# simd2x_bicubic_mac_flat

--- src/rtl/simd2x_pkg.sv ---
// Shared defaults and payload types for the SIMD 2x bicubic datapath.
// COEF_FRAC doubles as the downstream rounding stage's RSHIFT_RANGE.
package simd2x_pkg;

    localparam int unsigned PIXEL_WIDTH = 8;
    localparam int unsigned COEF_WIDTH  = 10;
    localparam int unsigned COEF_FRAC   = 8;
    localparam int unsigned ACC_WIDTH   = 48;
    localparam int unsigned TAPS        = 4;

    typedef logic        [PIXEL_WIDTH-1:0] pix_t;
    typedef logic signed [COEF_WIDTH-1:0]  coef_t;
    typedef logic signed [ACC_WIDTH-1:0]   acc_t;

endpackage

--- src/rtl/simd2x_bicubic_mac_if.sv ---
// Tap-beat input stream and sum output stream of the bicubic MAC stage.
interface simd2x_bicubic_mac_if #(
    parameter int unsigned PIXEL_WIDTH = simd2x_pkg::PIXEL_WIDTH,
    parameter int unsigned COEF_WIDTH  = simd2x_pkg::COEF_WIDTH,
    parameter int unsigned ACC_WIDTH   = simd2x_pkg::ACC_WIDTH,
    parameter int unsigned TAPS        = simd2x_pkg::TAPS
);

    localparam int unsigned TAP_W = $clog2(TAPS);

    logic                          s_valid;
    logic                          s_ready;
    logic        [PIXEL_WIDTH-1:0] s_pix_ch0;
    logic        [PIXEL_WIDTH-1:0] s_pix_ch1;
    logic signed [COEF_WIDTH-1:0]  s_coef;
    logic                          m_valid;
    logic                          m_ready;
    logic signed [ACC_WIDTH-1:0]   m_acc_ch0;
    logic signed [ACC_WIDTH-1:0]   m_acc_ch1;
    logic        [TAP_W-1:0]       tap_idx;

    // MAC side: sinks tap beats, sources sums
    modport slave (
        input  s_valid, s_pix_ch0, s_pix_ch1, s_coef, m_ready,
        output s_ready, m_valid, m_acc_ch0, m_acc_ch1, tap_idx
    );

    // Environment side: sources tap beats, sinks sums
    modport master (
        output s_valid, s_pix_ch0, s_pix_ch1, s_coef, m_ready,
        input  s_ready, m_valid, m_acc_ch0, m_acc_ch1, tap_idx
    );

endinterface

--- src/rtl/simd2x_tap_mul.sv ---
// Dual-channel pixel x shared-coefficient multiplier, sign-extended to the
// accumulator width. Purely combinational; the intended DSP packing point.
module simd2x_tap_mul #(
    parameter int unsigned PIXEL_WIDTH = simd2x_pkg::PIXEL_WIDTH,
    parameter int unsigned COEF_WIDTH  = simd2x_pkg::COEF_WIDTH,
    parameter int unsigned ACC_WIDTH   = simd2x_pkg::ACC_WIDTH
) (
    input  logic        [PIXEL_WIDTH-1:0] pix_ch0,
    input  logic        [PIXEL_WIDTH-1:0] pix_ch1,
    input  logic signed [COEF_WIDTH-1:0]  coef,
    output logic signed [ACC_WIDTH-1:0]   prod_ch0_c,
    output logic signed [ACC_WIDTH-1:0]   prod_ch1_c
);

    localparam int unsigned PROD_W = PIXEL_WIDTH + 1 + COEF_WIDTH;

    logic signed [PROD_W-1:0] mul_ch0;
    logic signed [PROD_W-1:0] mul_ch1;

    // Pixels are unsigned: a zero MSB keeps them positive in the signed multiply
    assign mul_ch0 = PROD_W'($signed({1'b0, pix_ch0})) * PROD_W'(coef);
    assign mul_ch1 = PROD_W'($signed({1'b0, pix_ch1})) * PROD_W'(coef);

    assign prod_ch0_c = ACC_WIDTH'(mul_ch0);
    assign prod_ch1_c = ACC_WIDTH'(mul_ch1);

endmodule

--- src/rtl/simd2x_bicubic_mac.sv ---
// Two-channel serial-tap bicubic MAC: accumulates TAPS products per channel and
// presents each sum through a one-deep output register with valid/ready.
module simd2x_bicubic_mac #(
    parameter int unsigned PIXEL_WIDTH = simd2x_pkg::PIXEL_WIDTH,
    parameter int unsigned COEF_WIDTH  = simd2x_pkg::COEF_WIDTH,
    parameter int unsigned TAPS        = simd2x_pkg::TAPS,
    parameter int unsigned ACC_WIDTH   = simd2x_pkg::ACC_WIDTH
) (
    input  logic                  clk,
    input  logic                  aresetn,
    input  logic                  sclr,
    simd2x_bicubic_mac_if.slave   bus
);

    localparam int unsigned TAP_W  = $clog2(TAPS);
    localparam int unsigned PROD_W = PIXEL_WIDTH + 1 + COEF_WIDTH;
    localparam logic [TAP_W-1:0] LAST_TAP = TAP_W'(TAPS - 1);

    if (TAPS < 2) begin : g_bad_taps
        $error("simd2x_bicubic_mac: TAPS must be at least 2");
    end
    if (ACC_WIDTH < PROD_W + TAP_W) begin : g_bad_acc
        $error("simd2x_bicubic_mac: ACC_WIDTH too narrow for TAPS products");
    end

    logic        [TAP_W-1:0]     tap_q,   tap_d;
    logic signed [ACC_WIDTH-1:0] acc0_q,  acc0_d;
    logic signed [ACC_WIDTH-1:0] acc1_q,  acc1_d;
    logic signed [ACC_WIDTH-1:0] macc0_q, macc0_d;
    logic signed [ACC_WIDTH-1:0] macc1_q, macc1_d;
    logic                        mval_q,  mval_d;

    logic signed [ACC_WIDTH-1:0] prod0_c;
    logic signed [ACC_WIDTH-1:0] prod1_c;
    logic                        last_c;
    logic                        ready_c;
    logic                        accept_c;

    simd2x_tap_mul #(
        .PIXEL_WIDTH (PIXEL_WIDTH),
        .COEF_WIDTH  (COEF_WIDTH),
        .ACC_WIDTH   (ACC_WIDTH)
    ) u_tap_mul (
        .pix_ch0    (bus.s_pix_ch0),
        .pix_ch1    (bus.s_pix_ch1),
        .coef       (bus.s_coef),
        .prod_ch0_c (prod0_c),
        .prod_ch1_c (prod1_c)
    );

    // Only the final tap can stall: it needs the output register free
    assign last_c   = (tap_q == LAST_TAP);
    assign ready_c  = !(last_c && mval_q && !bus.m_ready);
    assign accept_c = bus.s_valid && ready_c;

    assign bus.s_ready   = ready_c;
    assign bus.m_valid   = mval_q;
    assign bus.m_acc_ch0 = macc0_q;
    assign bus.m_acc_ch1 = macc1_q;
    assign bus.tap_idx   = tap_q;

    // State registers
    always_ff @(posedge clk or negedge aresetn) begin
        if (!aresetn) begin
            tap_q   <= '0;
            acc0_q  <= '0;
            acc1_q  <= '0;
            macc0_q <= '0;
            macc1_q <= '0;
            mval_q  <= 1'b0;
        end else begin
            tap_q   <= tap_d;
            acc0_q  <= acc0_d;
            acc1_q  <= acc1_d;
            macc0_q <= macc0_d;
            macc1_q <= macc1_d;
            mval_q  <= mval_d;
        end
    end

    // Next-state: sclr wins; otherwise consume, then accumulate or publish
    always_comb begin
        tap_d   = tap_q;
        acc0_d  = acc0_q;
        acc1_d  = acc1_q;
        macc0_d = macc0_q;
        macc1_d = macc1_q;
        mval_d  = mval_q;

        if (sclr) begin
            tap_d   = '0;
            acc0_d  = '0;
            acc1_d  = '0;
            macc0_d = '0;
            macc1_d = '0;
            mval_d  = 1'b0;
        end else begin
            if (mval_q && bus.m_ready) begin
                mval_d = 1'b0;
            end
            if (accept_c) begin
                if (last_c) begin
                    tap_d   = '0;
                    macc0_d = acc0_q + prod0_c;
                    macc1_d = acc1_q + prod1_c;
                    mval_d  = 1'b1;
                end else begin
                    tap_d = tap_q + TAP_W'(1);
                    if (tap_q == '0) begin
                        acc0_d = prod0_c;
                        acc1_d = prod1_c;
                    end else begin
                        acc0_d = acc0_q + prod0_c;
                        acc1_d = acc1_q + prod1_c;
                    end
                end
            end
        end
    end

endmodule

--- src/flat_wrapper.sv ---
// flat-port wrapper written by rule: the top's interface ports become plain ports
module simd2x_bicubic_mac_flat 
#(
    parameter int unsigned PIXEL_WIDTH = simd2x_pkg::PIXEL_WIDTH,
    parameter int unsigned COEF_WIDTH  = simd2x_pkg::COEF_WIDTH,
    parameter int unsigned TAPS        = simd2x_pkg::TAPS,
    parameter int unsigned ACC_WIDTH   = simd2x_pkg::ACC_WIDTH
)
  (clk, aresetn, sclr, bus_s_valid, bus_s_pix_ch0, bus_s_pix_ch1, bus_s_coef, bus_m_ready, bus_s_ready, bus_m_valid, bus_m_acc_ch0, bus_m_acc_ch1, bus_tap_idx);
  simd2x_bicubic_mac_if #(.PIXEL_WIDTH(PIXEL_WIDTH), .COEF_WIDTH(COEF_WIDTH), .ACC_WIDTH(ACC_WIDTH), .TAPS(TAPS)) bus_i ();
  input  logic clk;
  input  logic aresetn;
  input  logic sclr;
  input wire logic [$bits(bus_i.s_valid)-1:0] bus_s_valid;
  input wire logic [$bits(bus_i.s_pix_ch0)-1:0] bus_s_pix_ch0;
  input wire logic [$bits(bus_i.s_pix_ch1)-1:0] bus_s_pix_ch1;
  input wire logic [$bits(bus_i.s_coef)-1:0] bus_s_coef;
  input wire logic [$bits(bus_i.m_ready)-1:0] bus_m_ready;
  output wire logic [$bits(bus_i.s_ready)-1:0] bus_s_ready;
  output wire logic [$bits(bus_i.m_valid)-1:0] bus_m_valid;
  output wire logic [$bits(bus_i.m_acc_ch0)-1:0] bus_m_acc_ch0;
  output wire logic [$bits(bus_i.m_acc_ch1)-1:0] bus_m_acc_ch1;
  output wire logic [$bits(bus_i.tap_idx)-1:0] bus_tap_idx;
  assign bus_i.s_valid = bus_s_valid;
  assign bus_i.s_pix_ch0 = bus_s_pix_ch0;
  assign bus_i.s_pix_ch1 = bus_s_pix_ch1;
  assign bus_i.s_coef = bus_s_coef;
  assign bus_i.m_ready = bus_m_ready;
  assign bus_s_ready = bus_i.s_ready;
  assign bus_m_valid = bus_i.m_valid;
  assign bus_m_acc_ch0 = bus_i.m_acc_ch0;
  assign bus_m_acc_ch1 = bus_i.m_acc_ch1;
  assign bus_tap_idx = bus_i.tap_idx;
  simd2x_bicubic_mac #(.PIXEL_WIDTH(PIXEL_WIDTH), .COEF_WIDTH(COEF_WIDTH), .TAPS(TAPS), .ACC_WIDTH(ACC_WIDTH)) u_core (.clk(clk), .aresetn(aresetn), .sclr(sclr), .bus(bus_i));
endmodule
--- config.mk ---
export PLATFORM = sky130hd
export DESIGN_NAME = simd2x_bicubic_mac_flat
export DESIGN_NICKNAME = d
export VERILOG_FILES = /design/src/rtl/simd2x_pkg.sv /design/src/rtl/simd2x_bicubic_mac_if.sv /design/src/rtl/simd2x_tap_mul.sv /design/src/rtl/simd2x_bicubic_mac.sv /design/src/flat_wrapper.sv
export SDC_FILE = /design/constraint.sdc
export NUM_CORES = 1
export LEC_CHECK = 0
export CORE_ASPECT_RATIO = 0.5
export CORE_UTILIZATION = 30
export CTS_CLUSTER_DIAMETER = 200
export DETAILED_ROUTE_END_ITERATION = 6
export PLACE_DENSITY = 0.54
export SETUP_SLACK_MARGIN = 0.4
export SYNTH_ARGS = -nofsm -noshare
export SYNTH_HDL_FRONTEND = slang
export SYNTH_SLANG_ARGS = --single-unit
--- constraint.sdc ---
create_clock -name clk -period 3.3 [get_ports clk]
set_clock_uncertainty 0.05 [all_clocks]
set_input_delay 0.66 -clock clk [delete_from_list [all_inputs] [get_ports clk]]
set_output_delay 0.66 -clock clk [all_outputs]
set_load 0.05 [all_outputs]
# curve_blend

==> src/rtl/curve_blend.sv <==
// curve_blend: per-frame adaptive blend between raw luma and a brightness
// curve. Each frame's mean luma sets the blend weight applied to the next
// frame. The weight comes from the mean, so bright frames lean toward raw
// luma and dark frames lean toward the curve.
//
// Pipeline handshake: there is no valid/ready pair. i_de qualifies a pixel
// in the cycle it is presented. o_de, o_vsync and o_y follow exactly two
// cycles later. The block never stalls and never applies backpressure.
module curve_blend #(
  parameter int         PIX_SHIFT  = 2,
  parameter logic [7:0] ALPHA_INIT = 8'd128
) (
  input  logic       clk,
  input  logic       rst_n,
  input  logic       i_vsync,
  input  logic       i_de,
  input  logic [7:0] i_y,
  input  logic [7:0] i_cy,
  output logic       o_vsync,
  output logic       o_de,
  output logic [7:0] o_y,
  output logic [7:0] o_alpha,
  output logic [7:0] o_mean
);

  // Frame statistics state
  logic        vs_d1;
  logic [31:0] sum;
  logic [23:0] cnt;

  // Stage 1 registers
  logic [16:0] p0;
  logic [15:0] p1;
  logic        de1;
  logic        vs1;

  // Combinational helpers
  logic        frame_start;
  logic [31:0] sum_shr;
  logic [7:0]  mean;
  logic [32:0] sum_add;
  logic [31:0] sum_inc;
  logic [23:0] cnt_inc;
  logic [8:0]  inv_alpha;
  logic [16:0] p0_n;
  logic [15:0] p1_n;
  logic [17:0] acc;

  assign frame_start = i_vsync & ~vs_d1;

  // Mean of the finished frame, clamped to 8 bits, plus saturating accumulate terms
  always_comb begin
    sum_shr   = sum >> PIX_SHIFT;
    mean      = (sum_shr > 32'd255) ? 8'hFF : sum_shr[7:0];
    sum_add   = {1'b0, sum} + {25'd0, i_y};
    sum_inc   = sum_add[32] ? 32'hFFFF_FFFF : sum_add[31:0];
    cnt_inc   = (cnt == 24'hFF_FFFF) ? cnt : cnt + 24'd1;
    inv_alpha = 9'd256 - {1'b0, o_alpha};
    p0_n      = {9'd0, i_y} * {8'd0, inv_alpha};
    p1_n      = {8'd0, i_cy} * {8'd0, o_alpha};
    acc       = {1'b0, p0} + {2'b0, p1} + 18'd128;
  end

  // Frame sync edge detector
  always_ff @(posedge clk or negedge rst_n) begin
    if (!rst_n) vs_d1 <= 1'b0;
    else        vs_d1 <= i_vsync;
  end

  // Luma sum and pixel count; restart at frame start, seeded by a coincident pixel
  always_ff @(posedge clk or negedge rst_n) begin
    if (!rst_n) begin
      sum <= 32'd0;
      cnt <= 24'd0;
    end else if (frame_start) begin
      sum <= i_de ? {24'd0, i_y} : 32'd0;
      cnt <= i_de ? 24'd1 : 24'd0;
    end else if (i_de) begin
      sum <= sum_inc;
      cnt <= cnt_inc;
    end
  end

  // Publish mean and new weight at frame start; an empty frame keeps the old ones
  always_ff @(posedge clk or negedge rst_n) begin
    if (!rst_n) begin
      o_mean  <= 8'd0;
      o_alpha <= ALPHA_INIT;
    end else if (frame_start && (cnt != 24'd0)) begin
      o_mean  <= mean;
      o_alpha <= 8'd255 - mean;
    end
  end

  // Stage 1: weighted products using the weight in effect before this edge
  always_ff @(posedge clk or negedge rst_n) begin
    if (!rst_n) begin
      p0  <= 17'd0;
      p1  <= 16'd0;
      de1 <= 1'b0;
      vs1 <= 1'b0;
    end else begin
      p0  <= p0_n;
      p1  <= p1_n;
      de1 <= i_de;
      vs1 <= i_vsync;
    end
  end

  // Stage 2: rounded blend; weights sum to 256 so the result fits in 8 bits
  always_ff @(posedge clk or negedge rst_n) begin
    if (!rst_n) begin
      o_y     <= 8'd0;
      o_de    <= 1'b0;
      o_vsync <= 1'b0;
    end else begin
      o_y     <= de1 ? 8'(acc >> 8) : 8'd0;
      o_de    <= de1;
      o_vsync <= vs1;
    end
  end

endmodule

==> config.mk <==
export PLATFORM = sky130hd
export DESIGN_NAME = curve_blend
export DESIGN_NICKNAME = d
export VERILOG_FILES = /design/src/rtl/curve_blend.sv
export SDC_FILE = /design/constraint.sdc
export NUM_CORES = 1
export LEC_CHECK = 0
export ABC_AREA = 1
export CAP_MARGIN = 10
export CORE_MARGIN = 5
export CORE_UTILIZATION = 35
export DETAILED_ROUTE_END_ITERATION = 7
export DONT_BUFFER_PORTS = 1
export PLACE_DENSITY = 0.56
export SYNTH_ARGS = -nofsm -noshare
export SYNTH_HDL_FRONTEND = slang
export SYNTH_SLANG_ARGS = --single-unit
==> constraint.sdc <==
create_clock -name clk -period 4.96 [get_ports clk]
set_clock_uncertainty 0.2 [all_clocks]
set_input_delay 0.992 -clock clk [delete_from_list [all_inputs] [get_ports clk]]
set_output_delay 0.992 -clock clk [all_outputs]
set_load 0.02 [all_outputs]
**curve_blend: met2 routing**

Bar = 50 um.
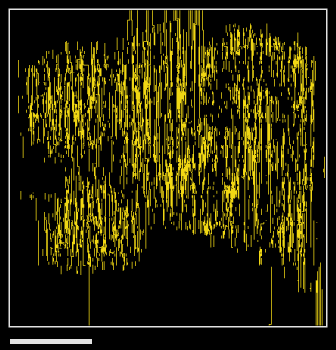
The layer holds 50% of the routed length. 1444 nets have wire on it.
GR met2 Demand/Resource: 28.97%
detailed-route wire length: 28.82 mm
via count of the routed design: 9846

==> impl_metrics.ini, curve_blend <==
; flow metrics
[run_status]
status = completed

[clocking]
clkSinkCount = 116
tritoncts_buffers = 17
ctsRootBufferMaster = sky130_fd_sc_hd__clkbuf_16
post-cts-setup-buffer-count = 0

[worst_setup_path]
critical_path_peak_fanout = 4
worst_r2r_path_depth = 21
setup.worst_path.class = register to register
worstPathRequired_ns = 5.08
worstSetupEndpoint = p0[12]$_DFF_PN0_
worstPathBufferInverterCount = 6

[finish]
largest_register_ff_count = 32
mi_logic_area_um2 = 7457
layout.area.seq_um2 = 2904
layout_top_cell_excl_fill_tap = sky130_fd_sc_hd__nand2_1
fillerInstances = 3467
reg_top3 = sum x32, cnt x24

[drt]
first_iteration_detailed_routing_drc_count = 453
drt_drc_violations_left = 0

[floorplanning]
std_cell_rows = 66
dieWidth_um = 192.1

[final_timing]
worst_pin_slew_ns = 1.009
setup_repair_after_global_routing_missed_its_margin = true
number_of_hold_violations_in_the_final_report = 0

[logic_synthesis]
synth.largest_area_cell = sky130_fd_sc_hd__dfrtp_1
synth-simple-area-share_pct = 28.51
yosys-top-cells-count = sky130_fd_sc_hd__nand2_1 (471), sky130_fd_sc_hd__inv_1 (302), sky130_fd_sc_hd__nor2_1 (123)
synth_flops = 116
yosys_warnings = 0

[global_routing]
largest_net_degree_at_the_start_of_global_routing = 117
==> curve_blend: cell type report <==
type                            instances  share of cell area [%]
Sequential cell                       116                   22.44
Clock buffer                           18                   3.317
Multi-Input combinational cell       1138                   57.63
Timing Repair Buffer                   37                   2.147
Tap cell                              442                   4.274
Clock inverter                         14                   1.276
Inverter                              307                   8.906
==> curve_blend: layer usage <==
metal | track usage (%) | vias to the layer above | wire length [um]
met5 | 0 | - | 0
met4 | 3.182 | 0 | 387
met3 | 2.999 | 32 | 1173
met2 | 28.97 | 143 | 14440
met1 | 20.51 | 4686 | 12820
li1 | - | 4985 | -
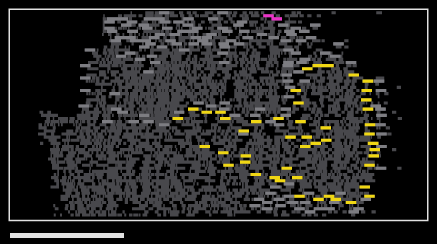
**Above:** simd2x_bicubic_mac_flat (sequential cells grouped by signal name).
Bar = 100 um. Other sequential cells in the stronger grey, the rest of the logic in the fainter grey.
Magenta marks u_core.bus.tap_idx, flops 2. Yellow marks u_core.acc1_q, flops 48.
Another 145 sequential cells are not coloured.

==> impl_metrics.ini, simd2x_bicubic_mac_flat <==
; flow metrics
[run_status]
status = finished with violations
failing_checks = design-rule violations, negative setup slack

[logic_synthesis]
syn_inst = 2410
mux_share_pct = 1.174
dominantRegCellSynth = sky130_fd_sc_hd__dfrtp_1
synth.largest_area_cell = sky130_fd_sc_hd__dfrtp_1
synthesis.area_per_instance_um2 = 8.178
mappedNetlistArea_um2 = 19710
xor_xnor_portion_of_the_synthesized_cell_area_pct = 5.155
yosysTopAreaCellShare_pct = 24.76

[final_timing]
final_critical_path_setup_slack_ns = -3.655
portion_of_the_clock_cycle_consumed_by_the_worst_path_in_the_final_layout_pct = 210.7
maxSlewViolCount = 0
fin_tns_setup_ns = -491.16
setup_repair_after_global_routing_missed_its_margin = true
worst_pin_slew_ns = 0.7777
slew-limit-headroom_pct = 48.15
setup_violations = 176

[drt]
route.top_layer_used = met4
drt_drc_violations_left = 2
met3_wirelength_mm = 1.138
routed-wl-met2_mm = 31.82
ant_nets = 0

[finish]
mostFrequentLayoutCells = sky130_fd_sc_hd__buf_4 (541), sky130_fd_sc_hd__nand2_1 (346), sky130_fd_sc_hd__inv_1 (225)
final.clkbuf_count = 17
nets = 3438
fillerInstances = 6004
buf_share_pct = 22.41
clkCellAreaFrac_pct = 1.820
area_growth_syn_to_layout_pct = 60.09

[worst_setup_path]
worstSetupEndpoint = u_core.acc0_q[46]$_DFFE_PN0P_
critical_path_peak_fanout = 6
worstPathRequired_ns = 3.60
worstPathBufferInverterCount = 10
timing.rr.end = u_core.bus.m_acc_ch1[46]$_DFFE_PN0P_
crit_cells = 35
worstReg2RegStart = u_core.acc1_q[0]$_DFFE_PN0P_

[clocking]
insertion_delay_ns = 0.48
clk_pin_slew_ns = 0.07
post-cts-setup-buffer-count = 81
cts_repair_resize_count = 412
tritoncts_buffers = 17
clkSinkCount = 195
tritoncts = built

[global_routing]
top_usage_layer = met2
grtUsageMet2_pct = 34.23
grt_first_pass_wirelength_mm = 102.1

[floorplanning]
die_area_um2 = 66790

[flow_run]
stage_log_warning_count = 32
==> simd2x_bicubic_mac_flat: flip-flops by register name, summed over array words and instances (netlist names) <==
| register | cells |
|---|---|
| u_core.acc0_q | 48 |
| u_core.acc1_q | 48 |
| u_core.bus.m_acc_ch0 | 48 |
| u_core.bus.m_acc_ch1 | 48 |
| u_core.bus.m_valid | 1 |
| u_core.bus.tap_idx | 2 |

==> screenshots <==
Gate-type map.
Plate I
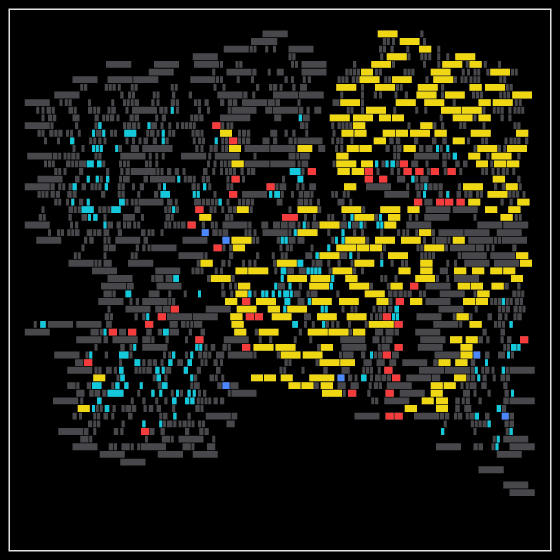
Plate II
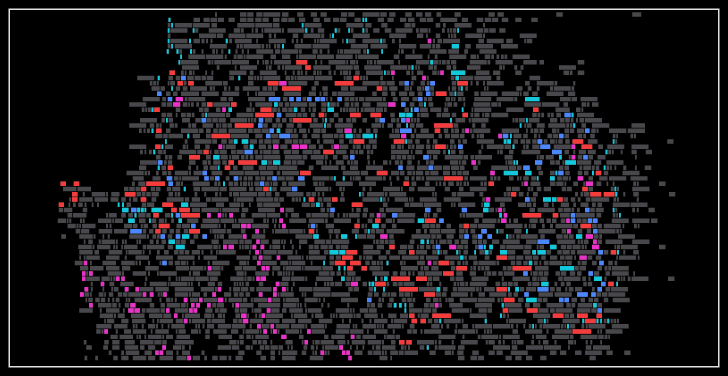
Plate II: simd2x_bicubic_mac_flat
Plate I: curve_blend
- most cells: Plate II


# aq_mmu_jtlb_tag_ctrl_flat

**aq_mmu_jtlb_tag_ctrl_flat: met2 routing**

Bar = 50 um.
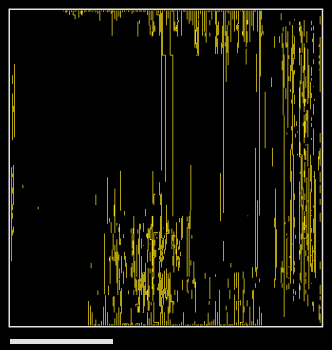

===== src/rtl/aq_mmu_jtlb_tag_ctrl_if.sv =====
`default_nettype none
// ============================================================================
// Module   : aq_mmu_jtlb_tag_ctrl_if
// Purpose  : Bundles the signals of the JTLB tag controller.
//            - lookup request/response
//            - refill write request
//            - invalidate-all control
//            - tag SRAM port
// Revision : 1.0 - initial release
// ============================================================================
interface aq_mmu_jtlb_tag_ctrl_if;
    // Lookup channel
    logic        lkup_req_vld;
    logic [5:0]  lkup_idx;
    logic        lkup_req_rdy;
    logic        lkup_rsp_vld;
    logic [97:0] lkup_rsp_tag;
    logic        lkup_rsp_victim;

    // Refill write channel
    logic        wr_req_vld;
    logic [5:0]  wr_idx;
    logic        wr_way;
    logic [47:0] wr_tag;
    logic        wr_req_rdy;

    // Invalidate-all control
    logic        inv_all_req;
    logic        inv_busy;
    logic        inv_done;

    // Tag SRAM port: wen bits are {fifo, way1, way0}
    logic        jtlb_tag_cen;
    logic [2:0]  jtlb_tag_wen;
    logic [8:0]  jtlb_tag_idx;
    logic [97:0] jtlb_tag_din;
    logic [97:0] jtlb_tag_dout;

    // Controller side
    modport slave (
        input  lkup_req_vld, lkup_idx, wr_req_vld, wr_idx, wr_way, wr_tag,
               inv_all_req, jtlb_tag_dout,
        output lkup_req_rdy, lkup_rsp_vld, lkup_rsp_tag, lkup_rsp_victim,
               wr_req_rdy, inv_busy, inv_done,
               jtlb_tag_cen, jtlb_tag_wen, jtlb_tag_idx, jtlb_tag_din
    );

    // Requester / SRAM side
    modport master (
        output lkup_req_vld, lkup_idx, wr_req_vld, wr_idx, wr_way, wr_tag,
               inv_all_req, jtlb_tag_dout,
        input  lkup_req_rdy, lkup_rsp_vld, lkup_rsp_tag, lkup_rsp_victim,
               wr_req_rdy, inv_busy, inv_done,
               jtlb_tag_cen, jtlb_tag_wen, jtlb_tag_idx, jtlb_tag_din
    );
endinterface
`default_nettype wire


===== src/rtl/aq_mmu_jtlb_tag_ctrl.sv =====
`default_nettype none
// ============================================================================
// Module   : aq_mmu_jtlb_tag_ctrl
// Purpose  : JTLB tag SRAM access controller.
//            - Arbitrates between an invalidate-all sweep, refill writes and
//              lookup reads.
//            - Issues at most one SRAM access per cycle.
// Options  : JTLB_INV_ON_RST_EN - run a full invalidate sweep right after reset
// Revision : 1.0 - initial release
// ============================================================================
module aq_mmu_jtlb_tag_ctrl (
    input  wire logic              forever_cpuclk,
    input  wire logic              cpurst_b,
    aq_mmu_jtlb_tag_ctrl_if.slave  bus
);

    typedef enum logic [1:0] {
        ST_IDLE = 2'd0,
        ST_INV  = 2'd1,
        ST_DONE = 2'd2
    } state_e;

`ifdef JTLB_INV_ON_RST_EN
    localparam state_e RST_STATE = ST_INV;
`else
    localparam state_e RST_STATE = ST_IDLE;
`endif

    state_e      state_q, state_d;
    logic [5:0]  cnt_q, cnt_d;
    logic        rsp_vld_q, rsp_vld_d;

    logic        cen;
    logic [2:0]  wen;
    logic [5:0]  idx;
    logic [97:0] din;
    logic        wr_rdy;
    logic        lk_rdy;
    logic        busy;
    logic        done;

    // Next-state, arbitration and SRAM command generation
    always_comb begin
        state_d   = state_q;
        cnt_d     = cnt_q;
        rsp_vld_d = 1'b0;
        cen       = 1'b0;
        wen       = 3'b000;
        idx       = 6'd0;
        din       = '0;
        wr_rdy    = 1'b0;
        lk_rdy    = 1'b0;
        busy      = 1'b0;
        done      = 1'b0;

        case (state_q)
            ST_IDLE: begin
                if (bus.inv_all_req) begin
                    // Sweep request wins; nothing else is accepted this cycle
                    state_d = ST_INV;
                    cnt_d   = 6'd0;
                end else begin
                    wr_rdy = 1'b1;
                    lk_rdy = ~bus.wr_req_vld;
                    if (bus.wr_req_vld) begin
                        // The refilled way becomes the most recent, so the
                        // other way is the next victim.
                        cen = 1'b1;
                        wen = {1'b1, bus.wr_way, ~bus.wr_way};
                        idx = bus.wr_idx;
                        din = {1'b0, ~bus.wr_way, bus.wr_tag, bus.wr_tag};
                    end else if (bus.lkup_req_vld) begin
                        cen       = 1'b1;
                        idx       = bus.lkup_idx;
                        rsp_vld_d = 1'b1;
                    end
                end
            end
            ST_INV: begin
                busy  = 1'b1;
                cen   = 1'b1;
                wen   = 3'b111;
                idx   = cnt_q;
                cnt_d = cnt_q + 6'd1;
                if (cnt_q == 6'd63) begin
                    state_d = ST_DONE;
                end
            end
            ST_DONE: begin
                busy    = 1'b1;
                done    = 1'b1;
                state_d = ST_IDLE;
            end
            default: begin
                state_d = ST_IDLE;
            end
        endcase

        // While reset is held nothing may reach the SRAM or the requesters
        if (!cpurst_b) begin
            rsp_vld_d = 1'b0;
            cen       = 1'b0;
            wen       = 3'b000;
            idx       = 6'd0;
            din       = '0;
            wr_rdy    = 1'b0;
            lk_rdy    = 1'b0;
            busy      = 1'b0;
            done      = 1'b0;
        end
    end

    // State, sweep counter and lookup-response registers
    always_ff @(posedge forever_cpuclk) begin
        if (!cpurst_b) begin
            state_q   <= RST_STATE;
            cnt_q     <= 6'd0;
            rsp_vld_q <= 1'b0;
        end else begin
            state_q   <= state_d;
            cnt_q     <= cnt_d;
            rsp_vld_q <= rsp_vld_d;
        end
    end

    assign bus.jtlb_tag_cen    = cen;
    assign bus.jtlb_tag_wen    = wen;
    assign bus.jtlb_tag_idx    = {3'b000, idx};
    assign bus.jtlb_tag_din    = din;
    assign bus.wr_req_rdy      = wr_rdy;
    assign bus.lkup_req_rdy    = lk_rdy;
    assign bus.inv_busy        = busy;
    assign bus.inv_done        = done;
    // SRAM read data arrives one cycle after the read; the response is dropped
    // if reset lands in that cycle.
    assign bus.lkup_rsp_vld    = rsp_vld_q & cpurst_b;
    assign bus.lkup_rsp_tag    = bus.jtlb_tag_dout;
    assign bus.lkup_rsp_victim = bus.jtlb_tag_dout[96];

endmodule
`default_nettype wire


===== src/flat_wrapper.sv =====
// flat-port wrapper written by rule: the top's interface ports become plain ports
module aq_mmu_jtlb_tag_ctrl_flat 
  (forever_cpuclk, cpurst_b, bus_lkup_req_vld, bus_lkup_idx, bus_wr_req_vld, bus_wr_idx, bus_wr_way, bus_wr_tag, bus_inv_all_req, bus_jtlb_tag_dout, bus_lkup_req_rdy, bus_lkup_rsp_vld, bus_lkup_rsp_tag, bus_lkup_rsp_victim, bus_wr_req_rdy, bus_inv_busy, bus_inv_done, bus_jtlb_tag_cen, bus_jtlb_tag_wen, bus_jtlb_tag_idx, bus_jtlb_tag_din);
  aq_mmu_jtlb_tag_ctrl_if bus_i ();
  input  wire logic forever_cpuclk;
  input  wire logic cpurst_b;
  input wire logic [$bits(bus_i.lkup_req_vld)-1:0] bus_lkup_req_vld;
  input wire logic [$bits(bus_i.lkup_idx)-1:0] bus_lkup_idx;
  input wire logic [$bits(bus_i.wr_req_vld)-1:0] bus_wr_req_vld;
  input wire logic [$bits(bus_i.wr_idx)-1:0] bus_wr_idx;
  input wire logic [$bits(bus_i.wr_way)-1:0] bus_wr_way;
  input wire logic [$bits(bus_i.wr_tag)-1:0] bus_wr_tag;
  input wire logic [$bits(bus_i.inv_all_req)-1:0] bus_inv_all_req;
  input wire logic [$bits(bus_i.jtlb_tag_dout)-1:0] bus_jtlb_tag_dout;
  output wire logic [$bits(bus_i.lkup_req_rdy)-1:0] bus_lkup_req_rdy;
  output wire logic [$bits(bus_i.lkup_rsp_vld)-1:0] bus_lkup_rsp_vld;
  output wire logic [$bits(bus_i.lkup_rsp_tag)-1:0] bus_lkup_rsp_tag;
  output wire logic [$bits(bus_i.lkup_rsp_victim)-1:0] bus_lkup_rsp_victim;
  output wire logic [$bits(bus_i.wr_req_rdy)-1:0] bus_wr_req_rdy;
  output wire logic [$bits(bus_i.inv_busy)-1:0] bus_inv_busy;
  output wire logic [$bits(bus_i.inv_done)-1:0] bus_inv_done;
  output wire logic [$bits(bus_i.jtlb_tag_cen)-1:0] bus_jtlb_tag_cen;
  output wire logic [$bits(bus_i.jtlb_tag_wen)-1:0] bus_jtlb_tag_wen;
  output wire logic [$bits(bus_i.jtlb_tag_idx)-1:0] bus_jtlb_tag_idx;
  output wire logic [$bits(bus_i.jtlb_tag_din)-1:0] bus_jtlb_tag_din;
  assign bus_i.lkup_req_vld = bus_lkup_req_vld;
  assign bus_i.lkup_idx = bus_lkup_idx;
  assign bus_i.wr_req_vld = bus_wr_req_vld;
  assign bus_i.wr_idx = bus_wr_idx;
  assign bus_i.wr_way = bus_wr_way;
  assign bus_i.wr_tag = bus_wr_tag;
  assign bus_i.inv_all_req = bus_inv_all_req;
  assign bus_i.jtlb_tag_dout = bus_jtlb_tag_dout;
  assign bus_lkup_req_rdy = bus_i.lkup_req_rdy;
  assign bus_lkup_rsp_vld = bus_i.lkup_rsp_vld;
  assign bus_lkup_rsp_tag = bus_i.lkup_rsp_tag;
  assign bus_lkup_rsp_victim = bus_i.lkup_rsp_victim;
  assign bus_wr_req_rdy = bus_i.wr_req_rdy;
  assign bus_inv_busy = bus_i.inv_busy;
  assign bus_inv_done = bus_i.inv_done;
  assign bus_jtlb_tag_cen = bus_i.jtlb_tag_cen;
  assign bus_jtlb_tag_wen = bus_i.jtlb_tag_wen;
  assign bus_jtlb_tag_idx = bus_i.jtlb_tag_idx;
  assign bus_jtlb_tag_din = bus_i.jtlb_tag_din;
  aq_mmu_jtlb_tag_ctrl u_core (.forever_cpuclk(forever_cpuclk), .cpurst_b(cpurst_b), .bus(bus_i));
endmodule

===== config.mk =====
export PLATFORM = sky130hd
export DESIGN_NAME = aq_mmu_jtlb_tag_ctrl_flat
export DESIGN_NICKNAME = d
export VERILOG_FILES = /design/src/rtl/aq_mmu_jtlb_tag_ctrl_if.sv /design/src/rtl/aq_mmu_jtlb_tag_ctrl.sv /design/src/flat_wrapper.sv
export SDC_FILE = /design/constraint.sdc
export NUM_CORES = 1
export LEC_CHECK = 0
export ABC_AREA = 1
export CAP_MARGIN = 20
export CORE_AREA = 3 3 148 150
export DETAILED_ROUTE_END_ITERATION = 10
export DIE_AREA = 0 0 151 153
export GPL_ROUTABILITY_DRIVEN = 0
export HOLD_SLACK_MARGIN = 0.05
export MAX_ROUTING_LAYER = met4
export SLEW_MARGIN = 20
export SYNTH_ARGS = -nofsm -noshare
export SYNTH_HDL_FRONTEND = slang
export SYNTH_SLANG_ARGS = --single-unit

===== constraint.sdc =====
create_clock -name forever_cpuclk -period 1.8 [get_ports forever_cpuclk]
set_clock_uncertainty 0.15 [all_clocks]
set_input_delay 0.36 -clock forever_cpuclk [delete_from_list [all_inputs] [get_ports forever_cpuclk]]
set_output_delay 0.36 -clock forever_cpuclk [all_outputs]
set_load 0.02 [all_outputs]

# spi_apb_req_arbiter

===== config.mk =====
export PLATFORM = sky130hd
export DESIGN_NAME = spi_apb_req_arbiter
export DESIGN_NICKNAME = d
export VERILOG_FILES = /design/src/rtl/spi_apb_req_arbiter.sv
export SDC_FILE = /design/constraint.sdc
export NUM_CORES = 1
export LEC_CHECK = 0
export CORE_MARGIN = 2
export CORE_UTILIZATION = 39
export DETAILED_ROUTE_END_ITERATION = 12
export PLACE_DENSITY = 0.78
export SYNTH_ARGS = -nofsm -noshare
export SYNTH_HDL_FRONTEND = slang
export SYNTH_SLANG_ARGS = --single-unit

===== constraint.sdc =====
create_clock -name PCLK -period 2.1 [get_ports PCLK]
set_input_delay 0.525 -clock PCLK [delete_from_list [all_inputs] [get_ports PCLK]]
set_output_delay 0.525 -clock PCLK [all_outputs]
set_load 0.02 [all_outputs]

===== src/rtl/spi_apb_req_arbiter.sv =====
// Round-robin front-end that lets two clients share one APB master port to the SPI register slave.
// Optional ACCESS-phase timeout is compiled in with `define SPI_ARB_TIMEOUT_EN.
module spi_apb_req_arbiter #(
  parameter int ADDR_W  = 3,
  parameter int DATA_W  = 8,
  parameter int TIMEOUT = 16
) (
  input  logic              PCLK,
  input  logic              PRESET,
  input  logic              req0_valid_i,
  input  logic              req0_write_i,
  input  logic [ADDR_W-1:0] req0_addr_i,
  input  logic [DATA_W-1:0] req0_wdata_i,
  output logic              req0_ready_o,
  output logic              req0_done_o,
  output logic [DATA_W-1:0] req0_rdata_o,
  output logic              req0_err_o,
  input  logic              req1_valid_i,
  input  logic              req1_write_i,
  input  logic [ADDR_W-1:0] req1_addr_i,
  input  logic [DATA_W-1:0] req1_wdata_i,
  output logic              req1_ready_o,
  output logic              req1_done_o,
  output logic [DATA_W-1:0] req1_rdata_o,
  output logic              req1_err_o,
  output logic              PSEL_o,
  output logic              PENABLE_o,
  output logic              PWRITE_o,
  output logic [ADDR_W-1:0] PADDR_o,
  output logic [DATA_W-1:0] PWDATA_o,
  input  logic [DATA_W-1:0] PRDATA_i,
  input  logic              PREADY_i,
  input  logic              PSLVERR_i,
  output logic              busy_o
);

  // Handshake: a command is taken in the cycle where valid and ready are both high at the
  // rising edge; ready is only ever high in IDLE and only for the arbitration winner.

  if (TIMEOUT < 2) begin : g_bad_timeout
    $error("spi_apb_req_arbiter: TIMEOUT must be >= 2");
  end

  typedef enum logic [1:0] {
    IDLE   = 2'd0,
    SETUP  = 2'd1,
    ACCESS = 2'd2
  } state_t;

  state_t state, state_nxt;

  logic ptr;       // 1: req1 favoured on a tie
  logic gnt;       // requester owning the transfer in flight
  logic win_id;
  logic accept;
  logic xfer_ok;
  logic abort;
  logic finish;
  logic fin_err;

  always_comb begin
    win_id = 1'b0;
    if (req0_valid_i && req1_valid_i) win_id = ptr;
    else                              win_id = req1_valid_i;
  end

  assign accept       = (state == IDLE) && (req0_valid_i || req1_valid_i);
  assign req0_ready_o = accept && !win_id;
  assign req1_ready_o = accept &&  win_id;

  assign xfer_ok = (state == ACCESS) && PREADY_i;

`ifdef SPI_ARB_TIMEOUT_EN
  localparam int CNT_W = (TIMEOUT > 2) ? $clog2(TIMEOUT) : 1;
  localparam logic [CNT_W-1:0] CNT_LAST = CNT_W'(TIMEOUT - 1);

  logic [CNT_W-1:0] wait_cnt;

  assign abort = (state == ACCESS) && !PREADY_i && (wait_cnt == CNT_LAST);

  always_ff @(posedge PCLK or posedge PRESET) begin
    if (PRESET) begin
      wait_cnt <= '0;
    end else if (state == SETUP) begin
      wait_cnt <= '0;
    end else if ((state == ACCESS) && !PREADY_i && !abort) begin
      wait_cnt <= wait_cnt + 1'b1;
    end
  end
`else
  assign abort = 1'b0;
`endif

  assign finish  = xfer_ok || abort;
  assign fin_err = xfer_ok ? PSLVERR_i : 1'b1;

  always_comb begin
    state_nxt = state;
    case (state)
      IDLE:    if (accept) state_nxt = SETUP;
      SETUP:   state_nxt = ACCESS;
      ACCESS:  if (finish) state_nxt = IDLE;
      default: state_nxt = IDLE;
    endcase
  end

  always_ff @(posedge PCLK or posedge PRESET) begin
    if (PRESET) state <= IDLE;
    else        state <= state_nxt;
  end

  // Bus strobes decode straight from state so an async reset drops them at once.
  assign PSEL_o    = (state == SETUP) || (state == ACCESS);
  assign PENABLE_o = (state == ACCESS);
  assign busy_o    = (state != IDLE);

  always_ff @(posedge PCLK or posedge PRESET) begin
    if (PRESET) begin
      ptr      <= 1'b0;
      gnt      <= 1'b0;
      PWRITE_o <= 1'b0;
      PADDR_o  <= '0;
      PWDATA_o <= '0;
    end else if (accept) begin
      ptr      <= !win_id;
      gnt      <= win_id;
      PWRITE_o <= win_id ? req1_write_i : req0_write_i;
      PADDR_o  <= win_id ? req1_addr_i  : req0_addr_i;
      PWDATA_o <= win_id ? req1_wdata_i : req0_wdata_i;
    end
  end

  always_ff @(posedge PCLK or posedge PRESET) begin
    if (PRESET) begin
      req0_done_o  <= 1'b0;
      req1_done_o  <= 1'b0;
      req0_err_o   <= 1'b0;
      req1_err_o   <= 1'b0;
      req0_rdata_o <= '0;
      req1_rdata_o <= '0;
    end else begin
      req0_done_o <= finish && !gnt;
      req1_done_o <= finish &&  gnt;
      if (finish && !gnt) req0_err_o <= fin_err;
      if (finish &&  gnt) req1_err_o <= fin_err;
      // Read data is taken even on a slave error, never on a timeout abort.
      if (xfer_ok && !PWRITE_o && !gnt) req0_rdata_o <= PRDATA_i;
      if (xfer_ok && !PWRITE_o &&  gnt) req1_rdata_o <= PRDATA_i;
    end
  end

endmodule



==> notes/layouts.md <==
Pictures saved along the way, in no particular order.

Sequential cells grouped by signal name.
(a)
Bar = 50 um. Other sequential cells in the stronger grey, the rest of the logic in the fainter grey.
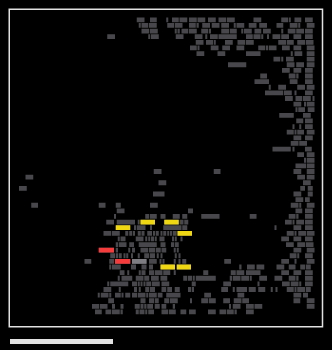
(b)
Bar = 20 um. Other sequential cells in the stronger grey, the rest of the logic in the fainter grey.
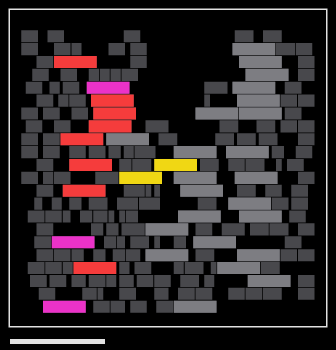
aq_mmu_jtlb_tag_ctrl_flat: (a)
spi_apb_req_arbiter: (b)

**spi_apb_req_arbiter: gate-type map**

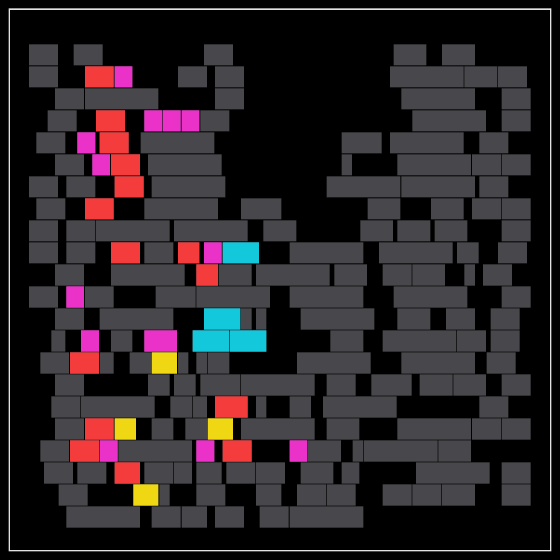
Magenta marks AND and OR gates, cells 13. Red marks AND-OR and OR-AND gates, cells 15. Yellow marks inverting AOI/OAI gates, cells 4, where lower left. Cyan marks adder and majority cells, cells 4, where centre.
multi-input logic portion of the cell area: 23.64%
highest-count logic cell in the final layout: sky130_fd_sc_hd__clkdlybuf4s50_1
Non-Filler Instances: 242

==> impl_metrics.ini, spi_apb_req_arbiter <==
; flow metrics
[logic_synthesis]
synthesis.area_per_instance_um2 = 14.22
post_synth_main_area_contributors = sky130_fd_sc_hd__dfrtp_1 (59%), sky130_fd_sc_hd__mux2_2 (13%), sky130_fd_sc_hd__a221o_1 (7.2%)
floorplan.nets = 150
ys_cells = 108
synth-simple-area-share_pct = 7.905

[floorplanning]
die_area_um2 = 4454

[worst_setup_path]
worstSetupEndpoint = busy_o
worstPathRequired_ns = 1.57

[drt]
routed-wl-met2_mm = 1.883
route.top_layer_used = met4

[final_timing]
worst_pin_slew_ns = 0.4364
finalCriticalPeriod_ns = 2.001

[run_status]
status = completed

[global_routing]
top_usage_layer = met2
grtUsageMet2_pct = 32.88

[finish]
sequential_cell_total = 36
area.share.sequential_pct = 37.00
mi_logic_area_um2 = 575.6

[power]
static-leakage-power_uw = 0.001092
power.density_cell_area_nw_per_um2 = 1459

[placed_design]
io_buffer_count = 74
place.gp.congestion = 0.7604
## spi_apb_req_arbiter: worst max-delay path: stages (launching register included)
cell and delay (ns):
sky130_fd_sc_hd__dfrtp_1 0.38, sky130_fd_sc_hd__inv_1 0.09, sky130_fd_sc_hd__ha_1 0.21, sky130_fd_sc_hd__buf_4 0.15, sky130_fd_sc_hd__inv_2 0.05, sky130_fd_sc_hd__dlygate4sd2_1 0.32
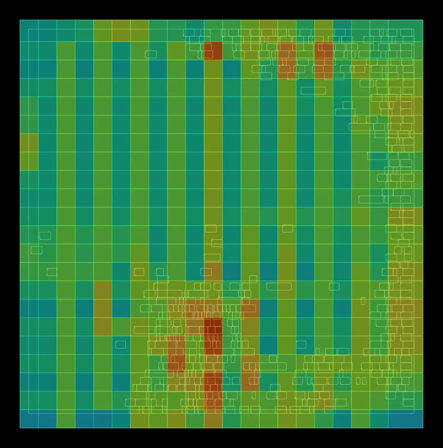
**Above:** aq_mmu_jtlb_tag_ctrl_flat (congestion heat map).
met3 Track Usage GR: 5.277%
fraction of the core area covered by cells at the end of the flow: 21.34%
peak-usage layer in the global routing report: met2

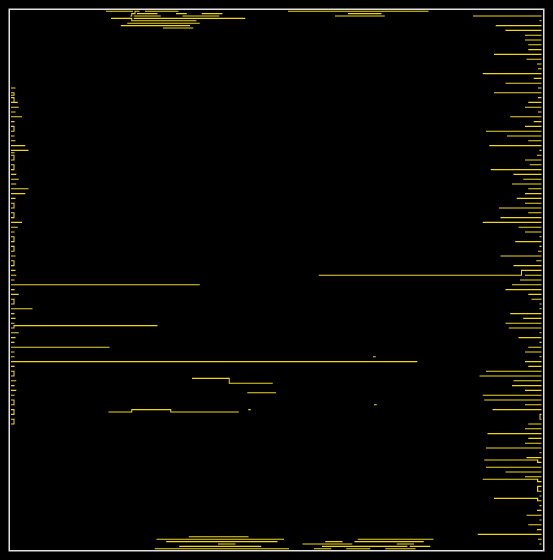
**Above:** aq_mmu_jtlb_tag_ctrl_flat (the metal 3 layer).
The wires run mostly horizontal. The layer carries 1630 um of wire. 178 nets have wire on it.
via count of the routed design: 2297
detailed-route wire length: 9.979 mm

About 'met2 routing' of aq_mmu_jtlb_tag_ctrl_flat:
The wires run mostly vertical. The layer holds 50% of the routed length. The longest straight run is 99.1 um. The layer carries 4970 um of wire.
GR met2 Demand/Resource: 12.25%

==> impl_metrics.ini, aq_mmu_jtlb_tag_ctrl_flat <==
; flow metrics
[run_status]
status = finished with violations
failing_checks = negative setup slack

[floorplanning]
std_cell_rows = 53

[logic_synthesis]
synth-simple-area-share_pct = 21.70
synthesis.area_per_instance_um2 = 6.046
synth-edff-count = 0

[final_timing]
maxSlewViolCount = 0
final_critical_path_setup_slack_ns = -0.3362
setup_violations = 108

[worst_setup_path]
worstReg2RegStart = u_core.state_q[1]$_SDFFE_PN0P_
critical_path_peak_fanout = 5
slowest_delay_ns = 0.32

[finish]
combAreaFraction_pct = 25.01
finish.cell_count_without_fillers = 725

[power]
power_combinational_uw = 1920
internal_power_uw = 1488
largestPowerGroup = combinational logic

[drt]
drt-vias-per-instance = 3.168
first_iteration_detailed_routing_drc_count = 47

[worst_hold_path]
hold_path_startpoint = u_core.cnt_q[0]$_SDFFE_PN0P_

[global_routing]
grt_antenna_before_repair = 3
==> aq_mmu_jtlb_tag_ctrl_flat: metrics by stage <==
stage | hold slack (ns) | setup slack, ns
5_1_grt | 0.3475 | -0.3968
3_3_place_gp | 0.3190 | -0.8717
3_5_place_dp | 0.3232 | -0.8749
2_1_floorplan | 0.3027 | -0.1275
4_1_cts | 0.3285 | -0.3503
6_report | 0.3274 | -0.3362
==> aq_mmu_jtlb_tag_ctrl_flat: state kept, by name, indices dropped and copies added, names as in the netlist <==
| name | cells |
|---|---|
| u_core.state_q | 2 |
| u_core.cnt_q | 6 |
| u_core.rsp_vld_q | 1 |

# rep_seq_gen

**rep_seq_gen: met2 routing**

Bar = 10 um.
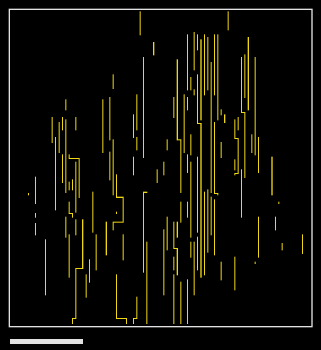

[src/rtl/rep_seq_gen.sv]
// rep_seq_gen: stimulus generator for the req ##1 busy[*N] ##1 ready[*1:$] protocol.
//
// A transaction starts when `start` is seen in IDLE. The block then runs
// REQ (1 cycle), BUSY (N cycles) and READY (until `ack`), and returns to IDLE.
// N = clamp(len, MIN_REP, MAX_REP) is latched when the transaction starts.
//
// Ports:
//   clk      in  1   clock, all state updates on posedge
//   rst      in  1   asynchronous active-high reset
//   start    in  1   request a transaction (sampled only in IDLE)
//   len      in  CW  requested busy run length (sampled with start)
//   ack      in  1   consumer acknowledge, ends READY
//   accept   out 1   pulse in the first REQ cycle when start was taken
//   clamped  out 1   pulse with accept when len was out of range
//   req      out 1   high in REQ
//   busy     out 1   high in BUSY
//   ready    out 1   high in READY
//   state    out 4   IDLE=0, REQ=1, BUSY=3, READY=4
//
// Optional feature: define REP_SEQ_GEN_ASSERT_EN to elaborate protocol
// assertions on the block's own outputs.
module rep_seq_gen #(
    parameter int unsigned MIN_REP = 2,
    parameter int unsigned MAX_REP = 4,
    parameter int unsigned CW      = 4
) (
    input  logic          clk,
    input  logic          rst,
    input  logic          start,
    input  logic [CW-1:0] len,
    input  logic          ack,
    output logic          accept,
    output logic          clamped,
    output logic          req,
    output logic          busy,
    output logic          ready,
    output logic [3:0]    state
);

    localparam logic [3:0] ST_IDLE  = 4'd0;
    localparam logic [3:0] ST_REQ   = 4'd1;
    localparam logic [3:0] ST_BUSY  = 4'd3;
    localparam logic [3:0] ST_READY = 4'd4;

    localparam logic [CW-1:0] MIN_C = CW'(MIN_REP);
    localparam logic [CW-1:0] MAX_C = CW'(MAX_REP);
    localparam logic [CW-1:0] ONE_C = CW'(1);

    logic [3:0]    state_q, state_d;
    logic [CW-1:0] cnt_q, cnt_d;
    logic [CW-1:0] n_q, n_d;
    logic          accept_q, accept_d;
    logic          clamped_q, clamped_d;

    always_comb begin
        state_d   = state_q;
        cnt_d     = cnt_q;
        n_d       = n_q;
        accept_d  = 1'b0;
        clamped_d = 1'b0;
        case (state_q)
            ST_IDLE: begin
                if (start) begin
                    accept_d = 1'b1;
                    state_d  = ST_REQ;
                    if (len < MIN_C) begin
                        n_d       = MIN_C;
                        clamped_d = 1'b1;
                    end else if (len > MAX_C) begin
                        n_d       = MAX_C;
                        clamped_d = 1'b1;
                    end else begin
                        n_d = len;
                    end
                end
            end
            ST_REQ: begin
                // Counter holds the number of BUSY cycles still to follow.
                cnt_d   = n_q - ONE_C;
                state_d = ST_BUSY;
            end
            ST_BUSY: begin
                if (cnt_q == '0) begin
                    state_d = ST_READY;
                end else begin
                    cnt_d = cnt_q - ONE_C;
                end
            end
            ST_READY: begin
                if (ack) begin
                    state_d = ST_IDLE;
                end
            end
            default: state_d = ST_IDLE;
        endcase
    end

    always_ff @(posedge clk or posedge rst) begin
        if (rst) begin
            state_q   <= ST_IDLE;
            cnt_q     <= '0;
            n_q       <= '0;
            accept_q  <= 1'b0;
            clamped_q <= 1'b0;
        end else begin
            state_q   <= state_d;
            cnt_q     <= cnt_d;
            n_q       <= n_d;
            accept_q  <= accept_d;
            clamped_q <= clamped_d;
        end
    end

    assign accept  = accept_q;
    assign clamped = clamped_q;
    assign req     = (state_q == ST_REQ);
    assign busy    = (state_q == ST_BUSY);
    assign ready   = (state_q == ST_READY);
    assign state   = state_q;

`ifdef REP_SEQ_GEN_ASSERT_EN
    // Length of the current busy run; holds the finished run length in the
    // cycle busy falls.
    logic [CW-1:0] busy_run_q;

    always_ff @(posedge clk or posedge rst) begin
        if (rst) begin
            busy_run_q <= '0;
        end else if (busy) begin
            busy_run_q <= busy_run_q + ONE_C;
        end else begin
            busy_run_q <= '0;
        end
    end

    a_req_then_busy: assert property (@(posedge clk) disable iff (rst)
        req |=> busy);
    a_run_len_lat: assert property (@(posedge clk) disable iff (rst)
        $fell(busy) |-> (busy_run_q == n_q) && ready);
    a_run_len_bound: assert property (@(posedge clk) disable iff (rst)
        $fell(busy) |-> (busy_run_q >= MIN_C) && (busy_run_q <= MAX_C));
    a_busy_to_ready: assert property (@(posedge clk) disable iff (rst)
        (state == ST_BUSY) |=> (state == ST_BUSY) || (state == ST_READY));
    a_ready_hold: assert property (@(posedge clk) disable iff (rst)
        ready && !ack |=> ready);
    a_onehot0: assert property (@(posedge clk) disable iff (rst)
        $onehot0({req, busy, ready}));
`endif

endmodule

[config.mk]
export PLATFORM = sky130hd
export DESIGN_NAME = rep_seq_gen
export DESIGN_NICKNAME = d
export VERILOG_FILES = /design/src/rtl/rep_seq_gen.sv
export SDC_FILE = /design/constraint.sdc
export NUM_CORES = 1
export LEC_CHECK = 0
export CORE_AREA = 2 2 39 41
export CTS_BUF_LIST = sky130_fd_sc_hd__clkbuf_4 sky130_fd_sc_hd__clkbuf_8
export DETAILED_ROUTE_END_ITERATION = 8
export DIE_AREA = 0 0 41 43
export HOLD_SLACK_MARGIN = 0.02
export PLACE_DENSITY = 0.82
export SETUP_SLACK_MARGIN = 0.5
export SLEW_MARGIN = 20
export SYNTH_ARGS = -nofsm -noshare
export SYNTH_HDL_FRONTEND = slang
export SYNTH_SLANG_ARGS = --single-unit
[constraint.sdc]
create_clock -name clk -period 2.5 [get_ports clk]
set_input_delay 0.375 -clock clk [delete_from_list [all_inputs] [get_ports clk]]
set_output_delay 0.375 -clock clk [all_outputs]
set_load 0.02 [all_outputs]
# eps_arbiter

## src/rtl/eps_arbiter_pkg.sv

```systemverilog
// Shared defaults, reset constants and FSM encoding for the eps arbiter.
package eps_arbiter_pkg;

  localparam int unsigned NChDefault     = 4;
  localparam int unsigned TimeoutDefault = 64;
  localparam logic [15:0] TargetReset    = 16'd4096;

  typedef enum logic [1:0] {
    StIdle  = 2'd0,
    StIssue = 2'd1,
    StWait  = 2'd2,
    StDone  = 2'd3
  } state_e;

  // Cyclic successor of a channel index among n channels.
  function automatic logic [2:0] next_ch(input logic [2:0] ch, input int unsigned n);
    logic [2:0] nxt;
    if (32'(ch) + 32'd1 >= n) nxt = 3'd0;
    else                      nxt = ch + 3'd1;
    return nxt;
  endfunction

endpackage

```

## src/rtl/rr_pick.sv

```systemverilog
// Round-robin picker: first pending channel at or after the pointer, cyclic.
module rr_pick
  import eps_arbiter_pkg::*;
#(
  parameter int unsigned N_CH = NChDefault
) (
  input  logic [N_CH-1:0] pend_i,
  input  logic [2:0]      ptr_i,
  output logic [N_CH-1:0] grant_o,
  output logic [2:0]      idx_o,
  output logic            any_o
);

  // Scan N_CH positions starting at the pointer; the first hit wins.
  always_comb begin
    int unsigned c;
    logic        found;
    grant_o = '0;
    idx_o   = '0;
    found   = 1'b0;
    for (int unsigned i = 0; i < N_CH; i++) begin
      c = 32'(ptr_i) + i;
      if (c >= N_CH) c = c - N_CH;
      for (int unsigned j = 0; j < N_CH; j++) begin
        if (!found && (j == c) && pend_i[j]) begin
          grant_o[j] = 1'b1;
          idx_o      = 3'(j);
          found      = 1'b1;
        end
      end
    end
    any_o = found;
  end

endmodule

```

## src/rtl/eps_arbiter.sv

```systemverilog
// Arbitrates per-channel |x|^2 samples onto one shared external eps calculator.
module eps_arbiter
  import eps_arbiter_pkg::*;
#(
  parameter int unsigned N_CH    = NChDefault,
  parameter int unsigned TIMEOUT = TimeoutDefault
) (
  input  logic                 clk,
  input  logic                 rst,
  input  logic [N_CH-1:0]      req_i,
  input  logic [16*N_CH-1:0]   abs2_i,
  input  logic                 cfg_we_i,
  input  logic [2:0]           cfg_ch_i,
  input  logic [15:0]          cfg_target_i,
  output logic [15:0]          calc_abs2_o,
  output logic [15:0]          calc_target_o,
  output logic                 calc_valid_o,
  input  logic signed [31:0]   calc_eps_i,
  input  logic                 calc_valid_i,
  output logic signed [31:0]   eps_o,
  output logic [2:0]           eps_ch_o,
  output logic                 eps_valid_o,
  output logic [N_CH-1:0]      ack_o,
  output logic                 busy_o,
  output logic [N_CH-1:0]      overrun_o,
  output logic                 timeout_o
);

  localparam int unsigned CntW = (TIMEOUT < 2) ? 1 : $clog2(TIMEOUT);

  state_e                 state_q, state_d;
  logic [N_CH-1:0]        pending_q, pending_d;
  logic [N_CH-1:0][15:0]  sample_q, sample_d;
  logic [N_CH-1:0][15:0]  target_q, target_d;
  logic [N_CH-1:0]        overrun_q, overrun_d;
  logic                   timeout_q, timeout_d;
  logic [2:0]             ptr_q, ptr_d;
  logic [2:0]             gnt_q, gnt_d;
  logic [CntW-1:0]        cnt_q, cnt_d;
  logic [15:0]            calc_abs2_q, calc_abs2_d;
  logic [15:0]            calc_target_q, calc_target_d;
  logic                   calc_valid_q, calc_valid_d;
  logic [N_CH-1:0]        ack_q, ack_d;
  logic signed [31:0]     eps_q, eps_d;
  logic [2:0]             eps_ch_q, eps_ch_d;
  logic                   eps_valid_q, eps_valid_d;
  logic                   busy_q, busy_d;

  logic [N_CH-1:0]        pick_grant;
  logic [2:0]             pick_idx;
  logic                   pick_any;
  logic                   granting;

  rr_pick #(
    .N_CH(N_CH)
  ) u_rr_pick (
    .pend_i (pending_q),
    .ptr_i  (ptr_q),
    .grant_o(pick_grant),
    .idx_o  (pick_idx),
    .any_o  (pick_any)
  );

  assign granting = (state_q == StIdle) && pick_any;

  // Next-state: request capture, target config, and the issue/wait/done sequence.
  always_comb begin
    state_d       = state_q;
    pending_d     = pending_q;
    sample_d      = sample_q;
    target_d      = target_q;
    overrun_d     = overrun_q;
    timeout_d     = timeout_q;
    ptr_d         = ptr_q;
    gnt_d         = gnt_q;
    cnt_d         = cnt_q;
    calc_abs2_d   = calc_abs2_q;
    calc_target_d = calc_target_q;
    calc_valid_d  = 1'b0;
    ack_d         = '0;
    eps_d         = eps_q;
    eps_ch_d      = eps_ch_q;
    eps_valid_d   = 1'b0;

    for (int k = 0; k < N_CH; k++) begin
      if (granting && pick_grant[k]) pending_d[k] = 1'b0;
      if (req_i[k]) begin
        // A re-request in the grant cycle is a fresh sample, not an overrun.
        if (pending_q[k] && !(granting && pick_grant[k])) overrun_d[k] = 1'b1;
        pending_d[k] = 1'b1;
        sample_d[k]  = abs2_i[16*k +: 16];
      end
      // Channel ids beyond N_CH never match and are dropped.
      if (cfg_we_i && (cfg_ch_i == 3'(k))) target_d[k] = cfg_target_i;
    end

    unique case (state_q)
      StIdle: begin
        if (pick_any) begin
          for (int k = 0; k < N_CH; k++) begin
            if (pick_grant[k]) begin
              calc_abs2_d   = sample_q[k];
              calc_target_d = target_q[k];
            end
          end
          gnt_d        = pick_idx;
          calc_valid_d = 1'b1;
          ack_d        = pick_grant;
          state_d      = StIssue;
        end
      end
      StIssue: begin
        cnt_d   = '0;
        state_d = StWait;
      end
      StWait: begin
        if (calc_valid_i) begin
          eps_d       = calc_eps_i;
          eps_ch_d    = gnt_q;
          eps_valid_d = 1'b1;
          cnt_d       = '0;
          state_d     = StDone;
        end else if (cnt_q == CntW'(TIMEOUT - 1)) begin
          timeout_d = 1'b1;
          ptr_d     = next_ch(gnt_q, N_CH);
          cnt_d     = '0;
          state_d   = StIdle;
        end else begin
          cnt_d = cnt_q + CntW'(1);
        end
      end
      StDone: begin
        ptr_d   = next_ch(gnt_q, N_CH);
        state_d = StIdle;
      end
    endcase

    busy_d = (state_d != StIdle);
  end

  // State and registered outputs; reset abandons any in-flight operation.
  always_ff @(posedge clk) begin
    if (rst) begin
      state_q       <= StIdle;
      pending_q     <= '0;
      sample_q      <= '0;
      target_q      <= {N_CH{TargetReset}};
      overrun_q     <= '0;
      timeout_q     <= 1'b0;
      ptr_q         <= '0;
      gnt_q         <= '0;
      cnt_q         <= '0;
      calc_abs2_q   <= '0;
      calc_target_q <= '0;
      calc_valid_q  <= 1'b0;
      ack_q         <= '0;
      eps_q         <= '0;
      eps_ch_q      <= '0;
      eps_valid_q   <= 1'b0;
      busy_q        <= 1'b0;
    end else begin
      state_q       <= state_d;
      pending_q     <= pending_d;
      sample_q      <= sample_d;
      target_q      <= target_d;
      overrun_q     <= overrun_d;
      timeout_q     <= timeout_d;
      ptr_q         <= ptr_d;
      gnt_q         <= gnt_d;
      cnt_q         <= cnt_d;
      calc_abs2_q   <= calc_abs2_d;
      calc_target_q <= calc_target_d;
      calc_valid_q  <= calc_valid_d;
      ack_q         <= ack_d;
      eps_q         <= eps_d;
      eps_ch_q      <= eps_ch_d;
      eps_valid_q   <= eps_valid_d;
      busy_q        <= busy_d;
    end
  end

  assign calc_abs2_o   = calc_abs2_q;
  assign calc_target_o = calc_target_q;
  assign calc_valid_o  = calc_valid_q;
  assign eps_o         = eps_q;
  assign eps_ch_o      = eps_ch_q;
  assign eps_valid_o   = eps_valid_q;
  assign ack_o         = ack_q;
  assign busy_o        = busy_q;
  assign overrun_o     = overrun_q;
  assign timeout_o     = timeout_q;

endmodule

```

## config.mk

```make
export PLATFORM = sky130hd
export DESIGN_NAME = eps_arbiter
export DESIGN_NICKNAME = d
export VERILOG_FILES = /design/src/rtl/eps_arbiter_pkg.sv /design/src/rtl/rr_pick.sv /design/src/rtl/eps_arbiter.sv
export SDC_FILE = /design/constraint.sdc
export NUM_CORES = 1
export LEC_CHECK = 0
export CORE_ASPECT_RATIO = 1.4
export CORE_MARGIN = 8
export CORE_UTILIZATION = 35
export DETAILED_ROUTE_END_ITERATION = 12
export RECOVER_POWER = 50
export SYNTH_ARGS = -nofsm -noshare
export SYNTH_HDL_FRONTEND = slang
export SYNTH_HIERARCHICAL = 1
export SYNTH_SLANG_ARGS = --single-unit
```

## constraint.sdc

```tcl
create_clock -name clk -period 2.3 [get_ports clk]
set_input_delay 0.69 -clock clk [delete_from_list [all_inputs] [get_ports clk]]
set_output_delay 0.69 -clock clk [all_outputs]
set_load 0.02 [all_outputs]
```

# uart_rx_frame_controller

**config.mk**
```make
export PLATFORM = sky130hd
export DESIGN_NAME = uart_rx_frame_controller
export DESIGN_NICKNAME = d
export VERILOG_FILES = /design/src/rtl/uart_rx_frame_controller.sv
export SDC_FILE = /design/constraint.sdc
export NUM_CORES = 1
export LEC_CHECK = 0
export ABC_CLOCK_PERIOD_IN_PS = 2750
export CAP_MARGIN = 20
export CORE_ASPECT_RATIO = 1.2
export CORE_UTILIZATION = 42
export CTS_CLUSTER_SIZE = 20
export DETAILED_ROUTE_END_ITERATION = 10
export GPL_TIMING_DRIVEN = 0
export SLEW_MARGIN = 10
export SYNTH_ARGS = -nofsm -noshare
export SYNTH_HDL_FRONTEND = slang
export SYNTH_SLANG_ARGS = --single-unit
```
**constraint.sdc**
```tcl
create_clock -name Clk -period 2.75 [get_ports Clk]
set_clock_uncertainty 0.05 [all_clocks]
set_input_delay 0.275 -clock Clk [delete_from_list [all_inputs] [get_ports Clk]]
set_output_delay 0.275 -clock Clk [all_outputs]
set_load 0.02 [all_outputs]
```
**src/rtl/uart_rx_frame_controller.sv**
```systemverilog
// uart_rx_frame_controller
// Receives bytes from a UART receiver over a 4-phase RxReady/RxAck handshake.
// Parses frames of the form A5, LEN, LEN payload bytes, CHK.
// A frame that checks out is buffered and then drained to a consumer over a
// valid/ready stream.
//
// Handshake semantics:
//   Receiver side : a byte is accepted in any cycle with RxReady=1 and RxAck=0
//                   (never in DRAIN). RxAck rises on the next edge and stays
//                   high until the first cycle RxReady=0 is seen.
//   Consumer side : a payload byte transfers in every cycle with
//                   FrameValid=1 and FrameReady=1. FrameData/FrameLast are
//                   stable while FrameValid=1 and FrameReady=0.
// State is exported on the State port (IDLE=0, LEN=1, PAYLOAD=2, CHECK=3,
// DRAIN=4) so that checkers can observe the FSM directly.
module uart_rx_frame_controller #(
  parameter int MAX_LEN = 16,
  parameter int TIMEOUT = 50000
) (
  input  logic       Clk,
  input  logic       Reset,
  input  logic [7:0] RxData,
  input  logic       RxReady,
  output logic       RxAck,
  output logic       RxSoftReset,
  output logic [7:0] FrameData,
  output logic       FrameValid,
  input  logic       FrameReady,
  output logic       FrameLast,
  output logic       FrameDone,
  output logic       FrameError,
  output logic [1:0] ErrCode,
  output logic       Busy,
  output logic [2:0] State
);

  // A one-byte buffer still needs a 1-bit pointer.
  localparam int PTR_W = (MAX_LEN > 1) ? $clog2(MAX_LEN) : 1;
  localparam int TMO_W = $clog2(TIMEOUT + 1);
  localparam logic [7:0]       MAX_LEN_B = 8'(MAX_LEN);
  localparam logic [TMO_W-1:0] TMO_LIMIT = TMO_W'(TIMEOUT);
  localparam logic [7:0]       SYNC_BYTE = 8'hA5;

  localparam logic [1:0] ERR_LEN     = 2'b01;
  localparam logic [1:0] ERR_TIMEOUT = 2'b10;
  localparam logic [1:0] ERR_CHKSUM  = 2'b11;

  typedef enum logic [2:0] {
    S_IDLE    = 3'd0,
    S_LEN     = 3'd1,
    S_PAYLOAD = 3'd2,
    S_CHECK   = 3'd3,
    S_DRAIN   = 3'd4
  } state_t;

  state_t             state_q, state_d;
  logic               ack_q, ack_d;
  logic               soft_q, soft_d;
  logic               done_q, done_d;
  logic               err_q, err_d;
  logic [1:0]         code_q, code_d;
  logic [7:0]         len_q, len_d;
  logic [7:0]         chk_q, chk_d;
  logic [PTR_W-1:0]   wr_q, wr_d;
  logic [PTR_W-1:0]   rd_q, rd_d;
  logic [TMO_W-1:0]   tmo_q, tmo_d;
  logic               mem_we;
  logic [7:0]         frame_mem [MAX_LEN];

  logic accept;
  logic in_timed;
  logic tmo_hit;
  logic wr_last;
  logic rd_last;
  logic xfer;

  // Handshake qualifiers and pointer/timeout conditions used by the FSM.
  always_comb begin
    accept   = RxReady && !ack_q && (state_q != S_DRAIN);
    in_timed = (state_q == S_LEN) || (state_q == S_PAYLOAD) || (state_q == S_CHECK);
    // An accepted byte in the same cycle wins over the timeout.
    tmo_hit  = in_timed && (tmo_q == TMO_LIMIT) && !accept;
    wr_last  = (8'(wr_q) == (len_q - 8'd1));
    rd_last  = (8'(rd_q) == (len_q - 8'd1));
    xfer     = (state_q == S_DRAIN) && FrameReady;
  end

  // Next-state and datapath decode.
  always_comb begin
    state_d = state_q;
    soft_d  = 1'b0;
    done_d  = 1'b0;
    err_d   = 1'b0;
    code_d  = code_q;
    len_d   = len_q;
    chk_d   = chk_q;
    wr_d    = wr_q;
    rd_d    = rd_q;
    mem_we  = 1'b0;

    // RxAck rises on accept, falls once the receiver drops RxReady.
    ack_d = ack_q;
    if (accept) begin
      ack_d = 1'b1;
    end else if (ack_q && !RxReady) begin
      ack_d = 1'b0;
    end

    // The idle-gap counter restarts on every byte and only runs mid-frame.
    if (accept || !in_timed) begin
      tmo_d = '0;
    end else begin
      tmo_d = tmo_q + TMO_W'(1);
    end

    if (tmo_hit) begin
      state_d = S_IDLE;
      err_d   = 1'b1;
      code_d  = ERR_TIMEOUT;
      soft_d  = 1'b1;
      tmo_d   = '0;
      wr_d    = '0;
    end else begin
      case (state_q)
        S_IDLE: begin
          if (accept && (RxData == SYNC_BYTE)) begin
            state_d = S_LEN;
          end
        end
        S_LEN: begin
          if (accept) begin
            if ((RxData == 8'd0) || (RxData > MAX_LEN_B)) begin
              state_d = S_IDLE;
              err_d   = 1'b1;
              code_d  = ERR_LEN;
            end else begin
              state_d = S_PAYLOAD;
              len_d   = RxData;
              chk_d   = RxData;
              wr_d    = '0;
            end
          end
        end
        S_PAYLOAD: begin
          if (accept) begin
            mem_we = 1'b1;
            chk_d  = chk_q + RxData;
            wr_d   = wr_q + PTR_W'(1);
            if (wr_last) begin
              state_d = S_CHECK;
            end
          end
        end
        S_CHECK: begin
          if (accept) begin
            if (RxData == chk_q) begin
              state_d = S_DRAIN;
              rd_d    = '0;
            end else begin
              state_d = S_IDLE;
              err_d   = 1'b1;
              code_d  = ERR_CHKSUM;
              wr_d    = '0;
            end
          end
        end
        S_DRAIN: begin
          if (xfer) begin
            if (rd_last) begin
              state_d = S_IDLE;
              done_d  = 1'b1;
              rd_d    = '0;
              wr_d    = '0;
            end else begin
              rd_d = rd_q + PTR_W'(1);
            end
          end
        end
        default: begin
          state_d = S_IDLE;
        end
      endcase
    end
  end

  // State and control registers, cleared asynchronously.
  always_ff @(posedge Clk or negedge Reset) begin
    if (!Reset) begin
      state_q <= S_IDLE;
      ack_q   <= 1'b0;
      soft_q  <= 1'b0;
      done_q  <= 1'b0;
      err_q   <= 1'b0;
      code_q  <= 2'b00;
      len_q   <= 8'd0;
      chk_q   <= 8'd0;
      wr_q    <= '0;
      rd_q    <= '0;
      tmo_q   <= '0;
    end else begin
      state_q <= state_d;
      ack_q   <= ack_d;
      soft_q  <= soft_d;
      done_q  <= done_d;
      err_q   <= err_d;
      code_q  <= code_d;
      len_q   <= len_d;
      chk_q   <= chk_d;
      wr_q    <= wr_d;
      rd_q    <= rd_d;
      tmo_q   <= tmo_d;
    end
  end

  // Payload buffer; contents are not reset since a frame is only ever read
  // after it has been fully written and checked.
  always_ff @(posedge Clk) begin
    if (mem_we) begin
      frame_mem[wr_q] <= RxData;
    end
  end

  // Output decode; FrameData is forced to 0 outside DRAIN so reset zeroes it.
  always_comb begin
    RxAck       = ack_q;
    RxSoftReset = soft_q;
    FrameDone   = done_q;
    FrameError  = err_q;
    ErrCode     = code_q;
    FrameValid  = (state_q == S_DRAIN);
    FrameData   = FrameValid ? frame_mem[rd_q] : 8'h00;
    FrameLast   = FrameValid && rd_last;
    Busy        = (state_q != S_IDLE);
    State       = state_q;
  end

endmodule

```
**rep_seq_gen: congestion heat map**

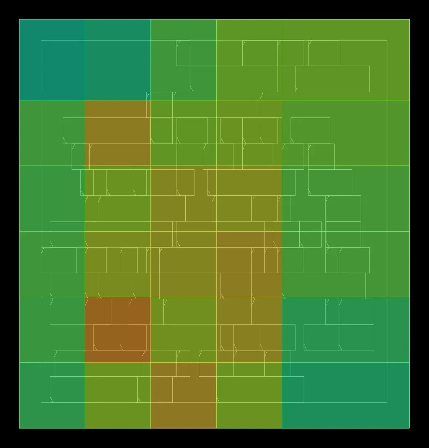
fraction of met1 tracks used by global routing: 22.92%
peak-usage layer in the global routing report: met2
overall track demand over capacity in global routing: 17.78%

About 'met2 routing' of rep_seq_gen:
The longest straight run is 20.9 um. 75 nets have wire on it. The layer carries 592 um of wire.
GR met2 Demand/Resource: 27.81%
via count of the routed design: 507
detailed-route wire length: 1.181 mm

==> impl_metrics.ini, rep_seq_gen <==
; flow metrics
[final_timing]
number_of_hold_violations_in_the_final_report = 0
portion_of_the_clock_cycle_consumed_by_the_worst_path_in_the_final_layout_pct = 74.01

[worst_setup_path]
worstSetupEndpoint = req
worstReg2RegStart = state[2]$_DFFE_PP0P_
critical_path_peak_fanout = 10
setup.worst_path.class = register to primary output
critical-path-top-delay-family = flip-flops
crit_path_end_kind = primary output
crit_cells = 3

[power]
power.density_cell_area_nw_per_um2 = 1254
combPwrFrac_pct = 51.8
powerSeq_uw = 391
largestPowerGroup = combinational logic

[placed_design]
io_buffer_count = 15

[run_status]
status = completed

[finish]
combAreaFraction_pct = 35.91
comb.multi_input.count = 40
final.clkbuf_count = 4
mostFrequentLayoutCells = sky130_fd_sc_hd__dfrtp_1 (12), sky130_fd_sc_hd__clkdlybuf4s50_1 (12), sky130_fd_sc_hd__inv_1 (6)
finish.cell_count_without_fillers = 96
sequential_cell_total = 13
area.share.sequential_pct = 37.34

[clocking]
ctsRootBufferMaster = sky130_fd_sc_hd__clkbuf_4
tritoncts = built
max-clock-path-buffers = 2

[logic_synthesis]
synthesis.area_per_instance_um2 = 10.96
synth-edff-count = 0
syn_inst = 62

[drt]
drt-pass1-iter-count = 3

[floorplanning]
core_um2 = 1384

[global_routing]
grt.overflow.total = 0
-- rep_seq_gen: cells by family (layout without fill, tap and decap cells) --
group,after synthesis,count (layout),share of synthesized area (%)
compound gates,13,13,14.18
xor+xnor,2,2,2.579
fa+ha+maj,1,1,1.841
buf+inv,9,27,6.260
flops,13,13,47.88
mux,4,4,6.077
other cells,1,1,0.5520
simple gates,19,19,20.63
-- rep_seq_gen: routing by layer --
metal | vias to the layer above | share of wire (%)
met1 | 241 | 46
li1 | 254 | -
met2 | 10 | 50
met3 | 2 | 2.5
met5 | - | 0
met4 | 0 | 1.4
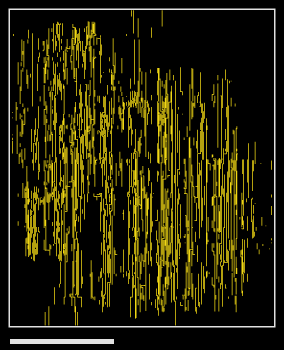
**Above:** uart_rx_frame_controller (met2 routing).
Bar = 50 um.
The longest straight run is 88.1 um. The wires run mostly vertical. The layer holds 52% of the routed length. 544 nets have wire on it.
GR met2 Demand/Resource: 32.21%
detailed-route wire length: 16.55 mm
via count of the routed design: 4493

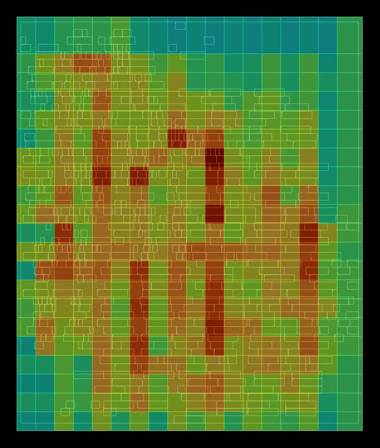
**Above:** uart_rx_frame_controller (congestion heat map).
fraction of met1 tracks used by global routing: 24.14%
overall track demand over capacity in global routing: 18.87%
met3 Track Usage GR: 3.652%
mean routed wirelength per cell: 20.35 um
fraction of the core area covered by cells at the end of the flow: 50.96%

==> impl_metrics.ini, uart_rx_frame_controller <==
; flow metrics
[run_status]
status = finished with violations
failing_checks = negative setup slack

[drt]
met3_wirelength_um = 801
route.top_layer_used = met4
first_iteration_detailed_routing_drc_count = 326
routed-wl-met2_mm = 8.525
drt-pass1-iter-count = 4

[placed_design]
placement.cell_area_um2 = 8423
detailedPlace.worstSlack_ns = -0.6924
io_buffer_count = 31

[finish]
largest_register_ff_count = 128
non_clock_inverter_count = 22
buf_share_pct = 6.795
fillerInstances = 1518
mi_logic_area_um2 = 2630
area_growth_syn_to_layout_pct = 18.49
top_register = frame_mem
largest_class = registers
layout.area.seq_um2 = 5071

[final_timing]
setup_repair_after_global_routing_missed_its_margin = true
worst_pin_slew_ns = 0.9425
finalCriticalPeriod_ns = 2.820
final_critical_path_setup_slack_ns = -0.07027
clock.fmax_mhz = 354.6
portion_of_the_clock_cycle_consumed_by_the_worst_path_in_the_final_layout_pct = 102.6
setup_violations = 7

[global_routing]
largest_net_degree_at_the_start_of_global_routing = 27
top_usage_layer = met2
grt.overflow.total = 0

[clocking]
clk_pin_slew_ns = 0.07
tritoncts = built
max-clock-path-buffers = 2

[logic_synthesis]
synth.yosys.chip_area_um2 = 7817
syn_inst = 512
synth-simple-area-share_pct = 11.08
synth.largest_area_cell = sky130_fd_sc_hd__edfxtp_1
mux_share_pct = 12.47
yosys-top-cells-count = sky130_fd_sc_hd__edfxtp_1 (128), sky130_fd_sc_hd__dfrtp_1 (49), sky130_fd_sc_hd__mux4_2 (40)
yosys_warnings = 0
ys_top_logic_family = multiplexers
synth-edff-count = 128
dominantRegCellSynth = sky130_fd_sc_hd__edfxtp_1

[worst_setup_path]
timing.rr.end = frame_mem[2][4]$_DFFE_PP_
critPathSlowestCell = sky130_fd_sc_hd__mux4_2
worstReg2RegStart = State[1]$_DFFE_PN0P_
setup.worst_path.class = register to primary output

[floorplanning]
num_tap_cells = 224
fp_util_pct = 43.01

[power]
powerSeq_uw = 3140
power.density_cell_area_nw_per_um2 = 671.2
power.ir.vdd_worst_mv = 0.4274
clockPowerShare_pct = 37.2
p_sw_share_pct = 26.56
[uart_rx_frame_controller: worst max-delay path, delay by kind of cell, from the launching register on]
kind,cells,cell delay [ns]
flops,1,0.40
buf+inv,4,0.49
simple gates,1,0.17
mux,2,1.00
[uart_rx_frame_controller: stage by stage]
step / util, % / total power [uW] / std cells
4_1_cts: 50.71 / 6265 / 810
5_1_grt: 50.96 / 6471 / 813
3_3_place_gp: 46.26 / 3927 / 767
3_5_place_dp: 46.34 / 3965 / 768
2_1_floorplan: - / 3706 / 512
6_report: 50.96 / 6217 / 813
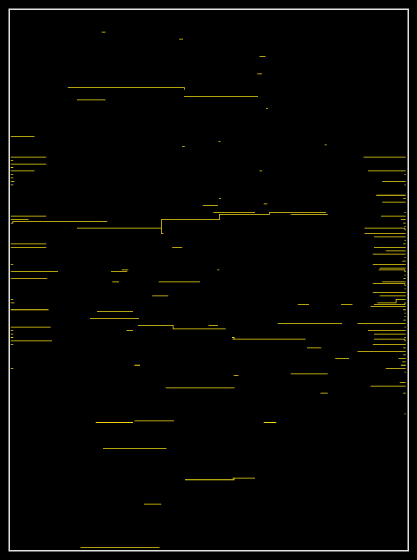
**Above:** eps_arbiter (the metal 3 layer).
The longest straight run is 45.5 um. 110 nets have wire on it. The wires run mostly horizontal.

==> impl_metrics.ini, eps_arbiter <==
; flow metrics
[final_timing]
number_of_hold_violations_in_the_final_report = 0
fin_skew_ns = 0.01113
setup_repair_after_global_routing_missed_its_margin = false

[finish]
insertedDiodeCount = 0
fillerInstances = 2653
final.clkbuf_count = 33
buffers_excl_clock = 250
comb.multi_input.count = 765

[worst_setup_path]
critical_path_peak_fanout = 2
slowest_delay_ns = 0.70
cp_data_arrival_time_ns = 1.53
crit_path_end_kind = primary output
critical-path-top-delay-family = buffers and inverters

[drt]
via_count = 8182
drt-vias-per-instance = 4.950
totalWireLength_mm = 28.57

[logic_synthesis]
yosys_warnings = 6
synthesis.area_per_instance_um2 = 8.791

[clocking]
tritoncts = built
htreeDepth = 1

[power]
internal_power_uw = 7352
powerSeq_uw = 4330
design_power_total_uw = 10180

[run_status]
status = completed

[floorplanning]
fp_util_pct = 35.56

[global_routing]
grt.overflow.total = 0
grt_first_pass_wirelength_mm = 45.19

[flow_run]
timing.max_cap.violations = 0
eps_arbiter: final timing paths:
kind                                  from                      endpoint  slack, ns  depth (start not counted)
min                                    rst         cnt_q[1]$_SDFFE_PP0P_       0.44                          2
max reg2reg          ptr_q[1]$_SDFFE_PP0P_  calc_abs2_o[14]$_SDFFE_PP0P_       0.12                          7
min reg2reg      target_q[36]$_SDFFE_PP0P_     target_q[36]$_SDFFE_PP0P_       0.45                          2
max          calc_target_o[4]$_SDFFE_PP0P_              calc_target_o[4]       0.08                          1

==> screenshots <==
Gate-type map.
image #1
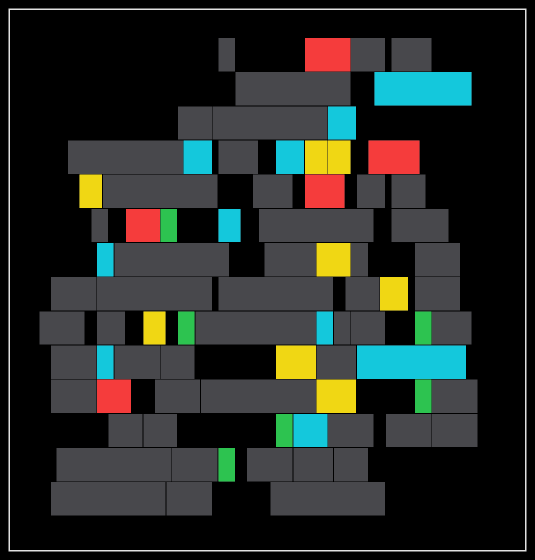
image #2
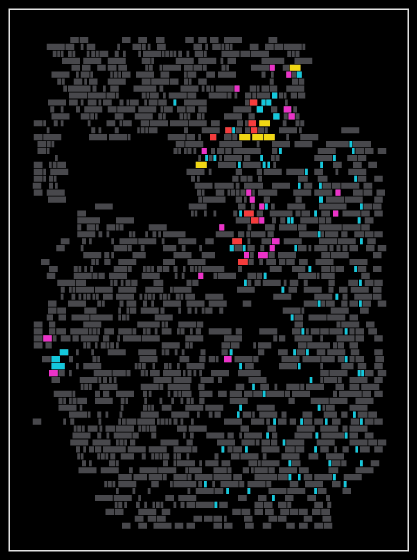
image #3
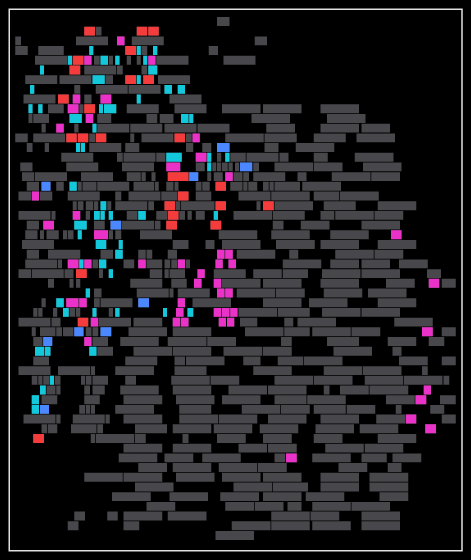
Image #1 comes from rep_seq_gen.
Image #3 comes from uart_rx_frame_controller.
Image #2 comes from eps_arbiter.
- most cells: image #2
- fewest cells: image #1


# gen_event_unpacker

**gen_event_unpacker: I/O nets highlighted**

Bar = 50 um.
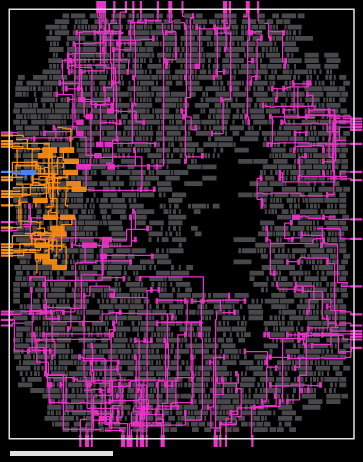

[src/rtl/gen_event_unpacker.sv]
// Receives 5-beat generated-event records on a 64-bit valid/ready stream,
// validates the header magic and presents each complete event on a valid/ready output.
module gen_event_unpacker #(
    parameter logic [15:0] MAGIC     = 16'hE7E7,
    parameter int unsigned ERR_CNT_W = 16
) (
    input  logic                 clock,
    input  logic                 reset,
    input  logic                 in_valid,
    output logic                 in_ready,
    input  logic [63:0]          in_bits,
    output logic                 out_valid,
    input  logic                 out_ready,
    output logic [15:0]          out_tag,
    output logic [63:0]          out_id,
    output logic [63:0]          out_parent,
    output logic [63:0]          out_cycle,
    output logic [63:0]          out_data,
    output logic                 err_pulse,
    output logic [ERR_CNT_W-1:0] err_count
);

    typedef enum logic [2:0] {
        S_HDR,
        S_ID,
        S_PAR,
        S_CYC,
        S_DAT
    } state_t;

    state_t      state, state_nxt;
    logic [15:0] stg_tag;
    logic [63:0] stg_id, stg_par, stg_cyc;
    logic        accept;
    logic        hdr_ok;

    // Only the final beat needs a free output slot; earlier beats stage behind a held event.
    assign in_ready = (state != S_DAT) || !out_valid || out_ready;
    assign accept   = in_valid && in_ready;
    assign hdr_ok   = (in_bits[63:48] == MAGIC);

    always_ff @(posedge clock) begin
        if (reset) begin
            state <= S_HDR;
        end else begin
            state <= state_nxt;
        end
    end

    always_comb begin
        state_nxt = state;
        if (accept) begin
            case (state)
                S_HDR:   state_nxt = hdr_ok ? S_ID : S_HDR;
                S_ID:    state_nxt = S_PAR;
                S_PAR:   state_nxt = S_CYC;
                S_CYC:   state_nxt = S_DAT;
                S_DAT:   state_nxt = S_HDR;
                default: state_nxt = S_HDR;
            endcase
        end
    end

    always_ff @(posedge clock) begin
        if (reset) begin
            stg_tag    <= '0;
            stg_id     <= '0;
            stg_par    <= '0;
            stg_cyc    <= '0;
            out_valid  <= 1'b0;
            out_tag    <= '0;
            out_id     <= '0;
            out_parent <= '0;
            out_cycle  <= '0;
            out_data   <= '0;
            err_pulse  <= 1'b0;
            err_count  <= '0;
        end else begin
            err_pulse <= 1'b0;
            if (out_valid && out_ready) begin
                out_valid <= 1'b0;
            end
            if (accept) begin
                case (state)
                    S_HDR: begin
                        if (hdr_ok) begin
                            stg_tag <= in_bits[47:32];
                        end else begin
                            err_pulse <= 1'b1;
                            if (err_count != '1) begin
                                err_count <= err_count + 1'b1;
                            end
                        end
                    end
                    S_ID:  stg_id  <= in_bits;
                    S_PAR: stg_par <= in_bits;
                    S_CYC: stg_cyc <= in_bits;
                    S_DAT: begin
                        // Overrides the clear above so a same-cycle reload leaves no bubble.
                        out_valid  <= 1'b1;
                        out_tag    <= stg_tag;
                        out_id     <= stg_id;
                        out_parent <= stg_par;
                        out_cycle  <= stg_cyc;
                        out_data   <= in_bits;
                    end
                    default: ;
                endcase
            end
        end
    end

endmodule

[config.mk]
export PLATFORM = sky130hd
export DESIGN_NAME = gen_event_unpacker
export DESIGN_NICKNAME = d
export VERILOG_FILES = /design/src/rtl/gen_event_unpacker.sv
export SDC_FILE = /design/constraint.sdc
export NUM_CORES = 1
export LEC_CHECK = 0
export CORE_ASPECT_RATIO = 1.25
export CORE_UTILIZATION = 51
export CTS_CLUSTER_SIZE = 12
export DETAILED_ROUTE_END_ITERATION = 8
export GPL_ROUTABILITY_DRIVEN = 0
export MAX_ROUTING_LAYER = met4
export PLACE_DENSITY = 0.8
export SLEW_MARGIN = 10
export SYNTH_ARGS = -nofsm -noshare
export SYNTH_HDL_FRONTEND = slang
export SYNTH_SLANG_ARGS = --single-unit
export TNS_END_PERCENT = 30
[constraint.sdc]
create_clock -name clock -period 2.45 [get_ports clock]
set_clock_uncertainty 0.1 [all_clocks]
set_input_delay 0.49 -clock clock [delete_from_list [all_inputs] [get_ports clock]]
set_output_delay 0.49 -clock clock [all_outputs]
set_load 0.005 [all_outputs]
# alu_issue_ctrl

**src/rtl/alu_issue_ctrl.sv**
```systemverilog
// alu_issue_ctrl: issue/writeback stage wrapped around the processor ALU.
// Define ALU_OVF_FLAG_EN to add the ovf_out overflow flag.
module alu_issue_ctrl #(
    parameter int SETTLE_CYCLES = 1,
    parameter int WIDTH         = 16
) (
    input  logic             clk,
    input  logic             rst_n,
    input  logic             req_valid,
    output logic             req_ready,
    input  logic [2:0]       req_op,
    input  logic             req_use_acc,
    input  logic [WIDTH-1:0] req_a,
    input  logic [WIDTH-1:0] req_b,
    output logic [WIDTH-1:0] alu_a,
    output logic [WIDTH-1:0] alu_b,
    output logic [2:0]       alu_sel,
    input  logic [WIDTH-1:0] alu_out,
    input  logic             alu_z,
    output logic [WIDTH-1:0] ac_out,
    output logic             z_out,
    output logic             rsp_valid,
    output logic             rsp_err,
    output logic             halted
`ifdef ALU_OVF_FLAG_EN
    ,
    output logic             ovf_out
`endif
);

    localparam logic [2:0] OP_ADD  = 3'b000;
    localparam logic [2:0] OP_SUB  = 3'b001;
    localparam logic [2:0] OP_MULT = 3'b010;
    localparam logic [2:0] OP_PASA = 3'b011;
    localparam logic [2:0] OP_HALT = 3'b110;
    localparam logic [2:0] OP_ILL  = 3'b111;

    localparam logic [3:0] CNT_INIT = 4'(SETTLE_CYCLES - 1);

    typedef enum logic [1:0] {
        IDLE,
        ISSUE,
        RESP,
        HALT
    } state_t;

    state_t     state;
    logic [3:0] cnt;
    logic       z_next;

    assign z_next = (alu_sel == OP_ADD || alu_sel == OP_SUB)
                  ? alu_z : (alu_out == '0);

`ifdef ALU_OVF_FLAG_EN
    logic [2*WIDTH-1:0] prod;
    logic               sa;
    logic               sb;
    logic               sr;
    logic               ovf_next;

    assign prod = {{WIDTH{1'b0}}, alu_a} * {{WIDTH{1'b0}}, alu_b};
    assign sa   = alu_a[WIDTH-1];
    assign sb   = alu_b[WIDTH-1];
    assign sr   = alu_out[WIDTH-1];

    always_comb begin
        ovf_next = 1'b0;
        unique case (1'b1)
            (alu_sel == OP_ADD):  ovf_next = (sa == sb) && (sr != sa);
            (alu_sel == OP_SUB):  ovf_next = (sa != sb) && (sr != sa);
            (alu_sel == OP_MULT): ovf_next = |prod[2*WIDTH-1:WIDTH];
            default:              ovf_next = 1'b0;
        endcase
    end
`endif

    always_ff @(posedge clk) begin
        if (!rst_n) begin
            state     <= IDLE;
            cnt       <= '0;
            req_ready <= 1'b1;
            alu_a     <= '0;
            alu_b     <= '0;
            alu_sel   <= OP_PASA;
            ac_out    <= '0;
            z_out     <= 1'b0;
            rsp_valid <= 1'b0;
            rsp_err   <= 1'b0;
            halted    <= 1'b0;
`ifdef ALU_OVF_FLAG_EN
            ovf_out   <= 1'b0;
`endif
        end else begin
            rsp_valid <= 1'b0;
            rsp_err   <= 1'b0;
            unique case (state)
                IDLE: begin
                    if (req_valid) begin
                        req_ready <= 1'b0;
                        unique case (1'b1)
                            (req_op == OP_HALT): begin
                                state  <= HALT;
                                halted <= 1'b1;
                            end
                            (req_op == OP_ILL): begin
                                state     <= RESP;
                                rsp_valid <= 1'b1;
                                rsp_err   <= 1'b1;
                            end
                            default: begin
                                state   <= ISSUE;
                                cnt     <= CNT_INIT;
                                alu_a   <= req_use_acc ? ac_out : req_a;
                                alu_b   <= req_b;
                                alu_sel <= req_op;
                            end
                        endcase
                    end
                end
                ISSUE: begin
                    if (cnt == '0) begin
                        state     <= RESP;
                        ac_out    <= alu_out;
                        z_out     <= z_next;
                        rsp_valid <= 1'b1;
`ifdef ALU_OVF_FLAG_EN
                        ovf_out   <= ovf_next;
`endif
                    end else begin
                        cnt <= cnt - 4'd1;
                    end
                end
                RESP: begin
                    state     <= IDLE;
                    req_ready <= 1'b1;
                end
                HALT: begin
                    state <= HALT;
                end
                default: state <= IDLE;
            endcase
        end
    end

endmodule

```
**config.mk**
```make
export PLATFORM = sky130hd
export DESIGN_NAME = alu_issue_ctrl
export DESIGN_NICKNAME = d
export VERILOG_FILES = /design/src/rtl/alu_issue_ctrl.sv
export SDC_FILE = /design/constraint.sdc
export NUM_CORES = 1
export LEC_CHECK = 0
export CORE_MARGIN = 8
export CORE_UTILIZATION = 45
export CTS_CLUSTER_SIZE = 20
export DETAILED_ROUTE_END_ITERATION = 8
export GPL_TIMING_DRIVEN = 0
export PLACE_DENSITY = 0.86
export SYNTH_ARGS = -nofsm -noshare
export SYNTH_HDL_FRONTEND = slang
export SYNTH_SLANG_ARGS = --single-unit
```
**constraint.sdc**
```tcl
create_clock -name clk -period 2.9 [get_ports clk]
set_clock_uncertainty 0.2 [all_clocks]
set_input_delay 0.435 -clock clk [delete_from_list [all_inputs] [get_ports clk]]
set_output_delay 0.435 -clock clk [all_outputs]
set_load 0.01 [all_outputs]
```
**gen_event_unpacker: gate-type map**

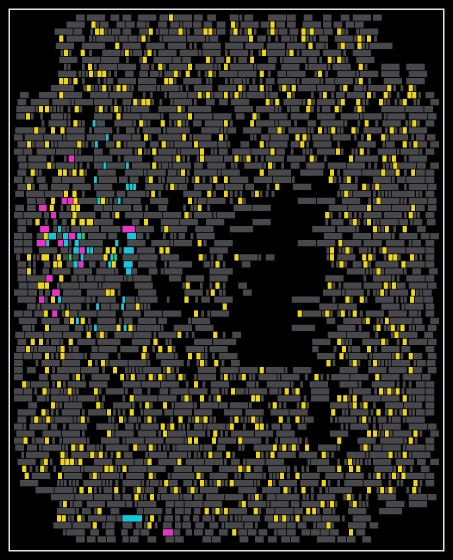
Yellow marks inverting AOI/OAI gates, cells 495, where all over the die. Cyan marks NOR gates, cells 38, where middle left. Green marks inverters, cells 3. Magenta marks AND and OR gates, cells 17, where middle left.

About 'I/O nets highlighted' of gen_event_unpacker:
Blue marks out_valid, bits 1, direction output, end cells 1, buffers 1, wire 17.6 um. Orange marks err_count, bits 16, direction output, end cells 16, buffers 16, wire 1030 um. Magenta marks in_bits, bits 64, direction input, end cells 276, buffers 80, wire 5970 um.
count of input and output buffers: 358
ports placed on the boundary: 359

==> impl_metrics.ini, gen_event_unpacker <==
; flow metrics
[final_timing]
final_critical_path_setup_slack_ns = 0.04040

[flow_run]
stage_log_warning_count = 30

[worst_hold_path]
whs_endpoint = stg_tag[6]$_SDFFE_PP0P_

[logic_synthesis]
yosysUniqueCellTypes = 40
synth.yosys.chip_area_um2 = 17360
syn_inst = 2201
post_synth_main_area_contributors = sky130_fd_sc_hd__dfxtp_1 (58%), sky130_fd_sc_hd__nand2_1 (20%), sky130_fd_sc_hd__a21oi_1 (14%)
ys_cells = 2201

[floorplanning]
die_area_um2 = 34780

[power]
combPwrFrac_pct = 2.7
power.ir.vdd_worst_mv = 0.5904

[finish]
layout.area.seq_um2 = 10030
buffers_excl_clock = 422
mi_logic_area_um2 = 6729
final.clkbuf_count = 57
buf_share_pct = 19.18
area.share.sequential_pct = 43.47
non_clock_inverter_count = 3
sequential_cell_total = 501
mostFrequentLayoutCells = sky130_fd_sc_hd__nand2_1 (940), sky130_fd_sc_hd__dfxtp_1 (499), sky130_fd_sc_hd__a21oi_1 (482)

[drt]
first_iteration_detailed_routing_drc_count = 1389
drt-vias-per-instance = 5.440
via_count = 16020

[run_status]
status = completed

[global_routing]
largest_net_degree_at_the_start_of_global_routing = 104
grt_first_pass_wirelength_mm = 80.19
grt.overflow.total = 0

[worst_setup_path]
worstSetupEndpoint = in_ready
reg2reg_setup_slack_ns = 0.19
timing.rr.end = err_count[2]$_SDFFE_PP0P_
crit_path_end_kind = primary output
critical_path_peak_fanout = 2
worstPathBufferInverterCount = 2
timing.critical_path.from = out_ready

[placed_design]
detailedPlace.worstSlack_ns = -0.3721

[clocking]
max-clock-path-buffers = 3
[gen_event_unpacker: flip-flops by register name, summed over array words and instances (netlist names)]
signal	cells
out_cycle	64
out_data	64
out_id	64
out_parent	64
stg_cyc	64
stg_id	64
stg_par	64
err_count	16
out_tag	16
stg_tag	16
state	3
err_pulse	1
out_valid	1
[gen_event_unpacker: metal layers]
metal / wire, um / GRT usage, % / up-vias
met5: 0 / - / -
met4: 2434 / 15.01 / 0
met3: 3043 / 4.432 / 128
met2: 24900 / 48.59 / 558
met1: 20440 / 34.88 / 7617
li1: - / - / 7718
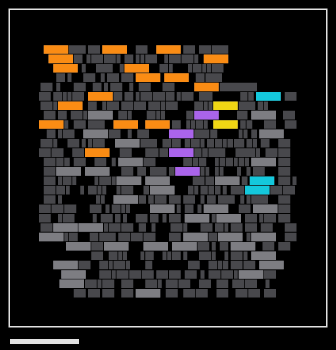
**Above:** alu_issue_ctrl (sequential cells grouped by signal name).
Bar = 20 um. Other sequential cells in the stronger grey, the rest of the logic in the fainter grey.
Orange marks alu_b, flops 16. Purple marks cnt, flops 4, where centre. Yellow marks state, flops 2. Cyan marks alu_sel, flops 3.
Another 37 sequential cells are not coloured.
total sequential power: 954 uW
fraction of area in registers: 31.33%
area taken by flip-flops and latches: 1241 um2

==> impl_metrics.ini, alu_issue_ctrl <==
; flow metrics
[logic_synthesis]
ys_cells = 288
ys_top_logic_family = simple AND/OR/NAND/NOR gates
synth.cellmix.compoundShare_pct = 20.04
yosys-top-cells-count = sky130_fd_sc_hd__nand2_1 (86), sky130_fd_sc_hd__dfxtp_1 (62), sky130_fd_sc_hd__a21boi_0 (19)
mux_share_pct = 6.211
adder_area_share_pct = 0.4852

[drt]
drt_drc_violations_left = 0
drt-pass1-iter-count = 4
ant_nets = 0
wirelength_met1_mm = 3.400
drt-vias-per-instance = 5.054

[global_routing]
grt.overflow.total = 0
grt_use_met3_pct = 5.297
top_usage_layer = met2
grt_antenna_before_repair = 0

[power]
power_combinational_uw = 451
static-leakage-power_uw = 0.001685
power.ir.vdd_worst_mv = 0.3522

[worst_setup_path]
slowest_delay_ns = 0.48
critPathSlowestCell = sky130_fd_sc_hd__clkdlybuf4s50_1
critical_path_peak_fanout = 10
worst_path_most_repeated_cell = sky130_fd_sc_hd__buf_2
worstReg2RegStart = cnt[0]$_SDFFE_PN0P_
crit_path_end_kind = register
timing.critical_path.from = req_valid

[finish]
area_growth_syn_to_layout_pct = 53.61
layout_cells_sized_above_1_pct = 7.506
sequential_cell_total = 62
finish.cell_count_without_fillers = 485
nets = 465

[clocking]
htreeDepth = 3
insertion_delay_ns = 0.34
clkSinkCount = 62
tritoncts = built

[placed_design]
io_buffer_count = 109

[worst_hold_path]
hold_path_startpoint = alu_b[0]$_SDFFE_PN0P_
worstHoldPathCells = 2

[run_status]
status = completed

[final_timing]
finalCriticalPeriod_ns = 2.067
-- alu_issue_ctrl: kinds of logic after synthesis --
logic type	after synthesis
and+or+nand+nor	122
adders and majority gates	1
AOI/OAI and AO/OA	64
muxes	16
buffers and inverters	23
DFF	62
-- alu_issue_ctrl: worst register-to-register path: cells and delay by family (launching register included) --
family                     cells  cell delay, ns
DFF                            1            0.33
AOI/OAI and AO/OA              1            0.16
buffers and inverters          2            0.39
adders and majority gates      1            0.17
and+or+nand+nor                3            0.64

# if_id_latch

**if_id_latch: sequential cells grouped by signal name**

Bar = 50 um. Other sequential cells in the stronger grey, the rest of the logic in the fainter grey.
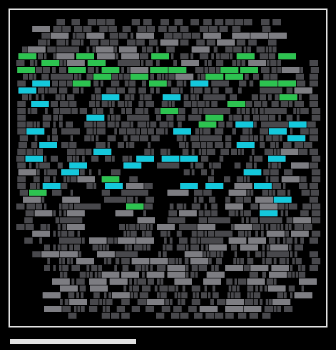

$ cat src/rtl/if_id_latch.sv
// IF/ID pipeline register with a one-entry capture buffer.
// Presents the fetched instruction and its PC to decode, holds under
// load-use and dcache stalls, squashes on taken branches/jumps, and
// parks an instruction returned by the icache during a stall so it is
// issued once the pipeline advances again.
module if_id_latch #(
  parameter int                WORD_W    = 32,
  parameter logic [WORD_W-1:0] NOP_INSTR = 32'h0000_0013
) (
  input  logic              CLK,
  input  logic              nRST,
  input  logic              ihit,
  input  logic [WORD_W-1:0] imemload,
  input  logic [WORD_W-1:0] pc_IF,
  input  logic              Write_IF_ID,
  input  logic              dmem_stall,
  input  logic              flush,
  output logic [WORD_W-1:0] instr_ID,
  output logic [WORD_W-1:0] pc_ID,
  output logic [WORD_W-1:0] npc_ID,
  output logic              valid_ID,
  output logic              fetch_hold
);

  // Sequential PC of an instruction; wraps at WORD_W bits, carry dropped.
  function automatic logic [WORD_W-1:0] next_pc(input logic [WORD_W-1:0] pc);
    return pc + WORD_W'(4);
  endfunction

  logic              adv;

  logic [WORD_W-1:0] instr_q, instr_d;
  logic [WORD_W-1:0] pc_q, pc_d;
  logic [WORD_W-1:0] npc_q, npc_d;
  logic              valid_q, valid_d;

  logic [WORD_W-1:0] buf_instr_q, buf_instr_d;
  logic [WORD_W-1:0] buf_pc_q, buf_pc_d;
  logic              buf_valid_q, buf_valid_d;

  // Pipeline moves only when the hazard unit allows it and the dcache is not stalling.
  assign adv = Write_IF_ID & ~dmem_stall;

  // Next-state selection: flush beats advance, buffered entry beats a fresh ihit.
  always_comb begin
    instr_d     = instr_q;
    pc_d        = pc_q;
    npc_d       = npc_q;
    valid_d     = valid_q;
    buf_instr_d = buf_instr_q;
    buf_pc_d    = buf_pc_q;
    buf_valid_d = buf_valid_q;

    if (flush) begin
      // Squash: bubble into decode, wrong-path buffered entry dropped.
      instr_d     = NOP_INSTR;
      valid_d     = 1'b0;
      buf_valid_d = 1'b0;
    end else if (adv) begin
      if (buf_valid_q) begin
        // Drain the parked instruction; fetch is held so ihit is ignored.
        instr_d     = buf_instr_q;
        pc_d        = buf_pc_q;
        npc_d       = next_pc(buf_pc_q);
        valid_d     = 1'b1;
        buf_valid_d = 1'b0;
      end else if (ihit) begin
        instr_d = imemload;
        pc_d    = pc_IF;
        npc_d   = next_pc(pc_IF);
        valid_d = 1'b1;
      end else begin
        // Nothing fetched: bubble, keep pc/npc for visibility.
        instr_d = NOP_INSTR;
        valid_d = 1'b0;
      end
    end else if (ihit && !buf_valid_q) begin
      // Stalled: park the returned instruction instead of losing it.
      buf_instr_d = imemload;
      buf_pc_d    = pc_IF;
      buf_valid_d = 1'b1;
    end
    // An ihit with the buffer already full is an upstream violation; ignored.
  end

  // State register; reset clears latch and buffer, including mid-stall.
  always_ff @(posedge CLK) begin
    if (!nRST) begin
      instr_q     <= NOP_INSTR;
      pc_q        <= '0;
      npc_q       <= '0;
      valid_q     <= 1'b0;
      buf_instr_q <= '0;
      buf_pc_q    <= '0;
      buf_valid_q <= 1'b0;
    end else begin
      instr_q     <= instr_d;
      pc_q        <= pc_d;
      npc_q       <= npc_d;
      valid_q     <= valid_d;
      buf_instr_q <= buf_instr_d;
      buf_pc_q    <= buf_pc_d;
      buf_valid_q <= buf_valid_d;
    end
  end

  assign instr_ID   = instr_q;
  assign pc_ID      = pc_q;
  assign npc_ID     = npc_q;
  assign valid_ID   = valid_q;
  assign fetch_hold = buf_valid_q;

endmodule

$ cat config.mk
export PLATFORM = sky130hd
export DESIGN_NAME = if_id_latch
export DESIGN_NICKNAME = d
export VERILOG_FILES = /design/src/rtl/if_id_latch.sv
export SDC_FILE = /design/constraint.sdc
export NUM_CORES = 1
export LEC_CHECK = 0
export CAP_MARGIN = 20
export CORE_MARGIN = 2
export CORE_UTILIZATION = 50
export DETAILED_ROUTE_END_ITERATION = 7
export PLACE_DENSITY = 0.8
export RECOVER_POWER = 50
export SETUP_SLACK_MARGIN = 0.4
export SYNTH_ARGS = -nofsm -noshare
export SYNTH_HDL_FRONTEND = slang
export SYNTH_SLANG_ARGS = --single-unit
$ cat constraint.sdc
create_clock -name CLK -period 3.35 [get_ports CLK]
set_clock_uncertainty 0.15 [all_clocks]
set_input_delay 0.5025 -clock CLK [delete_from_list [all_inputs] [get_ports CLK]]
set_output_delay 0.5025 -clock CLK [all_outputs]
set_load 0.02 [all_outputs]
# msf_symbol_sampler

--- src/rtl/msf_symbol_sampler.sv ---
// MSF carrier sampler: synchronises the demodulated input, locks to each second's on->off
// edge, majority-votes five 100 ms windows and emits one decoded symbol per second.
module msf_symbol_sampler #(
  parameter int SLOT_CYCLES      = 100,
  parameter int VOTE_MIN         = 6,
  parameter int SYNC_STAGES      = 2,
  parameter int DATA_ACTIVE_HIGH = 1
) (
  input  logic clk_i,
  input  logic rst_i,
  input  logic data_i,
  output logic bit_a_o,
  output logic bit_b_o,
  output logic minute_o,
  output logic valid_o,
  output logic error_o,
  output logic busy_o
);

  localparam int CW = (SLOT_CYCLES > 2) ? $clog2(SLOT_CYCLES) : 1;
  localparam logic [CW-1:0] SLOT_LAST = CW'(SLOT_CYCLES - 1);
  localparam logic [CW-1:0] SLOT_MID  = CW'(SLOT_CYCLES / 2);
  localparam logic          OFF_LVL   = (DATA_ACTIVE_HIGH != 0);

  typedef enum logic [2:0] {
    S_IDLE, S_W0, S_W1, S_W2, S_W3, S_W4, S_GUARD
  } state_t;

  state_t                 state_q, state_d;
  logic [SYNC_STAGES-1:0] sync_q;
  logic                   prev_q;
  logic [CW-1:0]          slot_q, slot_d;
  logic [5:0]             idx_q, idx_d;
  logic [3:0]             cnt_q, cnt_d;
  logic [2:0]             win_q, win_d;
  logic                   valid_q, valid_d, error_q, error_d;
  logic                   a_q, a_d, b_q, b_d, m_q, m_d;

  logic       off, edge_det, in_win, sample, slot_end, win_end, guard_end, win_off, minute;
  logic [3:0] cnt_now;

  // Chain and edge history start at the off level so a held-off input is never an edge.
  always_ff @(posedge clk_i or posedge rst_i) begin
    if (rst_i) begin
      sync_q <= {SYNC_STAGES{OFF_LVL}};
      prev_q <= 1'b1;
    end else begin
      sync_q <= {sync_q[SYNC_STAGES-2:0], data_i};
      prev_q <= off;
    end
  end

  assign off       = (sync_q[SYNC_STAGES-1] == OFF_LVL);
  assign edge_det  = off & ~prev_q;
  assign in_win    = (state_q == S_W0) || (state_q == S_W1) || (state_q == S_W2) ||
                     (state_q == S_W3) || (state_q == S_W4);
  assign sample    = in_win && (slot_q == SLOT_MID) && off;
  assign cnt_now   = cnt_q + {3'b000, sample};
  assign win_off   = (cnt_now >= 4'(VOTE_MIN));
  assign slot_end  = (slot_q == SLOT_LAST);
  assign win_end   = slot_end && (idx_q == 6'd9);
  assign guard_end = slot_end && (idx_q == 6'd39);
  assign minute    = win_q[0] & win_q[1] & win_q[2] & win_off;

  always_comb begin
    state_d = state_q;
    slot_d  = slot_end ? '0 : slot_q + CW'(1);
    idx_d   = slot_end ? idx_q + 6'd1 : idx_q;
    cnt_d   = cnt_now;
    win_d   = win_q;
    valid_d = 1'b0;
    error_d = 1'b0;
    a_d     = a_q;
    b_d     = b_q;
    m_d     = m_q;
    case (state_q)
      S_IDLE: begin
        slot_d = '0;
        idx_d  = '0;
        cnt_d  = '0;
        if (edge_det) begin
          state_d = S_W0;
          slot_d  = CW'(1);  // edge cycle itself is slot position 0
        end
      end
      S_W0, S_W1, S_W2, S_W3, S_W4: begin
        if (win_end) begin
          idx_d = '0;
          cnt_d = '0;
          case (state_q)
            S_W0: begin
              if (win_off) state_d = S_W1;
              else begin
                state_d = S_IDLE;
                error_d = 1'b1;
              end
            end
            S_W1: begin win_d[0] = win_off; state_d = S_W2; end
            S_W2: begin win_d[1] = win_off; state_d = S_W3; end
            S_W3: begin win_d[2] = win_off; state_d = S_W4; end
            default: begin
              valid_d = 1'b1;
              m_d     = minute;
              a_d     = minute ? 1'b0 : win_q[0];
              b_d     = minute ? 1'b0 : win_q[1];
              state_d = S_GUARD;
            end
          endcase
        end
      end
      S_GUARD: begin
        cnt_d = '0;
        if (guard_end) begin
          state_d = S_IDLE;
          idx_d   = '0;
        end
      end
      default: state_d = S_IDLE;
    endcase
  end

  always_ff @(posedge clk_i or posedge rst_i) begin
    if (rst_i) begin
      state_q <= S_IDLE;
      slot_q  <= '0;
      idx_q   <= '0;
      cnt_q   <= '0;
      win_q   <= '0;
      valid_q <= 1'b0;
      error_q <= 1'b0;
      a_q     <= 1'b0;
      b_q     <= 1'b0;
      m_q     <= 1'b0;
    end else begin
      state_q <= state_d;
      slot_q  <= slot_d;
      idx_q   <= idx_d;
      cnt_q   <= cnt_d;
      win_q   <= win_d;
      valid_q <= valid_d;
      error_q <= error_d;
      a_q     <= a_d;
      b_q     <= b_d;
      m_q     <= m_d;
    end
  end

  assign bit_a_o  = a_q;
  assign bit_b_o  = b_q;
  assign minute_o = m_q;
  assign valid_o  = valid_q;
  assign error_o  = error_q;
  assign busy_o   = (state_q != S_IDLE);

endmodule

--- config.mk ---
export PLATFORM = sky130hd
export DESIGN_NAME = msf_symbol_sampler
export DESIGN_NICKNAME = d
export VERILOG_FILES = /design/src/rtl/msf_symbol_sampler.sv
export SDC_FILE = /design/constraint.sdc
export NUM_CORES = 1
export LEC_CHECK = 0
export CAP_MARGIN = 20
export CORE_ASPECT_RATIO = 0.7
export CORE_MARGIN = 4
export CORE_UTILIZATION = 58
export CTS_BUF_LIST = sky130_fd_sc_hd__clkbuf_16
export DETAILED_ROUTE_END_ITERATION = 6
export GPL_ROUTABILITY_DRIVEN = 1
export PLACE_DENSITY = 0.78
export SLEW_MARGIN = 15
export SYNTH_ARGS = -nofsm -noshare
export SYNTH_HDL_FRONTEND = slang
export SYNTH_SLANG_ARGS = --single-unit
--- constraint.sdc ---
create_clock -name clk_i -period 3.26 [get_ports clk_i]
set_input_delay 0.652 -clock clk_i [delete_from_list [all_inputs] [get_ports clk_i]]
set_output_delay 0.652 -clock clk_i [all_outputs]
set_load 0.1 [all_outputs]

==> screenshots <==
Met2 routing.
panel A
Bar = 20 um.
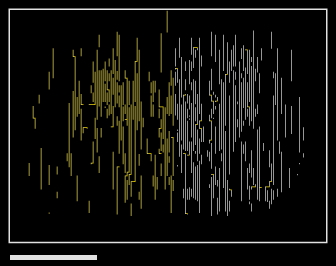
panel B
Bar = 50 um.
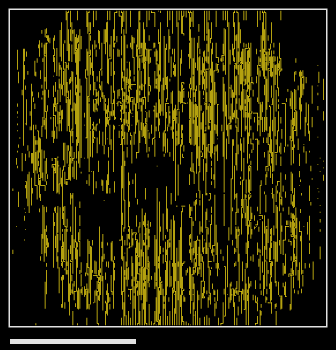
Panel B is if_id_latch.
Panel A is msf_symbol_sampler.
Of these, largest die: panel B

Key to panel B:
925 nets have wire on it. The layer holds 49% of the routed length. The layer carries 9640 um of wire.

**msf_symbol_sampler: gate-type map**

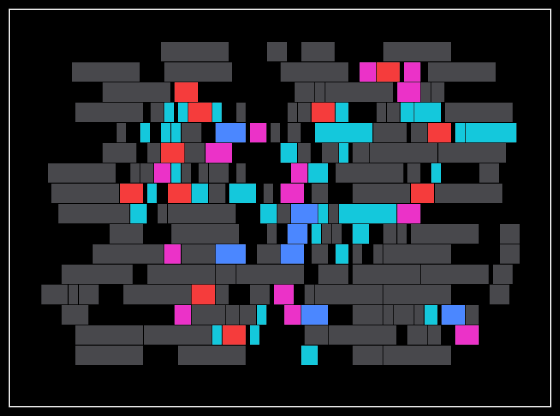
Red marks XOR/XNOR gates, cells 11. Blue marks AND-OR and OR-AND gates, cells 7. Magenta marks AND and OR gates, cells 14. Cyan marks NOR gates, cells 32.

==> impl_metrics.ini, msf_symbol_sampler <==
; flow metrics
[run_status]
status = completed

[global_routing]
grt.overflow.total = 0
grt_use_met3_pct = 6.641
grt_first_pass_wirelength_mm = 5.678
grtUsageMet2_pct = 32.49
grt_antenna_before_repair = 0

[finish]
non_clock_inverter_count = 10
reg_top3 = slot_q x7, idx_q x6, cnt_q x4
layout.area.seq_um2 = 779.5
finish.cell_count_without_fillers = 211
mostFrequentLayoutCells = sky130_fd_sc_hd__dfrtp_1 (28), sky130_fd_sc_hd__nor2_1 (16), sky130_fd_sc_hd__inv_1 (13)
mi_logic_area_um2 = 833.3
buffers_excl_clock = 10
layout.cell_area.non_filler_um2 = 1912
area.share.sequential_pct = 40.77

[logic_synthesis]
synth_flops = 31
dominantRegCellSynth = sky130_fd_sc_hd__dfrtp_1
adder_area_share_pct = 4.435
most_common_cell_in_the_netlist = sky130_fd_sc_hd__dfrtp_1
mux_share_pct = 1.996

[worst_setup_path]
worstSetupEndpoint = win_q[2]$_DFFE_PP0P_
worstPathBufferInverterCount = 1
cp_cell_sequence = nor2_1 -> buf_4 -> nand4_1 -> nor4_1 -> ha_1 -> ha_1 -> a21oi_1 -> nor2_1 -> or3_1 -> mux2_1
reg2reg_setup_slack_ns = 0.58
worst_r2r_path_depth = 10

[power]
combPwrFrac_pct = 16.1
internal_power_uw = 785.4
clock_net_power_uw = 416
power_combinational_uw = 175
power.net_switching_uw = 300.0
design_power_total_uw = 1086
largestPowerGroup = sequential cells

[final_timing]
worst_pin_slew_ns = 0.5337
setup_repair_after_global_routing_missed_its_margin = false

[floorplanning]
fp_util_pct = 60.40
std_cell_rows = 16

[drt]
totalWireLength_mm = 3.381
routed-wl-met2_mm = 1.628
drt-vias-per-instance = 5.976
first_iteration_detailed_routing_drc_count = 104

[clocking]
insertion_delay_ns = 0.27
[msf_symbol_sampler: worst register-to-register path, stage by stage, from the launching register on]
cell and delay, ns:
sky130_fd_sc_hd__dfrtp_1 0.42, sky130_fd_sc_hd__nor2_1 0.12, sky130_fd_sc_hd__buf_4 0.20, sky130_fd_sc_hd__nand4_1 0.11, sky130_fd_sc_hd__nor4_1 0.20, sky130_fd_sc_hd__ha_1 0.27
sky130_fd_sc_hd__ha_1 0.27, sky130_fd_sc_hd__a21oi_1 0.15, sky130_fd_sc_hd__nor2_1 0.08, sky130_fd_sc_hd__or3_1 0.41, sky130_fd_sc_hd__mux2_1 0.32
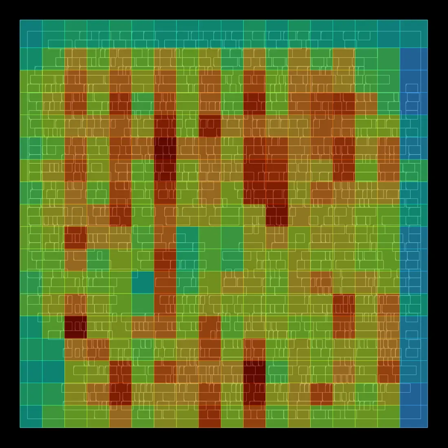
**Above:** if_id_latch (congestion heat map).
met3 Track Usage GR: 4.588%
overall track demand over capacity in global routing: 24.54%

About 'sequential cells grouped by signal name' of if_id_latch:
Green marks npc_ID, flops 30, where a horizontal strip, top. Cyan marks buf_pc_q, flops 32.
Another 98 sequential cells are not coloured.

==> impl_metrics.ini, if_id_latch <==
; flow metrics
[run_status]
status = completed

[finish]
layout.cell_area.non_filler_um2 = 9821
largest_class = combinational gates

[global_routing]
grt.met1_usage_pct = 31.69
grtUsageMet2_pct = 40.79

[drt]
ant_nets = 0
routed-wl-met2_mm = 9.644

[final_timing]
portion_of_the_clock_cycle_consumed_by_the_worst_path_in_the_final_layout_pct = 83.86
setup_repair_after_global_routing_missed_its_margin = false

[worst_setup_path]
timing.critical_path.from = fetch_hold$_SDFFE_PP0P_
worstReg2RegStart = fetch_hold$_SDFFE_PP0P_

[logic_synthesis]
yosysUniqueCellTypes = 54

[power]
clockPowerShare_pct = 43.9
internal_power_uw = 3462
largestPowerGroup = sequential cells
## if_id_latch: critical path, stage by stage (launching register included)
cell	delay [ns]
sky130_fd_sc_hd__dfxtp_4	0.54
sky130_fd_sc_hd__buf_6	0.46
sky130_fd_sc_hd__clkdlybuf4s50_1	0.70
## if_id_latch: sequential cells by signal, summed over array words and instances, names as in the netlist
| name | count |
|---|---|
| fetch_hold | 1 |
| npc_ID | 30 |
| instr_ID | 32 |
| pc_ID | 32 |
| buf_instr_q | 32 |
| valid_ID | 1 |
| buf_pc_q | 32 |

# mem_arbiter

**mem_arbiter: congestion heat map**

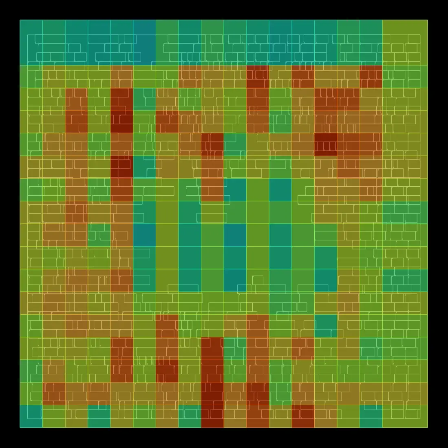

===== config.mk =====
export PLATFORM = sky130hd
export DESIGN_NAME = mem_arbiter
export DESIGN_NICKNAME = d
export VERILOG_FILES = /design/src/rtl/mem_arb_pkg.sv /design/src/rtl/mem_arb_timer.sv /design/src/rtl/mem_arbiter.sv
export SDC_FILE = /design/constraint.sdc
export NUM_CORES = 1
export LEC_CHECK = 0
export CORE_MARGIN = 2
export CORE_UTILIZATION = 43
export DETAILED_ROUTE_END_ITERATION = 10
export PLACE_DENSITY = 0.91
export SLEW_MARGIN = 40
export SYNTH_ARGS = -nofsm -noshare
export SYNTH_HDL_FRONTEND = slang
export SYNTH_HIERARCHICAL = 1
export SYNTH_SLANG_ARGS = --single-unit

===== constraint.sdc =====
create_clock -name clk_i -period 3.9 [get_ports clk_i]
set_clock_uncertainty 0.15 [all_clocks]
set_input_delay 0.78 -clock clk_i [delete_from_list [all_inputs] [get_ports clk_i]]
set_output_delay 0.78 -clock clk_i [all_outputs]
set_load 0.02 [all_outputs]

===== src/rtl/mem_arb_pkg.sv =====
// Shared types and sizing for the instruction/data memory arbiter.
package mem_arb_pkg;

  localparam int unsigned ADDR_W      = 32;
  localparam int unsigned DATA_W      = 32;
  localparam int unsigned TIMEOUT_DEF = 16;

  typedef enum logic [1:0] {
    IDLE,
    IF_BUSY,
    DM_BUSY
  } arb_state_e;

endpackage


===== src/rtl/mem_arb_timer.sv =====
// Wait-cycle counter for a shared-memory transaction; flags the cycle the limit is hit.
module mem_arb_timer
  import mem_arb_pkg::*;
#(
  parameter int unsigned TIMEOUT = TIMEOUT_DEF
) (
  input  logic clk_i,
  input  logic rst_i,
  input  logic clear_i,
  input  logic enable_i,
  output logic expired_o
);

  localparam int unsigned      CNT_W = $clog2(TIMEOUT + 1);
  localparam logic [CNT_W-1:0] LAST  = CNT_W'(TIMEOUT - 1);

  logic [CNT_W-1:0] cnt_q;

  always_ff @(posedge clk_i or negedge rst_i) begin
    if (!rst_i) begin
      cnt_q <= '0;
    end else if (clear_i) begin
      cnt_q <= '0;
    end else if (enable_i) begin
      cnt_q <= cnt_q + 1'b1;
    end
  end

  // Fires during the waiting cycle whose increment would bring the count to TIMEOUT.
  assign expired_o = enable_i && (cnt_q == LAST);

endmodule


===== src/rtl/mem_arbiter.sv =====
// Fixed-priority arbiter sharing one memory port between fetch and data access.
module mem_arbiter
  import mem_arb_pkg::*;
#(
  parameter int unsigned TIMEOUT = TIMEOUT_DEF
) (
  input  logic              clk_i,
  input  logic              rst_i,
  input  logic              if_req_i,
  input  logic [ADDR_W-1:0] if_addr_i,
  output logic              if_ack_o,
  output logic [DATA_W-1:0] if_data_o,
  input  logic              dm_req_i,
  input  logic              dm_we_i,
  input  logic [ADDR_W-1:0] dm_addr_i,
  input  logic [DATA_W-1:0] dm_wdata_i,
  output logic              dm_ack_o,
  output logic [DATA_W-1:0] dm_rdata_o,
  output logic              mem_en_o,
  output logic              mem_we_o,
  output logic [ADDR_W-1:0] mem_addr_o,
  output logic [DATA_W-1:0] mem_wdata_o,
  input  logic [DATA_W-1:0] mem_rdata_i,
  input  logic              mem_ack_i,
  output logic              stall_o,
  output logic              timeout_o
);

  arb_state_e        state_q, state_d;
  logic              grant_if, grant_dm, done, expired, busy;
  logic              we_q;
  logic [ADDR_W-1:0] addr_q;
  logic [DATA_W-1:0] wdata_q, resp_data;

  assign busy      = (state_q != IDLE);
  assign resp_data = expired ? '0 : mem_rdata_i;

  mem_arb_timer #(
    .TIMEOUT(TIMEOUT)
  ) u_timer (
    .clk_i    (clk_i),
    .rst_i    (rst_i),
    .clear_i  (grant_if | grant_dm),
    .enable_i (busy & ~mem_ack_i),
    .expired_o(expired)
  );

  always_ff @(posedge clk_i or negedge rst_i) begin
    if (!rst_i) begin
      state_q <= IDLE;
    end else begin
      state_q <= state_d;
    end
  end

  // A port still showing its ack this cycle is not eligible, so held requests are not re-granted.
  always_comb begin
    state_d  = state_q;
    grant_if = 1'b0;
    grant_dm = 1'b0;
    done     = 1'b0;
    unique case (state_q)
      IDLE: begin
        if (dm_req_i && !dm_ack_o) begin
          state_d  = DM_BUSY;
          grant_dm = 1'b1;
        end else if (if_req_i && !if_ack_o) begin
          state_d  = IF_BUSY;
          grant_if = 1'b1;
        end
      end
      IF_BUSY, DM_BUSY: begin
        if (mem_ack_i || expired) begin
          state_d = IDLE;
          done    = 1'b1;
        end
      end
      default: state_d = IDLE;
    endcase
  end

  always_ff @(posedge clk_i or negedge rst_i) begin
    if (!rst_i) begin
      addr_q     <= '0;
      we_q       <= 1'b0;
      wdata_q    <= '0;
      if_ack_o   <= 1'b0;
      dm_ack_o   <= 1'b0;
      if_data_o  <= '0;
      dm_rdata_o <= '0;
      timeout_o  <= 1'b0;
    end else begin
      if_ack_o <= 1'b0;
      dm_ack_o <= 1'b0;
      if (grant_dm) begin
        addr_q  <= dm_addr_i;
        we_q    <= dm_we_i;
        wdata_q <= dm_wdata_i;
      end else if (grant_if) begin
        addr_q  <= if_addr_i;
        we_q    <= 1'b0;
        wdata_q <= '0;
      end
      if (done) begin
        if (state_q == IF_BUSY) begin
          if_ack_o  <= 1'b1;
          if_data_o <= resp_data;
        end else begin
          dm_ack_o <= 1'b1;
          if (!we_q) begin
            dm_rdata_o <= resp_data;
          end
        end
      end
      if (expired) begin
        timeout_o <= 1'b1;
      end
    end
  end

  assign mem_en_o    = busy;
  assign mem_we_o    = (state_q == DM_BUSY) && we_q;
  assign mem_addr_o  = addr_q;
  assign mem_wdata_o = wdata_q;
  assign stall_o     = (if_req_i & ~if_ack_o) | (dm_req_i & ~dm_ack_o);

endmodule


# count_seq_ctrl

<file path="config.mk">
export PLATFORM = sky130hd
export DESIGN_NAME = count_seq_ctrl
export DESIGN_NICKNAME = d
export VERILOG_FILES = /design/src/rtl/count_seq_ctrl.sv
export SDC_FILE = /design/constraint.sdc
export NUM_CORES = 1
export LEC_CHECK = 0
export ABC_CLOCK_PERIOD_IN_PS = 1510
export CAP_MARGIN = 20
export CORE_MARGIN = 2
export CORE_UTILIZATION = 42
export CTS_CLUSTER_SIZE = 10
export DETAILED_ROUTE_END_ITERATION = 8
export PLACE_DENSITY = 0.77
export RECOVER_POWER = 25
export SLEW_MARGIN = 20
export SYNTH_ARGS = -nofsm -noshare
export SYNTH_HDL_FRONTEND = slang
export SYNTH_SLANG_ARGS = --single-unit
</file>
<file path="constraint.sdc">
create_clock -name clk -period 1.51 [get_ports clk]
set_clock_uncertainty 0.1 [all_clocks]
set_input_delay 0.3775 -clock clk [delete_from_list [all_inputs] [get_ports clk]]
set_output_delay 0.3775 -clock clk [all_outputs]
set_load 0.03 [all_outputs]
</file>
<file path="src/rtl/count_seq_ctrl.sv">
// count_seq_ctrl: run controller for the 3-bit up-counter datapath.
// A start command runs the count from 0 up to a latched limit, repeats that
// for a latched number of extra passes, then pulses done. Runs can be paused
// (level-sensitive) or aborted with stop.
// Optional build macro: COUNT_SEQ_GRAY_EN -- when defined, q presents the Gray
// code of the internal binary count; limit compare and wrap stay binary.
module count_seq_ctrl #(
  parameter int WIDTH  = 3,
  parameter int PASS_W = 2
) (
  input  logic              clk,
  input  logic              clr,
  input  logic              start,
  input  logic              stop,
  input  logic              pause,
  input  logic [WIDTH-1:0]  limit,
  input  logic [PASS_W-1:0] passes,
  output logic [WIDTH-1:0]  q,
  output logic [PASS_W-1:0] pass_cnt,
  output logic              busy,
  output logic              wrap,
  output logic              done
);

  typedef enum logic [1:0] {
    IDLE  = 2'd0,
    RUN   = 2'd1,
    PAUSE = 2'd2,
    DONE  = 2'd3
  } state_t;

  state_t              state_q, state_d;
  logic [WIDTH-1:0]    cnt_q, cnt_d;
  logic [PASS_W-1:0]   pass_q, pass_d;
  logic [WIDTH-1:0]    limit_q, limit_d;
  logic [PASS_W-1:0]   passes_q, passes_d;
  logic                wrap_q, wrap_d;
  logic                busy_q, busy_d;
  logic                done_q, done_d;

  // Next-state logic: stop beats pause, pause beats counting; limit/passes
  // are only sampled when a start is accepted in IDLE.
  always_comb begin
    state_d  = state_q;
    cnt_d    = cnt_q;
    pass_d   = pass_q;
    limit_d  = limit_q;
    passes_d = passes_q;
    wrap_d   = 1'b0;

    case (state_q)
      IDLE: begin
        cnt_d  = '0;
        pass_d = '0;
        if (start) begin
          limit_d  = limit;
          passes_d = passes;
          state_d  = RUN;
        end
      end

      RUN: begin
        if (stop) begin
          state_d = IDLE;
          cnt_d   = '0;
          pass_d  = '0;
        end else if (pause) begin
          state_d = PAUSE;
        end else if (cnt_q != limit_q) begin
          cnt_d = cnt_q + WIDTH'(1);
        end else begin
          cnt_d  = '0;
          wrap_d = 1'b1;
          if (pass_q == passes_q) begin
            state_d = DONE;
          end else begin
            pass_d = pass_q + PASS_W'(1);
          end
        end
      end

      PAUSE: begin
        if (stop) begin
          state_d = IDLE;
          cnt_d   = '0;
          pass_d  = '0;
        end else if (!pause) begin
          // Resume edge does not count; counting restarts on the edge after.
          state_d = RUN;
        end
      end

      DONE: begin
        // pass_cnt shows its final value during DONE and clears on leaving.
        cnt_d   = '0;
        pass_d  = '0;
        state_d = IDLE;
      end

      default: begin
        state_d = IDLE;
        cnt_d   = '0;
        pass_d  = '0;
      end
    endcase
  end

  // Status flags are derived from the next state so they are registered
  // alongside the state itself.
  always_comb begin
    busy_d = (state_d == RUN) || (state_d == PAUSE);
    done_d = (state_d == DONE);
  end

  // State and datapath registers; clr clears everything immediately.
  always_ff @(posedge clk or posedge clr) begin
    if (clr) begin
      state_q  <= IDLE;
      cnt_q    <= '0;
      pass_q   <= '0;
      limit_q  <= '0;
      passes_q <= '0;
      wrap_q   <= 1'b0;
      busy_q   <= 1'b0;
      done_q   <= 1'b0;
    end else begin
      state_q  <= state_d;
      cnt_q    <= cnt_d;
      pass_q   <= pass_d;
      limit_q  <= limit_d;
      passes_q <= passes_d;
      wrap_q   <= wrap_d;
      busy_q   <= busy_d;
      done_q   <= done_d;
    end
  end

`ifdef COUNT_SEQ_GRAY_EN
  logic [WIDTH-1:0] gray_q, gray_d;

  // Gray encoding is taken from the next binary count so q carries no extra
  // latency relative to the binary register.
  always_comb begin
    gray_d = cnt_d ^ (cnt_d >> 1);
  end

  // Registered Gray-coded output.
  always_ff @(posedge clk or posedge clr) begin
    if (clr) begin
      gray_q <= '0;
    end else begin
      gray_q <= gray_d;
    end
  end

  assign q = gray_q;
`else
  assign q = cnt_q;
`endif

  assign pass_cnt = pass_q;
  assign busy     = busy_q;
  assign wrap     = wrap_q;
  assign done     = done_q;

endmodule

</file>
# hdmi_period_scheduler

--- src/rtl/hdmi_period_scheduler.sv ---
// Raster timing and HDMI period sequencer: owns h/v counters, sync/CTL codes,
// guard bands, pixel enable, and grants data islands in horizontal blanking.
module hdmi_period_scheduler #(
  parameter int H_ACTIVE     = 640,
  parameter int H_FRONT      = 16,
  parameter int H_SYNC       = 96,
  parameter int H_BACK       = 48,
  parameter int V_ACTIVE     = 480,
  parameter int V_FRONT      = 10,
  parameter int V_SYNC       = 2,
  parameter int V_BACK       = 33,
  parameter bit SYNC_ACTIVE  = 1'b0,
  parameter int ISLAND_START = 4
) (
  input  logic        tmds_clk,
  input  logic        n_rst,
  input  logic        island_req,
  input  logic [2:0]  island_num_pkts,
  output logic        island_grant,
  output logic        island_pkt_start,
  output logic [4:0]  island_clk_idx,
  output logic [1:0]  period_type,
  output logic        guard_band,
  output logic [1:0]  ctrl_ch0,
  output logic [1:0]  ctrl_ch1,
  output logic [1:0]  ctrl_ch2,
  output logic        de,
  output logic [11:0] h_pos,
  output logic [10:0] v_pos
);

  localparam int H_BLANK = H_FRONT + H_SYNC + H_BACK;
  localparam int H_TOTAL = H_ACTIVE + H_BLANK;
  localparam int V_TOTAL = V_ACTIVE + V_FRONT + V_SYNC + V_BACK;

  localparam logic [11:0] H_LAST  = 12'(H_TOTAL - 1);
  localparam logic [11:0] H_ACT   = 12'(H_ACTIVE);
  localparam logic [11:0] H_ADM   = 12'(H_ACTIVE + ISLAND_START);
  localparam logic [11:0] H_VPRE  = 12'(H_TOTAL - 10);
  localparam logic [11:0] H_VGB   = 12'(H_TOTAL - 2);
  localparam logic [11:0] H_HS0   = 12'(H_ACTIVE + H_FRONT);
  localparam logic [11:0] H_HS1   = 12'(H_ACTIVE + H_FRONT + H_SYNC);
  localparam logic [10:0] V_LAST  = 11'(V_TOTAL - 1);
  localparam logic [10:0] V_ACT   = 11'(V_ACTIVE);
  localparam logic [10:0] V_VS0   = 11'(V_ACTIVE + V_FRONT);
  localparam logic [10:0] V_VS1   = 11'(V_ACTIVE + V_FRONT + V_SYNC);
  localparam logic        SYNC_OFF = ~SYNC_ACTIVE;

  typedef enum logic [2:0] {
    S_CTRL, S_VID_PRE, S_VID_GB, S_VIDEO, S_DI_PRE, S_DI_LGB, S_DI_DATA, S_DI_TGB
  } state_t;

  state_t      state_q, state_d;
  logic [11:0] h_q, h_d;
  logic [10:0] v_q, v_d, v_after;
  logic [2:0]  cnt_q, cnt_d;
  logic [4:0]  idx_q, idx_d;
  logic [2:0]  pkt_q, pkt_d;
  logic [2:0]  npk_q, npk_d;
  logic [2:0]  n_req;
  logic        next_act, fits, to_ctrl, grant_d, hs, vs;

  always_comb begin
    h_d = (h_q == H_LAST) ? '0 : h_q + 12'd1;
    v_d = v_q;
    if (h_q == H_LAST) v_d = (v_q == V_LAST) ? '0 : v_q + 11'd1;
    v_after  = (v_d == V_LAST) ? '0 : v_d + 11'd1;
    next_act = v_after < V_ACT;
    n_req    = (island_num_pkts == 3'd0) ? 3'd1 : island_num_pkts;
    fits     = (ISLAND_START + 16 + 32 * int'(n_req)) <= (H_BLANK - 10);
    hs       = (h_d >= H_HS0) && (h_d < H_HS1);
    vs       = (v_d >= V_VS0) && (v_d < V_VS1);

    state_d = state_q;
    cnt_d   = cnt_q;
    idx_d   = idx_q;
    pkt_d   = pkt_q;
    npk_d   = npk_q;
    grant_d = 1'b0;
    to_ctrl = 1'b0;

    case (state_q)
      S_CTRL:    to_ctrl = 1'b1;
      S_VID_PRE: if (h_d == H_VGB) state_d = S_VID_GB;
      S_VID_GB:  if (h_d == '0) state_d = S_VIDEO;
      S_VIDEO:   if (h_d == H_ACT) to_ctrl = 1'b1;
      S_DI_PRE: begin
        cnt_d = cnt_q + 3'd1;
        if (cnt_q == 3'd7) begin
          state_d = S_DI_LGB;
          cnt_d   = '0;
        end
      end
      S_DI_LGB: begin
        cnt_d = cnt_q + 3'd1;
        if (cnt_q == 3'd1) begin
          state_d = S_DI_DATA;
          idx_d   = '0;
          pkt_d   = '0;
        end
      end
      S_DI_DATA: begin
        idx_d = idx_q + 5'd1;
        if (idx_q == 5'd31) begin
          if (pkt_q == npk_q) begin
            state_d = S_DI_TGB;
            cnt_d   = '0;
          end else begin
            pkt_d = pkt_q + 3'd1;
          end
        end
      end
      S_DI_TGB: begin
        cnt_d = cnt_q + 3'd1;
        if (cnt_q == 3'd1) to_ctrl = 1'b1;
      end
      default:   to_ctrl = 1'b1;
    endcase

    // Any slot that would otherwise be control time is where islands and video preambles may start.
    if (to_ctrl) begin
      state_d = S_CTRL;
      if (h_d == H_ADM && island_req && fits) begin
        state_d = S_DI_PRE;
        cnt_d   = '0;
        npk_d   = n_req - 3'd1;
        grant_d = 1'b1;
      end else if (h_d == H_VPRE && next_act) begin
        state_d = S_VID_PRE;
      end
    end
  end

  always_ff @(posedge tmds_clk) begin
    if (!n_rst) begin
      state_q          <= S_CTRL;
      h_q              <= H_ACT;
      v_q              <= V_LAST;
      cnt_q            <= '0;
      idx_q            <= '0;
      pkt_q            <= '0;
      npk_q            <= '0;
      island_grant     <= 1'b0;
      island_pkt_start <= 1'b0;
      island_clk_idx   <= '0;
      period_type      <= 2'b00;
      guard_band       <= 1'b0;
      ctrl_ch0         <= {SYNC_OFF, SYNC_OFF};
      ctrl_ch1         <= 2'b00;
      ctrl_ch2         <= 2'b00;
      de               <= 1'b0;
    end else begin
      state_q          <= state_d;
      h_q              <= h_d;
      v_q              <= v_d;
      cnt_q            <= cnt_d;
      idx_q            <= idx_d;
      pkt_q            <= pkt_d;
      npk_q            <= npk_d;
      island_grant     <= grant_d;
      island_pkt_start <= (state_d == S_DI_DATA) && (idx_d == 5'd0);
      island_clk_idx   <= (state_d == S_DI_DATA) ? idx_d : '0;
      period_type      <= (state_d inside {S_DI_LGB, S_DI_DATA, S_DI_TGB}) ? 2'b01 :
                          (state_d inside {S_VID_GB, S_VIDEO})            ? 2'b10 : 2'b00;
      guard_band       <= state_d inside {S_VID_GB, S_DI_LGB, S_DI_TGB};
      ctrl_ch0         <= {vs ? SYNC_ACTIVE : SYNC_OFF, hs ? SYNC_ACTIVE : SYNC_OFF};
      ctrl_ch1         <= (state_d inside {S_VID_PRE, S_DI_PRE}) ? 2'b01 : 2'b00;
      ctrl_ch2         <= (state_d == S_DI_PRE) ? 2'b01 : 2'b00;
      de               <= state_d == S_VIDEO;
    end
  end

  assign h_pos = h_q;
  assign v_pos = v_q;

endmodule
--- config.mk ---
export PLATFORM = sky130hd
export DESIGN_NAME = hdmi_period_scheduler
export DESIGN_NICKNAME = d
export VERILOG_FILES = /design/src/rtl/hdmi_period_scheduler.sv
export SDC_FILE = /design/constraint.sdc
export NUM_CORES = 1
export LEC_CHECK = 0
export ABC_AREA = 0
export ABC_CLOCK_PERIOD_IN_PS = 3400
export CAP_MARGIN = 20
export CELL_PAD_IN_SITES_DETAIL_PLACEMENT = 1
export CELL_PAD_IN_SITES_GLOBAL_PLACEMENT = 1
export CORE_ASPECT_RATIO = 1.2
export CORE_MARGIN = 2
export CORE_UTILIZATION = 41
export DETAILED_ROUTE_END_ITERATION = 12
export GPL_TIMING_DRIVEN = 0
export PLACE_DENSITY_LB_ADDON = 0.25
export SYNTH_ARGS = -nofsm -noshare
export SYNTH_HDL_FRONTEND = slang
export SYNTH_SLANG_ARGS = --single-unit
--- constraint.sdc ---
create_clock -name tmds_clk -period 3.4 [get_ports tmds_clk]
set_input_delay 0.68 -clock tmds_clk [delete_from_list [all_inputs] [get_ports tmds_clk]]
set_output_delay 0.68 -clock tmds_clk [all_outputs]
set_load 0.005 [all_outputs]
# booth_mult_scheduler

**src/rtl/booth_sched_pkg.sv**
```systemverilog
// booth_sched_pkg: shared state encoding and default sizing for booth_mult_scheduler.
package booth_sched_pkg;

    localparam int STATE_W   = 3;
    localparam int DEF_WIDTH = 8;
    localparam int DEF_NREQ  = 2;

    typedef enum logic [STATE_W-1:0] {
        S_IDLE = 3'd0,
        S_LOAD = 3'd1,
        S_RUN  = 3'd2,
        S_CAPT = 3'd3,
        S_RESP = 3'd4
    } state_t;

endpackage

```
**src/rtl/rr_arbiter.sv**
```systemverilog
// rr_arbiter: combinational round-robin picker, first set req at or above ptr (mod NREQ) wins.
module rr_arbiter #(
    parameter int NREQ = 2
) (
    input  logic [NREQ-1:0]         req,
    input  logic [$clog2(NREQ)-1:0] ptr,
    output logic [NREQ-1:0]         gnt
);

    logic [NREQ-1:0] rot_req;
    logic [NREQ-1:0] rot_gnt;

    // Rotate so ptr sits at bit 0, isolate the lowest set bit, then rotate back.
    assign rot_req = NREQ'({req, req} >> ptr);
    assign rot_gnt = rot_req & (~rot_req + NREQ'(1));
    assign gnt     = NREQ'(({rot_gnt, rot_gnt} << ptr) >> NREQ);

endmodule

```
**src/rtl/booth_mult_scheduler.sv**
```systemverilog
// booth_mult_scheduler: round-robin sharing of one sequential Booth datapath between NREQ clients.
// Optional BOOTH_SCHED_STATS_EN adds the ops_done completion counter.
module booth_mult_scheduler
    import booth_sched_pkg::*;
#(
    parameter int WIDTH = DEF_WIDTH,
    parameter int NREQ  = DEF_NREQ
) (
    input  logic                  CLK,
    input  logic                  RST,
    input  logic [NREQ-1:0]       req_valid,
    input  logic [NREQ*WIDTH-1:0] req_a,
    input  logic [NREQ*WIDTH-1:0] req_b,
    output logic [NREQ-1:0]       req_ready,
    output logic [NREQ-1:0]       rsp_valid,
    input  logic [NREQ-1:0]       rsp_ready,
    output logic [2*WIDTH-1:0]    rsp_prod,
    output logic [WIDTH-1:0]      mul_a,
    output logic [WIDTH-1:0]      mul_b,
    output logic                  mul_load,
    output logic                  mul_rst,
    input  logic [2*WIDTH-1:0]    mul_prod
`ifdef BOOTH_SCHED_STATS_EN
   ,output logic [15:0]           ops_done
`endif
);

    localparam int PW = $clog2(NREQ);
    localparam int CW = $clog2(WIDTH);

    state_t               state_q, state_d;
    logic [PW-1:0]        rr_ptr_q, rr_ptr_d;
    logic [PW-1:0]        grant_q, grant_d;
    logic [CW-1:0]        cnt_q, cnt_d;
    logic [WIDTH-1:0]     mul_a_q, mul_a_d;
    logic [WIDTH-1:0]     mul_b_q, mul_b_d;
    logic [2*WIDTH-1:0]   rsp_prod_q, rsp_prod_d;
    logic [NREQ-1:0]      gnt;
    logic [PW-1:0]        win_idx;
    logic [WIDTH-1:0]     win_a, win_b;
`ifdef BOOTH_SCHED_STATS_EN
    logic [15:0]          ops_q, ops_d;
`endif

    rr_arbiter #(.NREQ(NREQ)) u_arb (
        .req (req_valid),
        .ptr (rr_ptr_q),
        .gnt (gnt)
    );

    always_comb begin
        win_idx = '0;
        win_a   = '0;
        win_b   = '0;
        for (int i = 0; i < NREQ; i++) begin
            if (gnt[i]) begin
                win_idx = PW'(i);
                win_a   = req_a[i*WIDTH +: WIDTH];
                win_b   = req_b[i*WIDTH +: WIDTH];
            end
        end
    end

    always_comb begin
        state_d    = state_q;
        rr_ptr_d   = rr_ptr_q;
        grant_d    = grant_q;
        cnt_d      = cnt_q;
        mul_a_d    = mul_a_q;
        mul_b_d    = mul_b_q;
        rsp_prod_d = rsp_prod_q;
`ifdef BOOTH_SCHED_STATS_EN
        ops_d      = ops_q;
`endif
        req_ready  = '0;
        rsp_valid  = '0;
        mul_load   = 1'b0;
        mul_rst    = 1'b0;
        case (state_q)
            S_IDLE: begin
                req_ready = gnt;
                mul_rst   = 1'b1;
                if (|(req_valid & gnt)) begin
                    grant_d = win_idx;
                    mul_a_d = win_a;
                    mul_b_d = win_b;
                    state_d = S_LOAD;
                end
            end
            S_LOAD: begin
                mul_load = 1'b1;
                cnt_d    = '0;
                state_d  = S_RUN;
            end
            S_RUN: begin
                cnt_d   = cnt_q + CW'(1);
                state_d = (cnt_q == CW'(WIDTH-1)) ? S_CAPT : S_RUN;
            end
            // The datapath holds its final product here; clearing it on this edge is safe.
            S_CAPT: begin
                mul_rst    = 1'b1;
                rsp_prod_d = mul_prod;
                state_d    = S_RESP;
            end
            S_RESP: begin
                mul_rst   = 1'b1;
                rsp_valid = NREQ'(1) << grant_q;
                if (|(rsp_ready & rsp_valid)) begin
                    rr_ptr_d = (grant_q == PW'(NREQ-1)) ? '0 : grant_q + PW'(1);
                    state_d  = S_IDLE;
`ifdef BOOTH_SCHED_STATS_EN
                    ops_d    = ops_q + 16'd1;
`endif
                end
            end
            default: state_d = S_IDLE;
        endcase
    end

    always_ff @(posedge CLK or negedge RST) begin
        if (!RST) begin
            state_q    <= S_IDLE;
            rr_ptr_q   <= '0;
            grant_q    <= '0;
            cnt_q      <= '0;
            mul_a_q    <= '0;
            mul_b_q    <= '0;
            rsp_prod_q <= '0;
`ifdef BOOTH_SCHED_STATS_EN
            ops_q      <= '0;
`endif
        end else begin
            state_q    <= state_d;
            rr_ptr_q   <= rr_ptr_d;
            grant_q    <= grant_d;
            cnt_q      <= cnt_d;
            mul_a_q    <= mul_a_d;
            mul_b_q    <= mul_b_d;
            rsp_prod_q <= rsp_prod_d;
`ifdef BOOTH_SCHED_STATS_EN
            ops_q      <= ops_d;
`endif
        end
    end

    assign rsp_prod = rsp_prod_q;
    assign mul_a    = mul_a_q;
    assign mul_b    = mul_b_q;
`ifdef BOOTH_SCHED_STATS_EN
    assign ops_done = ops_q;
`endif

endmodule
```
**config.mk**
```make
export PLATFORM = sky130hd
export DESIGN_NAME = booth_mult_scheduler
export DESIGN_NICKNAME = d
export VERILOG_FILES = /design/src/rtl/booth_sched_pkg.sv /design/src/rtl/rr_arbiter.sv /design/src/rtl/booth_mult_scheduler.sv
export SDC_FILE = /design/constraint.sdc
export NUM_CORES = 1
export LEC_CHECK = 0
export CORE_ASPECT_RATIO = 0.5
export CORE_UTILIZATION = 40
export CTS_CLUSTER_SIZE = 30
export DETAILED_ROUTE_END_ITERATION = 8
export GPL_ROUTABILITY_DRIVEN = 0
export PLACE_DENSITY_LB_ADDON = 0.25
export SYNTH_ARGS = -nofsm -noshare
export SYNTH_HDL_FRONTEND = slang
export SYNTH_SLANG_ARGS = --single-unit
```
**constraint.sdc**
```tcl
create_clock -name CLK -period 2.1 [get_ports CLK]
set_input_delay 0.42 -clock CLK [delete_from_list [all_inputs] [get_ports CLK]]
set_output_delay 0.42 -clock CLK [all_outputs]
set_load 0.1 [all_outputs]
```

==> notes/layouts.md <==
Pictures saved along the way, in no particular order.

Met2 routing.
picture 1
Bar = 20 um.
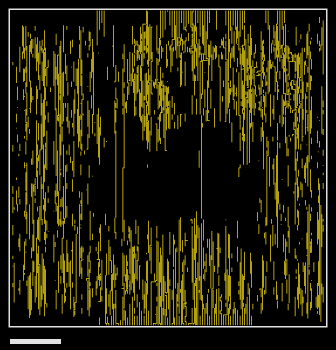
picture 2
Bar = 20 um.
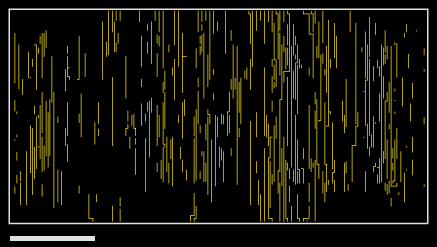
picture 3
Bar = 10 um.
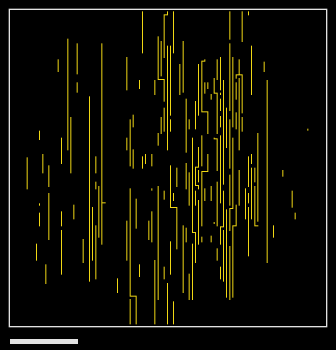
picture 4
Bar = 20 um.
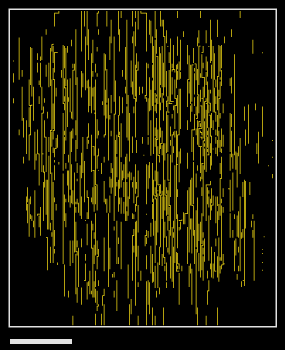
- smallest die: picture 3
- largest die: picture 1
hdmi_period_scheduler -> picture 4
mem_arbiter -> picture 1
booth_mult_scheduler -> picture 2
count_seq_ctrl -> picture 3

**count_seq_ctrl: the metal 3 layer**

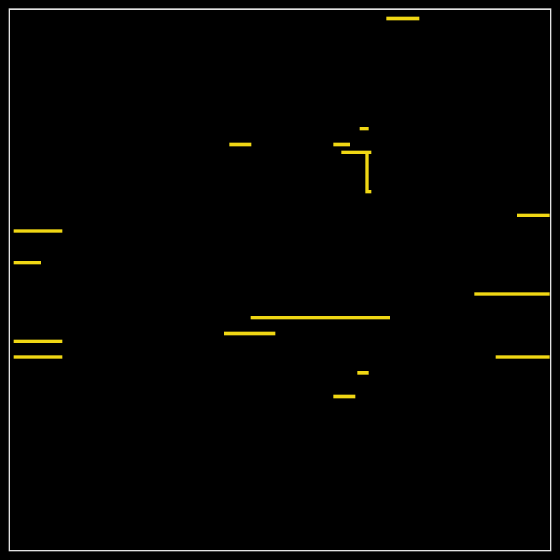
The longest straight run is 11.7 um. The layer holds 3.3% of the routed length. The layer carries 56.5 um of wire.

==> impl_metrics.ini, count_seq_ctrl <==
; flow metrics
[logic_synthesis]
syn_inst = 65
yosysTopAreaCellShare_pct = 49.18
mux_share_pct = 10.00
xor_xnor_portion_of_the_synthesized_cell_area_pct = 5.738
yosys_warnings = 0
synth_sequential_area_ratio_pct = 49.18
synth.cellmix.compoundShare_pct = 10.33
yosysUniqueCellTypes = 29
synth_flops = 15
synth-simple-area-share_pct = 20.98

[global_routing]
grt_antenna_before_repair = 0
grtUsageMet2_pct = 28.61
grt.met1_usage_pct = 23.91
grt_use_met3_pct = 3.529

[drt]
ant_nets = 0
first_iteration_detailed_routing_drc_count = 7
totalWireLength_mm = 1.735
drt-pass1-iter-count = 4
wirelength_met1_um = 805

[final_timing]
fin_tns_setup_ns = -0.1577
final_critical_path_setup_slack_ns = -0.06834
setup_violations = 4
portion_of_the_clock_cycle_consumed_by_the_worst_path_in_the_final_layout_pct = 104.5
hold_ws_ns = 0.4525

[worst_hold_path]
hold_path_startpoint = passes_q[1]$_DFFE_PP0P_

[clocking]
cts_repair_resize_count = 13
insertion_delay_ns = 0.28
htreeDepth = 1

[run_status]
status = finished with violations
failing_checks = negative setup slack

[finish]
finish.cell_count_without_fillers = 126
non_clock_inverter_count = 1
buf_share_pct = 24.44
combAreaFraction_pct = 39.37
layout_cells_sized_above_1_pct = 46.53
layout.area.seq_um2 = 381.6

[floorplanning]
dieWidth_um = 46.63
die.size.y_um = 46.63

[placed_design]
placement.cell_area_um2 = 1099

[worst_setup_path]
worst_r2r_path_depth = 5
[count_seq_ctrl: registers in the layout, indices dropped and copies added, names as in the netlist]
name	flops
q	3
wrap	1
pass_cnt	2
busy	1
state_q	2
limit_q	3
done	1
passes_q	2
[count_seq_ctrl: critical path: stages, from the launching register on]
cell	delay, ns
sky130_fd_sc_hd__dfrtp_1	0.42
sky130_fd_sc_hd__xnor2_2	0.20
sky130_fd_sc_hd__and3_4	0.23
sky130_fd_sc_hd__nand3_4	0.09
sky130_fd_sc_hd__a31oi_4	0.18
sky130_fd_sc_hd__ha_1	0.25
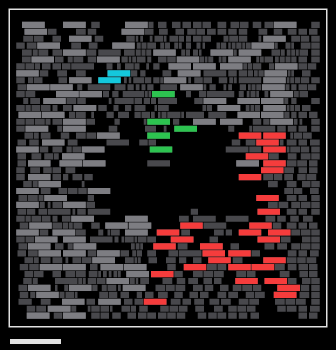
**Above:** mem_arbiter (sequential cells grouped by signal name).
Bar = 20 um. Other sequential cells in the stronger grey, the rest of the logic in the fainter grey.
Green marks u_timer/cnt_q, flops 5. Red marks mem_addr_o, flops 32. Cyan marks state_q, flops 2.
Another 100 sequential cells are not coloured.
fraction of area in registers: 36.25%
area taken by flip-flops and latches: 3478 um2
fraction of the core area covered by cells at the end of the flow: 68.59%

About 'congestion heat map' of mem_arbiter:
mean routed wirelength per cell: 17.61 um
fraction of met1 tracks used by global routing: 24.02%

==> impl_metrics.ini, mem_arbiter <==
; flow metrics
[finish]
sequential_cell_total = 139
mostFrequentLayoutCells = sky130_fd_sc_hd__clkdlybuf4s50_1 (266), sky130_fd_sc_hd__dfrtp_1 (139), sky130_fd_sc_hd__mux2_2 (108)
layout_top_cell_excl_fill_tap = sky130_fd_sc_hd__clkdlybuf4s50_1
comb.multi_input.count = 277
buffers_excl_clock = 279

[placed_design]
detailedPlace.worstSlack_ns = 0.6424
dp_cells = 923
placement.cell_area_um2 = 9027
io_buffer_count = 267
place.gp.congestion = 0.8138

[floorplanning]
core_um2 = 13990

[global_routing]
grt_usage_pct = 21.96
first_global_vias = 5092
largest_net_degree_at_the_start_of_global_routing = 101

[worst_setup_path]
cp_data_arrival_time_ns = 2.18
cp-start-kind = input port
crit_path_end_kind = primary output
cp_cell_sequence = clkdlybuf4s50_1 -> nand2b_1 -> nand2_1 -> clkdlybuf4s50_1
critical_path_peak_fanout = 3

[logic_synthesis]
synth_sequential_area_ratio_pct = 56.01
synth.yosys.chip_area_um2 = 6210
most_common_cell_in_the_netlist = sky130_fd_sc_hd__dfrtp_1
ys_cells = 498
synth.cellmix.compoundShare_pct = 4.453
ys_top_logic_family = multiplexers
yosysTopAreaCellShare_pct = 56.01
xor_xnor_portion_of_the_synthesized_cell_area_pct = 0.1410

[run_status]
status = completed

[worst_hold_path]
hold_class = input port to asynchronous set/reset pin

[drt]
first_iteration_detailed_routing_drc_count = 242

[final_timing]
slew-limit-headroom_pct = 52.13
finalCriticalPeriod_ns = 3.111
number_of_hold_violations_in_the_final_report = 0

[clocking]
cts_repair_resize_count = 0
tritoncts_buffers = 17
htreeDepth = 4
-- mem_arbiter: worst max-delay path by stage --
stage | slack, ns | depth (start not counted) | to | from
after detailed placement | 0.64 | 8 | dm_rdata_o[21]$_DFFE_PN0P_ | mem_ack_i
after floorplan | 1.17 | 12 | dm_rdata_o[22]$_DFFE_PN0P_ | state_q[0]$_DFFE_PN0P_
after CTS | 0.77 | 4 | stall_o | dm_req_i
final | 0.79 | 4 | stall_o | dm_req_i
after global placement | 0.73 | 8 | dm_rdata_o[21]$_DFFE_PN0P_ | mem_ack_i
after global routing | 0.72 | 4 | stall_o | dm_req_i
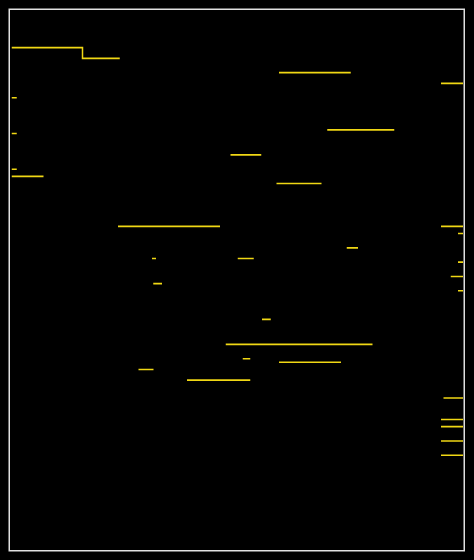
**Above:** hdmi_period_scheduler (the metal 3 layer).
27 nets have wire on it. The longest straight run is 27.6 um. The layer holds 2.0% of the routed length. The wires run mostly horizontal. The layer carries 181 um of wire.

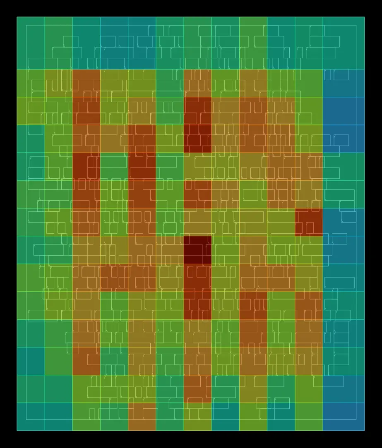
**Above:** hdmi_period_scheduler (congestion heat map).
met3 Track Usage GR: 2.242%
overall track demand over capacity in global routing: 21.22%
fraction of met1 tracks used by global routing: 25.72%
mean routed wirelength per cell: 16.51 um

==> impl_metrics.ini, hdmi_period_scheduler <==
; flow metrics
[global_routing]
grtUsageMet2_pct = 40.13
largest_net_degree_at_the_start_of_global_routing = 20
grt_first_pass_wirelength_mm = 15.25
grt.overflow.total = 0

[clocking]
clk_pin_slew_ns = 0.11
htreeDepth = 2
cts_repair_resize_count = 0
clkSinkCount = 55
ctsRootBufferMaster = sky130_fd_sc_hd__clkbuf_8

[worst_setup_path]
crit_path_end_kind = register
worstReg2RegStart = h_pos[0]$_SDFF_PN0_
worst_r2r_path_depth = 10
cp-start-kind = register
cp_data_arrival_time_ns = 3.38
critical_path_peak_fanout = 8

[placed_design]
placement.cell_area_um2 = 3871
place.gp.congestion = 0.8716
dp_hpwl_mm = 6.998

[drt]
via_count = 3151
totalWireLength_mm = 9.144
route.top_layer_used = met4
routed-wl-met2_mm = 4.857
met3_wirelength_um = 181

[floorplanning]
dieWidth_um = 86.25
die.size.y_um = 102.7
die_area_um2 = 8857

[worst_hold_path]
hold_path_startpoint = npk_q[2]$_SDFFE_PN0P_
hold_class = register to register

[finish]
nets = 477
buf_share_pct = 13.30
layout_cells_sized_above_1_pct = 9.150
buffers_excl_clock = 67
final.clkbuf_count = 5
sequential_cell_total = 55
finish.cell_count_without_fillers = 554
layout.area.seq_um2 = 1101

[run_status]
status = completed

[final_timing]
fin_tns_setup_ns = 0
number_of_hold_violations_in_the_final_report = 0
setup_repair_after_global_routing_missed_its_margin = false
fin_skew_ns = 0.01454

[logic_synthesis]
post_synth_main_area_contributors = sky130_fd_sc_hd__dfxtp_1 (33%), sky130_fd_sc_hd__nor2_1 (6.2%), sky130_fd_sc_hd__ha_1 (4.9%)
adder_area_share_pct = 4.887
synth.yosys.chip_area_um2 = 3328
mappedNetlistArea_um2 = 3328
yosysTopAreaCellShare_pct = 33.08
synth-edff-count = 0

[flow_run]
stage_log_warning_count = 30
hdmi_period_scheduler: worst max-delay path, stage by stage, from the launching register on:
cell,delay [ns]
sky130_fd_sc_hd__dfxtp_1,0.46
sky130_fd_sc_hd__ha_1,0.28
sky130_fd_sc_hd__nand4_1,0.34
sky130_fd_sc_hd__nor4_4,0.40
sky130_fd_sc_hd__nand3_1,0.16
sky130_fd_sc_hd__xor2_1,0.22
sky130_fd_sc_hd__and3b_1,0.23
sky130_fd_sc_hd__a32o_1,0.28
sky130_fd_sc_hd__nor4_4,0.38
sky130_fd_sc_hd__nor2_4,0.11
sky130_fd_sc_hd__o21a_1,0.20
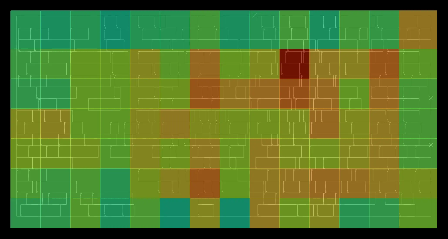
**Above:** booth_mult_scheduler (congestion heat map).
peak-usage layer in the global routing report: met2
fraction of the core area covered by cells at the end of the flow: 66.26%
GR met2 Demand/Resource: 34.04%
fraction of met1 tracks used by global routing: 21.80%
mean routed wirelength per cell: 14.71 um

==> impl_metrics.ini, booth_mult_scheduler <==
; flow metrics
[run_status]
status = finished with violations
failing_checks = design-rule violations

[logic_synthesis]
mappedNetlistArea_um2 = 1859
ys_cells = 141
synth.largest_area_cell = sky130_fd_sc_hd__dfrtp_1
yosysTopAreaCellShare_pct = 53.84
synthesis.area_per_instance_um2 = 13.19
synth.yosys.chip_area_um2 = 1859
async_reset_ff_share_pct = 100.0

[final_timing]
maxSlewViolCount = 0
fin_skew_ns = 0.003998
slew-limit-headroom_pct = 73.05

[worst_setup_path]
crit_path_end_kind = primary output
slowest_delay_ns = 0.49
worst_r2r_path_depth = 3
timing.critical_path.from = state_q[0]$_DFFE_PN0P_
reg2reg_setup_slack_ns = 0.34

[clocking]
max-clock-path-buffers = 2
tritoncts_buffers = 5
clkSinkCount = 40

[placed_design]
dp_hpwl_mm = 3.208
placement.cell_area_um2 = 2820

[global_routing]
first_global_vias = 1527
grt.overflow.total = 0
grt_first_pass_wirelength_mm = 7.058

[finish]
fillerInstances = 345
area.share.sequential_pct = 34.19
layout_cells_sized_above_1_pct = 38.98
largest_class = registers
clkCellAreaFrac_pct = 3.671
final.clkbuf_count = 6

[flow_run]
stage_log_warning_count = 27

[worst_hold_path]
hold_class = input port to asynchronous set/reset pin

[floorplanning]
core_um2 = 4424

[drt]
drt-pass1-iter-count = 8
drt_drc_violations_left = 4
==> booth_mult_scheduler: state kept, by name, summed over array words and instances (netlist names) <==
| signal | flops |
|---|---|
| rsp_prod | 16 |
| state_q | 3 |
| rr_ptr_q | 1 |
| mul_b | 8 |
| cnt_q | 3 |
| grant_q | 1 |
| mul_a | 8 |
==> booth_mult_scheduler: stage by stage <==
step                cells  TNS [ns]
finish                293         0
global route          293         0
CTS                   293         0
detailed placement    285   -0.2793
global placement      285         0
floorplan             141    -1.180


## Gallery

The metal 3 layer.
shot_01.png
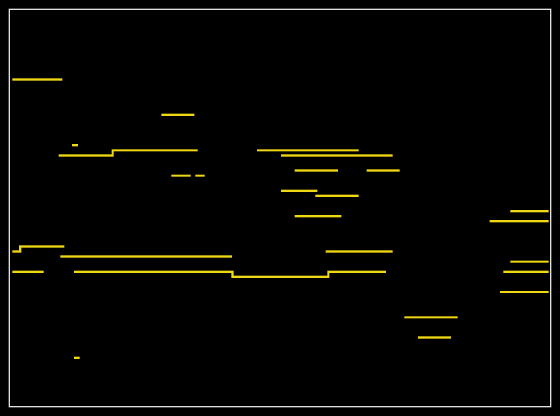
shot_02.png
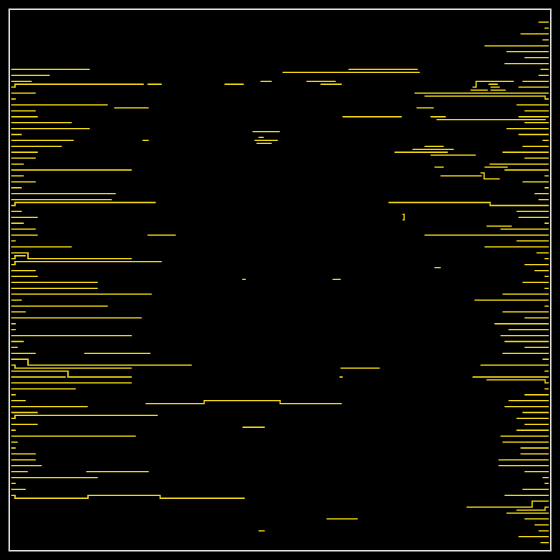
shot_03.png
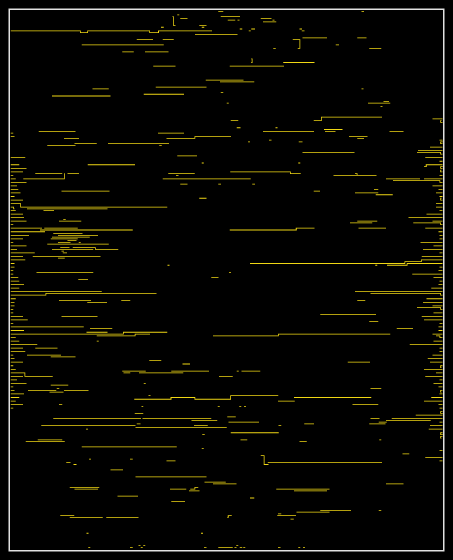
shot_04.png
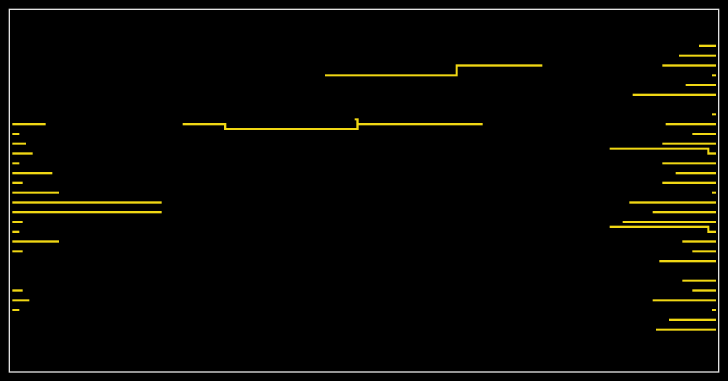
shot_05.png
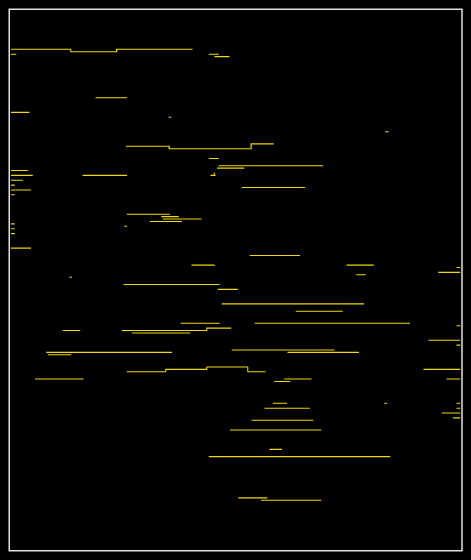
shot_06.png
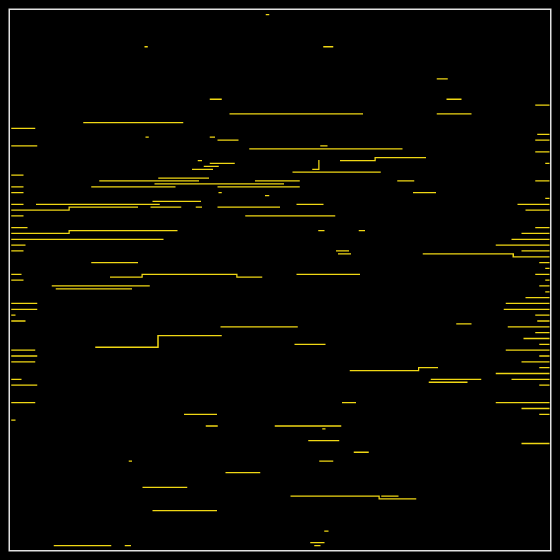
- mem_arbiter = shot_02.png
- uart_rx_frame_controller = shot_05.png
- gen_event_unpacker = shot_03.png
- booth_mult_scheduler = shot_04.png
- msf_symbol_sampler = shot_01.png
- if_id_latch = shot_06.png


==> gallery <==
Gate-type map.
(a)
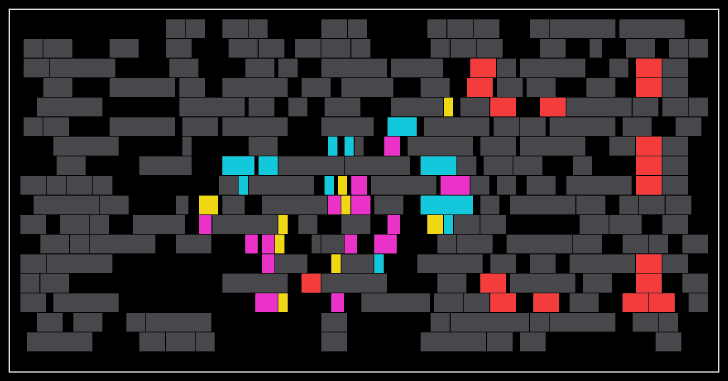
(b)
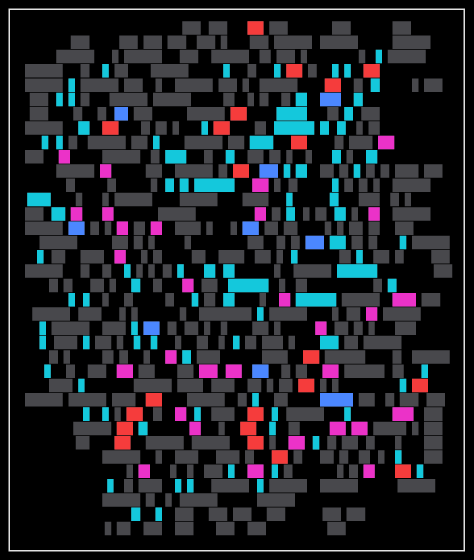
(c)
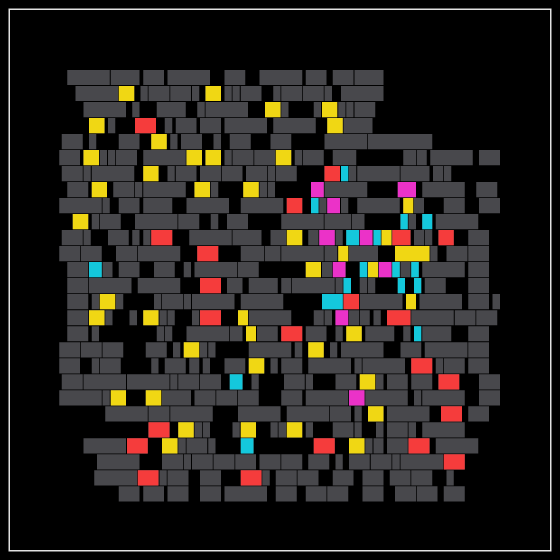
(d)
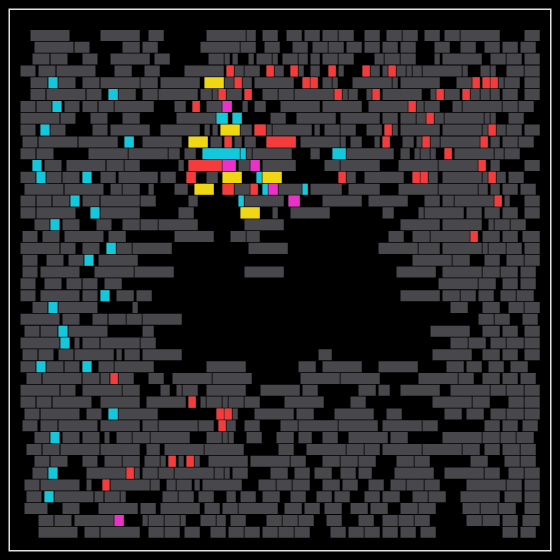
(e)
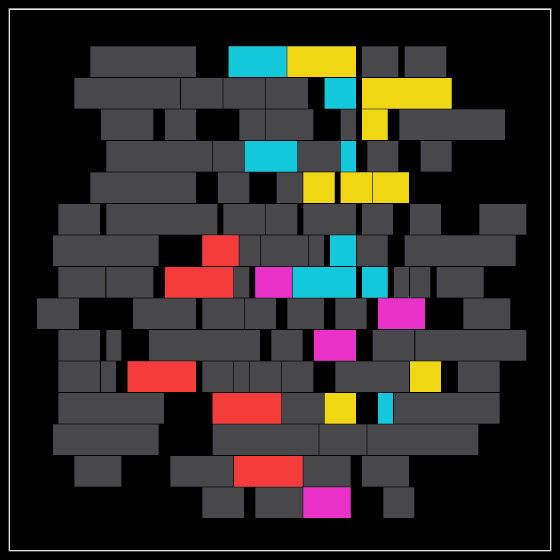
(f)
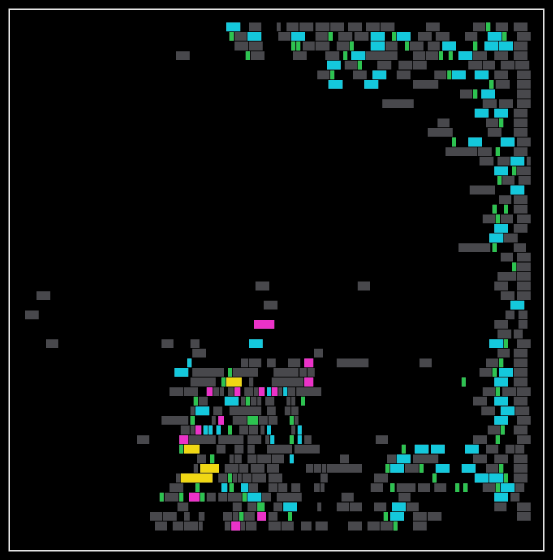
| from | picture |
|---|---|
| booth_mult_scheduler | (a) |
| count_seq_ctrl | (e) |
| mem_arbiter | (d) |
| hdmi_period_scheduler | (b) |
| alu_issue_ctrl | (c) |
| aq_mmu_jtlb_tag_ctrl_flat | (f) |
Of these, fewest cells: (e)

Key to (f):
Magenta marks inverting AOI/OAI gates, cells 13. Cyan marks NOR gates, cells 67. Green marks inverters, cells 70. Yellow marks adder and majority cells, cells 4.

Power and IR drop assume default switching activity.
